==================== recon_sequencer
Figure 1. Gate families picked out (recon_sequencer).
Scale bar: 50 um.
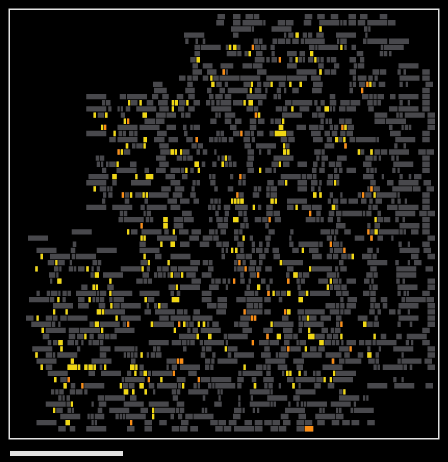
Figure 2. Placed cells, one color a class (recon_sequencer).
Scale bar: 50 um. Fill, decap, tap and diode cells in gray.
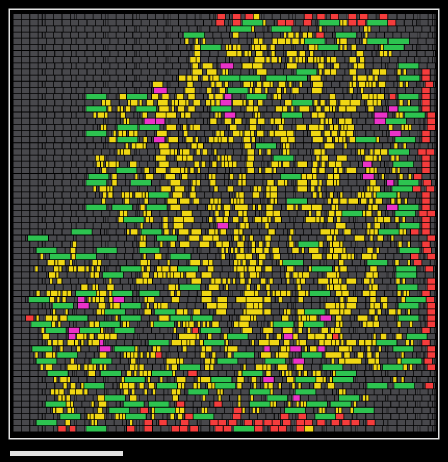
[config.mk]
export PLATFORM = sky130hd
export DESIGN_NAME = recon_sequencer
export DESIGN_NICKNAME = d
export VERILOG_FILES = /design/src/rtl/recon_sequencer.sv
export SDC_FILE = /design/constraint.sdc
export NUM_CORES = 1
export LEC_CHECK = 0
export ABC_CLOCK_PERIOD_IN_PS = 7500
export CAP_MARGIN = 20
export CELL_PAD_IN_SITES_DETAIL_PLACEMENT = 0
export CELL_PAD_IN_SITES_GLOBAL_PLACEMENT = 2
export CORE_UTILIZATION = 35
export CTS_BUF_LIST = sky130_fd_sc_hd__clkbuf_4 sky130_fd_sc_hd__clkbuf_8
export CTS_CLUSTER_SIZE = 40
export DETAILED_ROUTE_END_ITERATION = 12
export GPL_ROUTABILITY_DRIVEN = 0
export GPL_TIMING_DRIVEN = 1
export PLACE_DENSITY = 0.84
export SLEW_MARGIN = 30
export SYNTH_ARGS = -nofsm -noshare
export SYNTH_HDL_FRONTEND = slang
export SYNTH_SLANG_ARGS = --single-unit
[constraint.sdc]
create_clock -name clk -period 7.5 [get_ports clk]
set_input_delay 1.5 -clock clk [delete_from_list [all_inputs] [get_ports clk]]
set_output_delay 1.5 -clock clk [all_outputs]
set_load 0.1 [all_outputs]
[src/rtl/recon_sequencer.sv]
// Reconstruction sequencer: walks chroma 8x8 blocks in raster order and their four
// luma 4x4 sub-blocks in Z-order, handshaking extract/predict/commit stages.
module recon_sequencer #(
  parameter int WIDTH   = 1280,
  parameter int LENGTH  = 720,
  parameter int TIMEOUT = 1024
) (
  input  logic        clk,
  input  logic        reset,
  input  logic        start,
  input  logic        res_valid,
  output logic        res_ready,
  input  logic        fb_luma4x4,
  input  logic        fb_chromab8x8,
  input  logic        fb_chromar8x8,
  output logic [2:0]  enabler,
  output logic [31:0] mbnumber_luma4x4,
  output logic [31:0] mbnumber_chromab8x8,
  output logic [31:0] mbnumber_chromar8x8,
  output logic        commit_chroma,
  output logic        busy,
  output logic        frame_done,
  output logic        timeout_err
);

  localparam logic [31:0] CX_LAST       = 32'(WIDTH / 8 - 1);
  localparam logic [31:0] CY_LAST       = 32'(LENGTH / 8 - 1);
  localparam logic [31:0] LUMA_STRIDE   = 32'(WIDTH / 4);
  localparam logic [31:0] CHROMA_STRIDE = 32'(WIDTH / 8);
  localparam logic [31:0] TO_LAST       = 32'(TIMEOUT - 1);

  typedef enum logic [2:0] {
    S_IDLE, S_WAIT_RES, S_EXTRACT, S_PREDICT, S_COMMIT
  } state_t;

  state_t      state_q, state_d;
  logic [31:0] cx_q, cy_q, cnt_q;
  logic [31:0] cx_d, cy_d;
  logic [1:0]  k_q, k_d;
  logic        flag_l_q, flag_b_q, flag_r_q;
  logic        seen_l, seen_b, seen_r;
  logic        exit_ok, last_blk, timed_out;
  logic [31:0] luma_q, chroma_q;
  logic        busy_q, frame_done_q, timeout_err_q;

  function automatic logic [31:0] luma_idx(input logic [31:0] cx, input logic [31:0] cy,
                                           input logic [1:0] k);
    luma_idx = ((cy << 1) + {31'b0, k[1]}) * LUMA_STRIDE + (cx << 1) + {31'b0, k[0]};
  endfunction

  function automatic logic [31:0] chroma_idx(input logic [31:0] cx, input logic [31:0] cy);
    chroma_idx = cy * CHROMA_STRIDE + cx;
  endfunction

  // A pulse arriving in the deciding cycle counts together with the sticky flags.
  assign seen_l    = flag_l_q | fb_luma4x4;
  assign seen_b    = flag_b_q | fb_chromab8x8;
  assign seen_r    = flag_r_q | fb_chromar8x8;
  assign exit_ok   = seen_l && ((k_q != 2'd0) || (seen_b && seen_r));
  assign last_blk  = (cx_q == CX_LAST) && (cy_q == CY_LAST) && (k_q == 2'd3);
  assign timed_out = (cnt_q == TO_LAST);

  assign k_d  = k_q + 2'd1;
  assign cx_d = (k_q == 2'd3) ? ((cx_q == CX_LAST) ? 32'd0 : cx_q + 32'd1) : cx_q;
  assign cy_d = ((k_q == 2'd3) && (cx_q == CX_LAST)) ? cy_q + 32'd1 : cy_q;

  always_ff @(posedge clk or posedge reset) begin
    if (reset) state_q <= S_IDLE;
    else       state_q <= state_d;
  end

  always_comb begin
    state_d = state_q;
    case (state_q)
      S_IDLE:     if (start) state_d = S_WAIT_RES;
      S_WAIT_RES: if (res_valid) state_d = S_EXTRACT;
      S_EXTRACT:  state_d = S_PREDICT;
      S_PREDICT: begin
        if (exit_ok)        state_d = S_COMMIT;
        else if (timed_out) state_d = S_IDLE;
      end
      S_COMMIT:   state_d = last_blk ? S_IDLE : S_WAIT_RES;
      default:    state_d = S_IDLE;
    endcase
  end

  always_comb begin
    enabler       = 3'b000;
    res_ready     = 1'b0;
    commit_chroma = 1'b0;
    case (state_q)
      S_WAIT_RES: res_ready = 1'b1;
      S_EXTRACT:  enabler   = 3'b001;
      S_PREDICT:  enabler   = 3'b010;
      S_COMMIT: begin
        enabler       = 3'b100;
        commit_chroma = (k_q == 2'd0);
      end
      default: ;
    endcase
  end

  always_ff @(posedge clk or posedge reset) begin
    if (reset) begin
      cx_q          <= '0;
      cy_q          <= '0;
      k_q           <= '0;
      cnt_q         <= '0;
      flag_l_q      <= 1'b0;
      flag_b_q      <= 1'b0;
      flag_r_q      <= 1'b0;
      luma_q        <= '0;
      chroma_q      <= '0;
      busy_q        <= 1'b0;
      frame_done_q  <= 1'b0;
      timeout_err_q <= 1'b0;
    end else begin
      frame_done_q <= 1'b0;
      case (state_q)
        S_IDLE: if (start) begin
          cx_q          <= '0;
          cy_q          <= '0;
          k_q           <= '0;
          timeout_err_q <= 1'b0;
          busy_q        <= 1'b1;
        end
        S_WAIT_RES: if (res_valid) begin
          luma_q   <= luma_idx(cx_q, cy_q, k_q);
          chroma_q <= chroma_idx(cx_q, cy_q);
        end
        S_EXTRACT: begin
          flag_l_q <= 1'b0;
          flag_b_q <= 1'b0;
          flag_r_q <= 1'b0;
          cnt_q    <= '0;
        end
        S_PREDICT: begin
          flag_l_q <= seen_l;
          flag_b_q <= seen_b;
          flag_r_q <= seen_r;
          cnt_q    <= cnt_q + 32'd1;
          if (!exit_ok && timed_out) begin
            timeout_err_q <= 1'b1;
            busy_q        <= 1'b0;
          end
        end
        S_COMMIT: begin
          k_q  <= k_d;
          cx_q <= cx_d;
          cy_q <= cy_d;
          if (last_blk) begin
            busy_q       <= 1'b0;
            frame_done_q <= 1'b1;
          end
        end
        default: ;
      endcase
    end
  end

  assign mbnumber_luma4x4    = luma_q;
  assign mbnumber_chromab8x8 = chroma_q;
  assign mbnumber_chromar8x8 = chroma_q;
  assign busy                = busy_q;
  assign frame_done          = frame_done_q;
  assign timeout_err         = timeout_err_q;

endmodule

==> results.py <==
# Auto-generated metrics
metrics = {
    "outcome": {
        "status": "completed",
    },
    "placement": {
        "dp_slack_ps": 2390,
        "io_buffers": 110,
    },
    "route": {
        "vias_per_cell": 5.26,
        "totalWireLength_mm": 33.2,
        "wire_per_inst_um": 16.8,
        "dr.pass1.iters": 5,
        "num_vias": 10300,
        "route.detailed.drc": 0,
    },
    "global_routing": {
        "grt_pass1_vias": 10100,
        "antenna_found_initial": 0,
        "grt_max_degree": 102,
    },
    "yosys": {
        "synth_cell_types": 69,
        "synthSimpleGateAreaFrac": 0.205,
        "synth_area_leader_cell": "dfrtp_1",
        "synth_warnings": 0,
        "top_cells_by_count": "nand2_1, dfrtp_1, nor2_1",
        "ys_sh_adder": 0.118,
        "ys_cells": 1446,
        "fp_nets": 1566,
        "top_cells_by_area": "dfrtp_1, ha_1, xor2_1, nand2_1, xnor2_1",
        "xor_area_frac": 0.110,
        "flop_cell": "dfrtp_1",
        "syn-cell-area_um2": 12300,
        "synth_top_area_share": 0.338,
    },
    "finish": {
        "nClkBuffers": 17,
        "sh_comb_area": 0.536,
        "n_all_inverters": 52,
        "antenna_cells": 1,
        "buf_share": 0.0824,
        "largestClassByArea": "combinational gates",
        "seq_cells": 166,
        "final_nets": 1619,
    },
    "cts": {
        "cts_buffer_depth": 2,
        "post_cts_buffers": 0,
        "cts-buffers-inserted": 17,
        "htree_levels": 4,
        "cts_hold_buf": 0,
        "cts-root-buf": "clkbuf_8",
    },
    "timing": {
        "final.min_clock_period_ps": 5260,
        "slew_headroom": 0.324,
        "hold_viol_final": 0,
        "drv_slew": 0,
        "finalSetupViolCount": 0,
        "fin_ws_ps": 2240,
    },
    "power_and_ir_drop": {
        "switching_share": 0.499,
        "p_total_mw": 2.97,
        "power.group.top": "combinational logic",
        "p_switching_mw": 1.49,
        "pg_seq_mw": 1.07,
        "pwr-share-comb": 0.416,
        "pwr-share-seq": 0.359,
    },
    "setup_path": {
        "crit_type": "register to register",
        "critPathRequiredTime_ps": 7920,
        "r2r_slack_ps": 2240,
        "cpMostUsedCell": "a21oi_1",
        "crit_buf_inv": 0,
        "critPathLaunchType": "register",
        "crit_path_top_delay_cell": "o41ai_2",
    },
    "flow_run": {
        "warnings": 34,
    },
    "floorplan": {
        "die_area_um2": 35800,
        "die_width_um": 189,
    },
}
About Figure 1:
| family | color | cells | most used |
|---|---|---|---|
| nor cells | yellow | 202 | nor2_1 |
| inv cells | orange | 52 | inv_1 |
non-filler instance count after layout: 1968
most used logic cell in the final layout: nand2_1

About Figure 2:
| class | color | cells | share of their area |
|---|---|---|---|
| clock drivers and dummy loads | magenta | 32 | 2.9% |
| remaining logic cells | yellow | 1198 | 57% |
| remaining buffers and delay cells | red | 116 | 8.6% |
| sequential cells | green | 166 | 31% |
post-layout util: 0.404
design area: 13900 um2
FP Rows: 68
Seq area share: 0.298
core area: 34500 um2

## metrics by stage
| step | cell area (um2) | std cells | hold WS, ps |
|---|---|---|---|
| after detailed placement | 13500 | 1935 | 460 |
| after global routing | 13900 | 1967 | 515 |
| final | 13900 | 1968 | 480 |
| after CTS | 13900 | 1967 | 488 |
| after floorplan | 12300 | 1446 | 463 |
| after global placement | 13500 | 1935 | 463 |
## layer usage
metal  vias up  track usage  share of wire
met5         -            0              0
met4         0       0.0589          0.018
met3        36       0.0289          0.025
met1      4964        0.261           0.49
li1       5188            -              -
met2       158        0.317           0.47
## final timing paths
kind / startpoint / end / cells past startpoint
min reg2reg: mbnumber_luma4x4[13] / mbnumber_luma4x4[13] / 2
min: mbnumber_luma4x4[13] / mbnumber_luma4x4[13] / 2
min in group asynchronous: reset / mbnumber_luma4x4[2] / 2
max reg2reg: cy_q[1] / mbnumber_luma4x4[29] / 18
max: cy_q[1] / mbnumber_luma4x4[29] / 18
max in group asynchronous: reset / cy_q[25] / 3

==================== sort_eo_pipe
Figure 3. Placed cells, one color a class (sort_eo_pipe).
Scale bar: 50 um. Fill, decap, tap and diode cells in gray.
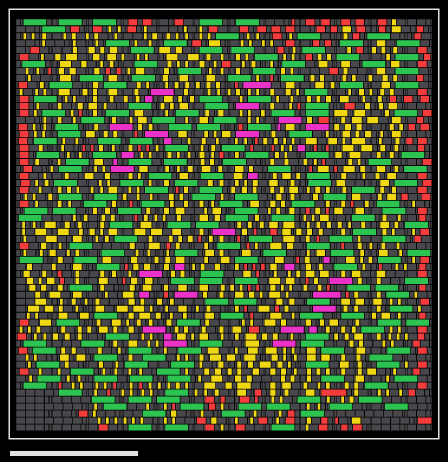
Figure 4. Cell outlines without signal wires (sort_eo_pipe).
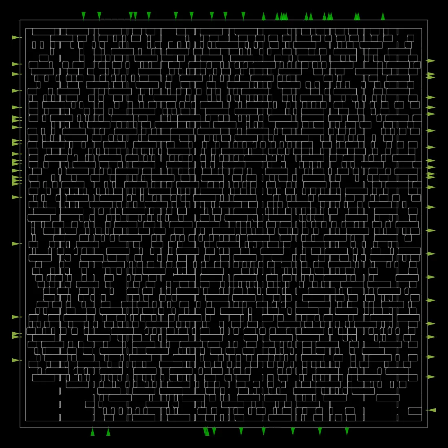
## config.mk

```make
export PLATFORM = sky130hd
export DESIGN_NAME = sort_eo_pipe
export DESIGN_NICKNAME = d
export VERILOG_FILES = /design/src/rtl/sort_eo_pkg.sv /design/src/rtl/sort_eo_stage.sv /design/src/rtl/sort_eo_pipe.sv
export SDC_FILE = /design/constraint.sdc
export NUM_CORES = 1
export LEC_CHECK = 0
export CELL_PAD_IN_SITES_DETAIL_PLACEMENT = 2
export CELL_PAD_IN_SITES_GLOBAL_PLACEMENT = 2
export CORE_MARGIN = 2
export CORE_UTILIZATION = 40
export CTS_CLUSTER_DIAMETER = 150
export DETAILED_ROUTE_END_ITERATION = 10
export GPL_TIMING_DRIVEN = 0
export MAX_ROUTING_LAYER = met4
export PLACE_DENSITY_LB_ADDON = 0.1
export SYNTH_ARGS = -nofsm -noshare
export SYNTH_HDL_FRONTEND = slang
export SYNTH_SLANG_ARGS = --single-unit
```

## constraint.sdc

```tcl
create_clock -name clk -period 3.9 [get_ports clk]
set_input_delay 0.39 -clock clk [delete_from_list [all_inputs] [get_ports clk]]
set_output_delay 0.39 -clock clk [all_outputs]
set_load 0.02 [all_outputs]
```

## src/rtl/sort_eo_pkg.sv

```systemverilog
// sort_eo_pkg: shared phase type and stage-number-to-phase mapping for the odd-even sorting network
package sort_eo_pkg;
   typedef enum logic {PH_ODD, PH_EVEN} phase_e;
   function automatic phase_e stage_phase(input int k);
      return (k % 2 == 1) ? PH_ODD : PH_EVEN;
   endfunction
endpackage

```

## src/rtl/sort_eo_stage.sv

```systemverilog
// sort_eo_stage: one registered compare-exchange stage of the odd-even transposition network
//   clk, rst_n            clock, asynchronous active-low reset
//   en                    load enable (pipeline advance); stage holds when low
//   in_valid/desc/data/idx  vector from the previous stage
//   out_valid/desc/data/idx registered vector after compare-exchange
module sort_eo_stage
   import sort_eo_pkg::*;
#(
   parameter int DWIDTH = 8,
   parameter int NUM = 4,
   parameter phase_e PHASE = PH_ODD,
   localparam int IDXW = $clog2(NUM)
) (
   input  logic                   clk,
   input  logic                   rst_n,
   input  logic                   en,
   input  logic                   in_valid,
   input  logic                   in_desc,
   input  logic [NUM*DWIDTH-1:0]  in_data,
   input  logic [NUM*IDXW-1:0]    in_idx,
   output logic                   out_valid,
   output logic                   out_desc,
   output logic [NUM*DWIDTH-1:0]  out_data,
   output logic [NUM*IDXW-1:0]    out_idx
);
   logic                  valid_q, valid_d, desc_q, desc_d;
   logic [NUM*DWIDTH-1:0] data_q, data_d, data_x;
   logic [NUM*IDXW-1:0]   idx_q, idx_d, idx_x;
   // Each lane knows its partner at elaboration time; a lane paired with itself passes through.
   for (genvar i = 0; i < NUM; i++) begin : g_lane
      localparam int P = (PHASE == PH_ODD) ? (i ^ 1) :
                         ((i == 0 || i == NUM - 1) ? i : ((i % 2 == 1) ? i + 1 : i - 1));
      localparam int L = (P < i) ? P : i;
      localparam int R = (P < i) ? i : P;
      logic [DWIDTH-1:0] kl, kr;
      logic              swap;
      assign kl   = in_data[L*DWIDTH +: DWIDTH];
      assign kr   = in_data[R*DWIDTH +: DWIDTH];
      // Strict compare: equal keys never swap, keeping the sort stable.
      assign swap = (L != R) && (in_desc ? (kl < kr) : (kl > kr));
      assign data_x[i*DWIDTH +: DWIDTH] = swap ? in_data[P*DWIDTH +: DWIDTH] : in_data[i*DWIDTH +: DWIDTH];
      assign idx_x[i*IDXW +: IDXW]      = swap ? in_idx[P*IDXW +: IDXW] : in_idx[i*IDXW +: IDXW];
   end
   always_comb begin
      valid_d = en ? in_valid : valid_q;
      desc_d  = en ? in_desc : desc_q;
      data_d  = en ? data_x : data_q;
      idx_d   = en ? idx_x : idx_q;
   end
   always_ff @(posedge clk or negedge rst_n) begin
      if (!rst_n) begin
         valid_q <= 1'b0;
         desc_q  <= 1'b0;
         data_q  <= '0;
         idx_q   <= '0;
      end else begin
         valid_q <= valid_d;
         desc_q  <= desc_d;
         data_q  <= data_d;
         idx_q   <= idx_d;
      end
   end
   assign out_valid = valid_q;
   assign out_desc  = desc_q;
   assign out_data  = data_q;
   assign out_idx   = idx_q;
endmodule

```

## src/rtl/sort_eo_pipe.sv

```systemverilog
// sort_eo_pipe: pipelined stable odd-even transposition sorter, NUM lanes of unsigned keys per vector
//   clk, rst_n           clock, asynchronous active-low reset
//   in_valid/in_ready    input handshake; in_desc selects descending order for this vector
//   in_data              lane i at [i*DWIDTH +: DWIDTH]
//   out_valid/out_ready  output handshake
//   out_data, out_idx    sorted keys (lane 0 first in sort order) and their original lane numbers
module sort_eo_pipe
   import sort_eo_pkg::*;
#(
   parameter int DWIDTH = 8,
   parameter int NUM = 4,
   localparam int IDXW = $clog2(NUM)
) (
   input  logic                   clk,
   input  logic                   rst_n,
   input  logic                   in_valid,
   output logic                   in_ready,
   input  logic                   in_desc,
   input  logic [NUM*DWIDTH-1:0]  in_data,
   output logic                   out_valid,
   input  logic                   out_ready,
   output logic [NUM*DWIDTH-1:0]  out_data,
   output logic [NUM*IDXW-1:0]    out_idx
);
   logic                  advance;
   logic                  v0_q, v0_d, desc0_q, desc0_d;
   logic [NUM*DWIDTH-1:0] data0_q, data0_d;
   logic [NUM*IDXW-1:0]   idx0_q, idx0_d, idx_init;
   logic                  v_s    [NUM+1];
   logic                  dsc_s  [NUM+1];
   logic [NUM*DWIDTH-1:0] data_s [NUM+1];
   logic [NUM*IDXW-1:0]   idx_s  [NUM+1];
   // The whole pipeline moves in lockstep; any stall at the output freezes every stage.
   assign advance  = out_ready | ~out_valid;
   assign in_ready = advance;
   always_comb begin
      idx_init = '0;
      for (int i = 0; i < NUM; i++) idx_init[i*IDXW +: IDXW] = IDXW'(i);
      v0_d    = advance ? (in_valid & in_ready) : v0_q;
      desc0_d = advance ? in_desc : desc0_q;
      data0_d = advance ? in_data : data0_q;
      idx0_d  = advance ? idx_init : idx0_q;
   end
   always_ff @(posedge clk or negedge rst_n) begin
      if (!rst_n) begin
         v0_q    <= 1'b0;
         desc0_q <= 1'b0;
         data0_q <= '0;
         idx0_q  <= '0;
      end else begin
         v0_q    <= v0_d;
         desc0_q <= desc0_d;
         data0_q <= data0_d;
         idx0_q  <= idx0_d;
      end
   end
   assign v_s[0]    = v0_q;
   assign dsc_s[0]  = desc0_q;
   assign data_s[0] = data0_q;
   assign idx_s[0]  = idx0_q;
   for (genvar k = 1; k <= NUM; k++) begin : g_stage
      sort_eo_stage #(
         .DWIDTH (DWIDTH),
         .NUM    (NUM),
         .PHASE  (stage_phase(k))
      ) u_stage (
         .clk       (clk),
         .rst_n     (rst_n),
         .en        (advance),
         .in_valid  (v_s[k-1]),
         .in_desc   (dsc_s[k-1]),
         .in_data   (data_s[k-1]),
         .in_idx    (idx_s[k-1]),
         .out_valid (v_s[k]),
         .out_desc  (dsc_s[k]),
         .out_data  (data_s[k]),
         .out_idx   (idx_s[k])
      );
   end
   assign out_valid = v_s[NUM];
   assign out_data  = data_s[NUM];
   assign out_idx   = idx_s[NUM];
endmodule

```

==> results.py <==
# Auto-generated metrics
metrics = {
    "finish": {
        "layout_top_cell": "a21oi_1",
        "final-clk-cell-share": 0.0487,
        "antenna_cells": 1,
        "drive_gt1_frac": 0.0710,
        "syn2layout_area_growth_pct": 17.4,
    },
    "floorplan": {
        "die_width_um": 167,
    },
    "power_and_ir_drop": {
        "pg_comb_mw": 6.99,
        "pwr-share-seq": 0.306,
        "powerClk_mw": 1.89,
        "vdd_drop_max_mv": 0.360,
        "p_switching_mw": 5.90,
        "pwr-share-comb": 0.546,
        "power.group.top": "combinational logic",
        "p_total_mw": 12.8,
    },
    "setup_path": {
        "crit_path_max_incr_delay_ps": 710,
        "r2r_slack_ps": 1280,
        "crit_buf_inv": 6,
        "crit_chain": "nor2b_1 > buf_2 > inv_1 > buf_2 > buf_2 > clkbuf_1 > clkdlybuf4s50_1",
        "reg2reg_to": "g_stage[3].u_stage.out_data[30]",
        "r2r_cells": 8,
    },
    "route": {
        "ant_nets": 0,
        "wire_per_inst_um": 23.6,
        "vias_per_cell": 5.69,
        "highest_layer": "met4",
        "drt_iter0_markers": 587,
        "wl_met3_um": 950,
    },
    "timing": {
        "finalSetupViolCount": 0,
        "hold_viol_final": 1,
        "fin_ws_ps": 494,
        "skew_ps": 15.1,
        "whs_ps": -5.42,
        "fmax_ghz": 0.294,
    },
    "cts": {
        "cts-buffers-inserted": 17,
        "post_cts_buffers": 0,
        "cts.reportedPaths.clkPinSlew_ps": 80,
        "clk_latency_ps": 450,
        "cts-root-buf": "clkbuf_16",
        "cts_tree": "yes",
    },
    "yosys": {
        "ys_sh_adder": 0.0568,
        "synth_cell_types": 33,
        "synth_area_per_cell_um2": 9.15,
        "synth_warnings": 0,
        "ys_sh_aoi": 0.158,
        "ys_chip_area_um2": 10600,
        "synthSimpleGateAreaFrac": 0.146,
        "ys_ff": 198,
        "ys_seq_frac": 0.468,
    },
    "global_routing": {
        "antenna_found_initial": 0,
        "grtUsageMet1": 0.338,
        "busiest_layer": "met2",
        "grt_pass1_wl_mm": 59.3,
        "grt_max_degree": 102,
        "grt_pass1_vias": 9987,
    },
    "outcome": {
        "status": "finished, violations left",
        "violations": "negative hold slack",
    },
    "flow_run": {
        "maxCapViolCount": 0,
    },
    "placement": {
        "place.gp.congestion": 0.875,
        "dp_slack_ps": 642,
    },
    "min_path": {
        "hp-class": "input pin to asynchronous set/reset pin",
    },
}
Notes on Figure 3 above:
| class | color | cells | share of their area |
|---|---|---|---|
| sequential cells | green | 198 | 41% |
| remaining buffers and delay cells | red | 179 | 11% |
| clock drivers and dummy loads | magenta | 32 | 5.0% |
| remaining logic cells | yellow | 858 | 42% |
FP Rows: 59
post-layout util: 0.478
Seq area share: 0.399

Notes on Figure 4 above:
Tapcells: 335
non-filler instance count after layout: 1603
fillers: 2844
core area: 26000 um2

==> cells in the mapped netlist <==
library cell,count,area (um2)
a211o_1,1,8.76
a211oi_1,7,52.6
a21o_1,7,52.6
a21o_2,1,8.76
a21oi_1,230,1150
a221oi_2,2,30.0
a311o_1,5,50.1
a311oi_1,3,26.3
a311oi_2,2,30.0
and2_1,60,375
and3_4,2,22.5
buf_1,3,11.3
buf_2,12,60.1
buf_4,33,248
buf_6,4,45.0
clkbuf_1,48,180
dfrtp_1,198,4950
ha_1,48,601
inv_1,50,188
mux2i_1,108,1080
nand2_1,202,758
nand2b_1,5,31.3
nand3_1,2,10.0
nand4_1,12,75.1
nor2_1,53,199
nor2_2,1,6.26
nor2b_1,7,43.8
nor3_1,4,20.0
o211a_1,1,10.0
o211ai_1,6,45.0
o21a_1,3,22.5
o21ai_0,35,175
o21ai_1,1,5.00
==> flip-flops by register name, summed over array words and instances, names as in the netlist <==
| signal | count |
|---|---|
| desc0_q | 1 |
| g_stage.u_stage.out_idx | 28 |
| v0_q | 1 |
| data0_q | 32 |
| g_stage.u_stage.out_desc | 3 |
| idx0_q | 1 |
| g_stage.u_stage.out_valid | 4 |
| g_stage.u_stage.out_data | 128 |

==================== iot_event_arbiter
Figure 5. Wiring by layer (iot_event_arbiter).
Scale bar: 20 um.
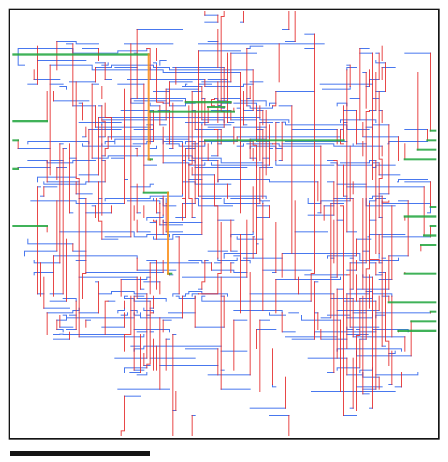
Figure 6. Cell outlines without signal wires (iot_event_arbiter).
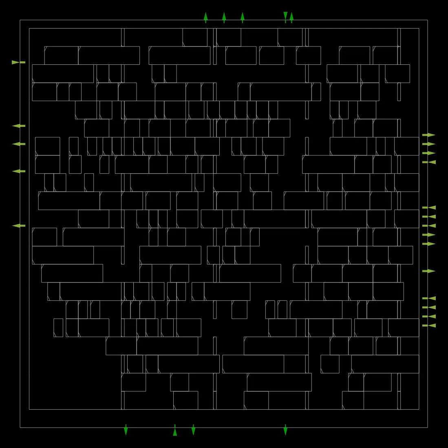
### config.mk
export PLATFORM = sky130hd
export DESIGN_NAME = iot_event_arbiter
export DESIGN_NICKNAME = d
export VERILOG_FILES = /design/src/rtl/iot_event_arbiter.sv
export SDC_FILE = /design/constraint.sdc
export NUM_CORES = 1
export LEC_CHECK = 0
export CAP_MARGIN = 20
export CORE_UTILIZATION = 43
export CTS_CLUSTER_SIZE = 8
export DETAILED_ROUTE_END_ITERATION = 12
export GPL_TIMING_DRIVEN = 0
export PLACE_DENSITY = 0.66
export RECOVER_POWER = 50
export SLEW_MARGIN = 10
export SYNTH_ARGS = -nofsm -noshare
export SYNTH_HDL_FRONTEND = slang
export SYNTH_SLANG_ARGS = --single-unit
### constraint.sdc
create_clock -name clk -period 3.8 [get_ports clk]
set_clock_uncertainty 0.2 [all_clocks]
set_input_delay 0.38 -clock clk [delete_from_list [all_inputs] [get_ports clk]]
set_output_delay 0.38 -clock clk [all_outputs]
set_load 0.01 [all_outputs]
### src/rtl/iot_event_arbiter.sv
`default_nettype none
// ============================================================================
//  Module      : iot_event_arbiter
//  Description : Round-robin arbiter and sequencer in front of the active-IoT-
//                device counter. It accepts connect/disconnect events from N
//                requesters, serialises them into single-cycle change/on_off
//                pulses, sequences multi-cycle counter clears, and keeps a
//                shadow count so underflow/overflow events are dropped.
//                Optional macro IOT_ARB_STATS_EN adds forwarded/dropped event
//                counters (fwd_cnt, drop_cnt).
//  Revision    : 1.0 - initial release
// ============================================================================
module iot_event_arbiter #(
    parameter int N          = 4,
    parameter int CLR_CYCLES = 2,
    parameter int WRAP       = 0
) (
    input  logic         clk,
    input  logic         rst_n,
    input  logic [N-1:0] req_valid,
    input  logic [N-1:0] req_on,
    output logic [N-1:0] req_ready,
    input  logic         clr_req,
    output logic         clr_busy,
    output logic         mon_rst,
    output logic         mon_change,
    output logic         mon_on_off,
    output logic [7:0]   active_cnt,
    output logic         drop_err
`ifdef IOT_ARB_STATS_EN
    ,
    output logic [15:0]  fwd_cnt,
    output logic [15:0]  drop_cnt
`endif
);

    localparam int            C_PW       = (N > 1) ? $clog2(N) : 1;
    localparam int            C_CW       = 4;
    localparam logic [C_CW-1:0] C_CLR_LAST = C_CW'(CLR_CYCLES - 1);
    localparam logic          C_WRAP     = (WRAP != 0);
    localparam logic [C_PW:0] C_N        = (C_PW + 1)'(N);
    localparam logic [C_PW-1:0] C_LAST_IDX = C_PW'(N - 1);

    typedef enum logic [0:0] {
        ST_IDLE  = 1'b0,
        ST_CLEAR = 1'b1
    } state_t;

    state_t           state_q, state_d;
    logic [C_PW-1:0]  ptr_q, ptr_d;
    logic [C_CW-1:0]  clr_cnt_q, clr_cnt_d;
    logic             mon_rst_q, mon_rst_d;
    logic             clr_busy_q, clr_busy_d;
    logic             mon_change_q, mon_change_d;
    logic             mon_on_off_q, mon_on_off_d;
    logic             drop_err_q, drop_err_d;
    logic [7:0]       active_cnt_q, active_cnt_d;

    logic             grant_vld;
    logic [C_PW-1:0]  grant_idx;
    logic [C_PW:0]    scan_sum;
    logic [C_PW-1:0]  scan_idx;
    logic             ev_fwd;
    logic             ev_drop;
    logic             clr_enter;

    // Round-robin scan: first valid requester at or after the pointer, wrapping.
    // Grants are suppressed in reset, during a clear, and when a clear is requested.
    always_comb begin
        grant_vld = 1'b0;
        grant_idx = '0;
        scan_sum  = '0;
        scan_idx  = '0;
        if (rst_n && (state_q == ST_IDLE) && !clr_req) begin
            for (int k = 0; k < N; k++) begin
                scan_sum = {1'b0, ptr_q} + (C_PW + 1)'(k);
                if (scan_sum >= C_N) begin
                    scan_sum = scan_sum - C_N;
                end
                scan_idx = scan_sum[C_PW-1:0];
                if (!grant_vld && req_valid[scan_idx]) begin
                    grant_vld = 1'b1;
                    grant_idx = scan_idx;
                end
            end
        end
    end

    assign req_ready = grant_vld ? (N'(1) << grant_idx) : '0;

    // Next-state and registered-output computation for the IDLE/CLEAR sequencer.
    always_comb begin
        state_d      = state_q;
        ptr_d        = ptr_q;
        clr_cnt_d    = clr_cnt_q;
        mon_rst_d    = 1'b0;
        clr_busy_d   = 1'b0;
        mon_change_d = 1'b0;
        mon_on_off_d = 1'b0;
        drop_err_d   = 1'b0;
        active_cnt_d = active_cnt_q;
        ev_fwd       = 1'b0;
        ev_drop      = 1'b0;
        clr_enter    = 1'b0;
        case (state_q)
            ST_IDLE: begin
                if (clr_req) begin
                    state_d      = ST_CLEAR;
                    clr_cnt_d    = '0;
                    mon_rst_d    = 1'b1;
                    clr_busy_d   = 1'b1;
                    active_cnt_d = 8'h00;
                    clr_enter    = 1'b1;
                end else if (grant_vld) begin
                    ptr_d = (grant_idx == C_LAST_IDX) ? '0 : grant_idx + C_PW'(1);
                    if (req_on[grant_idx]) begin
                        // Count-up: blocked at 255 unless wrap-around is enabled.
                        if ((active_cnt_q != 8'hFF) || C_WRAP) begin
                            mon_change_d = 1'b1;
                            mon_on_off_d = 1'b1;
                            active_cnt_d = active_cnt_q + 8'd1;
                            ev_fwd       = 1'b1;
                        end else begin
                            drop_err_d = 1'b1;
                            ev_drop    = 1'b1;
                        end
                    end else begin
                        // Count-down: never let the counter underflow.
                        if (active_cnt_q != 8'h00) begin
                            mon_change_d = 1'b1;
                            active_cnt_d = active_cnt_q - 8'd1;
                            ev_fwd       = 1'b1;
                        end else begin
                            drop_err_d = 1'b1;
                            ev_drop    = 1'b1;
                        end
                    end
                end
            end
            ST_CLEAR: begin
                active_cnt_d = 8'h00;
                if (clr_cnt_q == C_CLR_LAST) begin
                    state_d   = ST_IDLE;
                    clr_cnt_d = '0;
                end else begin
                    clr_cnt_d  = clr_cnt_q + C_CW'(1);
                    mon_rst_d  = 1'b1;
                    clr_busy_d = 1'b1;
                end
            end
            default: begin
                state_d = ST_IDLE;
            end
        endcase
    end

    // State and output registers; asynchronous reset abandons any operation.
    always_ff @(posedge clk or negedge rst_n) begin
        if (!rst_n) begin
            state_q      <= ST_IDLE;
            ptr_q        <= '0;
            clr_cnt_q    <= '0;
            mon_rst_q    <= 1'b0;
            clr_busy_q   <= 1'b0;
            mon_change_q <= 1'b0;
            mon_on_off_q <= 1'b0;
            drop_err_q   <= 1'b0;
            active_cnt_q <= 8'h00;
        end else begin
            state_q      <= state_d;
            ptr_q        <= ptr_d;
            clr_cnt_q    <= clr_cnt_d;
            mon_rst_q    <= mon_rst_d;
            clr_busy_q   <= clr_busy_d;
            mon_change_q <= mon_change_d;
            mon_on_off_q <= mon_on_off_d;
            drop_err_q   <= drop_err_d;
            active_cnt_q <= active_cnt_d;
        end
    end

    assign mon_rst    = mon_rst_q;
    assign clr_busy   = clr_busy_q;
    assign mon_change = mon_change_q;
    assign mon_on_off = mon_on_off_q;
    assign drop_err   = drop_err_q;
    assign active_cnt = active_cnt_q;

`ifdef IOT_ARB_STATS_EN
    logic [15:0] fwd_cnt_q, fwd_cnt_d;
    logic [15:0] drop_cnt_q, drop_cnt_d;

    // Saturating event statistics, zeroed whenever a clear starts.
    always_comb begin
        fwd_cnt_d  = fwd_cnt_q;
        drop_cnt_d = drop_cnt_q;
        if (clr_enter) begin
            fwd_cnt_d  = 16'h0000;
            drop_cnt_d = 16'h0000;
        end else begin
            if (ev_fwd && (fwd_cnt_q != 16'hFFFF)) begin
                fwd_cnt_d = fwd_cnt_q + 16'd1;
            end
            if (ev_drop && (drop_cnt_q != 16'hFFFF)) begin
                drop_cnt_d = drop_cnt_q + 16'd1;
            end
        end
    end

    // Statistics registers.
    always_ff @(posedge clk or negedge rst_n) begin
        if (!rst_n) begin
            fwd_cnt_q  <= 16'h0000;
            drop_cnt_q <= 16'h0000;
        end else begin
            fwd_cnt_q  <= fwd_cnt_d;
            drop_cnt_q <= drop_cnt_d;
        end
    end

    assign fwd_cnt  = fwd_cnt_q;
    assign drop_cnt = drop_cnt_q;
`endif

endmodule
`default_nettype wire

==> results.py <==
# Auto-generated metrics
metrics = {
    "outcome": {
        "status": "completed",
    },
    "yosys": {
        "syn-cell-area_um2": 1500,
        "synth_cells": 168,
        "ys_sh_aoi": 0.227,
        "flop_cell": "dfrtp_1",
        "synth_top_area_share": 0.300,
        "synth_area_leader_cell": "dfrtp_1",
        "synth_area_per_cell_um2": 8.94,
        "synth_warnings": 0,
        "ys_cells": 168,
    },
    "cts": {
        "cts.sinks": 18,
        "cts.reportedPaths.clkPinSlew_ps": 110,
        "post_cts_buffers": 0,
        "cts-root-buf": "clkbuf_4",
    },
    "setup_path": {
        "cp_max_fo": 10,
        "crit_path_top_delay_cell": "clkdlybuf4s50_1",
        "crit_chain": "clkdlybuf4s50_1 > nor3b_4 > buf_4 > o211a_1 > buf_6 > mux2i_4 > o21ai_4 > buf_6 > xnor2_1 > ha_1 > or3_1 > a21oi_2 > o21ai_0 > a31oi_1 > xor2_1 > o21ai_1",
        "crit_type": "input pin to register",
        "crit_buf_inv": 4,
    },
    "timing": {
        "final.min_clock_period_ps": 3590,
    },
    "floorplan": {
        "die_width_um": 61.1,
        "core_area_um2": 3340,
    },
    "finish": {
        "layout_top_cell": "clkdlybuf4s50_1",
    },
    "power_and_ir_drop": {
        "power.group.top": "combinational logic",
    },
    "route": {
        "ant_nets": 0,
    },
}
About Figure 5:
| layer | color | wire length |
|---|---|---|
| M1 | blue | 1620 um |
| M4 | orange | 26.5 um |
| M3 | green | 113 um |
| M2 | red | 1740 um |
WL/cell: 14.1 um
drt total wl: 3.51 mm
overall routing resource usage: 0.203
via count: 1376

About Figure 6:
post-layout util: 0.588
Tapcells: 46
non-filler instance count after layout: 248

-- area by class of cell --
cell class / instances / area [um2]
Buffer: 6 / 52.6
Clock buffer: 4 / 36.3
Fill cell: 328 / 1380
Inverter: 12 / 50.0
Multi-Input combinational cell: 132 / 1010
Sequential cell: 18 / 453
Tap cell: 46 / 57.6
Timing Repair Buffer: 30 / 303
-- worst min-delay path by stage --
stage            startpoint  slack, ps  cells past startpoint            end
6_report       clr_cnt_q[3]        300                      1   clr_cnt_q[3]
5_1_grt        clr_cnt_q[3]        360                      1   clr_cnt_q[3]
4_1_cts        clr_cnt_q[3]        310                      1   clr_cnt_q[3]
3_5_place_dp   clr_cnt_q[3]        290                      1   clr_cnt_q[3]
3_3_place_gp   clr_cnt_q[3]        270                      1   clr_cnt_q[3]
2_1_floorplan         rst_n       -120                      0  active_cnt[0]
-- routing by layer --
| layer | vias up | share of wire | GRT usage |
|---|---|---|---|
| met5 | - | 0 | 0 |
| met4 | 0 | 0.0074 | 0.0584 |
| met3 | 4 | 0.032 | 0.0252 |
| met2 | 29 | 0.50 | 0.345 |
| met1 | 659 | 0.46 | 0.273 |
| li1 | 684 | - | - |

==================== led_scan_sequencer
Figure 7. Sequential cells colored by netlist name (led_scan_sequencer).
Scale bar: 20 um. Other sequential cells in the stronger gray, the rest of the logic in the fainter gray.
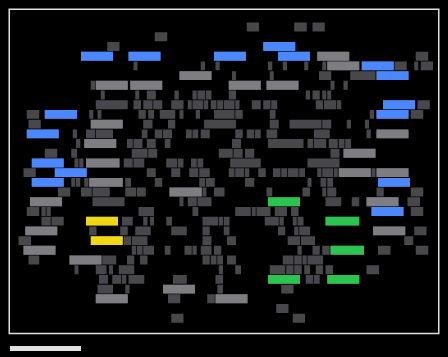
==> config.mk <==
export PLATFORM = sky130hd
export DESIGN_NAME = led_scan_sequencer
export DESIGN_NICKNAME = d
export VERILOG_FILES = /design/src/rtl/led_scan_sequencer.sv
export SDC_FILE = /design/constraint.sdc
export NUM_CORES = 1
export LEC_CHECK = 0
export CAP_MARGIN = 20
export CORE_ASPECT_RATIO = 0.75
export CORE_UTILIZATION = 25
export CTS_CLUSTER_DIAMETER = 50
export DETAILED_ROUTE_END_ITERATION = 16
export GPL_ROUTABILITY_DRIVEN = 0
export GPL_TIMING_DRIVEN = 0
export PLACE_DENSITY = 0.41
export SYNTH_ARGS = -nofsm -noshare
export SYNTH_HDL_FRONTEND = slang
export SYNTH_SLANG_ARGS = --single-unit
==> constraint.sdc <==
create_clock -name gck -period 2.8 [get_ports gck]
set_input_delay 0.56 -clock gck [delete_from_list [all_inputs] [get_ports gck]]
set_output_delay 0.56 -clock gck [all_outputs]
set_load 0.1 [all_outputs]
==> src/rtl/led_scan_sequencer.sv <==
// Frame/scanline scheduler for the multiplexed LED driver (grayscale clock domain).
// Per row: LOAD slot (vsync low), optional dead-time BLANK, then PWM SCAN (vsync high).
// Owns the shared PWM counter and row driver enable, and swaps the double-buffered
// frame store banks only at frame boundaries.
// Optional build macro LEDSEQ_STATUS_EN adds frame_cnt and underrun status outputs.
module led_scan_sequencer #(
    parameter int ROWS     = 32,
    parameter int ROW_W    = 5,
    parameter int PWM_W    = 16,
    parameter int LOAD_CYC = 2,
    parameter int DEAD_CYC = 4
) (
    input  logic             gck,
    input  logic             rst,
    input  logic             enable,
    input  logic             mode,
    input  logic             frame_ready,
    output logic             vsync,
    output logic [ROW_W-1:0] row_sel,
    output logic             row_en,
    output logic [PWM_W-1:0] pwm_cnt,
    output logic             bank_sel,
    output logic             frame_ack,
    output logic             frame_done
`ifdef LEDSEQ_STATUS_EN
    ,
    output logic [15:0]      frame_cnt,
    output logic             underrun
`endif
);

    localparam int PH_MAX = (LOAD_CYC > DEAD_CYC) ? LOAD_CYC : DEAD_CYC;
    localparam int PH_W   = (PH_MAX > 1) ? $clog2(PH_MAX) : 1;

    localparam logic [PH_W-1:0]  LOAD_LAST = PH_W'(LOAD_CYC - 1);
    localparam logic [PH_W-1:0]  DEAD_LAST = PH_W'((DEAD_CYC > 0) ? DEAD_CYC - 1 : 0);
    localparam logic [PWM_W-1:0] TERM_FULL = '1;
    localparam logic [PWM_W-1:0] TERM_HALF = PWM_W'((1 << (PWM_W - 1)) - 1);
    localparam logic [ROW_W-1:0] ROW_LAST  = ROW_W'(ROWS - 1);

    typedef enum logic [1:0] {
        S_IDLE,
        S_LOAD,
        S_BLANK,
        S_SCAN
    } state_t;

    state_t            state, state_d;
    logic [ROW_W-1:0]  row, row_d;
    logic [PWM_W-1:0]  cnt, cnt_d;
    logic [PH_W-1:0]   phase, phase_d;
    logic              half, half_d;
    logic              mode_q, mode_d;
    logic              ready_pend, pend_d;
    logic              bank_d, ack_d, done_d;
    logic              vsync_d, row_en_d;
    logic [PWM_W-1:0]  pwm_d;
    logic [PWM_W-1:0]  term, term_d;
    logic              start, swap;

    assign term = mode_q ? TERM_HALF : TERM_FULL;

    // Next-state, counters, bank arbitration and next registered output values.
    // Outputs are registered, so frame_done is predicted from the next-cycle state.
    always_comb begin
        state_d = state;
        row_d   = row;
        cnt_d   = cnt;
        phase_d = phase;
        half_d  = half;
        mode_d  = mode_q;
        pend_d  = ready_pend;
        bank_d  = bank_sel;
        ack_d   = 1'b0;
        start   = 1'b0;
        swap    = 1'b0;

        case (state)
            S_IDLE: begin
                if (enable) begin
                    start   = 1'b1;
                    state_d = S_LOAD;
                end
            end
            S_LOAD: begin
                if (phase == LOAD_LAST) begin
                    phase_d = '0;
                    cnt_d   = '0;
                    state_d = (DEAD_CYC == 0) ? S_SCAN : S_BLANK;
                end else begin
                    phase_d = phase + PH_W'(1);
                end
            end
            S_BLANK: begin
                if (phase == DEAD_LAST) begin
                    phase_d = '0;
                    cnt_d   = '0;
                    state_d = S_SCAN;
                end else begin
                    phase_d = phase + PH_W'(1);
                end
            end
            S_SCAN: begin
                if (cnt == term) begin
                    cnt_d = '0;
                    if (row != ROW_LAST) begin
                        row_d   = row + ROW_W'(1);
                        state_d = S_LOAD;
                    end else if (mode_q && !half) begin
                        half_d  = 1'b1;
                        row_d   = '0;
                        state_d = S_LOAD;
                    end else if (enable) begin
                        start   = 1'b1;
                        state_d = S_LOAD;
                    end else begin
                        row_d   = '0;
                        half_d  = 1'b0;
                        state_d = S_IDLE;
                    end
                end else begin
                    cnt_d = cnt + PWM_W'(1);
                end
            end
            default: state_d = S_IDLE;
        endcase

        // A pulse coinciding with the frame-start cycle is taken directly;
        // any other pulse is parked in ready_pend, so repeats collapse.
        if (start) begin
            mode_d  = mode;
            row_d   = '0;
            half_d  = 1'b0;
            cnt_d   = '0;
            phase_d = '0;
            if (ready_pend || frame_ready) begin
                swap   = 1'b1;
                bank_d = ~bank_sel;
                ack_d  = 1'b1;
                pend_d = 1'b0;
            end
        end else if (frame_ready) begin
            pend_d = 1'b1;
        end

        term_d   = mode_d ? TERM_HALF : TERM_FULL;
        vsync_d  = (state_d == S_SCAN);
        row_en_d = (state_d == S_SCAN);
        pwm_d    = '0;
        if (state_d == S_SCAN) begin
            pwm_d = mode_d ? {half_d, cnt_d[PWM_W-2:0]} : cnt_d;
        end
        done_d = (state_d == S_SCAN) && (cnt_d == term_d) && (row_d == ROW_LAST)
                 && (!mode_d || half_d);
    end

    // State register, counters and registered outputs; async reset drops a pending swap.
    always_ff @(posedge gck or posedge rst) begin
        if (rst) begin
            state      <= S_IDLE;
            row        <= '0;
            cnt        <= '0;
            phase      <= '0;
            half       <= 1'b0;
            mode_q     <= 1'b0;
            ready_pend <= 1'b0;
            bank_sel   <= 1'b0;
            frame_ack  <= 1'b0;
            frame_done <= 1'b0;
            vsync      <= 1'b0;
            row_en     <= 1'b0;
            row_sel    <= '0;
            pwm_cnt    <= '0;
        end else begin
            state      <= state_d;
            row        <= row_d;
            cnt        <= cnt_d;
            phase      <= phase_d;
            half       <= half_d;
            mode_q     <= mode_d;
            ready_pend <= pend_d;
            bank_sel   <= bank_d;
            frame_ack  <= ack_d;
            frame_done <= done_d;
            vsync      <= vsync_d;
            row_en     <= row_en_d;
            row_sel    <= row_d;
            pwm_cnt    <= pwm_d;
        end
    end

`ifdef LEDSEQ_STATUS_EN
    // Frame counter follows frame_done; underrun flags a frame start that repeats a bank.
    always_ff @(posedge gck or posedge rst) begin
        if (rst) begin
            frame_cnt <= '0;
            underrun  <= 1'b0;
        end else begin
            if (done_d) begin
                frame_cnt <= frame_cnt + 16'd1;
            end
            if (start) begin
                underrun <= ~swap;
            end
        end
    end
`endif

endmodule
==> results.py <==
# Auto-generated metrics
metrics = {
    "finish": {
        "final-clk-cell-share": 0.0467,
        "final_nets": 329,
        "sh_comb_area": 0.399,
        "layout_top_cells": "dfrtp_1, nor2_1, clkdlybuf4s50_1",
    },
    "yosys": {
        "synth.most_common_cell": "dfrtp_1",
        "topCombFamilyByArea": "simple AND/OR/NAND/NOR gates",
        "synth_cells": 267,
    },
    "global_routing": {
        "grt_pass1_vias": 2156,
        "grt_usage": 0.135,
        "grt_pass1_wl_mm": 11.4,
    },
    "timing": {
        "fmax_ghz": 0.390,
    },
    "placement": {
        "io_buffers": 30,
    },
    "setup_path": {
        "critPathLaunchType": "register",
        "cp_max_fo": 10,
    },
    "floorplan": {
        "core_area_um2": 9890,
        "tap_cells": 132,
        "die_h_um": 90.5,
    },
    "flow_run": {
        "warnings": 32,
    },
    "power_and_ir_drop": {
        "powerDensity_nw_per_um2": 404,
        "pwr-share-seq": 0.512,
    },
    "min_path": {
        "min_to": "bank_sel",
        "hold_depth": 1,
        "hp-class": "register to register",
    },
    "outcome": {
        "status": "completed",
    },
    "route": {
        "dr.pass1.iters": 4,
    },
}
Notes on Figure 7 above:
| name in the netlist | color | flops |
|---|---|---|
| `state` | yellow | 2 |
| `pwm_cnt` | blue | 16 |
| `row` | green | 5 |
not colored: 25
post-layout util: 0.338
Seq power: 693 uW
register area: 1210 um2
Seq area share: 0.360

-- layer usage --
metal  global-route usage  share of wire
met1                0.204           0.54
met2                0.190           0.41
met3               0.0360          0.048
met4               0.0271         0.0085
met5                    0              0
-- critical path, cell delays in order (launching register included) --
cell and delay, ps:
dfrtp_2 410, ha_1 220, nand4_1 90, buf_4 170, or4_1 560, o31ai_2 310
buf_6 220, nand2b_2 180, clkbuf_4 220, nor2_1 60
-- kinds of logic (layout without fill, tap and decap cells) --
family,Yosys count,in the layout
AND-OR/OR-AND,58,58
XOR/XNOR,2,2
adder cells (fa/ha/maj),11,11
buffers and inverters,22,69
flip-flops,48,48
multiplexers,3,3
AND/OR/NAND/NOR,123,123
-- stage by stage --
step	power, mW	cells	setup TNS [ps]	instance area (um2)
floorplan	0.718	267	0	2610
global placement	0.729	429	-611	3080
detailed placement	0.733	430	-176	3100
CTS	1.37	440	0	3280
global route	1.41	446	0	3350
finish	1.35	446	0	3350
-- power by group through the flow --
stage               Sequential [mW]  Clock [mW]  Combinational, mW
CTS                           0.693       0.654             0.0266
global route                  0.693       0.684             0.0290
finish                        0.693       0.635             0.0246
detailed placement            0.706           0             0.0266
global placement              0.706           0             0.0230
floorplan                     0.706           0             0.0114

==================== inst_loader
$ cat src/rtl/mips_mem_pkg.sv
// Shared memory-port types and loader states.
// READBACK_VERIFY_EN adds the VERIFY state.
package mips_mem_pkg;

  localparam int unsigned MEM_DEPTH = 1024;

  typedef logic [31:0] word_t;
  typedef logic [31:0] addr_t;

  typedef enum logic [2:0] {
    IDLE,
    LOAD,
    FLUSH,
`ifdef READBACK_VERIFY_EN
    VERIFY,
`endif
    DONE
  } loader_state_e;

endpackage

$ cat src/rtl/ld_checksum.sv
// Clearable running sum that wraps modulo 2^W.
module ld_checksum #(
  parameter int unsigned W = 32
) (
  input  logic         clk,
  input  logic         rst,
  input  logic         clr_i,
  input  logic         acc_i,
  input  logic [W-1:0] data_i,
  output logic [W-1:0] value_o
);

  logic [W-1:0] sum_q, sum_d;

  always_comb begin
    sum_d = sum_q;
    if (clr_i) begin
      sum_d = '0;
    end else if (acc_i) begin
      sum_d = sum_q + data_i;
    end
  end

  always_ff @(posedge clk) begin
    if (rst) begin
      sum_q <= '0;
    end else begin
      sum_q <= sum_d;
    end
  end

  assign value_o = sum_q;

endmodule

$ cat src/rtl/inst_loader.sv
// Streams words into consecutive memory addresses from base_addr, holding the CPU off the port.
// Optional readback checksum verify when READBACK_VERIFY_EN is defined.
module inst_loader
  import mips_mem_pkg::*;
#(
  parameter int unsigned DEPTH  = MEM_DEPTH,
  parameter int unsigned DATA_W = 32,
  parameter int unsigned ADDR_W = 32
) (
  input  logic              clk,
  input  logic              rst,
  input  logic              start,
  input  logic [ADDR_W-1:0] base_addr,
  input  logic [10:0]       word_count,
  input  logic              in_valid,
  output logic              in_ready,
  input  logic [DATA_W-1:0] in_data,
  output logic              mem_we,
  output logic [ADDR_W-1:0] mem_waddr,
  output logic [DATA_W-1:0] mem_wdata,
  output logic [ADDR_W-1:0] mem_raddr,
  input  logic [DATA_W-1:0] mem_rdata,
  output logic              busy,
  output logic              done,
  output logic              error,
  output logic [DATA_W-1:0] checksum
);

  localparam int unsigned EW = ADDR_W + 1;

  loader_state_e     state_q, state_d;
  logic [ADDR_W-1:0] base_q;
  logic [10:0]       cnt_q, idx_q;
  logic              mem_we_q, error_q, done_q;
  logic [ADDR_W-1:0] mem_waddr_q;
  logic [DATA_W-1:0] mem_wdata_q, wr_sum;
  logic [EW-1:0]     end_addr;
  logic              start_acc, hs, last_word, range_err;

  // Range check one bit wider than the address so a wrapping base cannot slip through.
  assign end_addr  = {1'b0, base_addr} + EW'(word_count);
  assign range_err = end_addr > EW'(DEPTH);
  // done_q marks the last busy cycle; a start there is still refused.
  assign start_acc = start && (state_q == IDLE) && !done_q;
  assign in_ready  = (state_q == LOAD);
  assign hs        = in_valid && in_ready;
  assign last_word = hs && (idx_q == cnt_q - 11'd1);

  ld_checksum #(.W(DATA_W)) u_wr_sum (
    .clk     (clk),
    .rst     (rst),
    .clr_i   (start_acc),
    .acc_i   (hs),
    .data_i  (in_data),
    .value_o (wr_sum)
  );

`ifdef READBACK_VERIFY_EN
  logic [10:0]       rcnt_q;
  logic              rv_a_q, rv_b_q, issue, verify_last, mismatch;
  logic [ADDR_W-1:0] mem_raddr_q;
  logic [DATA_W-1:0] rb_sum;

  // rv_a: read address on the port; rv_b: its data on mem_rdata this cycle.
  assign issue       = (state_q == VERIFY) && (rcnt_q != cnt_q);
  assign verify_last = (state_q == VERIFY) && (rcnt_q == cnt_q) && !rv_a_q && rv_b_q;
  assign mismatch    = (rb_sum + mem_rdata) != wr_sum;

  ld_checksum #(.W(DATA_W)) u_rb_sum (
    .clk     (clk),
    .rst     (rst),
    .clr_i   (start_acc),
    .acc_i   (rv_b_q),
    .data_i  (mem_rdata),
    .value_o (rb_sum)
  );

  always_ff @(posedge clk) begin
    if (rst) begin
      rcnt_q      <= '0;
      rv_a_q      <= 1'b0;
      rv_b_q      <= 1'b0;
      mem_raddr_q <= '0;
    end else begin
      rv_a_q <= issue;
      rv_b_q <= rv_a_q;
      if (start_acc) begin
        rcnt_q <= '0;
      end else if (issue) begin
        mem_raddr_q <= base_q + ADDR_W'(rcnt_q);
        rcnt_q      <= rcnt_q + 11'd1;
      end
    end
  end

  assign mem_raddr = mem_raddr_q;
`else
  logic unused_rdata;
  assign unused_rdata = ^mem_rdata;
  assign mem_raddr    = '0;
`endif

  always_comb begin
    state_d = state_q;
    unique case (state_q)
      IDLE: begin
        if (start_acc) begin
          if (range_err || word_count == 11'd0) begin
            state_d = DONE;
          end else begin
            state_d = LOAD;
          end
        end
      end
      LOAD: begin
        if (last_word) state_d = FLUSH;
      end
`ifdef READBACK_VERIFY_EN
      FLUSH:  state_d = VERIFY;
      VERIFY: begin
        if (verify_last) state_d = DONE;
      end
`else
      FLUSH:  state_d = DONE;
`endif
      DONE:    state_d = IDLE;
      default: state_d = IDLE;
    endcase
  end

  always_ff @(posedge clk) begin
    if (rst) begin
      state_q     <= IDLE;
      base_q      <= '0;
      cnt_q       <= '0;
      idx_q       <= '0;
      mem_we_q    <= 1'b0;
      mem_waddr_q <= '0;
      mem_wdata_q <= '0;
      error_q     <= 1'b0;
      done_q      <= 1'b0;
    end else begin
      state_q  <= state_d;
      done_q   <= (state_q == DONE);
      mem_we_q <= hs;
      if (start_acc) begin
        base_q  <= base_addr;
        cnt_q   <= word_count;
        idx_q   <= '0;
        error_q <= range_err;
      end
      if (hs) begin
        mem_waddr_q <= base_q + ADDR_W'(idx_q);
        mem_wdata_q <= in_data;
        idx_q       <= idx_q + 11'd1;
      end
`ifdef READBACK_VERIFY_EN
      if (verify_last && mismatch) error_q <= 1'b1;
`endif
    end
  end

  assign mem_we    = mem_we_q;
  assign mem_waddr = mem_waddr_q;
  assign mem_wdata = mem_wdata_q;
  assign busy      = (state_q != IDLE) || done_q;
  assign done      = done_q;
  assign error     = error_q;
  assign checksum  = wr_sum;

endmodule

$ cat config.mk
export PLATFORM = sky130hd
export DESIGN_NAME = inst_loader
export DESIGN_NICKNAME = d
export VERILOG_FILES = /design/src/rtl/mips_mem_pkg.sv /design/src/rtl/ld_checksum.sv /design/src/rtl/inst_loader.sv
export SDC_FILE = /design/constraint.sdc
export NUM_CORES = 1
export LEC_CHECK = 0
export CELL_PAD_IN_SITES_DETAIL_PLACEMENT = 1
export CELL_PAD_IN_SITES_GLOBAL_PLACEMENT = 2
export CORE_ASPECT_RATIO = 0.6
export CORE_MARGIN = 2
export CORE_UTILIZATION = 28
export CTS_CLUSTER_DIAMETER = 60
export DETAILED_ROUTE_END_ITERATION = 8
export GPL_ROUTABILITY_DRIVEN = 0
export GPL_TIMING_DRIVEN = 0
export PLACE_DENSITY_LB_ADDON = 0.1
export SKIP_LAST_GASP = 1
export SLEW_MARGIN = 10
export SYNTH_ARGS = -nofsm -noshare
export SYNTH_HDL_FRONTEND = slang
export SYNTH_SLANG_ARGS = --single-unit
$ cat constraint.sdc
create_clock -name clk -period 3.7 [get_ports clk]
set_input_delay 0.74 -clock clk [delete_from_list [all_inputs] [get_ports clk]]
set_output_delay 0.74 -clock clk [all_outputs]
set_load 0.02 [all_outputs]
==> results.py <==
# Auto-generated metrics
metrics = {
    "outcome": {
        "status": "completed",
    },
    "global_routing": {
        "grt_pass1_vias": 9574,
        "grt_pass1_wl_mm": 57.6,
        "gr-total-overflow": 0,
        "grt_use_met2": 0.288,
        "busiest_layer": "met1",
        "met3_usage": 0.0350,
    },
    "setup_path": {
        "r2r-start": "idx_q[0]",
        "cp_top_family": "AND-OR/OR-AND gates",
        "cp_max_fo": 4,
        "critPathLaunchType": "input pin",
        "crit_type": "input pin to register",
        "arrival_ps": 4020,
        "r2r_slack_ps": 360,
        "r2r_cells": 12,
        "crit_path_start": "base_addr[0]",
        "crit_chain": "clkdlybuf4s50_1 > ha_4 > fa_2 > a211oi_2 > o21a_1 > a21o_4 > a211oi_4 > or3b_1 > a311oi_2 > and4_4 > and4_1 > a211oi_1",
        "crit_end": "error",
    },
    "power_and_ir_drop": {
        "p_leak_nw": 4.69,
        "vdd_drop_max_mv": 0.347,
        "p_total_mw": 6.24,
    },
    "yosys": {
        "ys_sh_adder": 0.0840,
        "ys_chip_area_um2": 9650,
        "synth_cells": 1272,
        "top_cells_by_area": "dfxtp_1, nand2_1, a21oi_1, ha_1, xnor2_1",
        "synth_top_area_share": 0.322,
        "ys_seq_frac": 0.322,
        "synthSimpleGateAreaFrac": 0.240,
        "synth_warnings": 0,
        "synth_area_per_cell_um2": 7.59,
        "edf_count": 0,
        "ys_ff": 155,
        "ys_sh_aoi": 0.216,
        "top_cells_by_count": "nand2_1, a21oi_1, dfxtp_1",
    },
    "placement": {
        "io_buffers": 175,
        "hpwl_mm": 30.1,
        "dpl_cell_area_um2": 12100,
    },
    "finish": {
        "final_nets": 1671,
        "seq-cell-share": 0.242,
        "seq_cells": 155,
        "finish.utilization": 0.379,
        "antenna_cells": 0,
        "nClkBuffers": 21,
        "final_area_um2": 12800,
        "nFillCells": 4082,
        "drive_gt1_frac": 0.0682,
        "signal_buffers": 264,
        "final-clk-cell-share": 0.0464,
        "seqCellArea_um2": 3100,
    },
    "route": {
        "wl_met1_mm": 21.1,
        "dr.pass1.iters": 5,
        "vias_per_cell": 5.00,
        "ant_nets": 0,
        "highest_layer": "met4",
    },
    "cts": {
        "cts_hold_buf": 0,
        "post_cts_buffers": 0,
        "htree_levels": 4,
        "clk_latency_ps": 450,
        "cts_buffer_depth": 2,
    },
    "floorplan": {
        "std_cell_rows": 52,
        "die_h_um": 148,
        "core_area_um2": 33800,
    },
    "min_path": {
        "hp-class": "register to register",
        "hold_depth": 2,
        "hp-start": "mem_wdata[27]",
    },
    "timing": {
        "drv_slew": 0,
        "post-route-period-util": 0.999,
        "finalSetupViolCount": 0,
        "grt_setup_unrepaired": "true",
    },
    "flow_run": {
        "warnings": 64,
    },
}
[stage by stage]
| stage | std cells | worst slack, ps | hold slack, ps |
|---|---|---|---|
| final | 1969 | 2.27 | 452 |
| after floorplan | 1303 | 590 | 441 |
| after global placement | 1937 | -744 | 444 |
| after CTS | 1969 | -67.3 | 455 |
| after detailed placement | 1937 | -789 | 445 |
| after global routing | 1969 | -37.1 | 470 |
[timing repair]
action                                  CTS  global route
pin swaps                                 0             3
resized                                   3            24
endpoints found under the setup margin    2             8
[report_power, final]
| part | internal [mW] | switching [mW] | total, mW |
|---|---|---|---|
| clock | 1.08 | 0.775 | 1.85 |
| sequential | 1.88 | 0.191 | 2.08 |
| combinational | 0.874 | 1.44 | 2.31 |
| total | 3.84 | 2.40 | 6.24 |
[cell usage in the layout, fill, tap and decap left out, types with 12 or more instances in the layout]
cell type	instances
clkbuf_16	17
o21ai_0	27
nand4_1	18
a21o_1	13
ha_1	54
clkbuf_1	46
a211oi_1	31
xor2_1	31
dfxtp_1	155
nor2_1	80
o21ai_1	22
nand2_1	255
inv_1	35
conb_1	32
nor3_1	23
buf_1	12
nand3_1	47
a21oi_1	164
clkdlybuf4s50_1	174
buf_4	32
xnor2_1	36
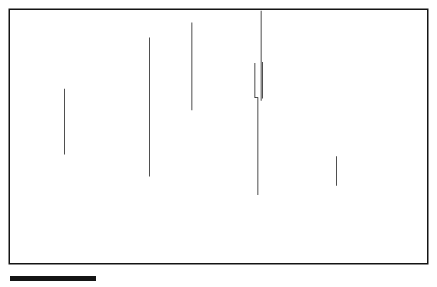
Figure 8: inst_loader, signal wires on met4.
Scale bar: 50 um.
main direction: vertical
longest straight run: 80.9 um
wire length on this layer: 339 um
share of all routed wire: 0.89%
nets with wire on the layer: 5
drt total wl: 38.1 mm
via count: 9839

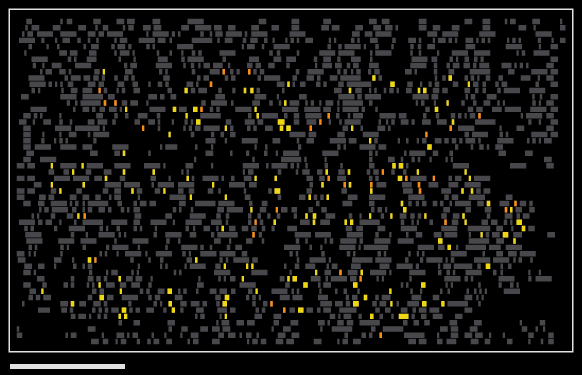
Figure 9: inst_loader, gate families picked out.
Scale bar: 50 um.
| family | color | cells | most used |
|---|---|---|---|
| inv cells | orange | 35 | inv_1 |
| nor cells | yellow | 129 | nor2_1 |
most used logic cell in the final layout: nand2_1
non-filler instance count after layout: 1969
logic share of the area: 0.485


==================== csa_mult_seq
### src/rtl/mult_pkg.sv
// Shared definitions for the sequential carry-save multiplier.
// The controller's state encoding and the default operand width live here.
package mult_pkg;

  localparam int MULT_W = 8;

  typedef enum logic [1:0] {
    IDLE    = 2'd0,
    ACCUM   = 2'd1,
    RESOLVE = 2'd2,
    DONE    = 2'd3
  } state_t;

endpackage

### src/rtl/csa_fa.sv
// Single-bit full-adder cell.
// Used as the building block of the carry-save row.
module csa_fa (
  input  logic x,
  input  logic y,
  input  logic z,
  output logic s,
  output logic co
);

  assign s  = x ^ y ^ z;
  assign co = (x & y) | (x & z) | (y & z);

endmodule

### src/rtl/csa_row.sv
// One N-bit carry-save row: three operands in, bitwise sum and carry out.
// The carry is returned unshifted; the caller aligns it to the next weight.
module csa_row #(
  parameter int N = 16
) (
  input  logic [N-1:0] x,
  input  logic [N-1:0] y,
  input  logic [N-1:0] z,
  output logic [N-1:0] sum,
  output logic [N-1:0] carry
);

  for (genvar i = 0; i < N; i++) begin : g_bit
    csa_fa u_fa (
      .x  (x[i]),
      .y  (y[i]),
      .z  (z[i]),
      .s  (sum[i]),
      .co (carry[i])
    );
  end

endmodule

### src/rtl/csa_mult_seq.sv
// Iterative unsigned WxW multiplier: one partial-product row folded into a
// registered sum/carry pair per cycle, then a single carry-propagate resolve.
module csa_mult_seq
  import mult_pkg::*;
#(
  parameter  int W  = MULT_W,
  localparam int CW = $clog2(W)
) (
  input  logic           clk,
  input  logic           rst_n,
  input  logic           in_valid,
  output logic           in_ready,
  input  logic [W-1:0]   a,
  input  logic [W-1:0]   b,
  output logic           out_valid,
  input  logic           out_ready,
  output logic [2*W-1:0] product,
  output logic           busy
);

  localparam int N = 2 * W;

  state_t         state_q, state_d;
  logic [W-1:0]   a_r_q, a_r_d;
  logic [W-1:0]   b_r_q, b_r_d;
  logic [N-1:0]   s_q, s_d;
  logic [N-1:0]   c_q, c_d;
  logic [N-1:0]   prod_q, prod_d;
  logic [CW-1:0]  cnt_q, cnt_d;
  logic           out_valid_q, out_valid_d;
  logic           busy_q, busy_d;

  logic [N-1:0]   pp;
  logic [N-1:0]   row_sum;
  logic [N-1:0]   row_carry;
  logic           accept;

  assign in_ready  = (state_q == IDLE) | ((state_q == DONE) & out_ready);
  assign accept    = in_valid & in_ready;
  assign out_valid = out_valid_q;
  assign product   = prod_q;
  assign busy      = busy_q;

  // Every row is folded, even when the multiplier bit is zero, so latency is fixed.
  assign pp = b_r_q[cnt_q] ? ({{W{1'b0}}, a_r_q} << cnt_q) : '0;

  csa_row #(.N(N)) u_row (
    .x     (s_q),
    .y     (c_q),
    .z     (pp),
    .sum   (row_sum),
    .carry (row_carry)
  );

  always_comb begin
    state_d     = state_q;
    a_r_d       = a_r_q;
    b_r_d       = b_r_q;
    s_d         = s_q;
    c_d         = c_q;
    prod_d      = prod_q;
    cnt_d       = cnt_q;
    out_valid_d = out_valid_q;

    case (state_q)
      IDLE: begin
        if (accept) begin
          a_r_d   = a;
          b_r_d   = b;
          s_d     = '0;
          c_d     = '0;
          cnt_d   = '0;
          state_d = ACCUM;
        end
      end
      ACCUM: begin
        s_d   = row_sum;
        c_d   = row_carry << 1;
        cnt_d = cnt_q + 1'b1;
        if (cnt_q == CW'(W - 1)) begin
          state_d = RESOLVE;
        end
      end
      RESOLVE: begin
        prod_d      = s_q + c_q;
        out_valid_d = 1'b1;
        state_d     = DONE;
      end
      DONE: begin
        if (out_ready) begin
          out_valid_d = 1'b0;
          // A new operand pair may be taken on the same edge as the transfer.
          if (in_valid) begin
            a_r_d   = a;
            b_r_d   = b;
            s_d     = '0;
            c_d     = '0;
            cnt_d   = '0;
            state_d = ACCUM;
          end else begin
            state_d = IDLE;
          end
        end
      end
      default: state_d = IDLE;
    endcase

    busy_d = (state_d == ACCUM) | (state_d == RESOLVE);
  end

  always_ff @(posedge clk or negedge rst_n) begin
    if (!rst_n) begin
      state_q     <= IDLE;
      a_r_q       <= '0;
      b_r_q       <= '0;
      s_q         <= '0;
      c_q         <= '0;
      prod_q      <= '0;
      cnt_q       <= '0;
      out_valid_q <= 1'b0;
      busy_q      <= 1'b0;
    end else begin
      state_q     <= state_d;
      a_r_q       <= a_r_d;
      b_r_q       <= b_r_d;
      s_q         <= s_d;
      c_q         <= c_d;
      prod_q      <= prod_d;
      cnt_q       <= cnt_d;
      out_valid_q <= out_valid_d;
      busy_q      <= busy_d;
    end
  end

endmodule
### config.mk
export PLATFORM = sky130hd
export DESIGN_NAME = csa_mult_seq
export DESIGN_NICKNAME = d
export VERILOG_FILES = /design/src/rtl/mult_pkg.sv /design/src/rtl/csa_fa.sv /design/src/rtl/csa_row.sv /design/src/rtl/csa_mult_seq.sv
export SDC_FILE = /design/constraint.sdc
export NUM_CORES = 1
export LEC_CHECK = 0
export CAP_MARGIN = 20
export CORE_MARGIN = 2
export CORE_UTILIZATION = 38
export DETAILED_ROUTE_END_ITERATION = 6
export GPL_ROUTABILITY_DRIVEN = 0
export PLACE_DENSITY = 0.57
export SYNTH_ARGS = -nofsm -noshare
export SYNTH_HDL_FRONTEND = slang
export SYNTH_SLANG_ARGS = --single-unit
### constraint.sdc
create_clock -name clk -period 3.76 [get_ports clk]
set_input_delay 0.752 -clock clk [delete_from_list [all_inputs] [get_ports clk]]
set_output_delay 0.752 -clock clk [all_outputs]
set_load 0.005 [all_outputs]
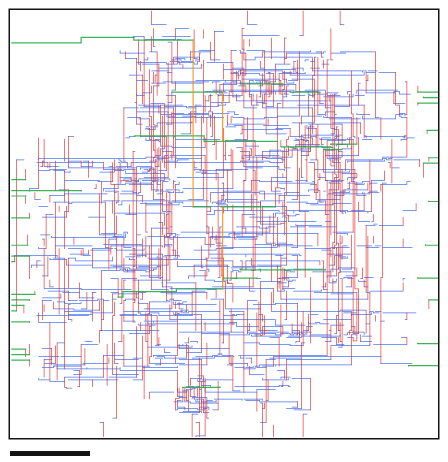
Figure 10: csa_mult_seq, wiring by layer.
Scale bar: 20 um.
| layer | color | wire length |
|---|---|---|
| M4 | orange | 74.1 um |
| M3 | green | 336 um |
| M1 | blue | 4070 um |
| M2 | red | 3650 um |
overall routing resource usage: 0.156
via count: 2900
drt total wl: 8.13 mm
WL/cell: 14.5 um

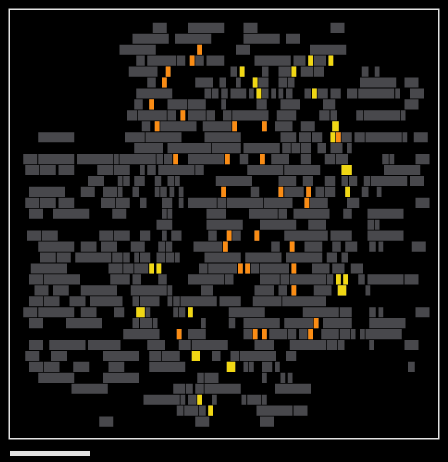
Figure 11: csa_mult_seq, gate families picked out.
Scale bar: 20 um.
| family | color | cells | most used |
|---|---|---|---|
| nor cells | yellow | 22 | nor2_1 |
| inv cells | orange | 30 | inv_1 |
non-filler instance count after layout: 562
logic share of the area: 0.429
most used logic cell in the final layout: dfrtp_1

==> results.py <==
# Auto-generated metrics
metrics = {
    "yosys": {
        "flop_cell": "dfrtp_1",
        "synth_top_area_share": 0.439,
        "synth_cell_types": 51,
    },
    "min_path": {
        "hp-class": "input pin to asynchronous set/reset pin",
    },
    "floorplan": {
        "die_h_um": 106,
        "num_io_pins": 39,
        "fp-utilization": 0.388,
    },
    "outcome": {
        "status": "completed",
    },
    "finish": {
        "syn2layout_area_growth_pct": 19.0,
        "seq-cell-share": 0.369,
        "nFillCells": 999,
        "antenna_cells": 0,
        "drive_gt1_frac": 0.0728,
        "seq_cells": 70,
        "buf_share": 0.0886,
    },
    "global_routing": {
        "busiest_layer": "met2",
        "gr-total-overflow": 0,
        "grtUsageMet1": 0.223,
    },
    "setup_path": {
        "r2r_slack_ps": 1130,
        "crit_chain": "clkdlybuf4s50_1 > nand3_1 > o21ai_1 > clkdlybuf4s50_1",
        "critPathRequiredTime_ps": 3010,
        "crit_path_max_incr_delay_ps": 520,
        "reg2reg_to": "s_q[6]",
    },
    "timing": {
        "final.min_clock_period_ps": 2790,
        "slew_headroom": 0.433,
    },
    "route": {
        "dr.pass1.iters": 4,
        "wl_met3_um": 335,
        "route.detailed.drc": 0,
        "vias_per_cell": 5.16,
    },
    "cts": {
        "cts-buffers-inserted": 9,
    },
    "placement": {
        "io_buffers": 38,
    },
    "power_and_ir_drop": {
        "p_leak_nw": 2.02,
        "powerDensity_nw_per_um2": 859,
    },
}
## cells by family after synthesis
logic type | count (synthesis) | share of synthesized area
muxes | 31 | 0.0907
xor gates and xnor gates | 9 | 0.0198
DFF | 70 | 0.439
buffers and inverters | 50 | 0.0502
and+or+nand+nor | 96 | 0.110
AOI/OAI and AO/OA | 99 | 0.162
adders and majority gates | 32 | 0.129
## power by group through the flow
stage	Sequential, mW	Clock (mW)	Combinational (mW)
6_report	1.34	0.773	1.96
2_1_floorplan	1.26	0	1.48
4_1_cts	1.35	0.797	1.96
3_5_place_dp	1.37	0	1.93
3_3_place_gp	1.35	0	1.89
5_1_grt	1.40	0.826	2.23
## how the worst max path moves through the flow
stage              start  endpoint  slack (ps)  depth (start not counted)
3_5_place_dp   out_ready  in_ready         970                          4
3_3_place_gp   out_ready  in_ready        1000                          4
4_1_cts        out_ready  in_ready         970                          4
5_1_grt        out_ready  in_ready         890                          4
2_1_floorplan   cnt_q[0]    s_q[8]        1520                          7
6_report       out_ready  in_ready         970                          4
## state kept, by name, summed over array words and instances (netlist names)
register,cells
a_r_q,8
b_r_q,8
busy,1
c_q,15
cnt_q,3
out_valid,1
product,16
s_q,16
state_q,2

==================== imem_prefetch_buffer
Figure 12. Signal wires on met4 (imem_prefetch_buffer).
Scale bar: 50 um.
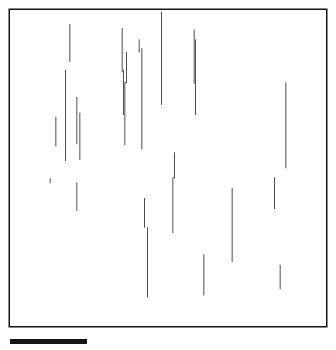
Figure 13. Wiring by layer (imem_prefetch_buffer).
Scale bar: 50 um.
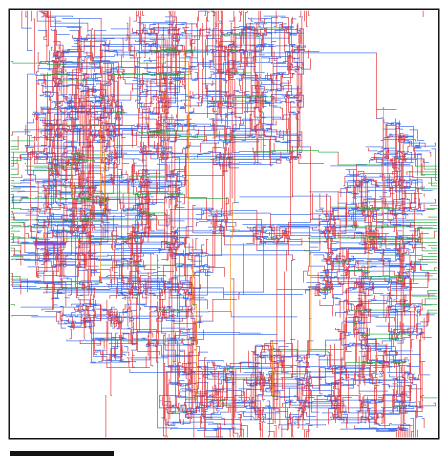
Figure 14. Cell outlines without signal wires (imem_prefetch_buffer).
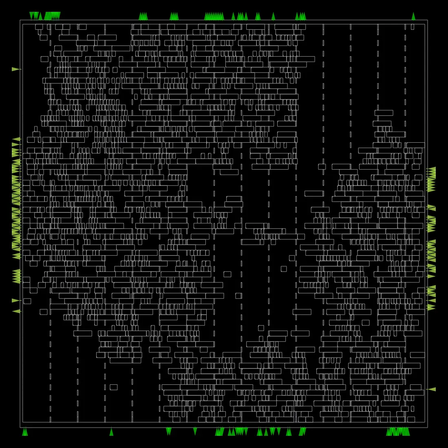
===== src/rtl/imem_pkg.sv =====
// Shared types for the instruction prefetch buffer: fetch FSM states and the
// {pc, instr} entry held in the prefetch FIFO.
package imem_pkg;

   localparam int unsigned XLen       = 32;
   localparam int unsigned InstrBytes = 4;

   typedef enum logic [1:0] {
      IDLE    = 2'd0,
      WAIT    = 2'd1,
      DISCARD = 2'd2
   } fetch_state_e;

   typedef struct packed {
      logic [XLen-1:0] pc;
      logic [XLen-1:0] instr;
   } fetch_entry_t;

endpackage


===== src/rtl/fetch_fifo.sv =====
// Small synchronous FIFO for prefetched entries; head is read straight from
// the storage registers, so a pushed entry is visible the following cycle.
module fetch_fifo #(
   parameter int unsigned Depth = 4,
   parameter type entry_t = logic [63:0],
   localparam int unsigned PtrW = $clog2(Depth),
   localparam int unsigned CntW = $clog2(Depth + 1)
) (
   input  logic            clk_i,
   input  logic            rst_ni,
   input  logic            flush_i,
   input  logic            push_i,
   input  entry_t          data_i,
   input  logic            pop_i,
   output entry_t          head_o,
   output logic            valid_o,
   output logic [CntW-1:0] count_o
);

   entry_t          mem_q [Depth];
   entry_t          mem_d [Depth];
   logic [PtrW-1:0] wr_ptr_q, wr_ptr_d;
   logic [PtrW-1:0] rd_ptr_q, rd_ptr_d;
   logic [CntW-1:0] count_q, count_d;
   logic            pop_eff;

   // Popping an empty FIFO is a no-op; flush wins over push and pop.
   assign pop_eff = pop_i && (count_q != '0);

   always_comb begin
      mem_d    = mem_q;
      wr_ptr_d = wr_ptr_q;
      rd_ptr_d = rd_ptr_q;
      count_d  = count_q;
      if (flush_i) begin
         wr_ptr_d = '0;
         rd_ptr_d = '0;
         count_d  = '0;
      end else begin
         if (push_i) begin
            mem_d[wr_ptr_q] = data_i;
            wr_ptr_d        = wr_ptr_q + PtrW'(1);
         end
         if (pop_eff) begin
            rd_ptr_d = rd_ptr_q + PtrW'(1);
         end
         count_d = count_q + CntW'(push_i) - CntW'(pop_eff);
      end
   end

   always_ff @(posedge clk_i or negedge rst_ni) begin
      if (!rst_ni) begin
         for (int i = 0; i < int'(Depth); i++) begin
            mem_q[i] <= '0;
         end
         wr_ptr_q <= '0;
         rd_ptr_q <= '0;
         count_q  <= '0;
      end else begin
         mem_q    <= mem_d;
         wr_ptr_q <= wr_ptr_d;
         rd_ptr_q <= rd_ptr_d;
         count_q  <= count_d;
      end
   end

   assign head_o  = mem_q[rd_ptr_q];
   assign valid_o = (count_q != '0);
   assign count_o = count_q;

endmodule


===== src/rtl/imem_prefetch_buffer.sv =====
// Sequential instruction prefetcher: one outstanding imem transaction, results
// queued with their PCs for the core; a redirect flushes and refetches.
module imem_prefetch_buffer
   import imem_pkg::*;
#(
   parameter int unsigned       DWidth  = XLen,
   parameter int unsigned       Depth   = 4,
   parameter logic [DWidth-1:0] ResetPc = '0
) (
   input  logic              clk_i,
   input  logic              rst_ni,
   input  logic              redirect_i,
   input  logic [DWidth-1:0] redirect_pc_i,
   output logic              instr_valid_o,
   output logic [DWidth-1:0] instr_o,
   output logic [DWidth-1:0] instr_pc_o,
   input  logic              instr_ready_i,
   output logic              imem_req_o,
   output logic [DWidth-1:0] imem_addr_o,
   input  logic              imem_ready_i,
   input  logic [DWidth-1:0] imem_rdata_i
);

   localparam int unsigned CntW = $clog2(Depth + 1);

   fetch_state_e      state_q, state_d;
   logic [DWidth-1:0] fetch_pc_q, fetch_pc_d;
   logic              req_q, req_d;
   logic [DWidth-1:0] addr_q, addr_d;

   logic              push_c, pop_c, fifo_valid;
   logic [CntW-1:0]   fifo_count;
   logic [CntW:0]     count_next;
   logic              can_issue;
   logic [DWidth-1:0] redirect_pc_aligned;
   fetch_entry_t      push_entry, head_entry;
   logic              unused_pc_lsb;

   assign redirect_pc_aligned = {redirect_pc_i[DWidth-1:2], 2'b00};
   assign unused_pc_lsb       = ^redirect_pc_i[1:0];

   assign push_c = (state_q == WAIT) && imem_ready_i && !redirect_i;
   assign pop_c  = instr_ready_i && !redirect_i;

   // Occupancy after this cycle; issuing only below Depth reserves the slot.
   assign count_next = (CntW+1)'(fifo_count) + (CntW+1)'(push_c)
                     - (CntW+1)'(pop_c && fifo_valid);
   assign can_issue  = count_next < (CntW+1)'(Depth);

   assign push_entry.pc    = XLen'(addr_q);
   assign push_entry.instr = XLen'(imem_rdata_i);

   always_comb begin
      state_d    = state_q;
      fetch_pc_d = fetch_pc_q;
      req_d      = req_q;
      addr_d     = addr_q;
      case (state_q)
         IDLE: begin
            if (redirect_i) begin
               fetch_pc_d = redirect_pc_aligned;
            end else if (can_issue) begin
               state_d    = WAIT;
               req_d      = 1'b1;
               addr_d     = fetch_pc_q;
               fetch_pc_d = fetch_pc_q + DWidth'(InstrBytes);
            end
         end
         WAIT: begin
            if (redirect_i) begin
               fetch_pc_d = redirect_pc_aligned;
               if (imem_ready_i) begin
                  state_d = IDLE;
                  req_d   = 1'b0;
               end else begin
                  state_d = DISCARD;
               end
            end else if (imem_ready_i) begin
               if (can_issue) begin
                  addr_d     = fetch_pc_q;
                  fetch_pc_d = fetch_pc_q + DWidth'(InstrBytes);
               end else begin
                  state_d = IDLE;
                  req_d   = 1'b0;
               end
            end
         end
         DISCARD: begin
            // Stale request stays on the bus until memory completes it.
            if (redirect_i) begin
               fetch_pc_d = redirect_pc_aligned;
            end
            if (imem_ready_i) begin
               state_d = IDLE;
               req_d   = 1'b0;
            end
         end
         default: begin
            state_d = IDLE;
            req_d   = 1'b0;
         end
      endcase
   end

   always_ff @(posedge clk_i or negedge rst_ni) begin
      if (!rst_ni) begin
         state_q    <= IDLE;
         fetch_pc_q <= ResetPc;
         req_q      <= 1'b0;
         addr_q     <= ResetPc;
      end else begin
         state_q    <= state_d;
         fetch_pc_q <= fetch_pc_d;
         req_q      <= req_d;
         addr_q     <= addr_d;
      end
   end

   fetch_fifo #(
      .Depth   (Depth),
      .entry_t (fetch_entry_t)
   ) u_fifo (
      .clk_i   (clk_i),
      .rst_ni  (rst_ni),
      .flush_i (redirect_i),
      .push_i  (push_c),
      .data_i  (push_entry),
      .pop_i   (pop_c),
      .head_o  (head_entry),
      .valid_o (fifo_valid),
      .count_o (fifo_count)
   );

   assign instr_valid_o = fifo_valid;
   assign instr_o       = DWidth'(head_entry.instr);
   assign instr_pc_o    = DWidth'(head_entry.pc);
   assign imem_req_o    = req_q;
   assign imem_addr_o   = addr_q;

endmodule


===== config.mk =====
export PLATFORM = sky130hd
export DESIGN_NAME = imem_prefetch_buffer
export DESIGN_NICKNAME = d
export VERILOG_FILES = /design/src/rtl/imem_pkg.sv /design/src/rtl/fetch_fifo.sv /design/src/rtl/imem_prefetch_buffer.sv
export SDC_FILE = /design/constraint.sdc
export NUM_CORES = 1
export LEC_CHECK = 0
export ABC_AREA = 1
export CAP_MARGIN = 5
export CORE_UTILIZATION = 35
export DETAILED_ROUTE_END_ITERATION = 10
export PLACE_DENSITY = 0.63
export SLEW_MARGIN = 20
export SYNTH_ARGS = -nofsm -noshare
export SYNTH_HDL_FRONTEND = slang
export SYNTH_SLANG_ARGS = --single-unit

===== constraint.sdc =====
create_clock -name clk_i -period 7.8 [get_ports clk_i]
set_clock_uncertainty 0.15 [all_clocks]
set_input_delay 2.34 -clock clk_i [delete_from_list [all_inputs] [get_ports clk_i]]
set_output_delay 2.34 -clock clk_i [all_outputs]
set_load 0.01 [all_outputs]

==> results.py <==
# Auto-generated metrics
metrics = {
    "yosys": {
        "ys_sh_mux": 0,
        "ys_seq_frac": 0.546,
        "async_flop_share": 1.00,
        "synth_top_area_share": 0.546,
        "topCombFamilyByArea": "simple AND/OR/NAND/NOR gates",
        "ys_chip_area_um2": 14600,
        "xor_area_frac": 0.00601,
        "top_cells_by_count": "nand2_1, o21ai_0, dfrtp_1",
    },
    "route": {
        "drt_iter0_markers": 857,
        "highest_layer": "met5",
        "dr.pass1.iters": 6,
        "dr_wl_met2_mm": 17.9,
        "wl_met1_mm": 18.5,
        "route.detailed.drc": 0,
    },
    "timing": {
        "finalSetupViolCount": 0,
        "drv_slew": 0,
        "tightest_slew_ps": 1110,
        "grt_setup_unrepaired": "false",
    },
    "power_and_ir_drop": {
        "pwr-share-clk": 0.254,
        "pg_comb_mw": 2.60,
        "vdd_drop_max_mv": 0.221,
        "powerDensity_nw_per_um2": 388,
        "power.group.top": "combinational logic",
        "p_int_mw": 4.34,
    },
    "global_routing": {
        "grt_pass1_vias": 11900,
        "grt_use_met2": 0.300,
        "grtUsageMet1": 0.265,
        "busiest_layer": "met2",
    },
    "setup_path": {
        "arrival_ps": 3270,
        "crit_chain": "buf_4 > o21ai_0 > o22ai_1 > clkdlybuf4s50_1",
        "r2r-start": "u_fifo.count_o[1]",
        "crit_path_start": "u_fifo.rd_ptr_q[0]",
    },
    "finish": {
        "fin_cells": 2454,
        "antenna_cells": 0,
        "nFillCells": 4059,
        "layout_top_cells": "nand2_1, o21ai_0, dfrtp_1",
        "drive_gt1_frac": 0.0468,
    },
    "cts": {
        "cts_hold_buf": 0,
        "cts_buffer_depth": 3,
        "cts-buffers-inserted": 37,
    },
    "min_path": {
        "hp-start": "u_fifo.mem_q[127]",
    },
    "floorplan": {
        "core_area_um2": 40900,
        "fp-utilization": 0.356,
        "num_io_pins": 167,
        "die_area_um2": 42500,
    },
    "placement": {
        "hpwl_mm": 24.0,
        "dp_slack_ps": 1670,
        "place.gp.congestion": 0.874,
    },
    "outcome": {
        "status": "completed",
    },
}
## Picture notes: Figure 12
nets with wire on the layer: 15
share of all routed wire: 2.0%
via count: 12400
drt total wl: 39.6 mm

## Picture notes: Figure 13
| layer | color | wire length |
|---|---|---|
| M1 | blue | 18500 um |
| M4 | orange | 808 um |
| M5 | purple | 13.8 um |
| M2 | red | 17900 um |
| M3 | green | 2410 um |
WL/cell: 16.1 um
overall routing resource usage: 0.189

## Picture notes: Figure 14
Seq area share: 0.449
FP Rows: 74
post-layout util: 0.433
Tapcells: 532
Flops: 318

final cells by class:
class,instances,area (um2),area share
Timing Repair Buffer,174,1750,0.0986
Clock inverter,9,128,0.00719
Tap cell,532,666,0.0375
Sequential cell,318,7960,0.449
Clock buffer,52,1090,0.0616
Inverter,115,433,0.0244
Multi-Input combinational cell,1254,5710,0.322
worst paths after layout:
check / end / slack, ps / cells past startpoint
setup reg to reg: imem_addr_o[30] / 4390 / 13
hold reg to reg: u_fifo.mem_q[127] / 330 / 2
setup / recovery: instr_pc_o[10] / 2040 / 4
min in group asynchronous: u_fifo.mem_q[141] / 1630 / 1
hold / removal: u_fifo.mem_q[127] / 330 / 2
max in group asynchronous: u_fifo.mem_q[113] / 4400 / 2
flip-flops by register name, summed over array words and instances, names as in the netlist:
register,flops
state_q,2
u_fifo.count_o,3
u_fifo.mem_q,248
u_fifo.rd_ptr_q,2
imem_req_o,1
imem_addr_o,30
fetch_pc_q,30
u_fifo.wr_ptr_q,2
critical path, delay by kind of cell, from the launching register on:
family | cells | cell delay, ps
buffers and inverters | 2 | 1390
flip-flops | 1 | 770
AND-OR/OR-AND | 2 | 580

==================== apb_rr_arbiter
Figure 15. Gate families picked out (apb_rr_arbiter).
Scale bar: 20 um.
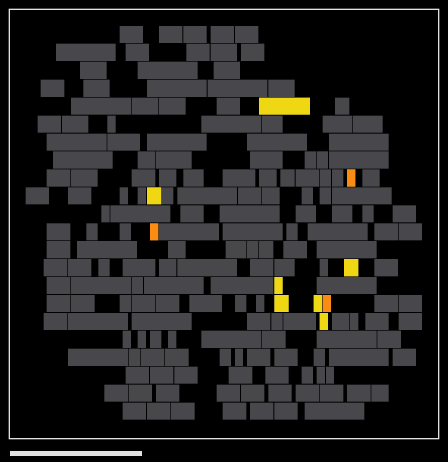
File: src/rtl/apb_arb_pkg.sv
// Shared definitions for the two-requester APB3 round-robin arbiter.
package apb_arb_pkg;

    // Bus-side transfer phase
    typedef enum logic [1:0] {
        ST_IDLE   = 2'd0,
        ST_SETUP  = 2'd1,
        ST_ACCESS = 2'd2
    } apb_state_e;

    localparam int unsigned TIMEOUT_DEFAULT = 16;
    localparam int unsigned NUM_REQ         = 2;

endpackage

File: src/rtl/apb_rr_pick.sv
// Two-way round-robin picker: one-hot grant, favouring the requester not granted last.
module apb_rr_pick
    import apb_arb_pkg::*;
(
    input  logic [NUM_REQ-1:0] req_i,
    input  logic               last_i,
    output logic [NUM_REQ-1:0] gnt_c_o
);

    // Single request wins outright; contention goes to the other side of last_i
    always_comb begin
        gnt_c_o = '0;
        case (req_i)
            2'b01:   gnt_c_o = 2'b01;
            2'b10:   gnt_c_o = 2'b10;
            2'b11:   gnt_c_o = last_i ? 2'b01 : 2'b10;
            default: gnt_c_o = '0;
        endcase
    end

endmodule

File: src/rtl/apb_rr_arbiter.sv
// Two requesters share one APB3 master port; round-robin grant, wait-state timeout.
module apb_rr_arbiter
    import apb_arb_pkg::*;
#(
    parameter int unsigned ADDR_WIDTH = 4,
    parameter int unsigned DATA_WIDTH = 4,
    parameter int unsigned TIMEOUT    = TIMEOUT_DEFAULT
) (
    input  logic                  pclk,
    input  logic                  presetn,
    input  logic                  req0,
    input  logic                  req1,
    input  logic                  write0,
    input  logic                  write1,
    input  logic [ADDR_WIDTH-1:0] addr0,
    input  logic [ADDR_WIDTH-1:0] addr1,
    input  logic [DATA_WIDTH-1:0] wdata0,
    input  logic [DATA_WIDTH-1:0] wdata1,
    output logic                  ack0,
    output logic                  ack1,
    output logic [DATA_WIDTH-1:0] rdata0,
    output logic [DATA_WIDTH-1:0] rdata1,
    output logic                  err0,
    output logic                  err1,
    output logic                  pwrite,
    output logic [ADDR_WIDTH-1:0] paddr,
    output logic [DATA_WIDTH-1:0] pwdata,
    output logic                  penable,
    output logic                  psel1,
    output logic                  psel2,
    input  logic [DATA_WIDTH-1:0] prdata,
    input  logic                  pready,
    input  logic                  pslverr
);

    localparam int unsigned CNT_W = $clog2(TIMEOUT + 1);

    apb_state_e            state_q, state_d;
    logic [NUM_REQ-1:0]    req_m;
    logic [NUM_REQ-1:0]    gnt_c;
    logic                  last_q, last_d;     // 1: requester 1 was granted last
    logic                  own_q, own_d;       // requester owning the current transfer
    logic [CNT_W-1:0]      cnt_q, cnt_d, cnt_inc;
    logic                  done_ok;
    logic                  timeout_hit;

    logic                  pwrite_q, pwrite_d;
    logic [ADDR_WIDTH-1:0] paddr_q, paddr_d;
    logic [DATA_WIDTH-1:0] pwdata_q, pwdata_d;
    logic                  penable_q, penable_d;
    logic                  psel1_q, psel1_d;
    logic                  psel2_q, psel2_d;
    logic                  ack0_q, ack0_d;
    logic                  ack1_q, ack1_d;
    logic                  err0_q, err0_d;
    logic                  err1_q, err1_d;
    logic [DATA_WIDTH-1:0] rdata0_q, rdata0_d;
    logic [DATA_WIDTH-1:0] rdata1_q, rdata1_d;

    // A requester being acked this cycle sits out arbitration
    assign req_m = {req1 & ~ack1_q, req0 & ~ack0_q};

    apb_rr_pick u_pick (
        .req_i   (req_m),
        .last_i  (last_q),
        .gnt_c_o (gnt_c)
    );

    assign cnt_inc     = cnt_q + CNT_W'(1);
    assign done_ok     = (state_q == ST_ACCESS) && pready;
    assign timeout_hit = (state_q == ST_ACCESS) && !pready && (cnt_inc == CNT_W'(TIMEOUT));

    // State register
    always_ff @(posedge pclk or negedge presetn) begin
        if (!presetn) begin
            state_q <= ST_IDLE;
        end else begin
            state_q <= state_d;
        end
    end

    // Next-state: grant -> one SETUP cycle -> ACCESS until ready or timeout
    always_comb begin
        state_d = state_q;
        case (state_q)
            ST_IDLE:   if (|gnt_c) state_d = ST_SETUP;
            ST_SETUP:  state_d = ST_ACCESS;
            ST_ACCESS: if (done_ok || timeout_hit) state_d = ST_IDLE;
            default:   state_d = ST_IDLE;
        endcase
    end

    // Output/datapath next values: latch fields at grant, report status at completion
    always_comb begin
        last_d   = last_q;
        own_d    = own_q;
        cnt_d    = cnt_q;
        pwrite_d = pwrite_q;
        paddr_d  = paddr_q;
        pwdata_d = pwdata_q;
        ack0_d   = 1'b0;
        ack1_d   = 1'b0;
        err0_d   = err0_q;
        err1_d   = err1_q;
        rdata0_d = rdata0_q;
        rdata1_d = rdata1_q;

        case (state_q)
            ST_IDLE: begin
                if (|gnt_c) begin
                    own_d    = gnt_c[1];
                    last_d   = gnt_c[1];
                    cnt_d    = '0;
                    pwrite_d = gnt_c[1] ? write1 : write0;
                    paddr_d  = gnt_c[1] ? addr1  : addr0;
                    pwdata_d = gnt_c[1] ? wdata1 : wdata0;
                end
            end
            ST_ACCESS: begin
                if (done_ok) begin
                    if (own_q) begin
                        ack1_d = 1'b1;
                        err1_d = pslverr;
                        if (!pwrite_q) rdata1_d = prdata;
                    end else begin
                        ack0_d = 1'b1;
                        err0_d = pslverr;
                        if (!pwrite_q) rdata0_d = prdata;
                    end
                end else begin
                    cnt_d = cnt_inc;
                    if (timeout_hit) begin
                        if (own_q) begin
                            ack1_d = 1'b1;
                            err1_d = 1'b1;
                        end else begin
                            ack0_d = 1'b1;
                            err0_d = 1'b1;
                        end
                    end
                end
            end
            default: ;
        endcase

        penable_d = (state_d == ST_ACCESS);
        psel1_d   = (state_d != ST_IDLE) && !paddr_d[ADDR_WIDTH-1];
        psel2_d   = (state_d != ST_IDLE) &&  paddr_d[ADDR_WIDTH-1];
    end

    // Output and datapath registers
    always_ff @(posedge pclk or negedge presetn) begin
        if (!presetn) begin
            last_q    <= 1'b1;
            own_q     <= 1'b0;
            cnt_q     <= '0;
            pwrite_q  <= 1'b0;
            paddr_q   <= '0;
            pwdata_q  <= '0;
            penable_q <= 1'b0;
            psel1_q   <= 1'b0;
            psel2_q   <= 1'b0;
            ack0_q    <= 1'b0;
            ack1_q    <= 1'b0;
            err0_q    <= 1'b0;
            err1_q    <= 1'b0;
            rdata0_q  <= '0;
            rdata1_q  <= '0;
        end else begin
            last_q    <= last_d;
            own_q     <= own_d;
            cnt_q     <= cnt_d;
            pwrite_q  <= pwrite_d;
            paddr_q   <= paddr_d;
            pwdata_q  <= pwdata_d;
            penable_q <= penable_d;
            psel1_q   <= psel1_d;
            psel2_q   <= psel2_d;
            ack0_q    <= ack0_d;
            ack1_q    <= ack1_d;
            err0_q    <= err0_d;
            err1_q    <= err1_d;
            rdata0_q  <= rdata0_d;
            rdata1_q  <= rdata1_d;
        end
    end

    assign pwrite  = pwrite_q;
    assign paddr   = paddr_q;
    assign pwdata  = pwdata_q;
    assign penable = penable_q;
    assign psel1   = psel1_q;
    assign psel2   = psel2_q;
    assign ack0    = ack0_q;
    assign ack1    = ack1_q;
    assign err0    = err0_q;
    assign err1    = err1_q;
    assign rdata0  = rdata0_q;
    assign rdata1  = rdata1_q;

endmodule
File: config.mk
export PLATFORM = sky130hd
export DESIGN_NAME = apb_rr_arbiter
export DESIGN_NICKNAME = d
export VERILOG_FILES = /design/src/rtl/apb_arb_pkg.sv /design/src/rtl/apb_rr_pick.sv /design/src/rtl/apb_rr_arbiter.sv
export SDC_FILE = /design/constraint.sdc
export NUM_CORES = 1
export LEC_CHECK = 0
export ABC_AREA = 0
export CORE_MARGIN = 2
export CORE_UTILIZATION = 40
export DETAILED_ROUTE_END_ITERATION = 8
export PLACE_DENSITY = 0.72
export SLEW_MARGIN = 20
export SYNTH_ARGS = -nofsm -noshare
export SYNTH_HDL_FRONTEND = slang
export SYNTH_SLANG_ARGS = --single-unit
File: constraint.sdc
create_clock -name pclk -period 3.7 [get_ports pclk]
set_clock_uncertainty 0.2 [all_clocks]
set_input_delay 0.74 -clock pclk [delete_from_list [all_inputs] [get_ports pclk]]
set_output_delay 0.74 -clock pclk [all_outputs]
set_load 0.01 [all_outputs]
==> results.py <==
# Auto-generated metrics
metrics = {
    "finish": {
        "final_nets": 209,
        "finish.utilization": 0.591,
    },
    "yosys": {
        "synth_warnings": 0,
        "fp_nets": 154,
        "top_cells_by_count": "dfrtp_1, o21ai_0, nand2_1",
        "synth_area_leader_cell": "dfrtp_1",
        "synth_top_area_share": 0.540,
    },
    "global_routing": {
        "grt_use_met2": 0.272,
        "grtUsageMet1": 0.202,
        "antenna_found_initial": 0,
    },
    "cts": {
        "post_cts_buffers": 0,
        "cts.reportedPaths.clkPinSlew_ps": 60,
        "cts-root-buf": "clkbuf_8",
    },
    "flow_run": {
        "maxCapViolCount": 0,
    },
    "power_and_ir_drop": {
        "p_int_mw": 1.01,
    },
    "route": {
        "ant_nets": 0,
        "dr_wl_met2_mm": 1.55,
    },
    "outcome": {
        "status": "completed",
    },
    "setup_path": {
        "endpoint_kind": "register",
        "cp_max_fo": 18,
    },
    "placement": {
        "dp.cells": 220,
        "io_buffers": 51,
    },
    "floorplan": {
        "fp-utilization": 0.412,
    },
}
Notes on Figure 15 above:
| family | color | cells |
|---|---|---|
| inv cells | orange | 3 |
| nor cells | yellow | 7 |
non-filler instance count after layout: 228
logic share of the area: 0.293

## final cells by class
type / count / area (um2)
Timing Repair Buffer: 53 / 526
Clock inverter: 2 / 10.0
Inverter: 3 / 11.3
Tap cell: 48 / 60.1
Sequential cell: 33 / 827
Clock buffer: 6 / 72.6
Multi-Input combinational cell: 83 / 626
Fill cell: 325 / 1470
## path summary, 6_finish.rpt
kind | start | endpoint
hold / removal | pwdata[3] | pwdata[3]
setup / recovery | req1 | psel1
max in group asynchronous | presetn | last_q
hold reg to reg | pwdata[3] | pwdata[3]
min in group asynchronous | presetn | penable
setup reg to reg | cnt_q[0] | err0
## cell families after synthesis
logic type / Yosys count / share of synthesized area
compound gates: 27 / 0.123
xor+xnor: 2 / 0.0118
fa+ha+maj: 2 / 0.0169
buf+inv: 8 / 0.0236
flops: 33 / 0.557
mux: 18 / 0.129
simple gates: 34 / 0.138
## state kept, by name, indices dropped and copies added (netlist names), 2 cells and up
register,count
pwdata,4
rdata1,4
paddr,4
cnt_q,5
rdata0,4
state_q,2
## critical path, cell delays in order
cell and delay (ps):
clkdlybuf4s50_1 400, nor2b_1 150, o21ai_2 410, buf_4 300, nand2_1 70, o21a_1 110
inv_1 60, nor2_1 40

==================== cmd_dispatch
Figure 16. Signal wires on met4 (cmd_dispatch).
Scale bar: 100 um.
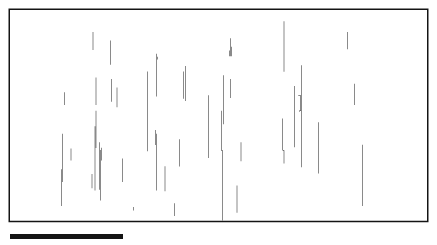
Figure 17. Gate families picked out (cmd_dispatch).
Scale bar: 100 um.
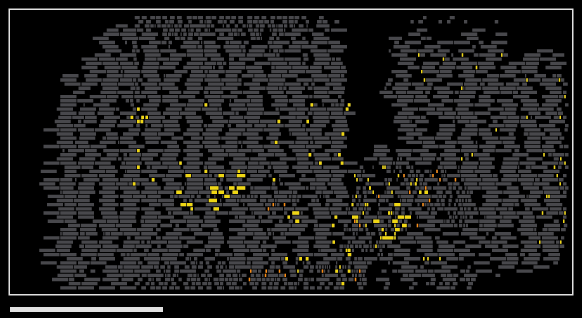
===== src/rtl/cmd_dispatch_pkg.sv =====
// rtl/cmd_dispatch_pkg.sv - shared header layout, FSM encoding and response word format
package cmd_dispatch_pkg;

    localparam int RSP_WIDTH     = 33;
    localparam int LAST_BIT      = 32;
    localparam int HDR_NARGS_LSB = 8;
    localparam int HDR_NARGS_W   = 8;

    typedef enum logic [2:0] {
        ST_IDLE,
        ST_COLLECT,
        ST_ISSUE,
        ST_WAIT_DONE,
        ST_INVOL
    } state_t;

    function automatic logic [HDR_NARGS_W-1:0] hdr_nargs(input logic [31:0] word);
        return word[HDR_NARGS_LSB +: HDR_NARGS_W];
    endfunction

endpackage


===== src/rtl/cmd_dispatch_rsp_fifo.sv =====
// rtl/cmd_dispatch_rsp_fifo.sv - synchronous response FIFO toward the host framer
module rsp_fifo
    import cmd_dispatch_pkg::*;
#(
    parameter int DEPTH = 16
) (
    input  logic                 clk,
    input  logic                 rst_n,
    input  logic [RSP_WIDTH-1:0] s_tdata,
    input  logic                 s_tvalid,
    output logic [RSP_WIDTH-1:0] m_tdata,
    input  logic                 m_tready,
    output logic                 full,
    output logic                 empty
);
    localparam int AW = $clog2(DEPTH);

    logic [RSP_WIDTH-1:0] mem [DEPTH];
    logic [AW:0]          wr_ptr;
    logic [AW:0]          rd_ptr;
    logic                 pop;
    logic                 push;

    assign empty = (wr_ptr == rd_ptr);
    assign full  = (wr_ptr[AW] != rd_ptr[AW]) && (wr_ptr[AW-1:0] == rd_ptr[AW-1:0]);
    assign pop   = !empty && m_tready;
    // A pop in the same cycle frees the slot, so a full FIFO still takes the push
    assign push  = s_tvalid && (!full || pop);
    assign m_tdata = empty ? '0 : mem[rd_ptr[AW-1:0]];

    always_ff @(posedge clk or negedge rst_n) begin
        if (!rst_n) begin
            wr_ptr <= '0;
            rd_ptr <= '0;
        end else begin
            if (push) wr_ptr <= wr_ptr + 1'b1;
            if (pop)  rd_ptr <= rd_ptr + 1'b1;
        end
    end

    always_ff @(posedge clk) begin
        if (push) mem[wr_ptr[AW-1:0]] <= s_tdata;
    end

endmodule


===== src/rtl/cmd_dispatch.sv =====
// rtl/cmd_dispatch.sv - host command dispatcher: collect args, issue to units, gather responses
module cmd_dispatch
    import cmd_dispatch_pkg::*;
#(
    parameter int CMD_BITS  = 6,
    parameter int NUNITS    = 4,
    parameter int MAX_ARGS  = 8,
    parameter int RSP_DEPTH = 16,
    parameter int TIMEOUT   = 1024
) (
    input  logic                        clk,
    input  logic                        rst_n,
    input  logic [31:0]                 in_data,
    input  logic                        in_valid,
    output logic                        in_ready,
    output logic [CMD_BITS-1:0]         cmd,
    output logic                        cmd_ready,
    output logic [31:0]                 arg_data,
    input  logic [NUNITS-1:0]           arg_advance,
    input  logic [NUNITS-1:0]           cmd_done,
    input  logic [RSP_WIDTH*NUNITS-1:0] param_data,
    input  logic [NUNITS-1:0]           param_write,
    input  logic [NUNITS-1:0]           invol_req,
    output logic [NUNITS-1:0]           invol_grant,
    output logic [RSP_WIDTH-1:0]        rsp_data,
    output logic                        rsp_valid,
    input  logic                        rsp_ready,
    output logic                        err_timeout,
    output logic                        err_overflow
);
    localparam int AW = $clog2(MAX_ARGS);
    localparam int UW = $clog2(NUNITS);
    localparam int TW = $clog2(TIMEOUT + 1);

    state_t                 state;
    logic [HDR_NARGS_W-1:0] nargs;
    logic [HDR_NARGS_W-1:0] cnt;
    logic [HDR_NARGS_W-1:0] arg_ptr;
    logic [HDR_NARGS_W-1:0] hdr_n;
    logic                   discard;
    logic [31:0]            args [MAX_ARGS];
    logic [TW-1:0]          tmo;
    logic [UW-1:0]          rr_ptr;
    logic [UW-1:0]          pick_idx;
    logic                   pick_any;
    logic                   issuing;
    logic [RSP_WIDTH-1:0]   wr_word;
    logic                   wr_ok;
    logic                   rsp_drop;
    logic                   fifo_full;
    logic                   fifo_empty;

    assign hdr_n    = hdr_nargs(in_data);
    assign issuing  = (state == ST_ISSUE) || (state == ST_WAIT_DONE);
    assign arg_data = (issuing && arg_ptr < nargs) ? args[arg_ptr[AW-1:0]] : 32'd0;

    // Round-robin search begins with the unit after the last one granted
    always_comb begin
        int idx;
        pick_any = 1'b0;
        pick_idx = '0;
        idx      = 0;
        for (int i = NUNITS; i >= 1; i--) begin
            idx = (int'(rr_ptr) + i) % NUNITS;
            if (invol_req[UW'(idx)]) begin
                pick_any = 1'b1;
                pick_idx = UW'(idx);
            end
        end
    end

    always_comb begin
        wr_word = '0;
        for (int u = 0; u < NUNITS; u++) begin
            if (param_write[u]) wr_word = wr_word | param_data[u*RSP_WIDTH +: RSP_WIDTH];
        end
    end

    assign wr_ok = ((state == ST_WAIT_DONE) && $onehot(param_write)) ||
                   ((state == ST_INVOL) && (invol_grant != '0) && (param_write == invol_grant));
    assign rsp_drop = ((param_write != '0) && !wr_ok) || (wr_ok && fifo_full && !rsp_ready);
    assign rsp_valid = !fifo_empty;

    rsp_fifo #(.DEPTH(RSP_DEPTH)) u_rsp_fifo (
        .clk      (clk),
        .rst_n    (rst_n),
        .s_tdata  (wr_word),
        .s_tvalid (wr_ok),
        .m_tdata  (rsp_data),
        .m_tready (rsp_ready),
        .full     (fifo_full),
        .empty    (fifo_empty)
    );

    always_ff @(posedge clk) begin
        if (state == ST_COLLECT && in_valid && in_ready && !discard)
            args[cnt[AW-1:0]] <= in_data;
    end

    always_ff @(posedge clk or negedge rst_n) begin
        if (!rst_n) begin
            state        <= ST_IDLE;
            in_ready     <= 1'b0;
            cmd          <= '0;
            cmd_ready    <= 1'b0;
            nargs        <= '0;
            cnt          <= '0;
            arg_ptr      <= '0;
            discard      <= 1'b0;
            tmo          <= '0;
            rr_ptr       <= '0;
            invol_grant  <= '0;
            err_timeout  <= 1'b0;
            err_overflow <= 1'b0;
        end else begin
            cmd_ready <= 1'b0;
            if (rsp_drop) err_overflow <= 1'b1;
            if (issuing && (arg_advance != '0) && arg_ptr < nargs) arg_ptr <= arg_ptr + 1'b1;
            case (state)
                ST_IDLE: begin
                    in_ready <= 1'b1;
                    if (in_valid && in_ready) begin
                        nargs   <= hdr_n;
                        cnt     <= '0;
                        arg_ptr <= '0;
                        if (int'(hdr_n) > MAX_ARGS) begin
                            discard      <= 1'b1;
                            err_overflow <= 1'b1;
                            state        <= ST_COLLECT;
                        end else begin
                            discard <= 1'b0;
                            cmd     <= in_data[CMD_BITS-1:0];
                            if (hdr_n == '0) begin
                                state     <= ST_ISSUE;
                                cmd_ready <= 1'b1;
                                in_ready  <= 1'b0;
                            end else begin
                                state <= ST_COLLECT;
                            end
                        end
                    end else if (!in_valid && (invol_req != '0)) begin
                        state    <= ST_INVOL;
                        in_ready <= 1'b0;
                    end
                end
                ST_COLLECT: begin
                    if (in_valid && in_ready) begin
                        cnt <= cnt + 1'b1;
                        if (cnt == nargs - 1'b1) begin
                            if (discard) begin
                                state <= ST_IDLE;
                            end else begin
                                state     <= ST_ISSUE;
                                cmd_ready <= 1'b1;
                                in_ready  <= 1'b0;
                            end
                        end
                    end
                end
                ST_ISSUE: begin
                    tmo   <= TW'(TIMEOUT);
                    state <= ST_WAIT_DONE;
                end
                ST_WAIT_DONE: begin
                    if (cmd_done != '0) begin
                        state    <= ST_IDLE;
                        in_ready <= 1'b1;
                    end else if (tmo == TW'(1)) begin
                        err_timeout <= 1'b1;
                        state       <= ST_IDLE;
                        in_ready    <= 1'b1;
                    end else begin
                        tmo <= tmo - 1'b1;
                    end
                end
                ST_INVOL: begin
                    if (invol_grant == '0) begin
                        if (pick_any) begin
                            invol_grant <= NUNITS'(1) << pick_idx;
                            rr_ptr      <= pick_idx;
                        end else begin
                            state    <= ST_IDLE;
                            in_ready <= 1'b1;
                        end
                    end else if ((invol_req & invol_grant) == '0) begin
                        invol_grant <= '0;
                        state       <= ST_IDLE;
                        in_ready    <= 1'b1;
                    end
                end
                default: state <= ST_IDLE;
            endcase
        end
    end

endmodule


===== config.mk =====
export PLATFORM = sky130hd
export DESIGN_NAME = cmd_dispatch
export DESIGN_NICKNAME = d
export VERILOG_FILES = /design/src/rtl/cmd_dispatch_pkg.sv /design/src/rtl/cmd_dispatch_rsp_fifo.sv /design/src/rtl/cmd_dispatch.sv
export SDC_FILE = /design/constraint.sdc
export NUM_CORES = 1
export LEC_CHECK = 0
export CORE_ASPECT_RATIO = 0.5
export CORE_MARGIN = 2
export CORE_UTILIZATION = 52
export DETAILED_ROUTE_END_ITERATION = 8
export PLACE_DENSITY = 0.75
export SETUP_SLACK_MARGIN = 0.5
export SYNTH_ARGS = -nofsm -noshare
export SYNTH_HDL_FRONTEND = slang
export SYNTH_SLANG_ARGS = --single-unit
export TNS_END_PERCENT = 1

===== constraint.sdc =====
create_clock -name clk -period 5 [get_ports clk]
set_clock_uncertainty 0.15 [all_clocks]
set_input_delay 1 -clock clk [delete_from_list [all_inputs] [get_ports clk]]
set_output_delay 1 -clock clk [all_outputs]
set_load 0.05 [all_outputs]

==> results.py <==
# Auto-generated metrics
metrics = {
    "outcome": {
        "status": "completed",
    },
    "timing": {
        "tightest_slew_ps": 1050,
        "whs_ps": 344,
        "fin_ws_ps": 262,
        "drv_slew": 0,
        "hold_viol_final": 0,
    },
    "global_routing": {
        "antenna_found_initial": 2,
        "grt_use_met2": 0.375,
        "grt_pass1_vias": 18400,
        "busiest_layer": "met2",
    },
    "setup_path": {
        "crit_cells": 5,
        "endpoint_kind": "output port",
        "crit_path_top_delay_cell": "clkdlybuf4s50_1",
        "critPathLaunchType": "register",
    },
    "yosys": {
        "top_cells_by_count": "edfxtp_1, mux4_2, nand2_1",
        "synth_top_area_share": 0.685,
        "fp_nets": 2008,
        "ys_ff": 849,
        "synth_area_per_cell_um2": 19.1,
    },
    "finish": {
        "final_nets": 2314,
    },
    "cts": {
        "cts.sinks": 849,
    },
    "route": {
        "wl_met1_mm": 32.5,
        "wl_met3_mm": 6.47,
        "dr_wl_met2_mm": 38.3,
    },
    "min_path": {
        "hp-class": "register to register",
    },
}
About Figure 16:
nets with wire on the layer: 32
wire length on this layer: 1350 um
main direction: vertical
drt total wl: 78.7 mm
via count: 18500

About Figure 17:
| family | color | cells | most used |
|---|---|---|---|
| nor cells | yellow | 131 | nor2_1 |
| inv cells | orange | 25 | inv_1 |
non-filler instance count after layout: 3055
most used logic cell in the final layout: edfxtp_1
logic share of the area: 0.217

-- stage by stage --
stage | cell area [um2] | std cells | utilization
final | 40900 | 3055 | 0.628
after global routing | 40900 | 3055 | 0.628
after CTS | 40900 | 3053 | 0.627
after detailed placement | 38500 | 2916 | 0.591
after global placement | 38500 | 2916 | 0.591
after floorplan | 34500 | 1803 | -
-- where the power goes --
group / total, mW / switching, mW / internal [mW]
registers: 8.45 / 0.459 / 7.99
clock network: 5.69 / 2.54 / 3.15
logic: 6.48 / 3.76 / 2.72
total: 20.6 / 6.76 / 13.9
-- cell usage in the layout (no fill, tap or decap), drive strengths merged, types with 65 or more instances in the layout --
| cell | instances |
|---|---|
| edfxtp | 784 |
| clkdlybuf4s50 | 225 |
| mux4 | 196 |
| buf | 108 |
| clkbuf | 92 |
| nand2 | 76 |
| nor2 | 71 |
| a211oi | 69 |
| mux2i | 66 |
| a22oi | 66 |
| dfrtp | 65 |
-- layout make-up --
cell class	count	share of cell area
diodes	2	0.000122
inverters	25	0.00229
clock buffers	92	0.0474
repair buffers	337	0.0802
clock inverters	43	0.0106
flip-flops and latches	849	0.615
well taps	884	0.0270
multi-input cells	823	0.217

==================== rv32_mod_lsu_pipelined
Figure 18. Signal wires on met4 (rv32_mod_lsu_pipelined).
Scale bar: 50 um.
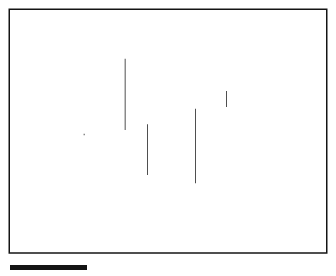
<file path="config.mk">
export PLATFORM = sky130hd
export DESIGN_NAME = rv32_mod_lsu_pipelined
export DESIGN_NICKNAME = d
export VERILOG_FILES = /design/src/rtl/rv32_mod_lsu_pipelined.sv
export SDC_FILE = /design/constraint.sdc
export NUM_CORES = 1
export LEC_CHECK = 0
export CAP_MARGIN = 20
export CORE_AREA = 2 2 204 156
export CTS_BUF_LIST = sky130_fd_sc_hd__clkbuf_4
export CTS_CLUSTER_DIAMETER = 60
export DETAILED_ROUTE_END_ITERATION = 7
export DIE_AREA = 0 0 206 158
export GPL_TIMING_DRIVEN = 0
export PLACE_DENSITY = 0.51
export SETUP_SLACK_MARGIN = 0.05
export SLEW_MARGIN = 30
export SYNTH_ARGS = -nofsm -noshare
export SYNTH_HDL_FRONTEND = slang
export SYNTH_SLANG_ARGS = --single-unit
</file>
<file path="constraint.sdc">
create_clock -name clk -period 3.4 [get_ports clk]
set_input_delay 0.68 -clock clk [delete_from_list [all_inputs] [get_ports clk]]
set_output_delay 0.68 -clock clk [all_outputs]
set_load 0.02 [all_outputs]
</file>
<file path="src/rtl/rv32_mod_lsu_pipelined.sv">
// RV32 LSU: issue register -> bus request (1 cycle), meta FIFO of DEPTH outstanding, completion pulse 1 cycle after response.
// Stall while issue entry is not granted/faulted; LSU_MISALIGNED_EN splits word-crossing accesses into two beats.
module rv32_mod_lsu_pipelined #(
  parameter int DEPTH   = 4,
  parameter int TIMEOUT = 0
) (
  input  logic        clk,
  input  logic        reset_n,
  input  logic        req,
  input  logic [3:0]  req_type,
  input  logic        wr,
  input  logic [31:0] address,
  input  logic [31:0] data_i,
  output logic [31:0] data_o,
  output logic        valid,
  output logic        error,
  output logic        stall,
  output logic        dext_req,
  input  logic        dext_gnt,
  output logic        dext_wr,
  output logic [3:0]  dext_be,
  output logic [31:0] dext_addr,
  output logic [31:0] dext_do,
  input  logic        dext_ack,
  input  logic        dext_err,
  input  logic [31:0] dext_di
);

  localparam int PW = (DEPTH > 1) ? $clog2(DEPTH) : 1;
  localparam int CW = $clog2(DEPTH + 1);
  localparam int TW = (TIMEOUT > 1) ? $clog2(TIMEOUT) : 1;
  localparam logic [CW-1:0] DEPTH_C = CW'(DEPTH);
  localparam logic [TW-1:0] TO_LAST = TW'((TIMEOUT > 0) ? TIMEOUT - 1 : 0);

  // split: 0 = single beat, 1 = first beat of a pair, 2 = second beat
  typedef struct packed {
    logic       wr;
    logic       sgn;
    logic [1:0] size;
    logic [1:0] off;
    logic       fault;
    logic [1:0] split;
  } meta_t;

  logic          r_iss_vld;
  logic [31:0]   r_iss_addr;
  logic [3:0]    r_iss_be;
  logic [31:0]   r_iss_do;
  meta_t         r_iss_m;

  meta_t         r_fifo [DEPTH];
  logic [PW-1:0] r_wptr;
  logic [PW-1:0] r_rptr;
  logic [CW-1:0] r_cnt;
  logic [TW-1:0] r_to_cnt;

  logic [3:0]    w_mask;
  logic [7:0]    w_lanes;
  logic          w_misal;
  logic [63:0]   w_dd;
  meta_t         w_new_m;
  logic          w_room;
  logic          w_grant;
  logic          w_fault_push;
  logic          w_iss_done;
  logic          w_accept;
  logic          w_push;
  meta_t         w_head;
  logic          w_hvld;
  logic          w_rsp;
  logic          w_pop_fault;
  logic          w_pop_rsp;
  logic          w_pop_to;
  logic          w_pop;
  logic          w_beat_err;
  logic          w_err_all;
  logic          w_emit;
  logic [63:0]   w_raw;
  logic [63:0]   w_sh;
  logic [31:0]   w_ext;
  logic          w_unused;

`ifdef LSU_MISALIGNED_EN
  logic [3:0]    r_iss_be1;
  logic [31:0]   r_mrg_dat;
  logic          r_mrg_err;
`endif

  function automatic logic [PW-1:0] f_inc(input logic [PW-1:0] p);
    return (p == PW'(DEPTH - 1)) ? '0 : p + PW'(1);
  endfunction

  // ---------------- request decode ----------------
  always_comb begin
    w_mask = 4'b0000;
    case (req_type[1:0])
      2'b00:   w_mask = 4'b0001;
      2'b01:   w_mask = 4'b0011;
      2'b10:   w_mask = 4'b1111;
      default: w_mask = 4'b0000;
    endcase
  end

  assign w_lanes = {4'b0000, w_mask} << address[1:0];
  assign w_misal = ((req_type[1:0] == 2'b01) && address[0]) ||
                   ((req_type[1:0] == 2'b10) && (address[1:0] != 2'b00));
  assign w_dd    = {data_i, data_i} << {address[1:0], 3'b000};

  always_comb begin
    w_new_m      = '0;
    w_new_m.wr   = wr;
    w_new_m.sgn  = req_type[3];
    w_new_m.size = req_type[1:0];
    w_new_m.off  = address[1:0];
`ifdef LSU_MISALIGNED_EN
    // a misaligned half that stays inside one word needs only one beat
    w_new_m.fault = (req_type[1:0] == 2'b11);
    w_new_m.split = (|w_lanes[7:4]) ? 2'd1 : 2'd0;
`else
    w_new_m.fault = (req_type[1:0] == 2'b11) || w_misal;
    w_new_m.split = 2'd0;
`endif
  end

  // ---------------- issue stage ----------------
  assign w_room       = (r_iss_m.split == 2'd1) ? ((int'(r_cnt) + 2) <= DEPTH) : (r_cnt < DEPTH_C);
  assign dext_req     = r_iss_vld && !r_iss_m.fault && w_room;
  assign w_grant      = dext_req && dext_gnt;
  assign w_fault_push = r_iss_vld && r_iss_m.fault && (r_cnt < DEPTH_C);
  assign w_iss_done   = (w_grant && (r_iss_m.split != 2'd1)) || w_fault_push;
  assign stall        = r_iss_vld && !w_iss_done;
  assign w_accept     = req && !stall;
  assign w_push       = w_grant || w_fault_push;

  assign dext_wr   = r_iss_m.wr;
  assign dext_be   = r_iss_be;
  assign dext_addr = r_iss_addr;
  assign dext_do   = r_iss_do;

  always_ff @(posedge clk or negedge reset_n) begin
    if (!reset_n) begin
      r_iss_vld  <= 1'b0;
      r_iss_addr <= '0;
      r_iss_be   <= '0;
      r_iss_do   <= '0;
      r_iss_m    <= '0;
`ifdef LSU_MISALIGNED_EN
      r_iss_be1  <= '0;
`endif
    end else if (w_accept) begin
      r_iss_vld  <= 1'b1;
      r_iss_addr <= {address[31:2], 2'b00};
      r_iss_be   <= w_lanes[3:0];
      r_iss_do   <= w_dd[63:32];
      r_iss_m    <= w_new_m;
`ifdef LSU_MISALIGNED_EN
      r_iss_be1  <= w_lanes[7:4];
`endif
    end else if (w_iss_done) begin
      r_iss_vld  <= 1'b0;
`ifdef LSU_MISALIGNED_EN
    end else if (w_grant) begin
      r_iss_addr    <= r_iss_addr + 32'd4;
      r_iss_be      <= r_iss_be1;
      r_iss_m.split <= 2'd2;
`endif
    end
  end

  // ---------------- meta FIFO ----------------
  assign w_head      = r_fifo[r_rptr];
  assign w_hvld      = (r_cnt != '0);
  assign w_rsp       = dext_ack || dext_err;
  assign w_pop_fault = w_hvld && w_head.fault;
  assign w_pop_rsp   = w_hvld && !w_head.fault && w_rsp;
  assign w_pop_to    = (TIMEOUT > 0) && w_hvld && !w_head.fault && !w_rsp && (r_to_cnt == TO_LAST);
  assign w_pop       = w_pop_fault || w_pop_rsp || w_pop_to;

  always_ff @(posedge clk or negedge reset_n) begin
    if (!reset_n) begin
      for (int i = 0; i < DEPTH; i++) r_fifo[i] <= '0;
      r_wptr <= '0;
      r_rptr <= '0;
      r_cnt  <= '0;
    end else begin
      if (w_push) begin
        r_fifo[r_wptr] <= r_iss_m;
        r_wptr         <= f_inc(r_wptr);
      end
      if (w_pop) r_rptr <= f_inc(r_rptr);
      if (w_push && !w_pop)      r_cnt <= r_cnt + CW'(1);
      else if (!w_push && w_pop) r_cnt <= r_cnt - CW'(1);
    end
  end

  always_ff @(posedge clk or negedge reset_n) begin
    if (!reset_n)              r_to_cnt <= '0;
    else if (!w_hvld || w_pop) r_to_cnt <= '0;
    else                       r_to_cnt <= r_to_cnt + TW'(1);
  end

  // ---------------- completion ----------------
  assign w_beat_err = w_head.fault || w_pop_to || dext_err;
  assign w_emit     = w_pop && (w_head.split != 2'd1);

`ifdef LSU_MISALIGNED_EN
  assign w_raw     = (w_head.split == 2'd2) ? {dext_di, r_mrg_dat} : {32'd0, dext_di};
  assign w_err_all = w_beat_err || ((w_head.split == 2'd2) && r_mrg_err);

  always_ff @(posedge clk or negedge reset_n) begin
    if (!reset_n) begin
      r_mrg_dat <= '0;
      r_mrg_err <= 1'b0;
    end else if (w_pop && (w_head.split == 2'd1)) begin
      r_mrg_dat <= dext_di;
      r_mrg_err <= w_beat_err;
    end
  end
`else
  assign w_raw     = {32'd0, dext_di};
  assign w_err_all = w_beat_err;
`endif

  assign w_sh = w_raw >> {w_head.off, 3'b000};

  always_comb begin
    w_ext = w_sh[31:0];
    case (w_head.size)
      2'b00:   w_ext = {{24{w_head.sgn & w_sh[7]}},  w_sh[7:0]};
      2'b01:   w_ext = {{16{w_head.sgn & w_sh[15]}}, w_sh[15:0]};
      default: w_ext = w_sh[31:0];
    endcase
  end

  always_ff @(posedge clk or negedge reset_n) begin
    if (!reset_n) begin
      valid  <= 1'b0;
      error  <= 1'b0;
      data_o <= '0;
    end else begin
      valid  <= w_emit && !w_err_all;
      error  <= w_emit && w_err_all;
      data_o <= (w_emit && !w_err_all && !w_head.wr) ? w_ext : 32'd0;
    end
  end

  assign w_unused = ^{req_type[2], w_lanes[7:4], w_misal, w_sh[63:32], w_pop_rsp};

endmodule

</file>
==> results.py <==
# Auto-generated metrics
metrics = {
    "outcome": {
        "status": "completed",
    },
    "finish": {
        "layout_top_cells": "clkdlybuf4s50_1, dfrtp_1, mux2_2",
        "signal_buffers": 240,
        "seq-cell-share": 0.366,
        "n_all_inverters": 8,
        "buf_share": 0.231,
        "syn2layout_area_growth_pct": 41.4,
        "fin_cells": 1153,
        "drive_gt1_frac": 0.224,
        "largestClassByArea": "registers",
    },
    "yosys": {
        "ys_sh_aoi": 0.0665,
        "edf_count": 0,
        "ys_sh_adder": 0.0192,
        "ys_chip_area_um2": 6920,
        "synth_area_per_cell_um2": 13.6,
        "syn-cell-area_um2": 6920,
        "synth_area_leader_cell": "dfrtp_1",
        "synthSimpleGateAreaFrac": 0.0457,
    },
    "setup_path": {
        "crit_path_top_delay_cell": "o21ai_1",
        "cp_max_fo": 9,
        "critPathRequiredTime_ps": 2720,
        "crit_type": "input pin to output port",
        "r2r_cells": 9,
        "cp_top_family": "buffers and inverters",
        "r2r-start": "r_rptr[0]",
        "crit_buf_inv": 3,
    },
    "flow_run": {
        "warnings": 32,
    },
    "power_and_ir_drop": {
        "p_int_mw": 5.18,
        "pwr-share-clk": 0.125,
        "power.group.top": "combinational logic",
        "pg_comb_mw": 4.80,
    },
    "timing": {
        "fin_ws_ps": 266,
        "skew_ps": 26.9,
        "fin_tns_setup_ps": 0,
        "finalSetupViolCount": 0,
        "drv_slew": 0,
        "fmax_ghz": 0.319,
    },
    "route": {
        "wire_per_inst_um": 17.6,
        "dr.pass1.iters": 4,
    },
    "cts": {
        "post_cts_buffers": 0,
        "htree_levels": 4,
        "cts.reportedPaths.clkPinSlew_ps": 150,
        "clk_latency_ps": 560,
        "cts-buffers-inserted": 17,
    },
    "floorplan": {
        "core_area_um2": 30700,
        "die_area_um2": 32500,
    },
    "global_routing": {
        "grt_usage": 0.125,
        "grt_pass1_vias": 5242,
        "antenna_found_initial": 1,
    },
    "placement": {
        "io_buffers": 205,
        "dp.cells": 1121,
    },
}
About Figure 18:
main direction: vertical
share of all routed wire: 0.68%
wire length on this layer: 138 um
nets with wire on the layer: 3
longest straight run: 48.3 um
drt total wl: 20.3 mm
via count: 4984

==> layer usage <==
metal  vias up  part of all wire  track usage
li1       2335                 -            -
met1      2475              0.46        0.163
met2       159              0.44        0.193
met3        13             0.086       0.0504
met4         2            0.0068       0.0272
met5         -           0.00064            0
==> cell families after synthesis <==
group                    after synthesis
XOR/XNOR                               4
adder cells (fa/ha/maj)               10
multiplexers                         194
flip-flops                           143
AND/OR/NAND/NOR                       57
buffers and inverters                 42
AND-OR/OR-AND                         57
other                                  1
==> cells in the mapped netlist (9+ instances only) <==
| cell | number |
|---|---|
| a211oi_1 | 14 |
| nor3_1 | 11 |
| mux2_2 | 107 |
| buf_2 | 9 |
| nor2b_1 | 10 |
| nor2_1 | 10 |
| dfrtp_1 | 143 |
| ha_1 | 9 |
| clkbuf_1 | 11 |
| mux2i_1 | 78 |
==> sequential cells by signal (all words and copies together), names as in the netlist <==
signal and flops:
data_o 32, dext_be 4, valid 1, r_iss_vld 1, r_cnt 3, r_wptr 2, dext_addr 30, r_fifo 28
error 1, r_rptr 2, dext_do 32, dext_wr 1, r_iss_m 6

==================== keypad_scanner
$ cat config.mk
export PLATFORM = sky130hd
export DESIGN_NAME = keypad_scanner
export DESIGN_NICKNAME = d
export VERILOG_FILES = /design/src/rtl/keypad_scanner.sv
export SDC_FILE = /design/constraint.sdc
export NUM_CORES = 1
export LEC_CHECK = 0
export CORE_UTILIZATION = 30
export CTS_CLUSTER_SIZE = 28
export DETAILED_ROUTE_END_ITERATION = 12
export PLACE_DENSITY = 0.53
export SLEW_MARGIN = 0
export SYNTH_ARGS = -nofsm -noshare
export SYNTH_HDL_FRONTEND = slang
export SYNTH_SLANG_ARGS = --single-unit
$ cat constraint.sdc
create_clock -name CLK -period 3.67 [get_ports CLK]
set_input_delay 0.9175 -clock CLK [delete_from_list [all_inputs] [get_ports CLK]]
set_output_delay 0.9175 -clock CLK [all_outputs]
set_load 0.01 [all_outputs]
$ cat src/rtl/keypad_scanner.sv
// keypad_scanner
//   Scans a 4x4 active-low matrix keypad. One column strobe is driven low at
//   a time, the row lines are synchronised and sampled once per column dwell
//   (scan tick), presses and releases are debounced, and every accepted key
//   is reported as a hex nibble {row_idx, col_idx}. The last four keys are
//   kept as a 16-bit value in display-data format, newest nibble in [3:0].
//
// Ports
//   CLK        in   1   system clock, all logic on posedge
//   clr_n      in   1   asynchronous active-low reset
//   row_in     in   4   keypad rows, active-low, asynchronous to CLK
//   key_clr    in   1   synchronous clear of key_data, active-high
//   col_ctrl   out  4   column strobe, exactly one bit low
//   key_valid  out  1   one-CLK pulse per accepted key
//   key_code   out  4   code of the last accepted key
//   key_data   out  16  last four keys, newest in [3:0]
module keypad_scanner #(
  parameter int SCAN_DIV     = 50000,
  parameter int DEBOUNCE_CNT = 4
) (
  input  logic        CLK,
  input  logic        clr_n,
  input  logic [3:0]  row_in,
  input  logic        key_clr,
  output logic [3:0]  col_ctrl,
  output logic        key_valid,
  output logic [3:0]  key_code,
  output logic [15:0] key_data
);

  localparam int DW = (SCAN_DIV > 2) ? $clog2(SCAN_DIV) : 1;
  localparam int CW = $clog2(DEBOUNCE_CNT + 1);
  localparam logic [DW-1:0] DIV_MAX = DW'(SCAN_DIV - 1);
  localparam logic [CW-1:0] CNT_MAX = CW'(DEBOUNCE_CNT);

  typedef enum logic [1:0] {
    SCAN,
    DEBOUNCE,
    HELD
  } state_e;

  state_e        state_q, state_d;
  logic [3:0]    row_sync1_q, row_sync2_q;
  logic [DW-1:0] div_q, div_d;
  logic [3:0]    col_q, col_d;
  logic [3:0]    cand_q, cand_d;
  logic [CW-1:0] cnt_q, cnt_d;
  logic          valid_q, valid_d;
  logic [3:0]    code_q, code_d;
  logic [15:0]   data_q, data_d;

  logic          tick;
  logic          accept;
  logic          singleLow;
  logic [3:0]    rowLow;
  logic [1:0]    rowIdx, colIdx;
  logic [3:0]    colRot;
  logic [CW-1:0] cntInc;

  // Scan tick: one CLK at the end of every column dwell.
  assign tick   = (div_q == DIV_MAX);
  assign div_d  = tick ? '0 : div_q + DW'(1);

  // A press is only meaningful when exactly one row line is low; two or more
  // low rows are a chord or ghost and are treated like no press at all.
  assign rowLow    = ~row_sync2_q;
  assign singleLow = (rowLow != 4'd0) && ((rowLow & (rowLow - 4'd1)) == 4'd0);

  assign colRot = {col_q[0], col_q[3:1]};
  assign cntInc = cnt_q + CW'(1);

  always_comb begin
    rowIdx = 2'd0;
    case (row_sync2_q)
      4'b1110: rowIdx = 2'd0;
      4'b1101: rowIdx = 2'd1;
      4'b1011: rowIdx = 2'd2;
      4'b0111: rowIdx = 2'd3;
      default: rowIdx = 2'd0;
    endcase
  end

  always_comb begin
    colIdx = 2'd0;
    case (col_q)
      4'b1110: colIdx = 2'd0;
      4'b1101: colIdx = 2'd1;
      4'b1011: colIdx = 2'd2;
      4'b0111: colIdx = 2'd3;
      default: colIdx = 2'd0;
    endcase
  end

  // Next-state logic. Every decision waits for a tick; between ticks the
  // column, candidate and counters simply hold.
  always_comb begin
    state_d = state_q;
    col_d   = col_q;
    cand_d  = cand_q;
    cnt_d   = cnt_q;
    accept  = 1'b0;
    if (tick) begin
      case (state_q)
        SCAN: begin
          if (singleLow) begin
            cand_d = row_sync2_q;
            if (DEBOUNCE_CNT == 1) begin
              accept  = 1'b1;
              cnt_d   = '0;
              state_d = HELD;
            end else begin
              cnt_d   = CW'(1);
              state_d = DEBOUNCE;
            end
          end else begin
            col_d = colRot;
          end
        end
        DEBOUNCE: begin
          if (row_sync2_q == cand_q) begin
            if (cntInc == CNT_MAX) begin
              accept  = 1'b1;
              cnt_d   = '0;
              state_d = HELD;
            end else begin
              cnt_d = cntInc;
            end
          end else begin
            cnt_d   = '0;
            col_d   = colRot;
            state_d = SCAN;
          end
        end
        HELD: begin
          // Column stays frozen on the held key; no auto-repeat.
          if (row_sync2_q == 4'b1111) begin
            if (cntInc == CNT_MAX) begin
              cnt_d   = '0;
              col_d   = colRot;
              state_d = SCAN;
            end else begin
              cnt_d = cntInc;
            end
          end else begin
            cnt_d = '0;
          end
        end
        default: begin
          cnt_d   = '0;
          state_d = SCAN;
        end
      endcase
    end
  end

  // Output side: the accepted code lands on the edge that takes the decision,
  // so key_valid appears one CLK after the accepting tick. key_clr beats a
  // simultaneous accept for key_data only.
  always_comb begin
    valid_d = accept;
    code_d  = accept ? {rowIdx, colIdx} : code_q;
    data_d  = data_q;
    if (key_clr) begin
      data_d = 16'h0000;
    end else if (accept) begin
      data_d = {data_q[11:0], rowIdx, colIdx};
    end
  end

  always_ff @(posedge CLK or negedge clr_n) begin
    if (!clr_n) begin
      state_q     <= SCAN;
      row_sync1_q <= 4'b1111;
      row_sync2_q <= 4'b1111;
      div_q       <= '0;
      col_q       <= 4'b1110;
      cand_q      <= 4'b1111;
      cnt_q       <= '0;
      valid_q     <= 1'b0;
      code_q      <= 4'h0;
      data_q      <= 16'h0000;
    end else begin
      state_q     <= state_d;
      row_sync1_q <= row_in;
      row_sync2_q <= row_sync1_q;
      div_q       <= div_d;
      col_q       <= col_d;
      cand_q      <= cand_d;
      cnt_q       <= cnt_d;
      valid_q     <= valid_d;
      code_q      <= code_d;
      data_q      <= data_d;
    end
  end

  assign col_ctrl  = col_q;
  assign key_valid = valid_q;
  assign key_code  = code_q;
  assign key_data  = data_q;

endmodule

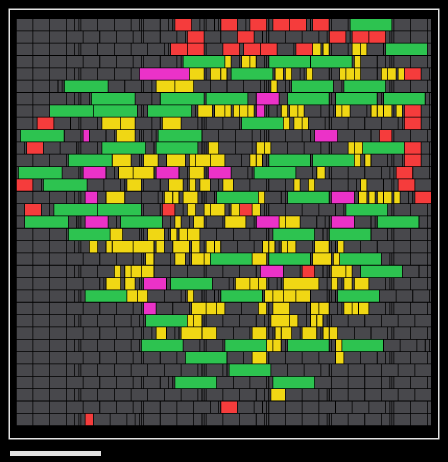
Figure 19: keypad_scanner, placed cells, one color a class.
Scale bar: 20 um. Fill, decap, tap and diode cells in gray.
| class | color | cells | share of their area |
|---|---|---|---|
| remaining logic cells | yellow | 172 | 34% |
| remaining buffers and delay cells | red | 35 | 11% |
| clock drivers and dummy loads | magenta | 16 | 6.7% |
| sequential cells | green | 58 | 48% |
design area: 3180 um2
FP Rows: 33
Seq area share: 0.462
post-layout util: 0.388

==> results.py <==
# Auto-generated metrics
metrics = {
    "min_path": {
        "hp-class": "register to register",
        "min_to": "row_sync2_q[1]",
    },
    "yosys": {
        "ys_chip_area_um2": 2560,
        "synth_cell_types": 41,
        "synth_cells": 239,
        "ys_ff": 58,
        "edf_count": 0,
        "ys_cells": 239,
        "synth_area_per_cell_um2": 10.7,
        "async_flop_share": 1.00,
    },
    "cts": {
        "clk_latency_ps": 330,
        "cts.repair.resized": 0,
        "cts.sinks": 58,
    },
    "placement": {
        "hpwl_mm": 3.34,
        "dpl_cell_area_um2": 2980,
        "dp_slack_ps": 1220,
    },
    "power_and_ir_drop": {
        "powerDensity_nw_per_um2": 400,
        "vdd_drop_max_mv": 0.260,
    },
    "setup_path": {
        "crit_cells": 7,
        "reg2reg_to": "key_data[2]",
        "endpoint_kind": "register",
        "crit_end": "key_data[2]",
        "arrival_ps": 2700,
        "critPathLaunchType": "register",
        "crit_chain": "ha_1 > nand3_1 > nor4_4 > buf_4 > and4_1 > nand4_1 > a21oi_1",
        "crit_path_start": "div_q[0]",
    },
    "floorplan": {
        "die_area_um2": 8900,
        "die_h_um": 94.4,
    },
    "timing": {
        "grt_setup_unrepaired": "false",
        "final.min_clock_period_ps": 2460,
        "whs_ps": 355,
        "post-route-period-util": 0.671,
        "fin_ws_ps": 1210,
        "finalSetupViolCount": 0,
        "tightest_slew_ps": 760,
        "fin_tns_setup_ps": 0,
    },
    "route": {
        "dr_wl_met2_mm": 2.28,
        "route.detailed.drc": 0,
        "dr.pass1.iters": 4,
        "num_vias": 1836,
        "vias_per_cell": 4.76,
    },
    "global_routing": {
        "antenna_found_initial": 0,
        "grtUsageMet1": 0.160,
        "grt_pass1_wl_mm": 8.49,
    },
    "finish": {
        "nFillCells": 823,
        "layout_top_cell": "nand2_1",
        "antenna_cells": 0,
        "fin_cells": 386,
        "syn2layout_area_growth_pct": 24.4,
    },
    "outcome": {
        "status": "completed",
    },
    "flow_run": {
        "maxCapViolCount": 0,
    },
}
==> Yosys cell counts, types with 4 or more instances <==
library cell,number,share of area
nand2_1,48,0.070
xor2_1,14,0.048
xnor2_1,7,0.024
dfstp_2,15,0.15
nor2_1,14,0.021
o21ai_0,7,0.014
nand4_1,5,0.012
nand3_1,10,0.020
clkbuf_1,4,0.0059
nor3_1,4,0.0078
dfrtp_1,43,0.42
a21oi_1,19,0.037
mux2_2,8,0.035
==> report_power, final <==
part | switching, mW | internal, mW
sequential | 0.00456 | 0.648
combinational | 0.0213 | 0.0106
clock | 0.240 | 0.349
total | 0.266 | 1.01
==> cell type report <==
cell class,instances,area [um2],share of cell area
multi-input cells,169,1030,0.324
clock buffers,12,155,0.0487
clock inverters,4,50.0,0.0157
flip-flops and latches,58,1470,0.462
well taps,105,131,0.0413
repair buffers,35,335,0.105
inverters,3,11.3,0.00354
==> cells by family after synthesis <==
group	after synthesis	synth area share
AND/OR/NAND/NOR	102	0.202
flip-flops	58	0.575
AND-OR/OR-AND	35	0.0792
XOR/XNOR	21	0.0719
buffers and inverters	12	0.0225
multiplexers	8	0.0352
adder cells (fa/ha/maj)	3	0.0147

==================== inst_fetch_buf_flat
Figure 20. Wiring by layer (inst_fetch_buf_flat).
Scale bar: 50 um.
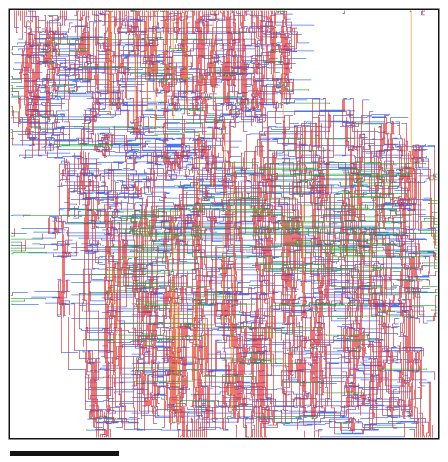
Figure 21. Cell outlines without signal wires (inst_fetch_buf_flat).
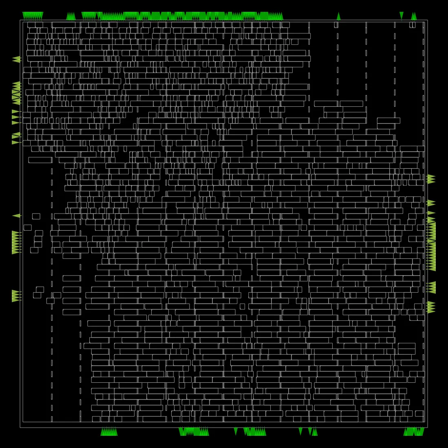
Figure 22. Gate families picked out (inst_fetch_buf_flat).
Scale bar: 50 um.
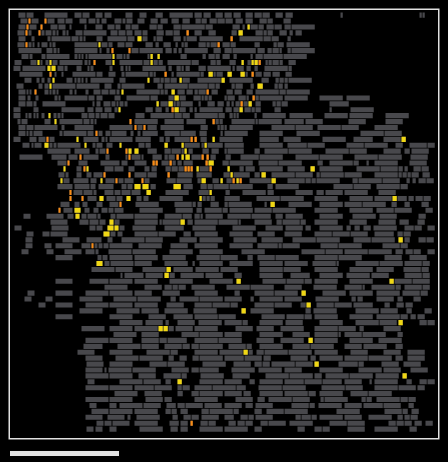
### config.mk
export PLATFORM = sky130hd
export DESIGN_NAME = inst_fetch_buf_flat
export DESIGN_NICKNAME = d
export VERILOG_FILES = /design/src/rtl/inst_fetch_buf_if.sv /design/src/rtl/inst_fetch_buf.sv /design/src/flat_wrapper.sv
export SDC_FILE = /design/constraint.sdc
export NUM_CORES = 1
export LEC_CHECK = 0
export CAP_MARGIN = 20
export CORE_UTILIZATION = 50
export DETAILED_ROUTE_END_ITERATION = 16
export GPL_ROUTABILITY_DRIVEN = 0
export PLACE_DENSITY = 0.73
export SETUP_SLACK_MARGIN = 0.3
export SYNTH_ARGS = -nofsm -noshare
export SYNTH_HDL_FRONTEND = slang
export SYNTH_SLANG_ARGS = --single-unit
### constraint.sdc
create_clock -name clk -period 10.9 [get_ports clk]
set_clock_uncertainty 0.1 [all_clocks]
set_input_delay 1.09 -clock clk [delete_from_list [all_inputs] [get_ports clk]]
set_output_delay 1.09 -clock clk [all_outputs]
set_load 0.03 [all_outputs]
### src/rtl/inst_fetch_buf_if.sv
// Memory-side bus of the instruction fetch line buffer.
//
// Signals:
//   mem_req    - read request valid (driven by the fetch buffer)
//   mem_addr   - line-aligned read address, held stable while mem_req is high
//   mem_gnt    - request accepted this cycle
//   mem_rvalid - read data valid
//   mem_rdata  - one line of read data; halfword 0 in bits [15:0]
//
// Modports:
//   master - fetch buffer side
//   slave  - instruction memory side
interface inst_fetch_buf_if #(
    parameter int unsigned LINEWIDTH = 64
);
    logic                 mem_req;
    logic [31:0]          mem_addr;
    logic                 mem_gnt;
    logic                 mem_rvalid;
    logic [LINEWIDTH-1:0] mem_rdata;

    modport master (
        output mem_req,
        output mem_addr,
        input  mem_gnt,
        input  mem_rvalid,
        input  mem_rdata
    );

    modport slave (
        input  mem_req,
        input  mem_addr,
        output mem_gnt,
        output mem_rvalid,
        output mem_rdata
    );
endinterface

### src/rtl/inst_fetch_buf.sv
// Instruction fetch line buffer.
//
// Issues line-aligned reads to instruction memory (one outstanding at a time), stores the
// returned halfwords in a circular FIFO and realigns mixed 16/32-bit instructions so that one
// instruction per cycle is presented to the PC/decode stage.
//
// Ports:
//   clk, rst      - clock, synchronous active-high reset
//   rst_addr_i    - fetch start address after reset
//   flush_i       - redirect request (highest priority)
//   flush_addr_i  - redirect target, halfword aligned
//   stall_i       - consumer not accepting the current instruction
//   mem           - memory bus (inst_fetch_buf_if.master)
//   inst_valid_o  - inst_o holds a complete instruction
//   inst_o        - instruction; compressed ones zero-extended in [15:0]
//   is_rvc_o      - inst_o is a 16-bit instruction
//   inst_addr_o   - address of inst_o
//
// Parameters:
//   DEPTH     - FIFO capacity in halfwords (power of two, >= 2 lines)
//   LINEWIDTH - bits per memory response (multiple of 32, power of two for line alignment)
//
// Build option:
//   IBUF_BYPASS_EN - when defined, a response arriving at an empty FIFO presents its first
//                    instruction combinationally in the same cycle; an accepted bypassed
//                    instruction is not written into the FIFO. When undefined, response to
//                    output latency is always one cycle.
module inst_fetch_buf #(
    parameter int unsigned DEPTH     = 16,
    parameter int unsigned LINEWIDTH = 64
) (
    input  logic             clk,
    input  logic             rst,
    input  logic [31:0]      rst_addr_i,
    input  logic             flush_i,
    input  logic [31:0]      flush_addr_i,
    input  logic             stall_i,
    inst_fetch_buf_if.master mem,
    output logic             inst_valid_o,
    output logic [31:0]      inst_o,
    output logic             is_rvc_o,
    output logic [31:0]      inst_addr_o
);

    localparam int unsigned HW_PER_LINE = LINEWIDTH / 16;
    localparam int unsigned LINE_BYTES  = LINEWIDTH / 8;
    localparam int unsigned OFF_W       = $clog2(LINE_BYTES);
    localparam int unsigned HW_IDX_W    = OFF_W - 1;
    localparam int unsigned PTR_W       = $clog2(DEPTH);
    localparam int unsigned CNT_W       = PTR_W + 1;

    localparam logic [CNT_W-1:0] DEPTH_C = CNT_W'(DEPTH);
    localparam logic [CNT_W-1:0] HW_C    = CNT_W'(HW_PER_LINE);
    localparam logic [CNT_W-1:0] ONE_C   = CNT_W'(1);
    localparam logic [CNT_W-1:0] TWO_C   = CNT_W'(2);

    typedef enum logic [1:0] {StIdle, StReq, StWait} state_e;

    // ------------------------------------------------------------------
    // State
    // ------------------------------------------------------------------
    state_e              state_q, state_d;
    logic                mem_req_q;
    logic                discard_q;
    logic [31:0]         fetch_addr_q;
    logic [HW_IDX_W-1:0] drop_q;
    logic [31:0]         inst_addr_q;
    logic [PTR_W-1:0]    rd_ptr_q, wr_ptr_q;
    logic [CNT_W-1:0]    count_q, count_d;
    logic [15:0]         fifo_q [DEPTH];

    // ------------------------------------------------------------------
    // Response handling
    // ------------------------------------------------------------------
    logic [15:0]      line_hw [HW_PER_LINE];
    logic             rsp_take;
    logic [CNT_W-1:0] wr_start;
    logic [CNT_W-1:0] wr_cnt;
    logic [CNT_W-1:0] rd_cnt;

    for (genvar i = 0; i < HW_PER_LINE; i++) begin : g_line_hw
        assign line_hw[i] = mem.mem_rdata[16*i +: 16];
    end

    // A response is stored only if it belongs to the current fetch stream.
    assign rsp_take = (state_q == StWait) && mem.mem_rvalid && !discard_q && !flush_i;

    // ------------------------------------------------------------------
    // Output decode
    // ------------------------------------------------------------------
    logic [15:0] h0, h1;
    logic        fifo_rvc;
    logic        fifo_ok;
    logic        dec_valid;
    logic        dec_rvc;
    logic [31:0] dec_inst;
    logic        pop;
    logic [CNT_W-1:0] pop_n;
    logic        bypass;

    assign h0       = fifo_q[rd_ptr_q];
    assign h1       = fifo_q[rd_ptr_q + PTR_W'(1)];
    assign fifo_rvc = (h0[1:0] != 2'b11);
    assign fifo_ok  = fifo_rvc ? (count_q >= ONE_C) : (count_q >= TWO_C);

`ifdef IBUF_BYPASS_EN
    logic [15:0]      bh0, bh1;
    logic             b_rvc;
    logic             b_has_h1;
    logic [CNT_W-1:0] drop_ext;

    assign drop_ext = CNT_W'(drop_q);
    assign bh0      = line_hw[drop_q];
    // bh1 only matters when the first instruction does not start in the last halfword.
    assign b_has_h1 = (drop_ext + ONE_C) < HW_C;
    assign bh1      = b_has_h1 ? line_hw[drop_q + 1'b1] : 16'h0000;
    assign b_rvc    = (bh0[1:0] != 2'b11);
    assign bypass   = (count_q == '0) && rsp_take;

    always_comb begin
        dec_valid = fifo_ok;
        dec_rvc   = fifo_rvc;
        dec_inst  = fifo_rvc ? {16'h0000, h0} : {h1, h0};
        if (bypass) begin
            dec_valid = b_rvc || b_has_h1;
            dec_rvc   = b_rvc;
            dec_inst  = b_rvc ? {16'h0000, bh0} : {bh1, bh0};
        end
    end

    // A bypassed instruction that is accepted skips the FIFO.
    assign wr_start = CNT_W'(drop_q) + ((bypass && pop) ? pop_n : '0);
`else
    assign bypass    = 1'b0;
    assign dec_valid = fifo_ok;
    assign dec_rvc   = fifo_rvc;
    assign dec_inst  = fifo_rvc ? {16'h0000, h0} : {h1, h0};
    assign wr_start  = CNT_W'(drop_q);
`endif

    assign inst_valid_o = dec_valid;
    assign is_rvc_o     = dec_valid && dec_rvc;
    assign inst_o       = dec_valid ? dec_inst : 32'h0000_0000;
    assign inst_addr_o  = inst_addr_q;

    assign pop    = dec_valid && !stall_i && !flush_i;
    assign pop_n  = dec_rvc ? ONE_C : TWO_C;
    assign rd_cnt = (pop && !bypass) ? pop_n : '0;
    assign wr_cnt = rsp_take ? (HW_C - wr_start) : '0;

    always_comb begin
        count_d = count_q + wr_cnt - rd_cnt;
    end

    // ------------------------------------------------------------------
    // FIFO storage: entry j takes line halfword (j - wr_ptr) + wr_start
    // ------------------------------------------------------------------
    for (genvar j = 0; j < DEPTH; j++) begin : g_fifo
        logic [PTR_W-1:0] off;
        logic [CNT_W-1:0] src;

        assign off = PTR_W'(j) - wr_ptr_q;
        assign src = CNT_W'(off) + wr_start;

        always_ff @(posedge clk) begin
            if (CNT_W'(off) < wr_cnt) begin
                fifo_q[j] <= line_hw[src[HW_IDX_W-1:0]];
            end
        end
    end

    always_ff @(posedge clk) begin
        if (rst) begin
            rd_ptr_q    <= '0;
            wr_ptr_q    <= '0;
            count_q     <= '0;
            inst_addr_q <= rst_addr_i;
        end else if (flush_i) begin
            rd_ptr_q    <= '0;
            wr_ptr_q    <= '0;
            count_q     <= '0;
            inst_addr_q <= flush_addr_i;
        end else begin
            rd_ptr_q <= rd_ptr_q + PTR_W'(rd_cnt);
            wr_ptr_q <= wr_ptr_q + PTR_W'(wr_cnt);
            count_q  <= count_d;
            if (pop) begin
                inst_addr_q <= inst_addr_q + (dec_rvc ? 32'd2 : 32'd4);
            end
        end
    end

    // ------------------------------------------------------------------
    // Request FSM
    // ------------------------------------------------------------------
    logic free_ok;
    logic free_ok_next;

    // Only request when a whole line fits, regardless of the drop offset.
    assign free_ok      = (DEPTH_C - count_q) >= HW_C;
    assign free_ok_next = (DEPTH_C - count_d) >= HW_C;

    always_comb begin
        state_d = state_q;
        unique case (state_q)
            StIdle: if (free_ok) state_d = StReq;
            StReq:  if (mem.mem_gnt) state_d = StWait;
            StWait: if (mem.mem_rvalid) state_d = free_ok_next ? StReq : StIdle;
            default: state_d = StIdle;
        endcase
        if (flush_i) begin
            // Still waiting on a response after this cycle: keep waiting, it gets discarded.
            if ((state_q == StReq && mem.mem_gnt) || (state_q == StWait && !mem.mem_rvalid)) begin
                state_d = StWait;
            end else begin
                state_d = StReq;
            end
        end
    end

    always_ff @(posedge clk) begin
        if (rst) begin
            state_q      <= StIdle;
            mem_req_q    <= 1'b0;
            discard_q    <= 1'b0;
            fetch_addr_q <= {rst_addr_i[31:OFF_W], {OFF_W{1'b0}}};
            drop_q       <= rst_addr_i[OFF_W-1:1];
        end else begin
            state_q   <= state_d;
            mem_req_q <= (state_d == StReq);
            if (flush_i) begin
                fetch_addr_q <= {flush_addr_i[31:OFF_W], {OFF_W{1'b0}}};
                drop_q       <= flush_addr_i[OFF_W-1:1];
                discard_q    <= (state_d == StWait);
            end else if (state_q == StWait && mem.mem_rvalid) begin
                discard_q <= 1'b0;
                if (!discard_q) begin
                    fetch_addr_q <= fetch_addr_q + 32'(LINE_BYTES);
                    drop_q       <= '0;
                end
            end
        end
    end

    assign mem.mem_req  = mem_req_q;
    assign mem.mem_addr = fetch_addr_q;

endmodule
### src/flat_wrapper.sv
// flat-port wrapper written by rule: the top's interface ports become plain ports
module inst_fetch_buf_flat 
#(
    parameter int unsigned DEPTH     = 16,
    parameter int unsigned LINEWIDTH = 64
)
  (clk, rst, rst_addr_i, flush_i, flush_addr_i, stall_i, inst_valid_o, inst_o, is_rvc_o, inst_addr_o, mem_mem_req, mem_mem_addr, mem_mem_gnt, mem_mem_rvalid, mem_mem_rdata);
  inst_fetch_buf_if #(.LINEWIDTH(LINEWIDTH)) mem_i ();
  input  logic clk;
  input  logic rst;
  input  logic [31:0] rst_addr_i;
  input  logic flush_i;
  input  logic [31:0] flush_addr_i;
  input  logic stall_i;
  output logic inst_valid_o;
  output logic [31:0] inst_o;
  output logic is_rvc_o;
  output logic [31:0] inst_addr_o;
  output wire logic [$bits(mem_i.mem_req)-1:0] mem_mem_req;
  output wire logic [$bits(mem_i.mem_addr)-1:0] mem_mem_addr;
  input wire logic [$bits(mem_i.mem_gnt)-1:0] mem_mem_gnt;
  input wire logic [$bits(mem_i.mem_rvalid)-1:0] mem_mem_rvalid;
  input wire logic [$bits(mem_i.mem_rdata)-1:0] mem_mem_rdata;
  assign mem_mem_req = mem_i.mem_req;
  assign mem_mem_addr = mem_i.mem_addr;
  assign mem_i.mem_gnt = mem_mem_gnt;
  assign mem_i.mem_rvalid = mem_mem_rvalid;
  assign mem_i.mem_rdata = mem_mem_rdata;
  inst_fetch_buf #(.DEPTH(DEPTH), .LINEWIDTH(LINEWIDTH)) u_core (.clk(clk), .rst(rst), .rst_addr_i(rst_addr_i), .flush_i(flush_i), .flush_addr_i(flush_addr_i), .stall_i(stall_i), .mem(mem_i), .inst_valid_o(inst_valid_o), .inst_o(inst_o), .is_rvc_o(is_rvc_o), .inst_addr_o(inst_addr_o));
endmodule
==> results.py <==
# Auto-generated metrics
metrics = {
    "finish": {
        "seqCellArea_um2": 9930,
        "layout_top_cells": "edfxtp_1, clkdlybuf4s50_1, mux4_2",
        "nFillCells": 2795,
        "antenna_cells": 0,
        "logic_area_um2": 8600,
        "syn2layout_area_growth_pct": 21.4,
    },
    "route": {
        "vias_per_cell": 6.25,
        "highest_layer": "met4",
        "drt_iter0_markers": 1089,
        "route.detailed.drc": 0,
        "wl_met3_mm": 4.64,
    },
    "yosys": {
        "async_flop_share": 0,
        "ys_sh_aoi": 0.0711,
        "synth_warnings": 0,
        "xor_area_frac": 0.0346,
        "synth_cell_types": 56,
        "synth_area_leader_cell": "edfxtp_1",
        "top_cells_by_count": "edfxtp_1, mux4_2, nand2_1",
        "ys_cells": 1268,
        "synthSimpleGateAreaFrac": 0.0642,
        "syn-cell-area_um2": 19000,
        "ys_seq_frac": 0.523,
        "synth_top_area_share": 0.505,
        "synth_area_per_cell_um2": 15.0,
    },
    "placement": {
        "hpwl_mm": 34.2,
        "io_buffers": 229,
    },
    "cts": {
        "cts.repair.resized": 0,
        "post_cts_buffers": 0,
        "cts-root-buf": "clkbuf_16",
        "cts-buffers-inserted": 35,
        "cts_buffer_depth": 3,
        "clk_latency_ps": 530,
        "htree_levels": 2,
    },
    "global_routing": {
        "grt_pass1_wl_mm": 77.6,
        "grt_usage": 0.271,
        "met3_usage": 0.0549,
        "grt_pass1_vias": 12800,
        "antenna_found_initial": 0,
        "grtUsageMet1": 0.352,
    },
    "min_path": {
        "hp-class": "register to register",
    },
    "timing": {
        "grt_setup_unrepaired": "false",
        "fmax_ghz": 0.155,
        "final.min_clock_period_ps": 6430,
        "tightest_slew_ps": 1050,
        "post-route-period-util": 0.590,
        "whs_ps": 450,
    },
    "power_and_ir_drop": {
        "pg_comb_uw": 682,
        "powerClk_mw": 1.17,
        "powerDensity_nw_per_um2": 148,
        "vdd_drop_max_mv": 0.0894,
        "p_leak_nw": 7.67,
        "pg_seq_mw": 1.55,
        "switching_share": 0.269,
        "p_int_mw": 2.48,
    },
    "floorplan": {
        "fp-utilization": 0.506,
        "std_cell_rows": 71,
    },
    "setup_path": {
        "arrival_ps": 5240,
        "critPathLaunchType": "register",
        "cpMostUsedCell": "buf_4",
        "cp_top_family": "buffers and inverters",
        "r2r_slack_ps": 4840,
        "crit_type": "register to output port",
        "crit_path_top_delay_cell": "clkdlybuf4s50_1",
        "crit_path_max_incr_delay_ps": 730,
        "cp_max_fo": 50,
        "endpoint_kind": "output port",
        "crit_cells": 10,
    },
    "flow_run": {
        "maxCapViolCount": 0,
    },
    "outcome": {
        "status": "completed",
    },
}
About Figure 20:
| layer | color | wire length |
|---|---|---|
| M1 | blue | 19400 um |
| M4 | orange | 1460 um |
| M3 | green | 4640 um |
| M2 | red | 26.2 mm |
WL/cell: 25.6 um
via count: 12600
drt total wl: 51.7 mm

About Figure 21:
post-layout util: 0.614
Tapcells: 511

About Figure 22:
| family | color | cells | most used |
|---|---|---|---|
| inv cells | orange | 61 | inv_1 |
| nor cells | yellow | 98 | nor2_1 |
most used logic cell in the final layout: edfxtp_1
non-filler instance count after layout: 2021
logic share of the area: 0.373

[per-stage QoR]
stage / setup slack (ps) / cell area [um2] / instances / power, mW
after floorplan: 6390 / 19000 / 1270 / 1.98
after global placement: 4990 / 21900 / 1959 / 2.24
after detailed placement: 4840 / 21900 / 1959 / 2.26
after CTS: 4370 / 23000 / 2021 / 3.42
after global routing: 4110 / 23000 / 2021 / 3.51
final: 4470 / 23000 / 2021 / 3.40
[final cells by class]
| type | instances | share of cell area |
|---|---|---|
| inverters | 61 | 0.00994 |
| multi-input cells | 789 | 0.373 |
| well taps | 511 | 0.0278 |
| clock inverters | 17 | 0.00744 |
| repair buffers | 262 | 0.110 |
| flip-flops and latches | 336 | 0.431 |
| clock buffers | 45 | 0.0410 |
[sequential cells by signal, summed over array words and instances (netlist names)]
register             count
u_core.mem.mem_req       1
u_core.inst_addr_o      32
u_core.mem.mem_addr     29
u_core.fifo_q          256
u_core.discard_q         1
u_core.rd_ptr_q          4
u_core.wr_ptr_q          4
u_core.state_q           2
u_core.drop_q            2
u_core.count_q           5
[path summary, 6_finish.rpt]
check,endpoint
worst min-delay path,u_core.discard_q
worst max register to register,u_core.state_q[0]
worst max-delay path,inst_o[14]
worst min register to register,u_core.discard_q

==================== seq_detect_param
### config.mk
export PLATFORM = sky130hd
export DESIGN_NAME = seq_detect_param
export DESIGN_NICKNAME = d
export VERILOG_FILES = /design/src/rtl/seq_detect_param.sv
export SDC_FILE = /design/constraint.sdc
export NUM_CORES = 1
export LEC_CHECK = 0
export CAP_MARGIN = 10
export CORE_UTILIZATION = 53
export DETAILED_ROUTE_END_ITERATION = 7
export PLACE_DENSITY = 0.9
export SYNTH_ARGS = -nofsm -noshare
export SYNTH_HDL_FRONTEND = slang
export SYNTH_SLANG_ARGS = --single-unit
### constraint.sdc
create_clock -name clk -period 3.17 [get_ports clk]
set_input_delay 0.634 -clock clk [delete_from_list [all_inputs] [get_ports clk]]
set_output_delay 0.634 -clock clk [all_outputs]
set_load 0.01 [all_outputs]
### src/rtl/seq_detect_param.sv
// seq_detect_param: masked serial pattern detector with overlap control and saturating match counter
module seq_detect_param #(
    parameter int PAT_W = 5,
    parameter logic [PAT_W-1:0] PAT_INIT = 5'b10111,
    parameter logic [PAT_W-1:0] MASK_INIT = {PAT_W{1'b1}},
    parameter int CNT_W = 8
) (
    input  logic             clk,
    input  logic             rst_n,
    input  logic             din,
    input  logic             din_vld,
    input  logic             ovl_en,
    input  logic             pat_load,
    input  logic [PAT_W-1:0] pat_in,
    input  logic [PAT_W-1:0] mask_in,
    input  logic             cnt_clr,
    output logic             match_o,
    output logic [CNT_W-1:0] match_cnt,
    output logic             armed
);
    localparam int FW = $clog2(PAT_W + 1);
    localparam logic [FW-1:0] FULL = FW'(PAT_W);
    logic [PAT_W-1:0] hist, pat, mask, hist_nxt;
    logic [FW-1:0] fill, fill_inc;
    logic accept, hit, hit_q;
    assign accept   = din_vld & ~pat_load;
    assign hist_nxt = {hist[PAT_W-2:0], din};
    assign fill_inc = (fill == FULL) ? fill : fill + FW'(1);
    assign hit      = accept && (fill_inc == FULL) && (((hist_nxt ^ pat) & mask) == '0);
    assign armed    = fill == FULL;
    always_ff @(posedge clk or negedge rst_n) begin
        if (!rst_n) begin
            hist      <= '0;
            fill      <= '0;
            pat       <= PAT_INIT;
            mask      <= MASK_INIT;
            hit_q     <= 1'b0;
            match_o   <= 1'b0;
            match_cnt <= '0;
        end else begin
            match_o <= hit_q;
            if (cnt_clr)
                match_cnt <= '0;
            else if (hit_q && match_cnt != {CNT_W{1'b1}})
                match_cnt <= match_cnt + CNT_W'(1);
            if (pat_load) begin
                pat   <= pat_in;
                mask  <= mask_in;
                hist  <= '0;
                fill  <= '0;
                hit_q <= 1'b0;
            end else if (accept) begin
                hist  <= hist_nxt;
                fill  <= (hit && !ovl_en) ? '0 : fill_inc;
                hit_q <= hit;
            end else begin
                hit_q <= 1'b0;
            end
        end
    end
endmodule

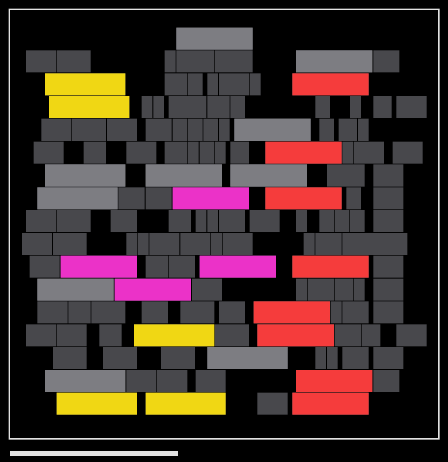
Figure 23: seq_detect_param, sequential cells colored by netlist name.
Scale bar: 20 um. Other sequential cells in the stronger gray, the rest of the logic in the fainter gray.
| name in the netlist | color | flops |
|---|---|---|
| `hist` | magenta | 4 |
| `match_cnt` | red | 8 |
| `mask` | yellow | 5 |
not colored: 10
register area: 687 um2
Seq power: 383 uW
Seq area share: 0.431

==> results.py <==
# Auto-generated metrics
metrics = {
    "yosys": {
        "edf_count": 0,
        "ys_seq_frac": 0.540,
    },
    "setup_path": {
        "crit_path_start": "fill[1]",
        "critPathRequiredTime_ps": 2540,
        "reg2reg_to": "fill[0]",
        "arrival_ps": 1760,
    },
    "cts": {
        "cts.repair.resized": 0,
        "cts-buffers-inserted": 3,
    },
    "power_and_ir_drop": {
        "p_total_uw": 604,
        "p_leak_nw": 0.686,
    },
    "finish": {
        "drive_gt1_frac": 0.197,
    },
    "route": {
        "route.detailed.drc": 0,
        "num_vias": 938,
        "drt_iter0_markers": 28,
    },
    "global_routing": {
        "met3_usage": 0.0179,
    },
    "outcome": {
        "status": "completed",
    },
}
cell families after synthesis:
group / after synthesis / synth area share
multiplexers: 14 / 0.120
flip-flops: 27 / 0.540
AND/OR/NAND/NOR: 31 / 0.116
adder cells (fa/ha/maj): 3 / 0.0295
XOR/XNOR: 11 / 0.0757
buffers and inverters: 8 / 0.0285
AND-OR/OR-AND: 14 / 0.0905
registers in the layout, indices dropped and copies added (netlist names):
| name | flops |
|---|---|
| fill | 3 |
| pat | 5 |
| hit_q | 1 |
| match_cnt | 8 |
| hist | 4 |
| mask | 5 |
| match_o | 1 |
cell type report:
cell class	count	area (um2)
sequential	27	687
fill	174	638
multi-input combinational	73	549
timing repair buffer	29	283
tap	28	35.0
clock buffer	4	26.3
inverter	4	15.0
stage by stage:
step | cell area, um2 | worst slack (ps)
6_report | 1600 | 772
4_1_cts | 1600 | 772
3_3_place_gp | 1570 | 918
2_1_floorplan | 1270 | 1550
5_1_grt | 1600 | 644
3_5_place_dp | 1570 | 853
power by group:
part | internal [mW] | switching, mW
sequential | 0.370 | 0.0126
clock | 0.0491 | 0.0946
combinational | 0.0450 | 0.0327
total | 0.464 | 0.140

==================== hazard_int_ctrl_flat
<file path="src/rtl/hazard_int_ctrl_if.sv">
// Signal bundle between the decode/execute pipeline and its hazard/interrupt sequencer.
// The pipeline side is the master; the sequencer is the slave.
`timescale 1ns/1ps

interface hazard_int_ctrl_if;
    // Pipeline status seen by the sequencer
    logic [2:0] id_rs;
    logic [2:0] id_rd;
    logic       id_uses_rs;
    logic       id_uses_rd;
    logic [2:0] ex_rd;
    logic       ex_mem_read;
    logic       ex_branch_tk;
    logic       int_req;

    // Sequencer controls back to the pipeline
    logic       pc_stall;
    logic       if_id_stall;
    logic       if_id_flush;
    logic       id_ex_flush;
    logic [1:0] push_sel;
    logic       vec_load;
    logic       int_ack;
    logic       busy;

    modport master (
        output id_rs, id_rd, id_uses_rs, id_uses_rd, ex_rd, ex_mem_read,
               ex_branch_tk, int_req,
        input  pc_stall, if_id_stall, if_id_flush, id_ex_flush, push_sel,
               vec_load, int_ack, busy
    );

    modport slave (
        input  id_rs, id_rd, id_uses_rs, id_uses_rd, ex_rd, ex_mem_read,
               ex_branch_tk, int_req,
        output pc_stall, if_id_stall, if_id_flush, id_ex_flush, push_sel,
               vec_load, int_ack, busy
    );
endinterface

</file>
<file path="src/rtl/hazard_int_ctrl.sv">
// Decode/execute boundary sequencer: load-use stalls, taken-branch flushes and the
// interrupt entry sequence (drain, push PC low/high halves, load vector).
`timescale 1ns/1ps

module hazard_int_ctrl #(
    parameter int LOAD_STALL   = 1,
    parameter int DRAIN_CYCLES = 3
) (
    input  logic              clk,
    input  logic              rst_n,
    hazard_int_ctrl_if.slave  bus
);

    typedef enum logic [2:0] {
        IDLE    = 3'd0,
        DRAIN   = 3'd1,
        PUSH_LO = 3'd2,
        PUSH_HI = 3'd3,
        VECTOR  = 3'd4
    } state_t;

    localparam logic [1:0] PUSH_NONE = 2'b00;
    localparam logic [1:0] PUSH_LOW  = 2'b01;
    localparam logic [1:0] PUSH_HIGH = 2'b10;

    // cnt holds the stall cycles still owed after the current one, so the hazard
    // cycle itself is the first of LOAD_STALL stall cycles.
    localparam logic [1:0] CNT_LOAD  = 2'(LOAD_STALL - 1);
    localparam logic [2:0] DCNT_LOAD = 3'(DRAIN_CYCLES - 1);

    state_t     state_q;
    state_t     state_d;
    logic [1:0] cnt_q;
    logic [1:0] cnt_d;
    logic [2:0] dcnt_q;
    logic [2:0] dcnt_d;
    logic       live_q;
    logic       live;
    logic       hz;
    logic       rs_hit;
    logic       rd_hit;

    logic       pc_stall_c;
    logic       if_id_stall_c;
    logic       if_id_flush_c;
    logic       id_ex_flush_c;
    logic [1:0] push_sel_c;
    logic       vec_load_c;
    logic       int_ack_c;
    logic       busy_c;

    assign rs_hit = bus.id_uses_rs && (bus.id_rs == bus.ex_rd);
    assign rd_hit = bus.id_uses_rd && (bus.id_rd == bus.ex_rd);
    assign hz     = bus.ex_mem_read && (rs_hit || rd_hit);

    // Outputs stay quiet while reset is held and for the first cycle after release.
    assign live = rst_n && live_q;

    always_ff @(posedge clk or negedge rst_n) begin
        if (!rst_n) begin
            state_q <= IDLE;
            cnt_q   <= 2'd0;
            dcnt_q  <= 3'd0;
            live_q  <= 1'b0;
        end else begin
            state_q <= state_d;
            cnt_q   <= cnt_d;
            dcnt_q  <= dcnt_d;
            live_q  <= 1'b1;
        end
    end

    always_comb begin
        state_d       = state_q;
        cnt_d         = cnt_q;
        dcnt_d        = dcnt_q;
        pc_stall_c    = 1'b0;
        if_id_stall_c = 1'b0;
        if_id_flush_c = 1'b0;
        id_ex_flush_c = 1'b0;
        push_sel_c    = PUSH_NONE;
        vec_load_c    = 1'b0;
        int_ack_c     = 1'b0;
        busy_c        = 1'b0;

        if (live) begin
            busy_c = (state_q != IDLE);
            unique case (state_q)
                IDLE: begin
                    if (bus.ex_branch_tk) begin
                        // Wrong-path instructions are squashed; any pending stall is moot.
                        if_id_flush_c = 1'b1;
                        id_ex_flush_c = 1'b1;
                        cnt_d         = 2'd0;
                    end else if (bus.int_req && (cnt_q == 2'd0)) begin
                        state_d       = DRAIN;
                        dcnt_d        = DCNT_LOAD;
                        pc_stall_c    = hz;
                        if_id_stall_c = hz;
                        id_ex_flush_c = hz;
                    end else begin
                        if (hz || (cnt_q != 2'd0)) begin
                            pc_stall_c    = 1'b1;
                            if_id_stall_c = 1'b1;
                            id_ex_flush_c = 1'b1;
                        end
                        if (cnt_q != 2'd0) begin
                            cnt_d = cnt_q - 2'd1;
                        end else if (hz) begin
                            cnt_d = CNT_LOAD;
                        end
                    end
                end
                DRAIN: begin
                    pc_stall_c    = 1'b1;
                    if_id_stall_c = 1'b1;
                    id_ex_flush_c = 1'b1;
                    if (dcnt_q == 3'd0) begin
                        state_d = PUSH_LO;
                    end else begin
                        dcnt_d = dcnt_q - 3'd1;
                    end
                end
                PUSH_LO: begin
                    pc_stall_c    = 1'b1;
                    if_id_stall_c = 1'b1;
                    id_ex_flush_c = 1'b1;
                    push_sel_c    = PUSH_LOW;
                    state_d       = PUSH_HI;
                end
                PUSH_HI: begin
                    pc_stall_c    = 1'b1;
                    if_id_stall_c = 1'b1;
                    id_ex_flush_c = 1'b1;
                    push_sel_c    = PUSH_HIGH;
                    state_d       = VECTOR;
                end
                VECTOR: begin
                    vec_load_c    = 1'b1;
                    if_id_flush_c = 1'b1;
                    int_ack_c     = 1'b1;
                    state_d       = IDLE;
                end
                default: begin
                    state_d = IDLE;
                end
            endcase
        end
    end

    assign bus.pc_stall    = pc_stall_c;
    assign bus.if_id_stall = if_id_stall_c;
    assign bus.if_id_flush = if_id_flush_c;
    assign bus.id_ex_flush = id_ex_flush_c;
    assign bus.push_sel    = push_sel_c;
    assign bus.vec_load    = vec_load_c;
    assign bus.int_ack     = int_ack_c;
    assign bus.busy        = busy_c;

endmodule
</file>
<file path="src/flat_wrapper.sv">
// flat-port wrapper written by rule: the top's interface ports become plain ports
module hazard_int_ctrl_flat 
#(
    parameter int LOAD_STALL   = 1,
    parameter int DRAIN_CYCLES = 3
)
  (clk, rst_n, bus_id_rs, bus_id_rd, bus_id_uses_rs, bus_id_uses_rd, bus_ex_rd, bus_ex_mem_read, bus_ex_branch_tk, bus_int_req, bus_pc_stall, bus_if_id_stall, bus_if_id_flush, bus_id_ex_flush, bus_push_sel, bus_vec_load, bus_int_ack, bus_busy);
  hazard_int_ctrl_if bus_i ();
  input  logic clk;
  input  logic rst_n;
  input wire logic [$bits(bus_i.id_rs)-1:0] bus_id_rs;
  input wire logic [$bits(bus_i.id_rd)-1:0] bus_id_rd;
  input wire logic [$bits(bus_i.id_uses_rs)-1:0] bus_id_uses_rs;
  input wire logic [$bits(bus_i.id_uses_rd)-1:0] bus_id_uses_rd;
  input wire logic [$bits(bus_i.ex_rd)-1:0] bus_ex_rd;
  input wire logic [$bits(bus_i.ex_mem_read)-1:0] bus_ex_mem_read;
  input wire logic [$bits(bus_i.ex_branch_tk)-1:0] bus_ex_branch_tk;
  input wire logic [$bits(bus_i.int_req)-1:0] bus_int_req;
  output wire logic [$bits(bus_i.pc_stall)-1:0] bus_pc_stall;
  output wire logic [$bits(bus_i.if_id_stall)-1:0] bus_if_id_stall;
  output wire logic [$bits(bus_i.if_id_flush)-1:0] bus_if_id_flush;
  output wire logic [$bits(bus_i.id_ex_flush)-1:0] bus_id_ex_flush;
  output wire logic [$bits(bus_i.push_sel)-1:0] bus_push_sel;
  output wire logic [$bits(bus_i.vec_load)-1:0] bus_vec_load;
  output wire logic [$bits(bus_i.int_ack)-1:0] bus_int_ack;
  output wire logic [$bits(bus_i.busy)-1:0] bus_busy;
  assign bus_i.id_rs = bus_id_rs;
  assign bus_i.id_rd = bus_id_rd;
  assign bus_i.id_uses_rs = bus_id_uses_rs;
  assign bus_i.id_uses_rd = bus_id_uses_rd;
  assign bus_i.ex_rd = bus_ex_rd;
  assign bus_i.ex_mem_read = bus_ex_mem_read;
  assign bus_i.ex_branch_tk = bus_ex_branch_tk;
  assign bus_i.int_req = bus_int_req;
  assign bus_pc_stall = bus_i.pc_stall;
  assign bus_if_id_stall = bus_i.if_id_stall;
  assign bus_if_id_flush = bus_i.if_id_flush;
  assign bus_id_ex_flush = bus_i.id_ex_flush;
  assign bus_push_sel = bus_i.push_sel;
  assign bus_vec_load = bus_i.vec_load;
  assign bus_int_ack = bus_i.int_ack;
  assign bus_busy = bus_i.busy;
  hazard_int_ctrl #(.LOAD_STALL(LOAD_STALL), .DRAIN_CYCLES(DRAIN_CYCLES)) u_core (.clk(clk), .rst_n(rst_n), .bus(bus_i));
endmodule
</file>
<file path="config.mk">
export PLATFORM = sky130hd
export DESIGN_NAME = hazard_int_ctrl_flat
export DESIGN_NICKNAME = d
export VERILOG_FILES = /design/src/rtl/hazard_int_ctrl_if.sv /design/src/rtl/hazard_int_ctrl.sv /design/src/flat_wrapper.sv
export SDC_FILE = /design/constraint.sdc
export NUM_CORES = 1
export LEC_CHECK = 0
export CAP_MARGIN = 20
export CORE_MARGIN = 2
export CORE_UTILIZATION = 45
export CTS_CLUSTER_DIAMETER = 200
export CTS_CLUSTER_SIZE = 14
export DETAILED_ROUTE_END_ITERATION = 6
export HOLD_SLACK_MARGIN = 0.06
export PLACE_DENSITY_LB_ADDON = 0.08
export SETUP_SLACK_MARGIN = 0.5
export SYNTH_ARGS = -nofsm -noshare
export SYNTH_HDL_FRONTEND = slang
export SYNTH_SLANG_ARGS = --single-unit
export TNS_END_PERCENT = 1
</file>
<file path="constraint.sdc">
create_clock -name clk -period 3.3 [get_ports clk]
set_input_delay 0.33 -clock clk [delete_from_list [all_inputs] [get_ports clk]]
set_output_delay 0.33 -clock clk [all_outputs]
set_load 0.02 [all_outputs]
</file>
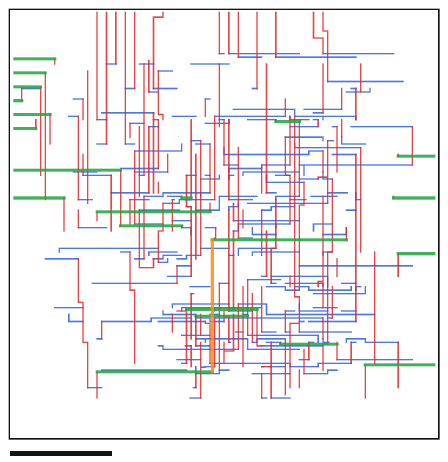
Figure 24: hazard_int_ctrl_flat, wiring by layer.
Scale bar: 10 um.
| layer | color | wire length |
|---|---|---|
| M3 | green | 111 um |
| M4 | orange | 12.9 um |
| M1 | blue | 576 um |
| M2 | red | 707 um |
overall routing resource usage: 0.177
drt total wl: 1.41 mm
WL/cell: 12.1 um

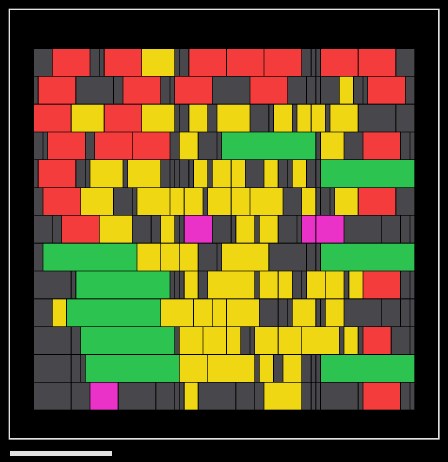
Figure 25: hazard_int_ctrl_flat, placed cells, one color a class.
Scale bar: 10 um. Fill, decap, tap and diode cells in gray.
| class | color | cells | share of their area |
|---|---|---|---|
| clock drivers and dummy loads | magenta | 4 | 3.0% |
| remaining buffers and delay cells | red | 25 | 28% |
| remaining logic cells | yellow | 63 | 44% |
| sequential cells | green | 9 | 25% |
design area: 903 um2
FP Rows: 13
Seq area share: 0.249
core area: 1320 um2
post-layout util: 0.686

==> results.py <==
# Auto-generated metrics
metrics = {
    "timing": {
        "skew_ps": 9.62,
    },
    "floorplan": {
        "tap_cells": 15,
        "die_h_um": 41.8,
        "fp-utilization": 0.489,
    },
    "yosys": {
        "topCombFamilyByArea": "simple AND/OR/NAND/NOR gates",
        "synth_cell_types": 32,
        "ys_seq_frac": 0.350,
        "ys_chip_area_um2": 644,
        "synth_area_leader_cell": "dfrtp_1",
        "synthSimpleGateAreaFrac": 0.233,
    },
    "finish": {
        "seq_cells": 9,
        "buf_share": 0.274,
        "largestClassByArea": "combinational gates",
        "sh_comb_area": 0.402,
        "nFillCells": 126,
    },
    "power_and_ir_drop": {
        "pwr-share-comb": 0.442,
        "p_int_uw": 311,
    },
    "flow_run": {
        "maxCapViolCount": 0,
    },
    "route": {
        "ant_nets": 0,
    },
    "cts": {
        "cts_buffer_depth": 2,
        "cts-root-buf": "clkbuf_4",
        "clk_latency_ps": 270,
    },
    "setup_path": {
        "r2r_cells": 4,
        "r2r_slack_ps": 1800,
        "critPathRequiredTime_ps": 2970,
    },
    "placement": {
        "dp_slack_ps": 685,
    },
    "outcome": {
        "status": "completed",
    },
}
==> routing by layer <==
| layer | up-vias | global-route usage |
|---|---|---|
| met5 | - | 0 |
| met4 | 0 | 0.0710 |
| met3 | 2 | 0.0652 |
| met2 | 30 | 0.309 |
| met1 | 278 | 0.190 |
| li1 | 319 | - |
==> power groups by stage <==
stage / Sequential, mW / Combinational (mW) / Clock (mW)
final: 0.210 / 0.234 / 0.0849
after global routing: 0.216 / 0.263 / 0.0930
after CTS: 0.208 / 0.236 / 0.0871
after detailed placement: 0.210 / 0.234 / 0
after global placement: 0.208 / 0.229 / 0
after floorplan: 0.164 / 0.208 / 0
==> metrics by stage <==
stage / hold WS [ps] / total power [mW]
final: 380 / 0.530
after global routing: 407 / 0.572
after CTS: 387 / 0.531
after detailed placement: 535 / 0.444
after global placement: 533 / 0.437
after floorplan: 34.4 / 0.372
==> registers in the layout (all words and copies together), names as in the netlist <==
name,count
u_core.state_q,3
u_core.cnt_q,2
u_core.live_q,1
u_core.dcnt_q,3
==> worst max-delay path, delay by kind of cell <==
kind / cells / cell delay, ps
XOR/XNOR: 1 / 130
buffers and inverters: 2 / 1190
AND/OR/NAND/NOR: 1 / 210
AND-OR/OR-AND: 2 / 420

==================== aria_sl_seq
`config.mk`:
```
export PLATFORM = sky130hd
export DESIGN_NAME = aria_sl_seq
export DESIGN_NICKNAME = d
export VERILOG_FILES = /design/src/rtl/aria_sl_seq.sv
export SDC_FILE = /design/constraint.sdc
export NUM_CORES = 1
export LEC_CHECK = 0
export CELL_PAD_IN_SITES_DETAIL_PLACEMENT = 0
export CELL_PAD_IN_SITES_GLOBAL_PLACEMENT = 1
export CORE_MARGIN = 2
export CORE_UTILIZATION = 37
export DETAILED_ROUTE_END_ITERATION = 10
export GPL_TIMING_DRIVEN = 0
export HOLD_SLACK_MARGIN = 0.05
export PLACE_DENSITY_LB_ADDON = 0.1
export SLEW_MARGIN = 20
export SYNTH_ARGS = -nofsm -noshare
export SYNTH_HDL_FRONTEND = slang
export SYNTH_SLANG_ARGS = --single-unit
```
`constraint.sdc`:
```
create_clock -name clk -period 5.1 [get_ports clk]
set_clock_uncertainty 0.2 [all_clocks]
set_input_delay 1.53 -clock clk [delete_from_list [all_inputs] [get_ports clk]]
set_output_delay 1.53 -clock clk [all_outputs]
set_load 0.03 [all_outputs]
```
`src/rtl/aria_sl_seq.sv`:
```
// Word-serial ARIA substitution-layer sequencer: latches state ^ round key, streams four
// 32-bit words (MSW first) through an external aria_lt S-box word and reassembles the result.
module aria_sl_seq (
  input  logic         clk,
  input  logic         rst_n,
  input  logic         sl_clr,
  input  logic         sl_in_valid,
  output logic         sl_in_ready,
  input  logic [127:0] sl_din,
  input  logic [127:0] sl_rk,
  input  logic         sl_conf_inv,
  output logic         sl_out_valid,
  input  logic         sl_out_ready,
  output logic [127:0] sl_dout,
  output logic         sl_busy,
  output logic [31:0]  sl_lt_din,
  output logic         sl_lt_conf_inv,
  input  logic [31:0]  sl_lt_dout
);

  typedef enum logic [1:0] {StIdle, StRun, StDone} state_e;

  state_e       state_q, state_d;
  logic [1:0]   cnt_q, cnt_d;
  logic         conf_q, conf_d;
  logic [127:0] work_q, work_d;
  logic [127:0] dout_q, dout_d;
  logic [31:0]  work_word;

  always_comb begin
    work_word = 32'h0;
    unique case (cnt_q)
      2'd0: work_word = work_q[127:96];
      2'd1: work_word = work_q[95:64];
      2'd2: work_word = work_q[63:32];
      2'd3: work_word = work_q[31:0];
      default: work_word = 32'h0;
    endcase
  end

  always_comb begin
    state_d = state_q;
    cnt_d   = cnt_q;
    conf_d  = conf_q;
    work_d  = work_q;
    dout_d  = dout_q;
    unique case (state_q)
      StIdle: begin
        if (sl_in_valid && !sl_clr) begin
          work_d  = sl_din ^ sl_rk;
          conf_d  = sl_conf_inv;
          cnt_d   = 2'd0;
          state_d = StRun;
        end
      end
      StRun: begin
        if (!sl_clr) begin
          unique case (cnt_q)
            2'd0: dout_d[127:96] = sl_lt_dout;
            2'd1: dout_d[95:64]  = sl_lt_dout;
            2'd2: dout_d[63:32]  = sl_lt_dout;
            2'd3: dout_d[31:0]   = sl_lt_dout;
            default: dout_d = dout_q;
          endcase
          cnt_d = cnt_q + 2'd1;
          if (cnt_q == 2'd3) state_d = StDone;
        end
      end
      StDone: begin
        if (sl_out_ready) state_d = StIdle;
      end
      default: state_d = StIdle;
    endcase
    // Clear wins over every transition but leaves the result register alone.
    if (sl_clr) begin
      state_d = StIdle;
      cnt_d   = 2'd0;
    end
  end

  always_ff @(posedge clk or negedge rst_n) begin
    if (!rst_n) begin
      state_q <= StIdle;
      cnt_q   <= 2'd0;
      conf_q  <= 1'b0;
      work_q  <= 128'h0;
      dout_q  <= 128'h0;
    end else begin
      state_q <= state_d;
      cnt_q   <= cnt_d;
      conf_q  <= conf_d;
      work_q  <= work_d;
      dout_q  <= dout_d;
    end
  end

  // rst_n gates ready so nothing is offered while reset is held.
  assign sl_in_ready    = rst_n && (state_q == StIdle);
  assign sl_out_valid   = (state_q == StDone);
  assign sl_busy        = (state_q != StIdle);
  assign sl_dout        = dout_q;
  assign sl_lt_din      = (state_q == StRun) ? work_word : 32'h0;
  assign sl_lt_conf_inv = conf_q;

endmodule

```
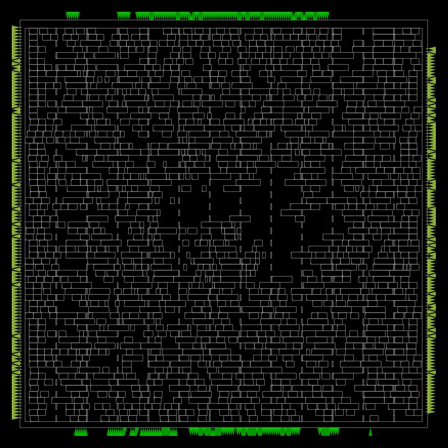
Figure 26: aria_sl_seq, cell outlines without signal wires.
Flops: 261
FP Rows: 65
Seq area share: 0.361
core area: 31600 um2

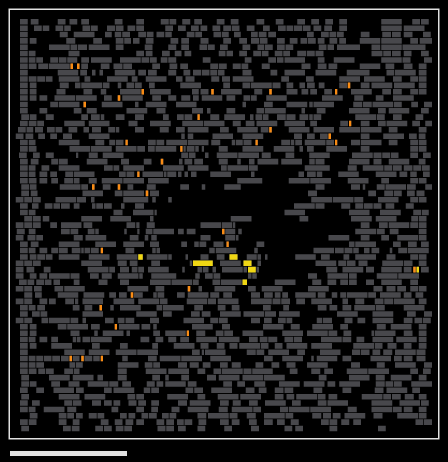
Figure 27: aria_sl_seq, gate families picked out.
Scale bar: 50 um.
| family | color | cells | most used |
|---|---|---|---|
| inv cells | orange | 34 | inv_1 |
| nor cells | yellow | 7 | nor4bb_1 |
logic share of the area: 0.270
most used logic cell in the final layout: clkdlybuf4s50_1
non-filler instance count after layout: 1775

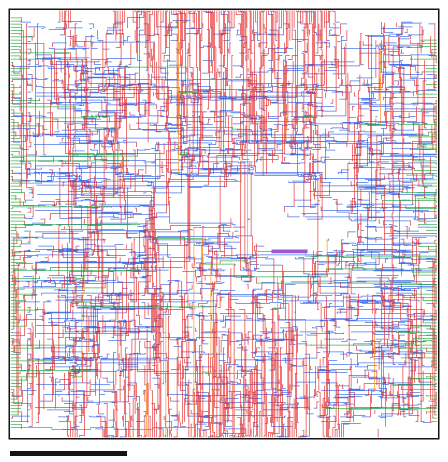
Figure 28: aria_sl_seq, wiring by layer.
Scale bar: 50 um.
| layer | color | wire length |
|---|---|---|
| M4 | orange | 729 um |
| M2 | red | 17200 um |
| M3 | green | 2650 um |
| M5 | purple | 13.8 um |
| M1 | blue | 14000 um |
overall routing resource usage: 0.202
via count: 8590
drt total wl: 34.6 mm
WL/cell: 19.5 um

==> results.py <==
# Auto-generated metrics
metrics = {
    "cts": {
        "cts.reportedPaths.clkPinSlew_ps": 60,
        "cts-buffers-inserted": 29,
        "cts.sinks": 261,
        "htree_levels": 1,
        "cts-root-buf": "clkbuf_16",
        "cts_buffer_depth": 3,
    },
    "setup_path": {
        "crit_chain": "inv_1 > ha_1 > clkbuf_1 > clkbuf_2 > a21oi_1 > a221oi_1 > clkdlybuf4s50_1",
        "r2r_slack_ps": 2610,
        "r2r-start": "cnt_q[0]",
        "crit_path_start": "cnt_q[0]",
        "crit_type": "register to output port",
        "crit_buf_inv": 4,
        "arrival_ps": 3130,
        "crit_path_top_delay_cell": "clkdlybuf4s50_1",
        "crit_cells": 7,
        "critPathRequiredTime_ps": 3370,
    },
    "yosys": {
        "ys_chip_area_um2": 11900,
        "synth_area_per_cell_um2": 13.9,
        "ys_sh_mux": 0.240,
        "ys_ff": 261,
        "ys_cells": 857,
        "syn-cell-area_um2": 11900,
        "synth_cell_types": 31,
        "synthSimpleGateAreaFrac": 0.0113,
        "topCombFamilyByArea": "multiplexers",
        "ys_sh_adder": 0.00526,
    },
    "route": {
        "dr.pass1.iters": 4,
        "wl_met1_mm": 14.0,
        "dr_wl_met2_mm": 17.2,
        "highest_layer": "met5",
        "drt_iter0_markers": 293,
        "wl_met3_mm": 2.65,
    },
    "min_path": {
        "min_to": "sl_dout[12]",
        "hp-class": "register to register",
    },
    "timing": {
        "finalSetupViolCount": 0,
        "drv_slew": 0,
        "slew_headroom": 0.580,
        "fin_tns_setup_ps": 0,
        "final.min_clock_period_ps": 4860,
        "whs_ps": 283,
    },
    "finish": {
        "finish.utilization": 0.574,
        "final_nets": 1646,
        "final_area_um2": 18100,
        "drive_gt1_frac": 0.183,
    },
    "floorplan": {
        "die_area_um2": 33600,
        "fp-utilization": 0.377,
    },
    "placement": {
        "dpl_cell_area_um2": 17000,
        "hpwl_mm": 26.7,
        "place.gp.congestion": 0.741,
        "dp.cells": 1719,
    },
    "global_routing": {
        "grtUsageMet1": 0.251,
        "met3_usage": 0.0512,
        "antenna_found_initial": 3,
        "grt_max_degree": 94,
        "gr-total-overflow": 0,
        "grt_use_met2": 0.350,
    },
    "power_and_ir_drop": {
        "switching_share": 0.313,
        "powerDensity_nw_per_um2": 412,
        "powerClk_mw": 2.23,
        "p_int_mw": 5.12,
        "p_leak_nw": 7.79,
        "pg_seq_mw": 2.85,
        "p_total_mw": 7.45,
        "power.group.top": "sequential cells",
    },
    "flow_run": {
        "maxCapViolCount": 0,
        "warnings": 30,
    },
    "outcome": {
        "status": "completed",
    },
}
[cell usage after synthesis]
cell type,instances,area share
a211oi_1,1,0.00063
o32ai_1,1,0.00074
nor2b_1,2,0.0011
or2_2,2,0.0011
a22oi_1,32,0.020
mux2_2,151,0.14
o21ba_2,1,0.00084
buf_6,7,0.0066
or4b_2,1,0.00084
inv_1,34,0.011
buf_4,16,0.010
mux2_1,75,0.071
and4bb_2,1,0.0011
a221oi_1,31,0.023
nand2b_1,2,0.0011
clkbuf_1,24,0.0076
ha_1,5,0.0053
mux2i_1,31,0.026
xnor2_1,31,0.023
nor4bb_1,3,0.0025
nor4b_4,1,0.0020
xor2_1,97,0.071
or3b_2,1,0.00074
o21bai_1,1,0.00063
clkbuf_2,2,0.00084
nand3b_1,1,0.00063
nor2_1,1,0.00032
a21oi_1,33,0.014
dfrtp_1,261,0.55
buf_2,7,0.0029
o31ai_1,1,0.00063
[cell type report]
cell class              count  area [um2]
fillers                  2694       13400
flip-flops and latches    261        6530
multi-input cells         506        4890
repair buffers            460        4670
clock buffers              44         862
well taps                 402         503
plain buffers              55         343
clock inverters            10         174
inverters                  34         128
diodes                      3        7.51

==================== instruction_fetch_unit
Figure 29. Placed cells, one color a class (instruction_fetch_unit).
Scale bar: 50 um. Fill, decap, tap and diode cells in gray.
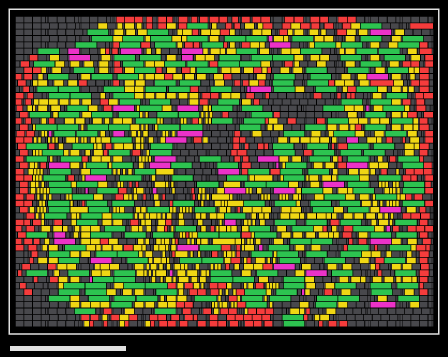
Figure 30. Gate families picked out (instruction_fetch_unit).
Scale bar: 50 um.
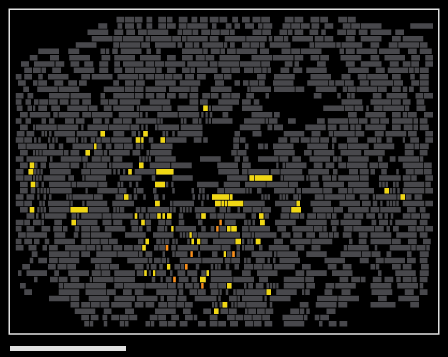
File: src/rtl/fetch_pkg.sv
// fetch_pkg: shared types and constants for the instruction fetch unit.
//   XLEN          - PC / address width
//   INST_W        - instruction word width
//   fetch_state_t - fetch FSM states
//   fetch_entry_t - one fetch buffer entry {pc, instr}
//   NOP           - canonical RISC-V nop (addi x0, x0, 0)
package fetch_pkg;

    localparam int unsigned XLEN   = 64;
    localparam int unsigned INST_W = 32;

    typedef enum logic [1:0] {
        RUN,
        HALT,
        FAULT
    } fetch_state_t;

    typedef struct packed {
        logic [XLEN-1:0]   pc;
        logic [INST_W-1:0] instr;
    } fetch_entry_t;

    localparam logic [INST_W-1:0] NOP = 32'h0000_0013;

endpackage

File: src/rtl/fetch_buffer.sv
// fetch_buffer: 2-entry FIFO of fetched {pc, instr} pairs.
//   clk, reset_n - clock, async active-low reset
//   flush        - drop all contents (wins over push/pop)
//   push, entry  - write entry at tail
//   pop          - retire head
//   head_valid   - at least one entry held
//   head         - oldest entry
//   count        - occupancy 0..2
module fetch_buffer
    import fetch_pkg::*;
(
    input  logic         clk,
    input  logic         reset_n,
    input  logic         flush,
    input  logic         push,
    input  fetch_entry_t entry,
    input  logic         pop,
    output logic         head_valid,
    output fetch_entry_t head,
    output logic [1:0]   count
);

    fetch_entry_t mem_q [2];
    logic         wr_ptr_q;
    logic         rd_ptr_q;
    logic [1:0]   count_q;

    always_ff @(posedge clk or negedge reset_n) begin
        if (!reset_n) begin
            for (int i = 0; i < 2; i++) begin
                mem_q[i] <= '0;
            end
            wr_ptr_q <= 1'b0;
            rd_ptr_q <= 1'b0;
            count_q  <= 2'd0;
        end else if (flush) begin
            wr_ptr_q <= 1'b0;
            rd_ptr_q <= 1'b0;
            count_q  <= 2'd0;
        end else begin
            // At count 2 a push only arrives together with a pop, so the
            // slot being overwritten is the one leaving this cycle.
            if (push) begin
                mem_q[wr_ptr_q] <= entry;
                wr_ptr_q        <= ~wr_ptr_q;
            end
            if (pop) begin
                rd_ptr_q <= ~rd_ptr_q;
            end
            case ({push, pop})
                2'b10:   count_q <= count_q + 2'd1;
                2'b01:   count_q <= count_q - 2'd1;
                default: count_q <= count_q;
            endcase
        end
    end

    assign head_valid = (count_q != 2'd0);
    assign head       = mem_q[rd_ptr_q];
    assign count      = count_q;

endmodule

File: src/rtl/instruction_fetch_unit.sv
// instruction_fetch_unit: owns the PC, fetches from a combinational
// instruction memory into a 2-entry buffer and hands instructions to decode
// over valid/ready. Handles execute redirects and stops past the image end.
//   clk, reset_n         - clock, async active-low reset
//   inst_address         - byte address to imem (current PC)
//   instruction          - imem word for inst_address (same cycle)
//   redirect_valid/target- PC change request from execute
//   out_valid/ready      - decode handshake
//   out_instruction/pc   - buffer head (0 when not valid)
//   halted               - PC ran past the image; fetching stopped
//   fault                - sticky misaligned redirect
module instruction_fetch_unit #(
    parameter int unsigned     XLEN       = 64,
    parameter logic [XLEN-1:0] RESET_PC   = '0,
    parameter int unsigned     IMEM_BYTES = 152
) (
    input  logic            clk,
    input  logic            reset_n,
    output logic [XLEN-1:0] inst_address,
    input  logic [31:0]     instruction,
    input  logic            redirect_valid,
    input  logic [XLEN-1:0] redirect_target,
    output logic            out_valid,
    input  logic            out_ready,
    output logic [31:0]     out_instruction,
    output logic [XLEN-1:0] out_pc,
    output logic            halted,
    output logic            fault
);

    import fetch_pkg::*;

    localparam logic [XLEN-1:0] LAST_PC = XLEN'(IMEM_BYTES - 4);

    fetch_state_t    state_q, state_d;
    logic [XLEN-1:0] pc_q, pc_d;
    logic            push, pop, flush;
    logic            head_valid;
    fetch_entry_t    head, push_entry;
    logic [1:0]      count;

    // Redirects are dead once faulted; the buffer is already empty then.
    assign flush = redirect_valid && (state_q != FAULT);
    assign pop   = head_valid && out_ready && !flush;

    assign push_entry = '{pc: pc_q, instr: instruction};

    always_comb begin
        state_d = state_q;
        pc_d    = pc_q;
        push    = 1'b0;
        unique case (state_q)
            RUN, HALT: begin
                if (redirect_valid) begin
                    pc_d = redirect_target;
                    if (redirect_target[1:0] != 2'b00) begin
                        state_d = FAULT;
                    end else if (redirect_target > LAST_PC) begin
                        state_d = HALT;
                    end else begin
                        state_d = RUN;
                    end
                end else if (state_q == RUN) begin
                    if (pc_q > LAST_PC) begin
                        state_d = HALT;
                    end else if (count != 2'd2 || pop) begin
                        push = 1'b1;
                        pc_d = pc_q + XLEN'(4);
                    end
                end
            end
            FAULT: begin
                state_d = FAULT;
            end
            default: begin
                state_d = FAULT;
            end
        endcase
    end

    always_ff @(posedge clk or negedge reset_n) begin
        if (!reset_n) begin
            state_q <= RUN;
            pc_q    <= RESET_PC;
        end else begin
            state_q <= state_d;
            pc_q    <= pc_d;
        end
    end

    fetch_buffer u_fetch_buffer (
        .clk        (clk),
        .reset_n    (reset_n),
        .flush      (flush),
        .push       (push),
        .entry      (push_entry),
        .pop        (pop),
        .head_valid (head_valid),
        .head       (head),
        .count      (count)
    );

    assign inst_address    = pc_q;
    assign out_valid       = head_valid;
    assign out_instruction = head_valid ? head.instr : '0;
    assign out_pc          = head_valid ? head.pc : '0;
    assign halted          = (state_q == HALT);
    assign fault           = (state_q == FAULT);

endmodule
File: config.mk
export PLATFORM = sky130hd
export DESIGN_NAME = instruction_fetch_unit
export DESIGN_NICKNAME = d
export VERILOG_FILES = /design/src/rtl/fetch_pkg.sv /design/src/rtl/fetch_buffer.sv /design/src/rtl/instruction_fetch_unit.sv
export SDC_FILE = /design/constraint.sdc
export NUM_CORES = 1
export LEC_CHECK = 0
export CORE_ASPECT_RATIO = 0.75
export CORE_MARGIN = 2
export CORE_UTILIZATION = 51
export DETAILED_ROUTE_END_ITERATION = 12
export GPL_TIMING_DRIVEN = 0
export MAX_ROUTING_LAYER = met4
export PLACE_DENSITY = 0.83
export SYNTH_ARGS = -nofsm -noshare
export SYNTH_HDL_FRONTEND = slang
export SYNTH_HIERARCHICAL = 1
export SYNTH_SLANG_ARGS = --single-unit
File: constraint.sdc
create_clock -name clk -period 3.1 [get_ports clk]
set_input_delay 0.62 -clock clk [delete_from_list [all_inputs] [get_ports clk]]
set_output_delay 0.62 -clock clk [all_outputs]
set_load 0.1 [all_outputs]
==> results.py <==
# Auto-generated metrics
metrics = {
    "outcome": {
        "status": "completed",
    },
    "flow_run": {
        "warnings": 32,
    },
    "finish": {
        "signal_buffers": 325,
        "syn2layout_area_growth_pct": 32.0,
        "buf_share": 0.178,
        "seq_cells": 262,
        "final_nets": 1423,
        "nClkBuffers": 41,
        "comb.multi_input.count": 697,
        "seqCellArea_um2": 6590,
        "final-clk-cell-share": 0.0533,
        "antenna_cells": 1,
    },
    "route": {
        "dr_wl_met2_mm": 16.2,
        "totalWireLength_mm": 36.8,
        "wl_met1_mm": 16.5,
        "drt_iter0_markers": 637,
    },
    "yosys": {
        "ys_chip_area_um2": 12400,
        "fp_nets": 1128,
        "synth_area_per_cell_um2": 12.1,
        "synth.most_common_cell": "dfrtp_1",
        "async_flop_share": 1.00,
        "ys_ff": 262,
    },
    "placement": {
        "io_buffers": 262,
        "place.gp.congestion": 0.900,
    },
    "cts": {
        "cts_tree": "yes",
        "htree_levels": 1,
        "cts-buffers-inserted": 26,
    },
    "floorplan": {
        "die_h_um": 139,
        "fp-utilization": 0.517,
    },
    "setup_path": {
        "cp_max_fo": 10,
        "cp_top_family": "buffers and inverters",
        "crit_path_max_incr_delay_ps": 490,
        "r2r_cells": 9,
        "crit_chain": "clkdlybuf4s50_1 > buf_2 > inv_1 > clkbuf_1 > nor2_1 > nand3b_4 > buf_4 > buf_4 > mux2_2",
    },
    "power_and_ir_drop": {
        "p_leak_nw": 8.06,
        "p_int_mw": 5.60,
        "vdd_drop_max_mv": 0.344,
    },
}
Notes on Figure 29 above:
| class | color | cells | share of their area |
|---|---|---|---|
| remaining logic cells | yellow | 705 | 35% |
| remaining buffers and delay cells | red | 325 | 18% |
| clock drivers and dummy loads | magenta | 47 | 5.5% |
| sequential cells | green | 262 | 41% |
FP Rows: 49
core area: 23900 um2
post-layout util: 0.682
Seq area share: 0.404

Notes on Figure 30 above:
| family | color | cells | most used |
|---|---|---|---|
| nor cells | yellow | 60 | nor4_1 |
| inv cells | orange | 8 | inv_1 |
non-filler instance count after layout: 1646
most used logic cell in the final layout: mux2_2
logic share of the area: 0.339

cells by family after synthesis:
| logic type | share of synthesized area |
|---|---|
| xor+xnor | 0.00284 |
| flops | 0.531 |
| compound gates | 0.0211 |
| simple gates | 0.150 |
| mux | 0.265 |
| fa+ha+maj | 0.00304 |
| buf+inv | 0.0270 |
metal layers:
metal,GRT usage,vias to the layer above
met4,0.0623,0
li1,-,4178
met2,0.435,406
met1,0.418,4727
met5,-,-
met3,0.0741,47
power groups by stage:
stage	Combinational, mW	Clock (mW)	Sequential [mW]
floorplan	0.0713	0	3.88
global placement	0.705	0	3.62
detailed placement	0.718	0	3.62
CTS	0.725	3.25	3.56
global route	0.763	3.39	3.57
finish	0.726	3.21	3.56
cell usage in the layout (no fill, tap or decap), drive strengths merged, types with 14 or more instances in the layout:
master and n:
mux2 289, nor2 14, clkdlybuf4s50 165, and2 98, buf 95, nor4 31
nand4 20, clkdlybuf4s15 35, clkbuf 70, nand2 172, dfrtp 262
state kept, by name, summed over array words and instances (netlist names):
signal / cells
u_fetch_buffer/count: 2
inst_address: 64
state_q: 2
u_fetch_buffer/rd_ptr_q: 1
u_fetch_buffer/mem_q: 192
u_fetch_buffer/wr_ptr_q: 1

==================== chain_router
Figure 31. Signal wires on met4 (chain_router).
Scale bar: 50 um.
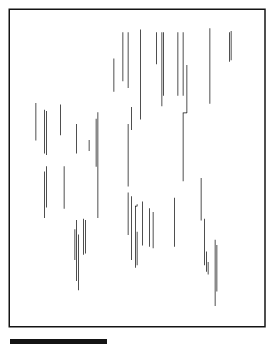
Figure 32. Placed cells, one color a class (chain_router).
Scale bar: 50 um. Fill, decap, tap and diode cells in gray.
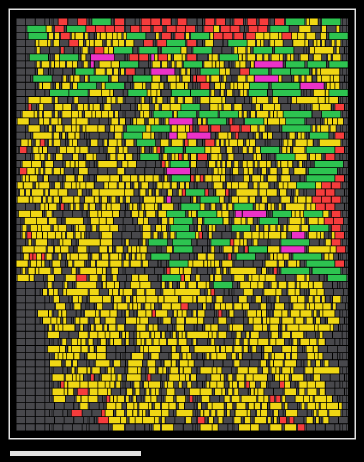
===== src/rtl/chain_pkg.sv =====
// Shared types for the chain router: lane state encoding and mode constants.
package chain_pkg;

   typedef enum logic [1:0] {
      LANE_IDLE   = 2'd0,
      LANE_STREAM = 2'd1,
      LANE_DONE   = 2'd2
   } lane_state_e;

   localparam logic MODE_STATIC  = 1'b0;
   localparam logic MODE_DYNAMIC = 1'b1;

endpackage


===== src/rtl/chain_lane_fifo.sv =====
// One-bit-wide first-word-fall-through FIFO used as the buffer of one output lane.
module chain_lane_fifo #(
   parameter int FIFO_DEPTH = 4
) (
   input  logic clk,
   input  logic rst,
   input  logic push_i,
   input  logic din_i,
   input  logic pop_i,
   output logic dout_o,
   output logic full_o,
   output logic empty_o
);

   localparam int PTR_W = $clog2(FIFO_DEPTH);

   logic [FIFO_DEPTH-1:0] mem_q;
   logic [PTR_W-1:0]      wr_q;
   logic [PTR_W-1:0]      rd_q;
   logic [PTR_W:0]        cnt_q;
   logic                  do_push;
   logic                  do_pop;

   assign full_o  = (cnt_q == (PTR_W+1)'(FIFO_DEPTH));
   assign empty_o = (cnt_q == '0);
   assign do_push = push_i && !full_o;
   assign do_pop  = pop_i && !empty_o;
   assign dout_o  = empty_o ? 1'b0 : mem_q[rd_q];

   // NOTE: storage is deliberately not reset; empty_o masks stale contents, so only pointers need it.
   always_ff @(posedge clk) begin
      if (do_push) mem_q[wr_q] <= din_i;
   end

   always_ff @(posedge clk) begin
      if (rst) begin
         wr_q  <= '0;
         rd_q  <= '0;
         cnt_q <= '0;
      end else begin
         if (do_push) wr_q <= wr_q + 1'b1;
         if (do_pop)  rd_q <= rd_q + 1'b1;
         case ({do_push, do_pop})
            2'b10:   cnt_q <= cnt_q + 1'b1;
            2'b01:   cnt_q <= cnt_q - 1'b1;
            default: cnt_q <= cnt_q;
         endcase
      end
   end

endmodule


===== src/rtl/chain_router.sv =====
// Routes serial capture chains onto buffered output lanes with static or
// round-robin dynamic assignment, per-lane popped-bit counts and completion flags.
module chain_router
   import chain_pkg::*;
#(
   parameter int CHAINS_IN  = 5,
   parameter int CHAINS_OUT = 3,
   parameter int FIFO_DEPTH = 4,
   parameter int CNT_W      = 16
) (
   input  logic                        clk,
   input  logic                        rst,
   input  logic                        mode,
   input  logic [CHAINS_IN-1:0]        cin_status,
   input  logic [CHAINS_IN-1:0]        cin,
   output logic [CHAINS_IN-1:0]        cin_en,
   input  logic [CHAINS_OUT-1:0]       cout_en,
   output logic [CHAINS_OUT-1:0]       cout,
   output logic [CHAINS_OUT-1:0]       cout_valid,
   output logic [CHAINS_OUT-1:0]       cout_status,
   output logic [CHAINS_OUT*CNT_W-1:0] lane_bits,
   output logic                        all_done
);

   localparam int CIDX_W = (CHAINS_IN > 1) ? $clog2(CHAINS_IN) : 1;

   lane_state_e          state_q [CHAINS_OUT];
   lane_state_e          state_d [CHAINS_OUT];
   logic [CIDX_W-1:0]    chan_q  [CHAINS_OUT];
   logic [CIDX_W-1:0]    chan_d  [CHAINS_OUT];
   logic [CNT_W-1:0]     bits_q  [CHAINS_OUT];
   logic [CNT_W-1:0]     bits_d  [CHAINS_OUT];
   logic [CHAINS_IN-1:0] claimed_q;
   logic [CHAINS_IN-1:0] claimed_d;
   logic [CIDX_W-1:0]    rr_q;
   logic [CIDX_W-1:0]    rr_d;
   logic                 mode_q;

   logic [CHAINS_OUT-1:0] fifo_full;
   logic [CHAINS_OUT-1:0] fifo_empty;
   logic [CHAINS_OUT-1:0] lane_push;
   logic [CHAINS_OUT-1:0] lane_pop;
   logic [CHAINS_OUT-1:0] lane_din;

   // Lanes are visited in ascending order against a shrinking availability mask,
   // so lanes going idle together each receive a distinct chain in one cycle.
   always_comb begin
      logic [CHAINS_IN-1:0] avail;
      logic [CIDX_W-1:0]    pick;
      logic [CIDX_W-1:0]    ptr;
      logic                 found;
      int                   idx;

      // NOTE: every combinational output gets a default before any branch, so no latch is inferred.
      state_d   = state_q;
      chan_d    = chan_q;
      claimed_d = claimed_q;
      cin_en    = '0;
      lane_push = '0;
      avail     = ~claimed_q;
      ptr       = rr_q;
      pick      = '0;
      found     = 1'b0;
      idx       = 0;

      for (int j = 0; j < CHAINS_OUT; j++) begin
         found = 1'b0;
         pick  = '0;
         case (state_q[j])
            LANE_IDLE: begin
               if (mode_q == MODE_STATIC) begin
                  for (int c = CHAINS_IN - 1; c >= 0; c--) begin
                     if ((c % CHAINS_OUT) == j && avail[c]) begin
                        found = 1'b1;
                        pick  = CIDX_W'(c);
                     end
                  end
               end else begin
                  for (int k = CHAINS_IN - 1; k >= 0; k--) begin
                     idx = (int'(ptr) + k) % CHAINS_IN;
                     if (avail[idx]) begin
                        found = 1'b1;
                        pick  = CIDX_W'(idx);
                     end
                  end
               end
               if (found) begin
                  state_d[j]      = LANE_STREAM;
                  chan_d[j]       = pick;
                  avail[pick]     = 1'b0;
                  claimed_d[pick] = 1'b1;
                  if (mode_q == MODE_DYNAMIC) ptr = CIDX_W'((int'(pick) + 1) % CHAINS_IN);
               end else if (fifo_empty[j]) begin
                  state_d[j] = LANE_DONE;
               end
            end
            LANE_STREAM: begin
               if (cin_status[chan_q[j]]) begin
                  state_d[j] = LANE_IDLE;
               end else begin
                  cin_en[chan_q[j]] = !fifo_full[j];
                  lane_push[j]      = !fifo_full[j];
               end
            end
            default: ;
         endcase
      end
      rr_d = ptr;
   end

   always_comb begin
      for (int j = 0; j < CHAINS_OUT; j++) begin
         lane_pop[j] = cout_en[j] && !fifo_empty[j];
         lane_din[j] = cin[chan_q[j]];
         bits_d[j]   = (lane_pop[j] && (bits_q[j] != '1)) ? bits_q[j] + 1'b1 : bits_q[j];
      end
   end

   // NOTE: sequential state uses non-blocking assignments so every register samples pre-edge values.
   always_ff @(posedge clk) begin
      if (rst) begin
         mode_q    <= mode;
         claimed_q <= '0;
         rr_q      <= '0;
         for (int j = 0; j < CHAINS_OUT; j++) begin
            state_q[j] <= LANE_IDLE;
            chan_q[j]  <= '0;
            bits_q[j]  <= '0;
         end
      end else begin
         claimed_q <= claimed_d;
         rr_q      <= rr_d;
         state_q   <= state_d;
         chan_q    <= chan_d;
         bits_q    <= bits_d;
      end
   end

   for (genvar j = 0; j < CHAINS_OUT; j++) begin : g_lane
      chain_lane_fifo #(
         .FIFO_DEPTH(FIFO_DEPTH)
      ) u_fifo (
         .clk    (clk),
         .rst    (rst),
         .push_i (lane_push[j]),
         .din_i  (lane_din[j]),
         .pop_i  (lane_pop[j]),
         .dout_o (cout[j]),
         .full_o (fifo_full[j]),
         .empty_o(fifo_empty[j])
      );

      assign cout_valid[j]                = !fifo_empty[j];
      assign cout_status[j]               = (state_q[j] == LANE_DONE);
      assign lane_bits[j*CNT_W +: CNT_W]  = bits_q[j];
   end

   assign all_done = &cout_status;

endmodule


===== config.mk =====
export PLATFORM = sky130hd
export DESIGN_NAME = chain_router
export DESIGN_NICKNAME = d
export VERILOG_FILES = /design/src/rtl/chain_pkg.sv /design/src/rtl/chain_lane_fifo.sv /design/src/rtl/chain_router.sv
export SDC_FILE = /design/constraint.sdc
export NUM_CORES = 1
export LEC_CHECK = 0
export CORE_ASPECT_RATIO = 1.25
export CORE_MARGIN = 2
export CORE_UTILIZATION = 55
export DETAILED_ROUTE_END_ITERATION = 12
export GPL_TIMING_DRIVEN = 0
export PLACE_DENSITY = 0.73
export SKIP_CTS_REPAIR_TIMING = 1
export SYNTH_ARGS = -nofsm -noshare
export SYNTH_HDL_FRONTEND = slang
export SYNTH_HIERARCHICAL = 1
export SYNTH_SLANG_ARGS = --single-unit

===== constraint.sdc =====
create_clock -name clk -period 35.1 [get_ports clk]
set_input_delay 3.51 -clock clk [delete_from_list [all_inputs] [get_ports clk]]
set_output_delay 3.51 -clock clk [all_outputs]
set_load 0.005 [all_outputs]

==> results.py <==
# Auto-generated metrics
metrics = {
    "route": {
        "wl_met3_mm": 1.65,
        "highest_layer": "met4",
        "dr.pass1.iters": 5,
        "ant_nets": 0,
        "wl_met1_mm": 13.7,
        "dr_wl_met2_mm": 15.5,
    },
    "cts": {
        "clk_latency_ps": 350,
        "cts.sinks": 105,
    },
    "yosys": {
        "top_cells_by_count": "nor2_1, nand2_1, dfxtp_1",
        "syn-cell-area_um2": 11200,
        "fp_nets": 1527,
        "synth_warnings": 6,
        "ys_chip_area_um2": 11200,
        "topCombFamilyByArea": "AND-OR/OR-AND gates",
        "ys_sh_mux": 0.0731,
        "synth_top_area_share": 0.164,
        "xor_area_frac": 0.0522,
    },
    "timing": {
        "hold_viol_final": 0,
        "finalSetupViolCount": 0,
        "drv_slew": 0,
        "post-route-period-util": 0.539,
        "skew_ps": 11.0,
    },
    "setup_path": {
        "crit_path_max_incr_delay_ps": 710,
        "arrival_ps": 19180,
        "cp_max_fo": 14,
    },
    "floorplan": {
        "std_cell_rows": 58,
        "die_h_um": 164,
    },
    "placement": {
        "dp.cells": 1770,
        "hpwl_mm": 24.5,
    },
    "global_routing": {
        "grt_use_met2": 0.513,
        "grt_pass1_vias": 10600,
        "grtUsageMet1": 0.355,
        "grt_pass1_wl_mm": 51.8,
    },
    "finish": {
        "fin_cells": 1786,
        "seqCellArea_um2": 2230,
    },
    "outcome": {
        "status": "completed",
    },
}
Notes on Figure 31 above:
main direction: vertical
share of all routed wire: 3.5%
nets with wire on the layer: 38
via count: 11200
drt total wl: 31.9 mm

Notes on Figure 32 above:
| class | color | cells | share of their area |
|---|---|---|---|
| remaining buffers and delay cells | red | 130 | 8.4% |
| sequential cells | green | 105 | 18% |
| clock drivers and dummy loads | magenta | 16 | 2.4% |
| remaining logic cells | yellow | 1265 | 71% |
core area: 20000 um2
post-layout util: 0.630

layout by cell type (no fill, tap or decap), types with 9 or more instances in the layout:
cell type / count
a31oi_1: 21
clkbuf_1: 36
inv_1: 81
or3_1: 29
nand2_1: 113
nand3_1: 44
nor4_1: 14
mux2_2: 11
nor2b_1: 22
a211oi_1: 18
clkbuf_16: 9
nand4_1: 18
mux2i_1: 49
clkdlybuf4s50_1: 78
and2_1: 25
o21ai_0: 78
nand2b_1: 17
o21a_1: 16
o31ai_1: 15
nor3_1: 30
xor2_1: 34
nor2_1: 135
edfxtp_1: 13
nand3b_1: 15
a21o_1: 10
o211ai_1: 15
and3_1: 25
xnor2_1: 31
a21oi_1: 80
dfxtp_1: 92
ha_1: 85
worst max-delay path: cells and delay by family, from the launching register on:
family	cells	cell delay (ps)
mux	2	790
buf+inv	16	3050
simple gates	19	4520
fa+ha+maj	14	3900
compound gates	22	5790
flops	1	710

==================== rram_mvm_sequencer
<file path="src/rtl/rram_ctrl_pkg.sv">
// Shared definitions for the RRAM crossbar control slice.
//   seq_state_t     : MVM sequencer FSM state encoding
//   WORD_IDX_W      : width of the input-vector word index
//   ADCSEL_W        : width of the core ADCSEL phase field
//   ADC_BITS        : bits per ADC channel in the core ADCout bus
//   ADDR_WORD_SHIFT : position of the word index inside core ADDR
//   word_addr()     : builds the core ADDR for a given input word
package rram_ctrl_pkg;

  localparam int unsigned WORD_IDX_W      = 5;
  localparam int unsigned ADCSEL_W        = 4;
  localparam int unsigned ADC_BITS        = 4;
  localparam int unsigned ADDR_WORD_SHIFT = 5;
  localparam int unsigned CORE_ADDR_W     = WORD_IDX_W + ADDR_WORD_SHIFT;

  typedef enum logic [2:0] {
    ST_IDLE = 3'd0,
    ST_LOAD = 3'd1,
    ST_FIRE = 3'd2,
    ST_WAIT = 3'd3,
    ST_SCAN = 3'd4,
    ST_CAPT = 3'd5,
    ST_DONE = 3'd6
  } seq_state_t;

  function automatic logic [CORE_ADDR_W-1:0] word_addr(input logic [WORD_IDX_W-1:0] idx);
    return CORE_ADDR_W'(idx) << ADDR_WORD_SHIFT;
  endfunction

endpackage

</file>
<file path="src/rtl/rram_sync2.sv">
// Two-flop synchronizer bringing the core's CLK_ADC-domain valid into CLK.
//   CLK   : destination clock
//   RESET : synchronous active-high reset, clears both flops
//   d     : asynchronous input
//   q     : synchronized output (two CLK cycles of latency)
module rram_sync2 (
  input  logic CLK,
  input  logic RESET,
  input  logic d,
  output logic q
);

  logic meta;

  always_ff @(posedge CLK) begin
    if (RESET) begin
      meta <= 1'b0;
      q    <= 1'b0;
    end else begin
      meta <= d;
      q    <= meta;
    end
  end

endmodule

</file>
<file path="src/rtl/rram_mvm_sequencer.sv">
// Runs one matrix-vector multiply on the RRAM crossbar core per command:
// streams NUM_WORDS input words into the WL registers, fires the read, waits
// for the core's conversion valid, then walks ADCSEL through NUM_SEL phases
// and returns each ADC snapshot on a valid/ready result stream.
//   CLK, RESET          : clock, synchronous active-high reset
//   cmd_valid/cmd_ready : start handshake (ready only in IDLE)
//   in_valid/in_ready/in_data : input-vector word stream, word 0 first
//   core_*              : crossbar core control/data pins
//   res_valid/res_ready/res_data/res_sel/res_last : result snapshot stream
//   busy, done, err     : status (done/err are one-cycle pulses)
module rram_mvm_sequencer
  import rram_ctrl_pkg::*;
#(
  parameter int unsigned NUM_WORDS  = 32,
  parameter int unsigned NUM_ADCS   = 32,
  parameter int unsigned NUM_SEL    = 16,
  parameter int unsigned ADC_SETTLE = 2,
  parameter int unsigned TIMEOUT    = 1023
) (
  input  logic                         CLK,
  input  logic                         RESET,
  input  logic                         cmd_valid,
  output logic                         cmd_ready,
  input  logic                         in_valid,
  output logic                         in_ready,
  input  logic [31:0]                  in_data,
  output logic                         core_wr_wl,
  output logic                         core_wr_bl,
  output logic                         core_we,
  output logic                         core_re,
  output logic [CORE_ADDR_W-1:0]       core_addr,
  output logic [31:0]                  core_datain,
  output logic                         core_valid_i,
  input  logic                         core_ready_i,
  input  logic                         core_valid_o,
  output logic                         core_ready_o,
  output logic [ADCSEL_W-1:0]          core_adcsel,
  input  logic [ADC_BITS*NUM_ADCS-1:0] core_adcout,
  output logic                         res_valid,
  input  logic                         res_ready,
  output logic [ADC_BITS*NUM_ADCS-1:0] res_data,
  output logic [ADCSEL_W-1:0]          res_sel,
  output logic                         res_last,
  output logic                         busy,
  output logic                         done,
  output logic                         err
);

  localparam int unsigned SETTLE_W = (ADC_SETTLE > 1) ? $clog2(ADC_SETTLE + 1) : 1;
  localparam int unsigned TO_W     = $clog2(TIMEOUT + 1);

  localparam logic [WORD_IDX_W-1:0] LAST_WORD  = WORD_IDX_W'(NUM_WORDS - 1);
  localparam logic [ADCSEL_W-1:0]   LAST_SEL   = ADCSEL_W'(NUM_SEL - 1);
  localparam logic [SETTLE_W-1:0]   SETTLE_END = SETTLE_W'(ADC_SETTLE - 1);
  localparam logic [TO_W-1:0]       TO_END     = TO_W'(TIMEOUT - 1);

  seq_state_t            state;
  logic [WORD_IDX_W-1:0] word_idx;
  logic [ADCSEL_W-1:0]   sel;
  logic [SETTLE_W-1:0]   settle_cnt;
  logic [TO_W-1:0]       to_cnt;
  logic                  armed;
  logic                  valid_sync;
  logic                  word_xfer;

  rram_sync2 u_valid_sync (
    .CLK   (CLK),
    .RESET (RESET),
    .d     (core_valid_o),
    .q     (valid_sync)
  );

  // armed holds cmd_ready low for the first cycle out of reset.
  assign cmd_ready    = (state == ST_IDLE) && armed;
  assign busy         = (state != ST_IDLE);
  assign in_ready     = (state == ST_LOAD) && core_ready_i;
  assign word_xfer    = in_valid && in_ready;
  assign core_ready_o = (state == ST_WAIT);
  assign res_valid    = (state == ST_CAPT);
  assign res_last     = res_valid && (res_sel == LAST_SEL);
  assign core_wr_bl   = 1'b0;
  assign core_we      = 1'b0;

  always_ff @(posedge CLK) begin
    if (RESET) begin
      state        <= ST_IDLE;
      armed        <= 1'b0;
      word_idx     <= '0;
      sel          <= '0;
      settle_cnt   <= '0;
      to_cnt       <= '0;
      core_wr_wl   <= 1'b0;
      core_valid_i <= 1'b0;
      core_re      <= 1'b0;
      core_addr    <= '0;
      core_datain  <= '0;
      core_adcsel  <= '0;
      res_data     <= '0;
      res_sel      <= '0;
      done         <= 1'b0;
      err          <= 1'b0;
    end else begin
      armed        <= 1'b1;
      core_wr_wl   <= 1'b0;
      core_valid_i <= 1'b0;
      done         <= 1'b0;
      err          <= 1'b0;

      case (state)
        ST_IDLE: begin
          if (cmd_valid && armed) begin
            word_idx <= '0;
            state    <= ST_LOAD;
          end
        end

        ST_LOAD: begin
          if (word_xfer) begin
            core_wr_wl   <= 1'b1;
            core_valid_i <= 1'b1;
            core_datain  <= in_data;
            core_addr    <= word_addr(word_idx);
            if (word_idx == LAST_WORD) begin
              word_idx <= '0;
              state    <= ST_FIRE;
            end else begin
              word_idx <= word_idx + 1'b1;
            end
          end
        end

        ST_FIRE: begin
          core_re <= 1'b1;
          to_cnt  <= '0;
          state   <= ST_WAIT;
        end

        // A synchronized valid is checked before the timeout so it wins a tie.
        ST_WAIT: begin
          if (valid_sync) begin
            sel         <= '0;
            core_adcsel <= '0;
            settle_cnt  <= '0;
            state       <= ST_SCAN;
          end else if (to_cnt == TO_END) begin
            err     <= 1'b1;
            core_re <= 1'b0;
            state   <= ST_IDLE;
          end else if (to_cnt < TO_END) begin
            to_cnt <= to_cnt + 1'b1;
          end
        end

        ST_SCAN: begin
          if (settle_cnt == SETTLE_END) begin
            res_data <= core_adcout;
            res_sel  <= sel;
            state    <= ST_CAPT;
          end else if (settle_cnt < SETTLE_END) begin
            settle_cnt <= settle_cnt + 1'b1;
          end
        end

        // ADCSEL only moves on the way back into SCAN, so it stays put
        // for as long as the result is held.
        ST_CAPT: begin
          if (res_ready) begin
            if (sel == LAST_SEL) begin
              sel     <= '0;
              core_re <= 1'b0;
              done    <= 1'b1;
              state   <= ST_DONE;
            end else begin
              sel         <= sel + 1'b1;
              core_adcsel <= sel + 1'b1;
              settle_cnt  <= '0;
              state       <= ST_SCAN;
            end
          end
        end

        ST_DONE: begin
          state <= ST_IDLE;
        end

        default: begin
          state <= ST_IDLE;
        end
      endcase
    end
  end

endmodule
</file>
<file path="config.mk">
export PLATFORM = sky130hd
export DESIGN_NAME = rram_mvm_sequencer
export DESIGN_NICKNAME = d
export VERILOG_FILES = /design/src/rtl/rram_ctrl_pkg.sv /design/src/rtl/rram_sync2.sv /design/src/rtl/rram_mvm_sequencer.sv
export SDC_FILE = /design/constraint.sdc
export NUM_CORES = 1
export LEC_CHECK = 0
export ABC_AREA = 1
export CORE_MARGIN = 5
export CORE_UTILIZATION = 42
export DETAILED_ROUTE_END_ITERATION = 7
export PLACE_DENSITY_LB_ADDON = 0.12
export SLEW_MARGIN = 5
export SYNTH_ARGS = -nofsm -noshare
export SYNTH_HDL_FRONTEND = slang
export SYNTH_SLANG_ARGS = --single-unit
</file>
<file path="constraint.sdc">
create_clock -name CLK -period 2 [get_ports CLK]
set_input_delay 0.6 -clock CLK [delete_from_list [all_inputs] [get_ports CLK]]
set_output_delay 0.6 -clock CLK [all_outputs]
set_load 0.05 [all_outputs]
</file>
==> results.py <==
# Auto-generated metrics
metrics = {
    "outcome": {
        "status": "finished, violations left",
        "violations": "negative setup slack",
    },
    "min_path": {
        "hold_depth": 2,
    },
    "finish": {
        "comb.multi_input.count": 729,
        "finish.utilization": 0.641,
        "final_nets": 1562,
        "final-clk-cell-share": 0.0585,
        "syn2layout_area_growth_pct": 51.1,
    },
    "setup_path": {
        "crit_type": "register to output port",
        "r2r_slack_ps": 220,
        "reg2reg_to": "state[1]",
    },
    "timing": {
        "finalSetupViolCount": 1,
        "final.min_clock_period_ps": 2010,
        "fin_ws_ps": -7.65,
    },
    "yosys": {
        "synth_top_area_share": 0.498,
        "synth_area_leader_cell": "dfxtp_1",
        "top_cells_by_count": "nand2_1, dfxtp_1, a21oi_1",
    },
    "cts": {
        "cts-buffers-inserted": 23,
    },
    "global_routing": {
        "antenna_found_initial": 0,
        "gr-total-overflow": 0,
    },
    "power_and_ir_drop": {
        "p_total_mw": 10.5,
    },
    "placement": {
        "place.gp.congestion": 0.852,
    },
}
-- cells by family (layout without fill, tap and decap cells) --
kind of cell | Yosys count | after routing | synth area share
buf+inv | 130 | 471 | 0.0792
compound gates | 209 | 209 | 0.130
flops | 204 | 204 | 0.498
simple gates | 502 | 502 | 0.277
other cells | 1 | 7 | 0.000457
fa+ha+maj | 7 | 7 | 0.0107
xor+xnor | 4 | 4 | 0.00427
-- power groups by stage --
stage               combinational, mW  clock, mW  sequential (mW)
floorplan                        1.02          0             4.51
global placement                 1.96          0             4.37
detailed placement               1.98          0             4.37
CTS                              2.12       4.15             4.31
global route                     2.34       4.36             4.32
finish                           2.17       4.05             4.30
-- metal layers --
metal,vias to the layer above,track usage
met5,-,0
met4,0,0.0627
met3,42,0.0833
met2,297,0.383
met1,3760,0.286
li1,4158,-
-- worst reg2reg max path: cells and delay by family, from the launching register on --
kind                     cells  cell delay, ps
adder cells (fa/ha/maj)      2             370
buffers and inverters        2              90
flip-flops                   1             400
AND/OR/NAND/NOR              7             810
-- repair_timing --
action	CTS	global route
hold buffers	0	0
setup endpoints to repair	6	4
buffers inserted	7	5
gates resized	16	2
pin swaps	5	5
cloned	0	0
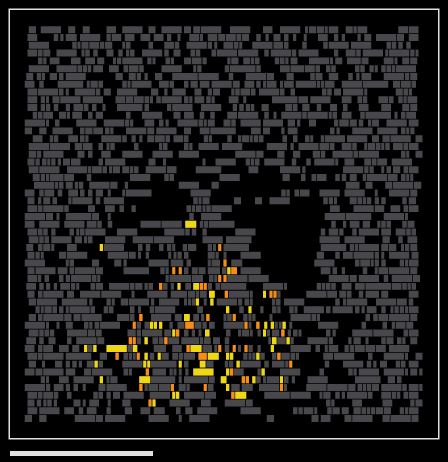
Figure 33: rram_mvm_sequencer, gate families picked out.
Scale bar: 50 um.
| family | color | cells | most used | where |
|---|---|---|---|---|
| inv cells | orange | 44 | inv_1 | south |
| nor cells | yellow | 55 | nor2_1 | south |
logic share of the area: 0.286
most used logic cell in the final layout: nand2_1
non-filler instance count after layout: 1669

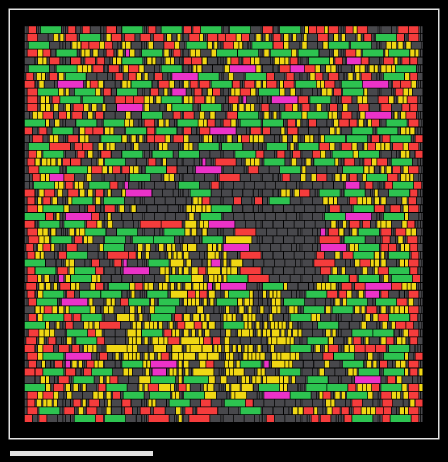
Figure 34: rram_mvm_sequencer, placed cells, one color a class.
Scale bar: 50 um. Fill, decap, tap and diode cells in gray.
| class | color | cells | share of their area |
|---|---|---|---|
| remaining logic cells | yellow | 773 | 31% |
| remaining buffers and delay cells | red | 386 | 29% |
| clock drivers and dummy loads | magenta | 41 | 6.0% |
| sequential cells | green | 204 | 34% |
FP Rows: 51
Seq area share: 0.330


==================== fp_addsub_pipe_flat
Figure 35. Cell outlines without signal wires (fp_addsub_pipe_flat).
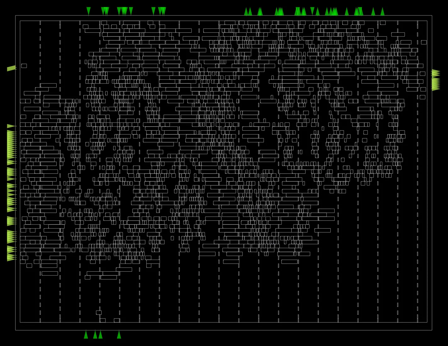
Figure 36. Placed cells, one color a class (fp_addsub_pipe_flat).
Scale bar: 100 um. Fill, decap, tap and diode cells in gray.
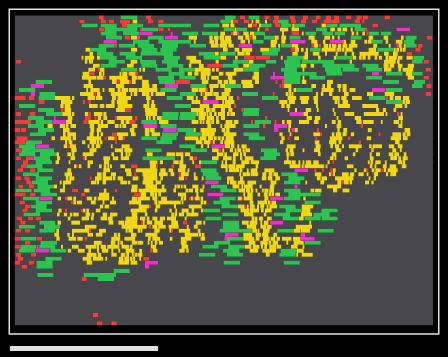
`config.mk`:
```
export PLATFORM = sky130hd
export DESIGN_NAME = fp_addsub_pipe_flat
export DESIGN_NICKNAME = d
export VERILOG_FILES = /design/src/rtl/fp_addsub_pipe_if.sv /design/src/rtl/fp_addsub_pipe.sv /design/src/flat_wrapper.sv
export SDC_FILE = /design/constraint.sdc
export NUM_CORES = 1
export LEC_CHECK = 0
export CORE_ASPECT_RATIO = 0.75
export CORE_MARGIN = 3
export CORE_UTILIZATION = 29
export DETAILED_ROUTE_END_ITERATION = 16
export GPL_TIMING_DRIVEN = 0
export SYNTH_ARGS = -nofsm -noshare
export SYNTH_HDL_FRONTEND = slang
export SYNTH_SLANG_ARGS = --single-unit
```
`constraint.sdc`:
```
create_clock -name Clock -period 39.8 [get_ports Clock]
set_clock_uncertainty 0.05 [all_clocks]
set_input_delay 11.94 -clock Clock [delete_from_list [all_inputs] [get_ports Clock]]
set_output_delay 11.94 -clock Clock [all_outputs]
set_load 0.1 [all_outputs]
```
`src/rtl/fp_addsub_pipe_if.sv`:
```
// Handshake and data bundle for fp_addsub_pipe.
// Flags exists only when FP_ADDSUB_FLAGS_EN is defined.
interface fp_addsub_pipe_if #(
    parameter int EXP_W = 8,
    parameter int MAN_W = 23
);
    logic                   InValid;
    logic                   InReady;
    logic [EXP_W+MAN_W:0]   Op1;
    logic [EXP_W+MAN_W:0]   Op2;
    logic                   Sub;
    logic                   OutValid;
    logic                   OutReady;
    logic [EXP_W+MAN_W:0]   Result;
`ifdef FP_ADDSUB_FLAGS_EN
    logic [3:0]             Flags;

    modport master (output InValid, Op1, Op2, Sub, OutReady,
                    input  InReady, OutValid, Result, Flags);
    modport slave  (input  InValid, Op1, Op2, Sub, OutReady,
                    output InReady, OutValid, Result, Flags);
`else
    modport master (output InValid, Op1, Op2, Sub, OutReady,
                    input  InReady, OutValid, Result);
    modport slave  (input  InValid, Op1, Op2, Sub, OutReady,
                    output InReady, OutValid, Result);
`endif
endinterface

```
`src/rtl/fp_addsub_pipe.sv`:
```
// Pipelined floating-point adder/subtractor: input capture, align, add, normalise, round/pack.
// Define FP_ADDSUB_FLAGS_EN to build the {Invalid, Overflow, Underflow, Inexact} Flags output.
module fp_addsub_pipe #(
    parameter int EXP_W = 8,
    parameter int MAN_W = 23
) (
    input  logic              Clock,
    input  logic              Reset,
    fp_addsub_pipe_if.slave   bus
);
    localparam int W   = EXP_W + MAN_W + 1;
    localparam int F   = MAN_W + 4;
    localparam int XW  = EXP_W + 2;
    localparam int LZW = $clog2(F + 1);
    localparam logic [EXP_W-1:0]         EMAX = '1;
    localparam logic signed [XW-1:0]     EINF = XW'(2**EXP_W - 1);
    localparam logic signed [XW-1:0]     EZERO = '0;
    localparam logic signed [XW-1:0]     EONE = XW'(1);

    function automatic logic [LZW-1:0] lzc(input logic [F-1:0] x);
        lzc = LZW'(F);
        for (int i = 0; i < F; i++)
            if (x[i]) lzc = LZW'(F - 1 - i);
    endfunction

    logic stall, adv;
    logic v0, v1, v2, v3, vout;
    logic [W-1:0] in_a, in_b, res_q;
    logic in_sub;

    logic sa, sb, za, zb, nana, nanb, infa, infb, swap;
    logic [W-2:0] ka, kb;
    logic [EXP_W-1:0] ea, eb, el, es, d;
    logic [MAN_W:0] ma, mb, mlg, msm;
    logic [F-1:0] al;
    logic [2*F-1:0] wide;
    logic nan1, inf1;

    logic s1_sign, s1_subop, s1_zsign, s1_nan, s1_inf, s1_isign;
    logic [EXP_W-1:0] s1_exp;
    logic [F-1:0] s1_fl, s1_fs;

    logic s2_sign, s2_zsign, s2_nan, s2_inf, s2_isign;
    logic [EXP_W-1:0] s2_exp;
    logic [F:0] s2_sum;

    logic [LZW-1:0] lz;
    logic [F-1:0] nm;
    logic signed [XW-1:0] ne;

    logic s3_sign, s3_zsign, s3_zero, s3_nan, s3_inf, s3_isign;
    logic signed [XW-1:0] s3_exp;
    logic [F-1:0] s3_man;

    logic inc, grs, ovf, unf;
    logic [MAN_W+1:0] rm;
    logic [MAN_W-1:0] rf;
    logic signed [XW-1:0] re;
    logic [W-1:0] res_d;
    logic [3:0] flg_d;

    // The whole pipeline freezes while the output is held, so no bubble is ever squeezed out.
    assign stall       = vout && !bus.OutReady;
    assign adv         = !stall;
    assign bus.InReady = !stall;
    assign bus.OutValid = vout;
    assign bus.Result  = res_q;

    always_ff @(posedge Clock) begin
        if (Reset) begin
            {v0, v1, v2, v3, vout} <= '0;
        end else if (adv) begin
            v0   <= bus.InValid;
            v1   <= v0;
            v2   <= v1;
            v3   <= v2;
            vout <= v3;
        end
    end

    always_comb begin
        sa   = in_a[W-1];
        sb   = in_b[W-1] ^ in_sub;
        ea   = in_a[W-2:MAN_W];
        eb   = in_b[W-2:MAN_W];
        za   = (ea == '0);
        zb   = (eb == '0);
        nana = (ea == EMAX) && (in_a[MAN_W-1:0] != '0);
        nanb = (eb == EMAX) && (in_b[MAN_W-1:0] != '0);
        infa = (ea == EMAX) && (in_a[MAN_W-1:0] == '0);
        infb = (eb == EMAX) && (in_b[MAN_W-1:0] == '0);
        ka   = za ? '0 : in_a[W-2:0];
        kb   = zb ? '0 : in_b[W-2:0];
        swap = kb > ka;
        ma   = za ? '0 : {1'b1, in_a[MAN_W-1:0]};
        mb   = zb ? '0 : {1'b1, in_b[MAN_W-1:0]};
        el   = swap ? eb : ea;
        es   = swap ? ea : eb;
        mlg  = swap ? mb : ma;
        msm  = swap ? ma : mb;
        d    = el - es;
        wide = {msm, 3'b000, {F{1'b0}}} >> d;
        // Past the round position only the sticky OR of the small mantissa survives.
        if (32'(d) >= 32'(MAN_W + 3))
            al = {{(F-1){1'b0}}, |msm};
        else
            al = {wide[2*F-1:F+1], wide[F] | (|wide[F-1:0])};
        nan1 = nana || nanb || (infa && infb && (sa != sb));
        inf1 = (infa || infb) && !nan1;
    end

    always_comb begin
        lz = lzc(s2_sum[F-1:0]);
        if (s2_sum[F]) begin
            nm = {s2_sum[F:2], s2_sum[1] | s2_sum[0]};
            ne = $signed({2'b00, s2_exp}) + EONE;
        end else begin
            nm = s2_sum[F-1:0] << lz;
            ne = $signed({2'b00, s2_exp}) - $signed(XW'(lz));
        end
    end

    always_comb begin
        inc = s3_man[2] & (s3_man[1] | s3_man[0] | s3_man[3]);
        grs = |s3_man[2:0];
        rm  = {1'b0, s3_man[F-1:3]} + (MAN_W+2)'(inc);
        re  = s3_exp + $signed(XW'(rm[MAN_W+1]));
        rf  = rm[MAN_W+1] ? rm[MAN_W:1] : rm[MAN_W-1:0];
        ovf = re >= EINF;
        unf = re <= EZERO;
        res_d = {s3_sign, re[EXP_W-1:0], rf};
        flg_d = '0;
        if (s3_nan) begin
            res_d = {1'b0, EMAX, 1'b1, {(MAN_W-1){1'b0}}};
            flg_d = 4'b1000;
        end else if (s3_inf) begin
            res_d = {s3_isign, EMAX, {MAN_W{1'b0}}};
        end else if (s3_zero) begin
            res_d = {s3_zsign, {(W-1){1'b0}}};
        end else if (ovf) begin
            res_d = {s3_sign, EMAX, {MAN_W{1'b0}}};
            flg_d = 4'b0101;
        end else if (unf) begin
            res_d = {s3_sign, {(W-1){1'b0}}};
            flg_d = 4'b0011;
        end else begin
            flg_d = {3'b000, grs};
        end
    end

    // Datapath registers carry no reset; the valid bits above decide what is live.
    always_ff @(posedge Clock) begin
        if (adv) begin
            in_a     <= bus.Op1;
            in_b     <= bus.Op2;
            in_sub   <= bus.Sub;

            s1_sign  <= swap ? sb : sa;
            s1_exp   <= el;
            s1_fl    <= {mlg, 3'b000};
            s1_fs    <= al;
            s1_subop <= sa ^ sb;
            s1_zsign <= sa & sb;
            s1_nan   <= nan1;
            s1_inf   <= inf1;
            s1_isign <= infa ? sa : sb;

            s2_sum   <= s1_subop ? ({1'b0, s1_fl} - {1'b0, s1_fs})
                                 : ({1'b0, s1_fl} + {1'b0, s1_fs});
            s2_exp   <= s1_exp;
            s2_sign  <= s1_sign;
            s2_zsign <= s1_zsign;
            s2_nan   <= s1_nan;
            s2_inf   <= s1_inf;
            s2_isign <= s1_isign;

            s3_man   <= nm;
            s3_exp   <= ne;
            s3_zero  <= (s2_sum == '0);
            s3_sign  <= s2_sign;
            s3_zsign <= s2_zsign;
            s3_nan   <= s2_nan;
            s3_inf   <= s2_inf;
            s3_isign <= s2_isign;
        end
    end

`ifdef FP_ADDSUB_FLAGS_EN
    logic [3:0] flg_q;
    assign bus.Flags = flg_q;

    always_ff @(posedge Clock) begin
        if (Reset) begin
            res_q <= '0;
            flg_q <= '0;
        end else if (adv) begin
            res_q <= res_d;
            flg_q <= flg_d;
        end
    end
`else
    always_ff @(posedge Clock) begin
        if (Reset)
            res_q <= '0;
        else if (adv)
            res_q <= res_d;
    end
`endif

endmodule

```
`src/flat_wrapper.sv`:
```
// flat-port wrapper written by rule: the top's interface ports become plain ports
module fp_addsub_pipe_flat 
#(
    parameter int EXP_W = 8,
    parameter int MAN_W = 23
)
  (Clock, Reset, bus_InValid, bus_Op1, bus_Op2, bus_Sub, bus_OutReady, bus_InReady, bus_OutValid, bus_Result);
  fp_addsub_pipe_if #(.EXP_W(EXP_W), .MAN_W(MAN_W)) bus_i ();
  input  logic Clock;
  input  logic Reset;
  input wire logic [$bits(bus_i.InValid)-1:0] bus_InValid;
  input wire logic [$bits(bus_i.Op1)-1:0] bus_Op1;
  input wire logic [$bits(bus_i.Op2)-1:0] bus_Op2;
  input wire logic [$bits(bus_i.Sub)-1:0] bus_Sub;
  input wire logic [$bits(bus_i.OutReady)-1:0] bus_OutReady;
  output wire logic [$bits(bus_i.InReady)-1:0] bus_InReady;
  output wire logic [$bits(bus_i.OutValid)-1:0] bus_OutValid;
  output wire logic [$bits(bus_i.Result)-1:0] bus_Result;
  assign bus_i.InValid = bus_InValid;
  assign bus_i.Op1 = bus_Op1;
  assign bus_i.Op2 = bus_Op2;
  assign bus_i.Sub = bus_Sub;
  assign bus_i.OutReady = bus_OutReady;
  assign bus_InReady = bus_i.InReady;
  assign bus_OutValid = bus_i.OutValid;
  assign bus_Result = bus_i.Result;
  fp_addsub_pipe #(.EXP_W(EXP_W), .MAN_W(MAN_W)) u_core (.Clock(Clock), .Reset(Reset), .bus(bus_i));
endmodule
```
==> results.py <==
# Auto-generated metrics
metrics = {
    "outcome": {
        "status": "completed",
    },
    "finish": {
        "buf_share": 0.0793,
        "antenna_cells": 0,
        "sh_comb_area": 0.461,
        "n_all_inverters": 106,
        "drive_gt1_frac": 0.0699,
        "largestClassByArea": "combinational gates",
    },
    "timing": {
        "tightest_slew_ps": 1230,
        "slew_headroom": 0.178,
        "drv_slew": 0,
        "post-route-period-util": 0.687,
        "finalSetupViolCount": 0,
    },
    "setup_path": {
        "endpoint_kind": "output port",
        "critPathLaunchType": "input pin",
        "crit_type": "input pin to output port",
        "arrival_ps": 15340,
        "r2r_slack_ps": 30140,
        "r2r_cells": 33,
        "crit_end": "bus_InReady",
        "crit_chain": "clkdlybuf4s50_1 > nor2b_1 > inv_1 > clkbuf_4 > buf_16 > buf_12 > buf_16 > buf_16 > clkdlybuf4s50_1",
        "critPathRequiredTime_ps": 27810,
    },
    "placement": {
        "io_buffers": 101,
    },
    "min_path": {
        "hp-start": "u_core.s1_zsign",
        "hp-class": "register to register",
    },
    "yosys": {
        "synth_cell_types": 102,
        "synth_cells": 1880,
        "async_flop_share": 0,
        "syn-cell-area_um2": 17500,
        "ys_sh_mux": 0.0677,
        "synth.most_common_cell": "edfxtp_1",
        "ys_sh_aoi": 0.198,
        "synth_top_area_share": 0.368,
    },
    "cts": {
        "cts_buffer_depth": 3,
        "cts-root-buf": "clkbuf_16",
        "cts.reportedPaths.clkPinSlew_ps": 60,
        "cts-buffers-inserted": 27,
        "post_cts_buffers": 0,
        "cts.sinks": 251,
        "htree_levels": 1,
    },
    "power_and_ir_drop": {
        "vdd_drop_max_mv": 0.0348,
    },
    "floorplan": {
        "die_width_um": 289,
    },
    "global_routing": {
        "grt_use_met2": 0.273,
        "antenna_found_initial": 0,
    },
    "route": {
        "num_vias": 15400,
        "route.detailed.drc": 0,
        "wire_per_inst_um": 20.4,
        "dr_wl_met2_mm": 24.6,
    },
}
## Picture notes: Figure 35
Tapcells: 790
post-layout util: 0.345
fillers: 6053

## Picture notes: Figure 36
| class | color | cells | share of their area |
|---|---|---|---|
| remaining buffers and delay cells | red | 216 | 8.3% |
| sequential cells | green | 251 | 37% |
| clock drivers and dummy loads | magenta | 47 | 4.3% |
| remaining logic cells | yellow | 1518 | 50% |
core area: 59300 um2
design area: 20400 um2

==> report_power, final <==
part | switching (mW) | internal [mW]
clock network | 0.106 | 0.137
logic | 0.345 | 0.187
registers | 0.0660 | 0.354
total | 0.517 | 0.679
==> logic make-up (layout without fill, tap and decap cells) <==
kind of cell,Yosys count,count (layout)
AOI/OAI and AO/OA,529,529
adders and majority gates,94,94
muxes,97,97
and+or+nand+nor,611,611
buffers and inverters,217,369
DFF,251,251
xor gates and xnor gates,81,81
==> flip-flops by register name, indices dropped and copies added (netlist names), 10 cells and up <==
register / count
u_core.bus.Result: 32
u_core.s2_sum: 28
u_core.s1_fs: 27
u_core.in_a: 32
u_core.s3_man: 27
u_core.s3_exp: 10
u_core.in_b: 32
u_core.s1_fl: 24
==> metrics by stage <==
stage	utilization	instance area [um2]	hold slack (ps)	cells	setup WS (ps)
after global routing	0.345	20400	376	2822	12250
after global placement	0.329	19500	354	2771	4660
after detailed placement	0.331	19600	355	2775	12420
after floorplan	-	17500	350	1880	8930
after CTS	0.345	20400	369	2822	12410
final	0.345	20400	369	2822	12470
==> worst max-delay path, delay by kind of cell <==
kind	cells	cell delay [ps]
buffers and inverters	8	3220
and+or+nand+nor	1	100

==================== minc_loader_flat
===== config.mk =====
export PLATFORM = sky130hd
export DESIGN_NAME = minc_loader_flat
export DESIGN_NICKNAME = d
export VERILOG_FILES = /design/src/rtl/minc_loader_if.sv /design/src/rtl/minc_loader.sv /design/src/flat_wrapper.sv
export SDC_FILE = /design/constraint.sdc
export NUM_CORES = 1
export LEC_CHECK = 0
export CAP_MARGIN = 20
export CORE_MARGIN = 2
export CORE_UTILIZATION = 45
export DETAILED_ROUTE_END_ITERATION = 7
export MAX_ROUTING_LAYER = met4
export PLACE_DENSITY = 0.66
export SLEW_MARGIN = 20
export SYNTH_ARGS = -nofsm -noshare
export SYNTH_HDL_FRONTEND = slang
export SYNTH_SLANG_ARGS = --single-unit

===== constraint.sdc =====
create_clock -name CLK -period 2.7 [get_ports CLK]
set_input_delay 0.54 -clock CLK [delete_from_list [all_inputs] [get_ports CLK]]
set_output_delay 0.54 -clock CLK [all_outputs]
set_load 0.01 [all_outputs]

===== src/rtl/minc_loader_if.sv =====
// Program-memory write port between minc_loader and the minc core's
// 256x10 program ROM. The loader drives it; the memory receives it.
interface minc_loader_if;
    logic       mem_we;
    logic [7:0] mem_addr;
    logic [9:0] mem_wdata;

    modport master (output mem_we, mem_addr, mem_wdata);
    modport slave  (input  mem_we, mem_addr, mem_wdata);
endinterface


===== src/rtl/minc_loader.sv =====
// minc_loader: receives a framed UART byte stream (sync byte, word count,
// then high/low byte pairs), writes 10-bit instruction words sequentially
// into program memory and holds the minc core in reset while loading.
module minc_loader #(
    parameter int unsigned CLKS_PER_BIT = 104,
    parameter logic [7:0]  SYNC_BYTE    = 8'hA5
) (
    input  logic          CLK,
    input  logic          RESET,
    input  logic          RXD,
    minc_loader_if.master prog,
    output logic          cpu_nreset,
    output logic          busy,
    output logic          error
);

    localparam logic [15:0] BIT_LAST  = 16'(CLKS_PER_BIT - 1);
    localparam logic [15:0] HALF_LAST = 16'(CLKS_PER_BIT / 2 - 1);

    typedef enum logic [1:0] {
        RX_IDLE,
        RX_START,
        RX_DATA,
        RX_STOP
    } rx_state_t;

    typedef enum logic [2:0] {
        P_WAIT_SYNC,
        P_COUNT,
        P_HI,
        P_LO,
        P_ERR
    } p_state_t;

    // ------------------------------------------------------------------
    // RXD synchronizer and edge history
    // ------------------------------------------------------------------
    logic rxd_meta, rxd_sync, rxd_prev;

    // Two-flop synchronizer plus one history flop for falling-edge detection.
    // NOTE: these reset to 1 (idle line level) so leaving reset never looks
    // like a start-bit falling edge.
    always_ff @(posedge CLK or posedge RESET) begin
        if (RESET) begin
            rxd_meta <= 1'b1;
            rxd_sync <= 1'b1;
            rxd_prev <= 1'b1;
        end else begin
            rxd_meta <= RXD;
            rxd_sync <= rxd_meta;
            rxd_prev <= rxd_sync;
        end
    end

    // ------------------------------------------------------------------
    // UART receiver
    // ------------------------------------------------------------------
    rx_state_t   rx_state, rx_state_d;
    logic [15:0] rx_cnt, rx_cnt_d;
    logic [2:0]  rx_bit, rx_bit_d;
    logic [7:0]  rx_shift, rx_shift_d;
    logic        rx_valid, rx_valid_d;
    logic        rx_ferr, rx_ferr_d;

    // UART state register; rx_valid/rx_ferr are registered one-cycle pulses.
    // NOTE: sequential state uses non-blocking assignments only, so every
    // flop samples the pre-edge values regardless of statement order.
    always_ff @(posedge CLK or posedge RESET) begin
        if (RESET) begin
            rx_state <= RX_IDLE;
            rx_cnt   <= '0;
            rx_bit   <= '0;
            rx_shift <= '0;
            rx_valid <= 1'b0;
            rx_ferr  <= 1'b0;
        end else begin
            rx_state <= rx_state_d;
            rx_cnt   <= rx_cnt_d;
            rx_bit   <= rx_bit_d;
            rx_shift <= rx_shift_d;
            rx_valid <= rx_valid_d;
            rx_ferr  <= rx_ferr_d;
        end
    end

    // UART next-state: half-bit wait for the start bit, then full-bit steps.
    // NOTE: every output of this block is defaulted first so no path through
    // the case statement can leave a value unassigned and infer a latch.
    always_comb begin
        rx_state_d = rx_state;
        rx_cnt_d   = rx_cnt;
        rx_bit_d   = rx_bit;
        rx_shift_d = rx_shift;
        rx_valid_d = 1'b0;
        rx_ferr_d  = 1'b0;
        case (rx_state)
            RX_IDLE: begin
                rx_cnt_d = '0;
                rx_bit_d = '0;
                if (rxd_prev && !rxd_sync)
                    rx_state_d = RX_START;
            end
            RX_START: begin
                if (rx_cnt == HALF_LAST) begin
                    rx_cnt_d   = '0;
                    rx_state_d = rxd_sync ? RX_IDLE : RX_DATA;
                end else begin
                    rx_cnt_d = rx_cnt + 16'd1;
                end
            end
            RX_DATA: begin
                if (rx_cnt == BIT_LAST) begin
                    rx_cnt_d   = '0;
                    rx_shift_d = {rxd_sync, rx_shift[7:1]};
                    rx_bit_d   = rx_bit + 3'd1;
                    if (rx_bit == 3'd7)
                        rx_state_d = RX_STOP;
                end else begin
                    rx_cnt_d = rx_cnt + 16'd1;
                end
            end
            RX_STOP: begin
                if (rx_cnt == BIT_LAST) begin
                    rx_cnt_d   = '0;
                    rx_state_d = RX_IDLE;
                    rx_valid_d = rxd_sync;
                    rx_ferr_d  = !rxd_sync;
                end else begin
                    rx_cnt_d = rx_cnt + 16'd1;
                end
            end
            default: rx_state_d = RX_IDLE;
        endcase
    end

    // ------------------------------------------------------------------
    // Load protocol
    // ------------------------------------------------------------------
    p_state_t   p_state, p_state_d;
    logic [7:0] addr_cnt, addr_cnt_d;
    logic [8:0] remain, remain_d;
    logic [1:0] wd_hi, wd_hi_d;
    logic       mem_we_q, mem_we_d;
    logic [7:0] mem_addr_q, mem_addr_d;
    logic [9:0] mem_wdata_q, mem_wdata_d;
    logic       cpu_nreset_d, busy_d, error_d;

    // Protocol state register and registered outputs.
    always_ff @(posedge CLK or posedge RESET) begin
        if (RESET) begin
            p_state     <= P_WAIT_SYNC;
            addr_cnt    <= '0;
            remain      <= '0;
            wd_hi       <= '0;
            mem_we_q    <= 1'b0;
            mem_addr_q  <= '0;
            mem_wdata_q <= '0;
            cpu_nreset  <= 1'b0;
            busy        <= 1'b0;
            error       <= 1'b0;
        end else begin
            p_state     <= p_state_d;
            addr_cnt    <= addr_cnt_d;
            remain      <= remain_d;
            wd_hi       <= wd_hi_d;
            mem_we_q    <= mem_we_d;
            mem_addr_q  <= mem_addr_d;
            mem_wdata_q <= mem_wdata_d;
            cpu_nreset  <= cpu_nreset_d;
            busy        <= busy_d;
            error       <= error_d;
        end
    end

    // Protocol next-state; status outputs follow the state being entered so
    // they change in the same cycle as the write strobe.
    always_comb begin
        p_state_d   = p_state;
        addr_cnt_d  = addr_cnt;
        remain_d    = remain;
        wd_hi_d     = wd_hi;
        mem_we_d    = 1'b0;
        mem_addr_d  = mem_addr_q;
        mem_wdata_d = mem_wdata_q;

        if (rx_ferr) begin
            if (p_state != P_WAIT_SYNC)
                p_state_d = P_ERR;
        end else if (rx_valid) begin
            case (p_state)
                P_WAIT_SYNC, P_ERR: begin
                    if (rx_shift == SYNC_BYTE) begin
                        addr_cnt_d = '0;
                        p_state_d  = P_COUNT;
                    end
                end
                P_COUNT: begin
                    remain_d  = (rx_shift == 8'd0) ? 9'd256 : {1'b0, rx_shift};
                    p_state_d = P_HI;
                end
                P_HI: begin
                    wd_hi_d   = rx_shift[1:0];
                    p_state_d = (rx_shift[7:2] != 6'd0) ? P_ERR : P_LO;
                end
                P_LO: begin
                    mem_we_d    = 1'b1;
                    mem_addr_d  = addr_cnt;
                    mem_wdata_d = {wd_hi, rx_shift};
                    addr_cnt_d  = addr_cnt + 8'd1;
                    remain_d    = remain - 9'd1;
                    p_state_d   = (remain == 9'd1) ? P_WAIT_SYNC : P_HI;
                end
                default: p_state_d = P_WAIT_SYNC;
            endcase
        end

        cpu_nreset_d = (p_state_d == P_WAIT_SYNC);
        busy_d       = (p_state_d == P_COUNT) || (p_state_d == P_HI) || (p_state_d == P_LO);
        error_d      = (p_state_d == P_ERR);
    end

    assign prog.mem_we    = mem_we_q;
    assign prog.mem_addr  = mem_addr_q;
    assign prog.mem_wdata = mem_wdata_q;

endmodule


===== src/flat_wrapper.sv =====
// flat-port wrapper written by rule: the top's interface ports become plain ports
module minc_loader_flat 
#(
    parameter int unsigned CLKS_PER_BIT = 104,
    parameter logic [7:0]  SYNC_BYTE    = 8'hA5
)
  (CLK, RESET, RXD, cpu_nreset, busy, error, prog_mem_we, prog_mem_addr, prog_mem_wdata);
  minc_loader_if prog_i ();
  input  logic CLK;
  input  logic RESET;
  input  logic RXD;
  output logic cpu_nreset;
  output logic busy;
  output logic error;
  output wire logic [$bits(prog_i.mem_we)-1:0] prog_mem_we;
  output wire logic [$bits(prog_i.mem_addr)-1:0] prog_mem_addr;
  output wire logic [$bits(prog_i.mem_wdata)-1:0] prog_mem_wdata;
  assign prog_mem_we = prog_i.mem_we;
  assign prog_mem_addr = prog_i.mem_addr;
  assign prog_mem_wdata = prog_i.mem_wdata;
  minc_loader #(.CLKS_PER_BIT(CLKS_PER_BIT), .SYNC_BYTE(SYNC_BYTE)) u_core (.CLK(CLK), .RESET(RESET), .RXD(RXD), .prog(prog_i), .cpu_nreset(cpu_nreset), .busy(busy), .error(error));
endmodule

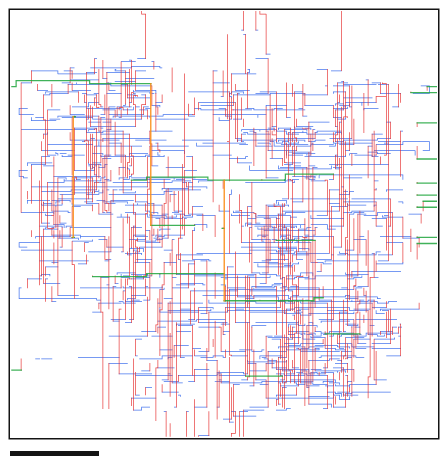
Figure 37: minc_loader_flat, wiring by layer.
Scale bar: 20 um.
| layer | color | wire length |
|---|---|---|
| M2 | red | 3450 um |
| M4 | orange | 86.4 um |
| M3 | green | 214 um |
| M1 | blue | 3370 um |
WL/cell: 14.8 um
drt total wl: 7.13 mm
via count: 2666

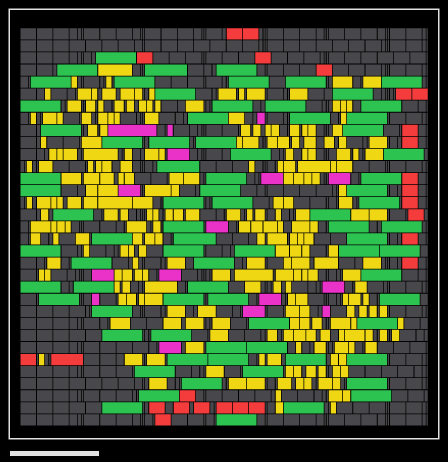
Figure 38: minc_loader_flat, placed cells, one color a class.
Scale bar: 20 um. Fill, decap, tap and diode cells in gray.
| class | color | cells | share of their area |
|---|---|---|---|
| clock drivers and dummy loads | magenta | 16 | 4.7% |
| sequential cells | green | 78 | 46% |
| remaining logic cells | yellow | 256 | 43% |
| remaining buffers and delay cells | red | 25 | 6.1% |
core area: 8260 um2
design area: 4370 um2
post-layout util: 0.529
FP Rows: 33
Seq area share: 0.448

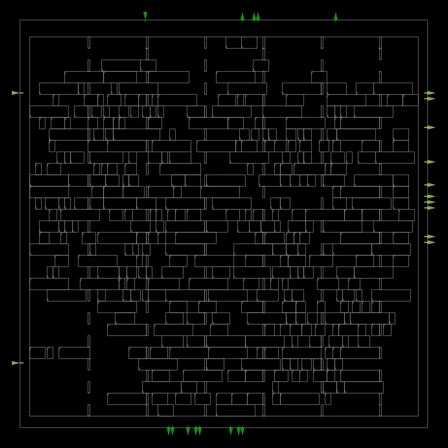
Figure 39: minc_loader_flat, cell outlines without signal wires.
non-filler instance count after layout: 480
Tapcells: 105
fillers: 751
Flops: 78

==> cells in the final DEF, fill, tap and decap left out, drive strengths merged, types with 4 or more instances in the layout <==
cell	count
nand2	22
nor4	6
dfrtp	75
nor2	34
a21oi	15
clkdlybuf4s50	24
nand3	16
and3	6
nand4	13
inv	10
nor2b	4
mux2	27
ha	6
xnor2	11
nor3	10
o31ai	4
or3	5
o21ai	17
clkbuf	12
==> power groups by stage <==
stage	registers [mW]	logic, mW	clock network [mW]
floorplan	1.26	0.155	0
global placement	1.29	0.166	0
detailed placement	1.29	0.168	0
CTS	1.27	0.169	0.905
global route	1.28	0.189	0.960
finish	1.27	0.166	0.875
==> through the flow <==
stage          area [um2]  total power [mW]  utilization  setup WS [ps]
6_report             4370              2.31        0.529            799
5_1_grt              4370              2.43        0.529            696
4_1_cts              4370              2.34        0.529            789
3_5_place_dp         4170              1.46        0.504            803
3_3_place_gp         4170              1.46        0.504            825
2_1_floorplan        3850              1.42            -            170
==> logic make-up (layout without fill, tap and decap cells) <==
family | after synthesis | in the layout
flops | 78 | 78
compound gates | 57 | 57
fa+ha+maj | 6 | 6
simple gates | 140 | 140
buf+inv | 23 | 51
xor+xnor | 13 | 13
mux | 30 | 30
==> results.py <==
# Auto-generated metrics
metrics = {
    "yosys": {
        "synth_cells": 347,
        "top_cells_by_count": "dfrtp_1, nor2_1, mux2_2",
        "fp_nets": 356,
        "synth_warnings": 0,
        "synth.most_common_cell": "dfrtp_1",
        "ys_sh_aoi": 0.0975,
        "ys_cells": 347,
        "synthSimpleGateAreaFrac": 0.229,
        "ys_seq_frac": 0.508,
        "flop_cell": "dfrtp_1",
        "top_cells_by_area": "dfrtp_1, mux2_2, nor2_1, xnor2_1, o21ai_0",
        "synth_cell_types": 60,
        "ys_sh_adder": 0.0195,
    },
    "min_path": {
        "hold_depth": 0,
        "min_to": "u_core.rxd_sync",
        "hp-class": "register to register",
        "hp-start": "u_core.rxd_meta",
    },
    "setup_path": {
        "critPathRequiredTime_ps": 2930,
        "crit_cells": 6,
        "endpoint_kind": "register",
        "crit_type": "register to register",
        "crit_path_top_delay_cell": "or3b_2",
        "crit_buf_inv": 1,
        "crit_chain": "inv_1 > ha_1 > or3b_2 > nor2_1 > nand4_1 > and3_1",
        "crit_end": "u_core.remain[8]",
        "crit_path_max_incr_delay_ps": 500,
        "r2r_slack_ps": 800,
    },
    "global_routing": {
        "grt_pass1_vias": 2624,
        "antenna_found_initial": 0,
        "grt_pass1_wl_mm": 12.5,
        "grt_use_met2": 0.279,
        "grt_usage": 0.177,
        "grt_max_degree": 79,
    },
    "power_and_ir_drop": {
        "pwr-share-clk": 0.379,
        "switching_share": 0.242,
        "p_int_mw": 1.75,
        "powerDensity_nw_per_um2": 529,
    },
    "placement": {
        "place.gp.congestion": 0.795,
        "io_buffers": 24,
        "dp.cells": 464,
        "hpwl_mm": 4.78,
    },
    "floorplan": {
        "num_io_pins": 25,
        "die_h_um": 96.5,
    },
    "cts": {
        "cts-root-buf": "clkbuf_8",
        "post_cts_buffers": 0,
        "cts.reportedPaths.clkPinSlew_ps": 80,
        "cts_buffer_depth": 2,
        "cts-buffers-inserted": 9,
        "cts_tree": "yes",
    },
    "timing": {
        "drv_slew": 0,
        "fmax_ghz": 0.526,
        "whs_ps": 367,
        "slew_headroom": 0.673,
    },
    "finish": {
        "buf_share": 0.0596,
        "final_nets": 379,
        "antenna_cells": 0,
        "largestClassByArea": "registers",
        "logic_area_um2": 1780,
        "top_register": "u_core.rx_cnt",
        "n_all_inverters": 10,
    },
    "route": {
        "wl_met1_mm": 3.37,
        "drt_iter0_markers": 60,
        "highest_layer": "met4",
        "route.detailed.drc": 0,
        "dr_wl_met2_mm": 3.45,
        "wl_met3_um": 213,
    },
    "flow_run": {
        "warnings": 27,
        "maxCapViolCount": 0,
    },
    "outcome": {
        "status": "completed",
    },
}

==================== ram_separate_io_flat
File: config.mk
export PLATFORM = sky130hd
export DESIGN_NAME = ram_separate_io_flat
export DESIGN_NICKNAME = d
export VERILOG_FILES = /design/src/rtl/ram_separate_io_if.sv /design/src/rtl/ram_separate_io.sv /design/src/flat_wrapper.sv
export SDC_FILE = /design/constraint.sdc
export NUM_CORES = 2
export LEC_CHECK = 0
export CORE_UTILIZATION = 45
export DETAILED_ROUTE_END_ITERATION = 8
export PLACE_DENSITY_LB_ADDON = 0.1
export SYNTH_ARGS = -nofsm -noshare
export SYNTH_HDL_FRONTEND = slang
export SYNTH_SLANG_ARGS = --single-unit
export TNS_END_PERCENT = 5
File: constraint.sdc
create_clock -name clk -period 7 [get_ports clk]
set_input_delay 1.4 -clock clk [delete_from_list [all_inputs] [get_ports clk]]
set_output_delay 1.4 -clock clk [all_outputs]
set_load 0.02 [all_outputs]
File: src/rtl/ram_separate_io_if.sv
// Bus bundle for ram_separate_io: shared address, write strobe, separate data in/out.
// The master drives address/write side; the RAM (slave) drives the read data.
interface ram_separate_io_if #(
    parameter int DATA_WIDTH = 8,
    parameter int ADDR_WIDTH = 8
) ();

    logic                  we;
    logic [ADDR_WIDTH-1:0] addr;
    logic [DATA_WIDTH-1:0] data_in;
    logic [DATA_WIDTH-1:0] data_out;

    modport master (
        output we,
        output addr,
        output data_in,
        input  data_out
    );

    modport slave (
        input  we,
        input  addr,
        input  data_in,
        output data_out
    );

endinterface

File: src/rtl/ram_separate_io.sv
// Single-port RAM: synchronous write, read gated by per-word valid flags that reset clears.
// Define RAM_OUT_REG_EN to register data_out (1-cycle read latency, read-before-write).
module ram_separate_io #(
    parameter int DATA_WIDTH = 8,
    parameter int ADDR_WIDTH = 8
) (
    input  logic               clk,
    input  logic               rst_n,
    ram_separate_io_if.slave   bus
);

    localparam int DEPTH = 1 << ADDR_WIDTH;

    logic [DATA_WIDTH-1:0] ram [DEPTH];
    logic [DEPTH-1:0]      valid;
    logic                  wr_en_s;
    logic [DATA_WIDTH-1:0] read_data_s;

    // Qualified write strobe: no write can land while reset is held.
    always_comb begin
        wr_en_s = rst_n & bus.we;
    end

    // Storage array; deliberately not reset, the valid flags mask stale contents.
    always_ff @(posedge clk) begin
        if (wr_en_s) begin
            ram[bus.addr] <= bus.data_in;
        end
    end

    // Per-word valid flags, cleared asynchronously by reset.
    always_ff @(posedge clk or negedge rst_n) begin
        if (!rst_n) begin
            valid <= {DEPTH{1'b0}};
        end else if (bus.we) begin
            valid[bus.addr] <= 1'b1;
        end
    end

    // Read mux sees pre-edge contents, giving read-before-write behaviour.
    always_comb begin
        read_data_s = {DATA_WIDTH{1'b0}};
        if (rst_n && valid[bus.addr]) begin
            read_data_s = ram[bus.addr];
        end else begin
            read_data_s = {DATA_WIDTH{1'b0}};
        end
    end

`ifdef RAM_OUT_REG_EN
    logic [DATA_WIDTH-1:0] data_out_r;

    // Output register samples the read mux on every edge.
    always_ff @(posedge clk or negedge rst_n) begin
        if (!rst_n) begin
            data_out_r <= {DATA_WIDTH{1'b0}};
        end else begin
            data_out_r <= read_data_s;
        end
    end

    assign bus.data_out = data_out_r;
`else
    assign bus.data_out = read_data_s;
`endif

endmodule

File: src/flat_wrapper.sv
// flat-port wrapper written by rule: the top's interface ports become plain ports
module ram_separate_io_flat 
#(
    parameter int DATA_WIDTH = 8,
    parameter int ADDR_WIDTH = 8
)
  (clk, rst_n, bus_we, bus_addr, bus_data_in, bus_data_out);
  ram_separate_io_if #(.DATA_WIDTH(DATA_WIDTH), .ADDR_WIDTH(ADDR_WIDTH)) bus_i ();
  input  logic clk;
  input  logic rst_n;
  input wire logic [$bits(bus_i.we)-1:0] bus_we;
  input wire logic [$bits(bus_i.addr)-1:0] bus_addr;
  input wire logic [$bits(bus_i.data_in)-1:0] bus_data_in;
  output wire logic [$bits(bus_i.data_out)-1:0] bus_data_out;
  assign bus_i.we = bus_we;
  assign bus_i.addr = bus_addr;
  assign bus_i.data_in = bus_data_in;
  assign bus_data_out = bus_i.data_out;
  ram_separate_io #(.DATA_WIDTH(DATA_WIDTH), .ADDR_WIDTH(ADDR_WIDTH)) u_core (.clk(clk), .rst_n(rst_n), .bus(bus_i));
endmodule
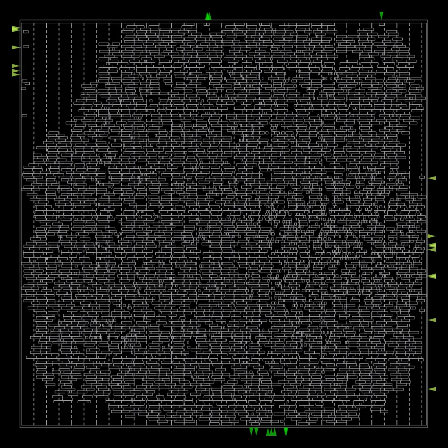
Figure 40: ram_separate_io_flat, cell outlines without signal wires.
Seq area share: 0.665
core area: 198000 um2
non-filler instance count after layout: 7254

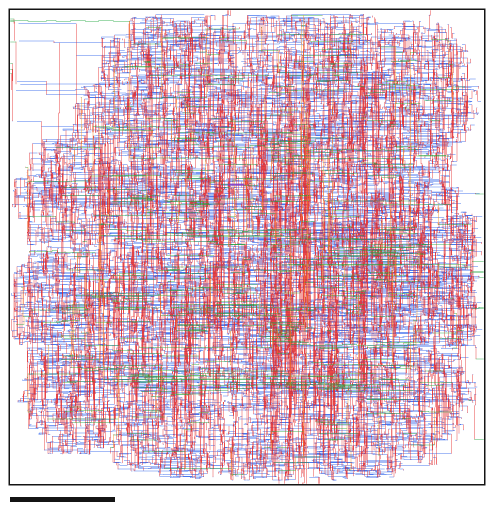
Figure 41: ram_separate_io_flat, wiring by layer.
Scale bar: 100 um.
| layer | color | wire length |
|---|---|---|
| M3 | green | 14600 um |
| M5 | purple | 13.8 um |
| M1 | blue | 107 mm |
| M4 | orange | 4820 um |
| M2 | red | 115 mm |
drt total wl: 242 mm
via count: 43700

==> results.py <==
# Auto-generated metrics
metrics = {
    "outcome": {
        "status": "completed",
    },
    "cts": {
        "htree_levels": 4,
        "cts_tree": "yes",
        "cts-buffers-inserted": 233,
    },
    "power_and_ir_drop": {
        "p_total_mw": 28.9,
        "pwr-share-comb": 0.056,
        "p_int_mw": 22.5,
    },
    "yosys": {
        "syn-cell-area_um2": 90100,
        "ys_cells": 4147,
        "ys_ff": 2304,
        "edf_count": 2048,
        "async_flop_share": 0.111,
        "synth.most_common_cell": "edfxtp_1",
        "synth_area_leader_cell": "edfxtp_1",
        "synth_cell_types": 55,
        "synth_area_per_cell_um2": 21.7,
    },
    "floorplan": {
        "tap_cells": 2640,
        "die_width_um": 450,
        "fp-utilization": 0.455,
        "std_cell_rows": 163,
        "die_h_um": 450,
    },
    "setup_path": {
        "critPathLaunchType": "input pin",
        "r2r-start": "u_core.valid[45]",
        "cp_top_family": "multiplexers",
        "cpMostUsedCell": "buf_4",
    },
    "finish": {
        "antenna_cells": 2,
        "seq_cells": 2304,
        "nClkBuffers": 286,
        "drive_gt1_frac": 0.295,
        "buf_share": 0.0267,
        "layout_top_cell": "edfxtp_1",
        "signal_buffers": 304,
        "finish.utilization": 0.515,
        "n_all_inverters": 5,
    },
    "global_routing": {
        "grt_use_met2": 0.376,
        "grt_usage": 0.241,
        "antenna_found_initial": 11,
        "grtUsageMet1": 0.358,
        "grt_max_degree": 157,
    },
    "placement": {
        "place.gp.congestion": 0.807,
        "io_buffers": 26,
        "dp.cells": 6815,
        "hpwl_mm": 148,
    },
    "min_path": {
        "hp-class": "input pin to asynchronous set/reset pin",
    },
    "route": {
        "drt_iter0_markers": 4511,
        "wl_met1_mm": 107,
        "route.detailed.drc": 0,
    },
    "timing": {
        "post-route-period-util": 0.947,
        "fin_ws_ps": 373,
        "slew_headroom": 0.197,
    },
}
sequential cells by signal (all words and copies together) (netlist names):
signal        flops
u_core.valid    256
u_core.ram     2048
kinds of logic after synthesis:
| group | synth area share |
|---|---|
| flip-flops | 0.753 |
| multiplexers | 0.176 |
| AND/OR/NAND/NOR | 0.0207 |
| AND-OR/OR-AND | 0.0324 |
| buffers and inverters | 0.0173 |
worst max path at each step:
stage | depth (start not counted) | to | slack [ps] | from
after floorplan | 12 | bus_data_out[1] | 1500 | bus_addr[0]
after global placement | 10 | bus_data_out[0] | 360 | bus_addr[0]
after detailed placement | 10 | bus_data_out[0] | 350 | bus_addr[0]
after CTS | 10 | bus_data_out[0] | 350 | bus_addr[0]
after global routing | 10 | bus_data_out[0] | 270 | bus_addr[0]
final | 10 | bus_data_out[0] | 370 | bus_addr[0]
power groups by stage:
stage / combinational, mW / sequential [mW] / clock, mW
6_report: 1.63 / 15.2 / 12.1
5_1_grt: 1.72 / 15.2 / 12.8
4_1_cts: 1.66 / 15.2 / 12.3
3_5_place_dp: 1.65 / 15.5 / 0
3_3_place_gp: 1.63 / 15.5 / 0
2_1_floorplan: 0.891 / 15.4 / 0


## Gallery

Cell outlines without signal wires.
Plate I
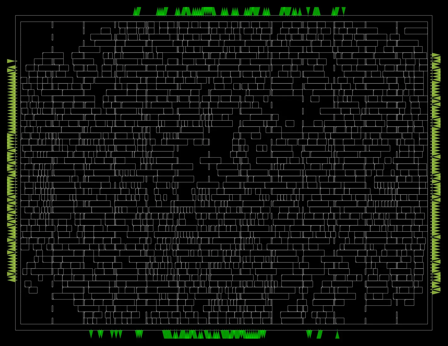
Plate II
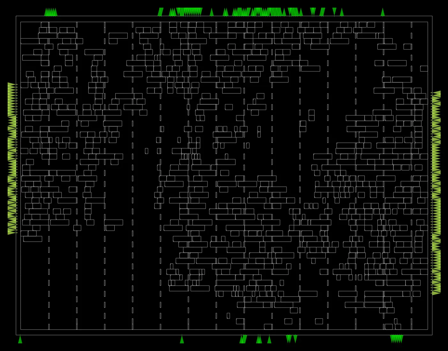
Plate III
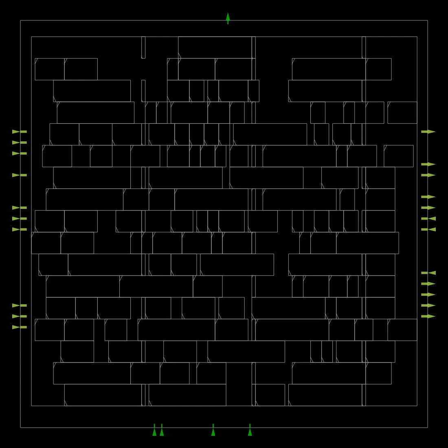
Plate IV
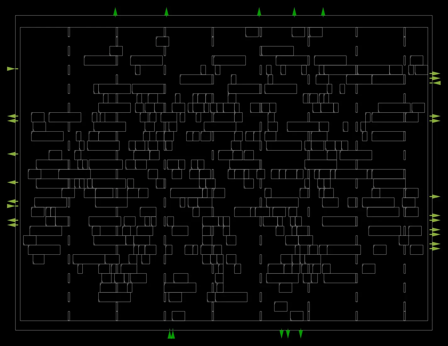
Plate V
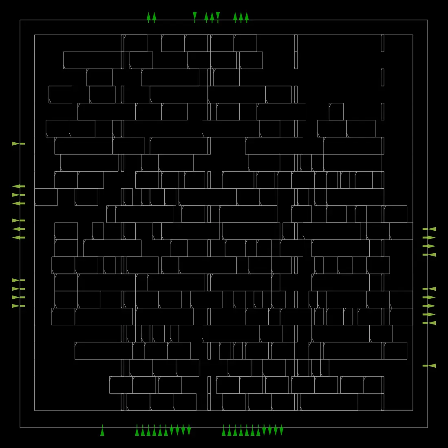
Plate VI
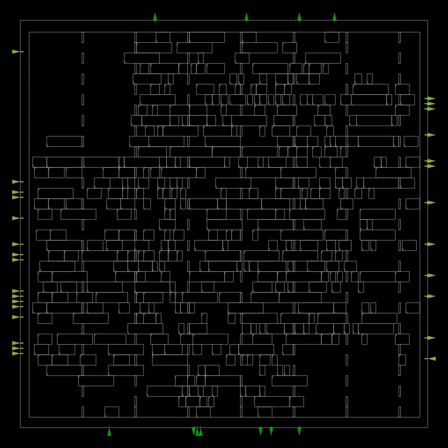
| from | picture |
|---|---|
| led_scan_sequencer | Plate IV |
| rv32_mod_lsu_pipelined | Plate II |
| apb_rr_arbiter | Plate V |
| instruction_fetch_unit | Plate I |
| seq_detect_param | Plate III |
| csa_mult_seq | Plate VI |


==> gallery <==
Wiring by layer.
(a)
Scale bar: 50 um.
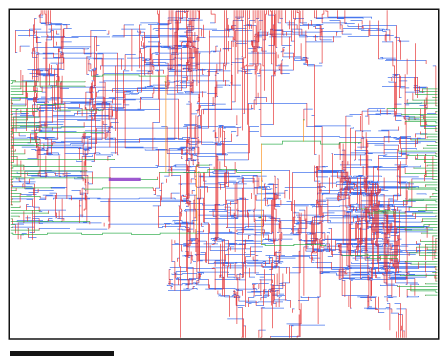
(b)
Scale bar: 20 um.
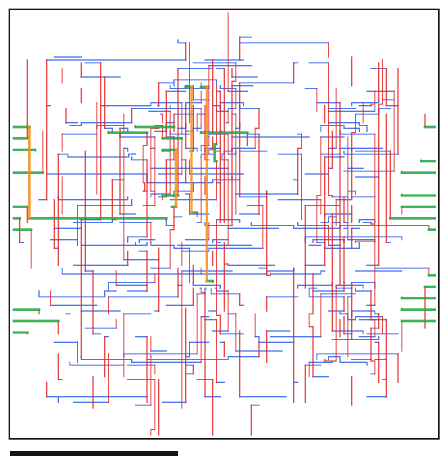
(c)
Scale bar: 50 um.
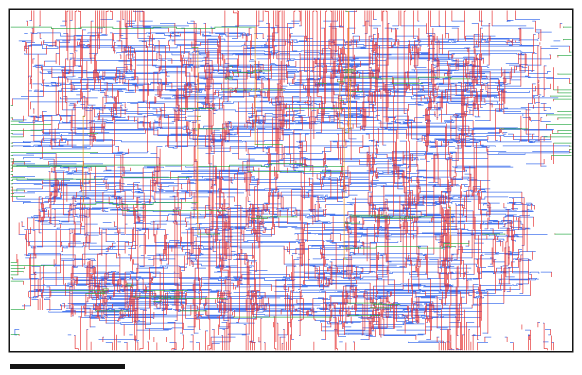
(d)
Scale bar: 50 um.
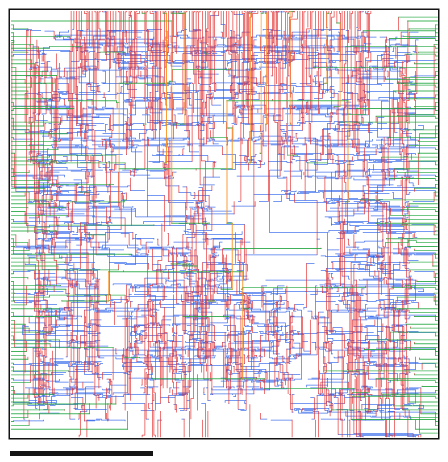
(e)
Scale bar: 50 um.
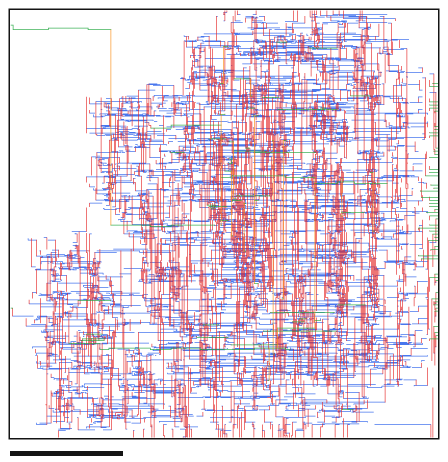
(f)
Scale bar: 100 um.
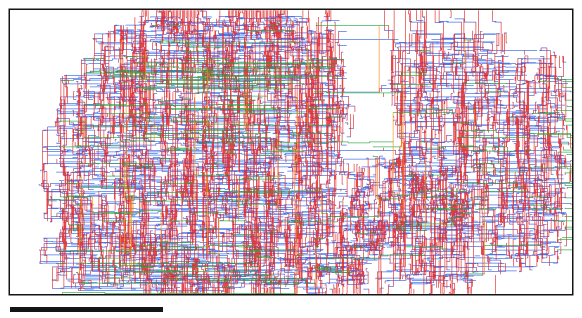
(b) is seq_detect_param.
(c) is inst_loader.
(f) is cmd_dispatch.
(e) is recon_sequencer.
(d) is rram_mvm_sequencer.
(a) is rv32_mod_lsu_pipelined.
Of these, most wire: (f)

Key to (d):
| layer | color | wire length |
|---|---|---|
| M3 | green | 2970 um |
| M1 | blue | 11100 um |
| M2 | red | 13100 um |
| M4 | orange | 685 um |

No activity file was given, so power comes from the tool's default toggle rates.
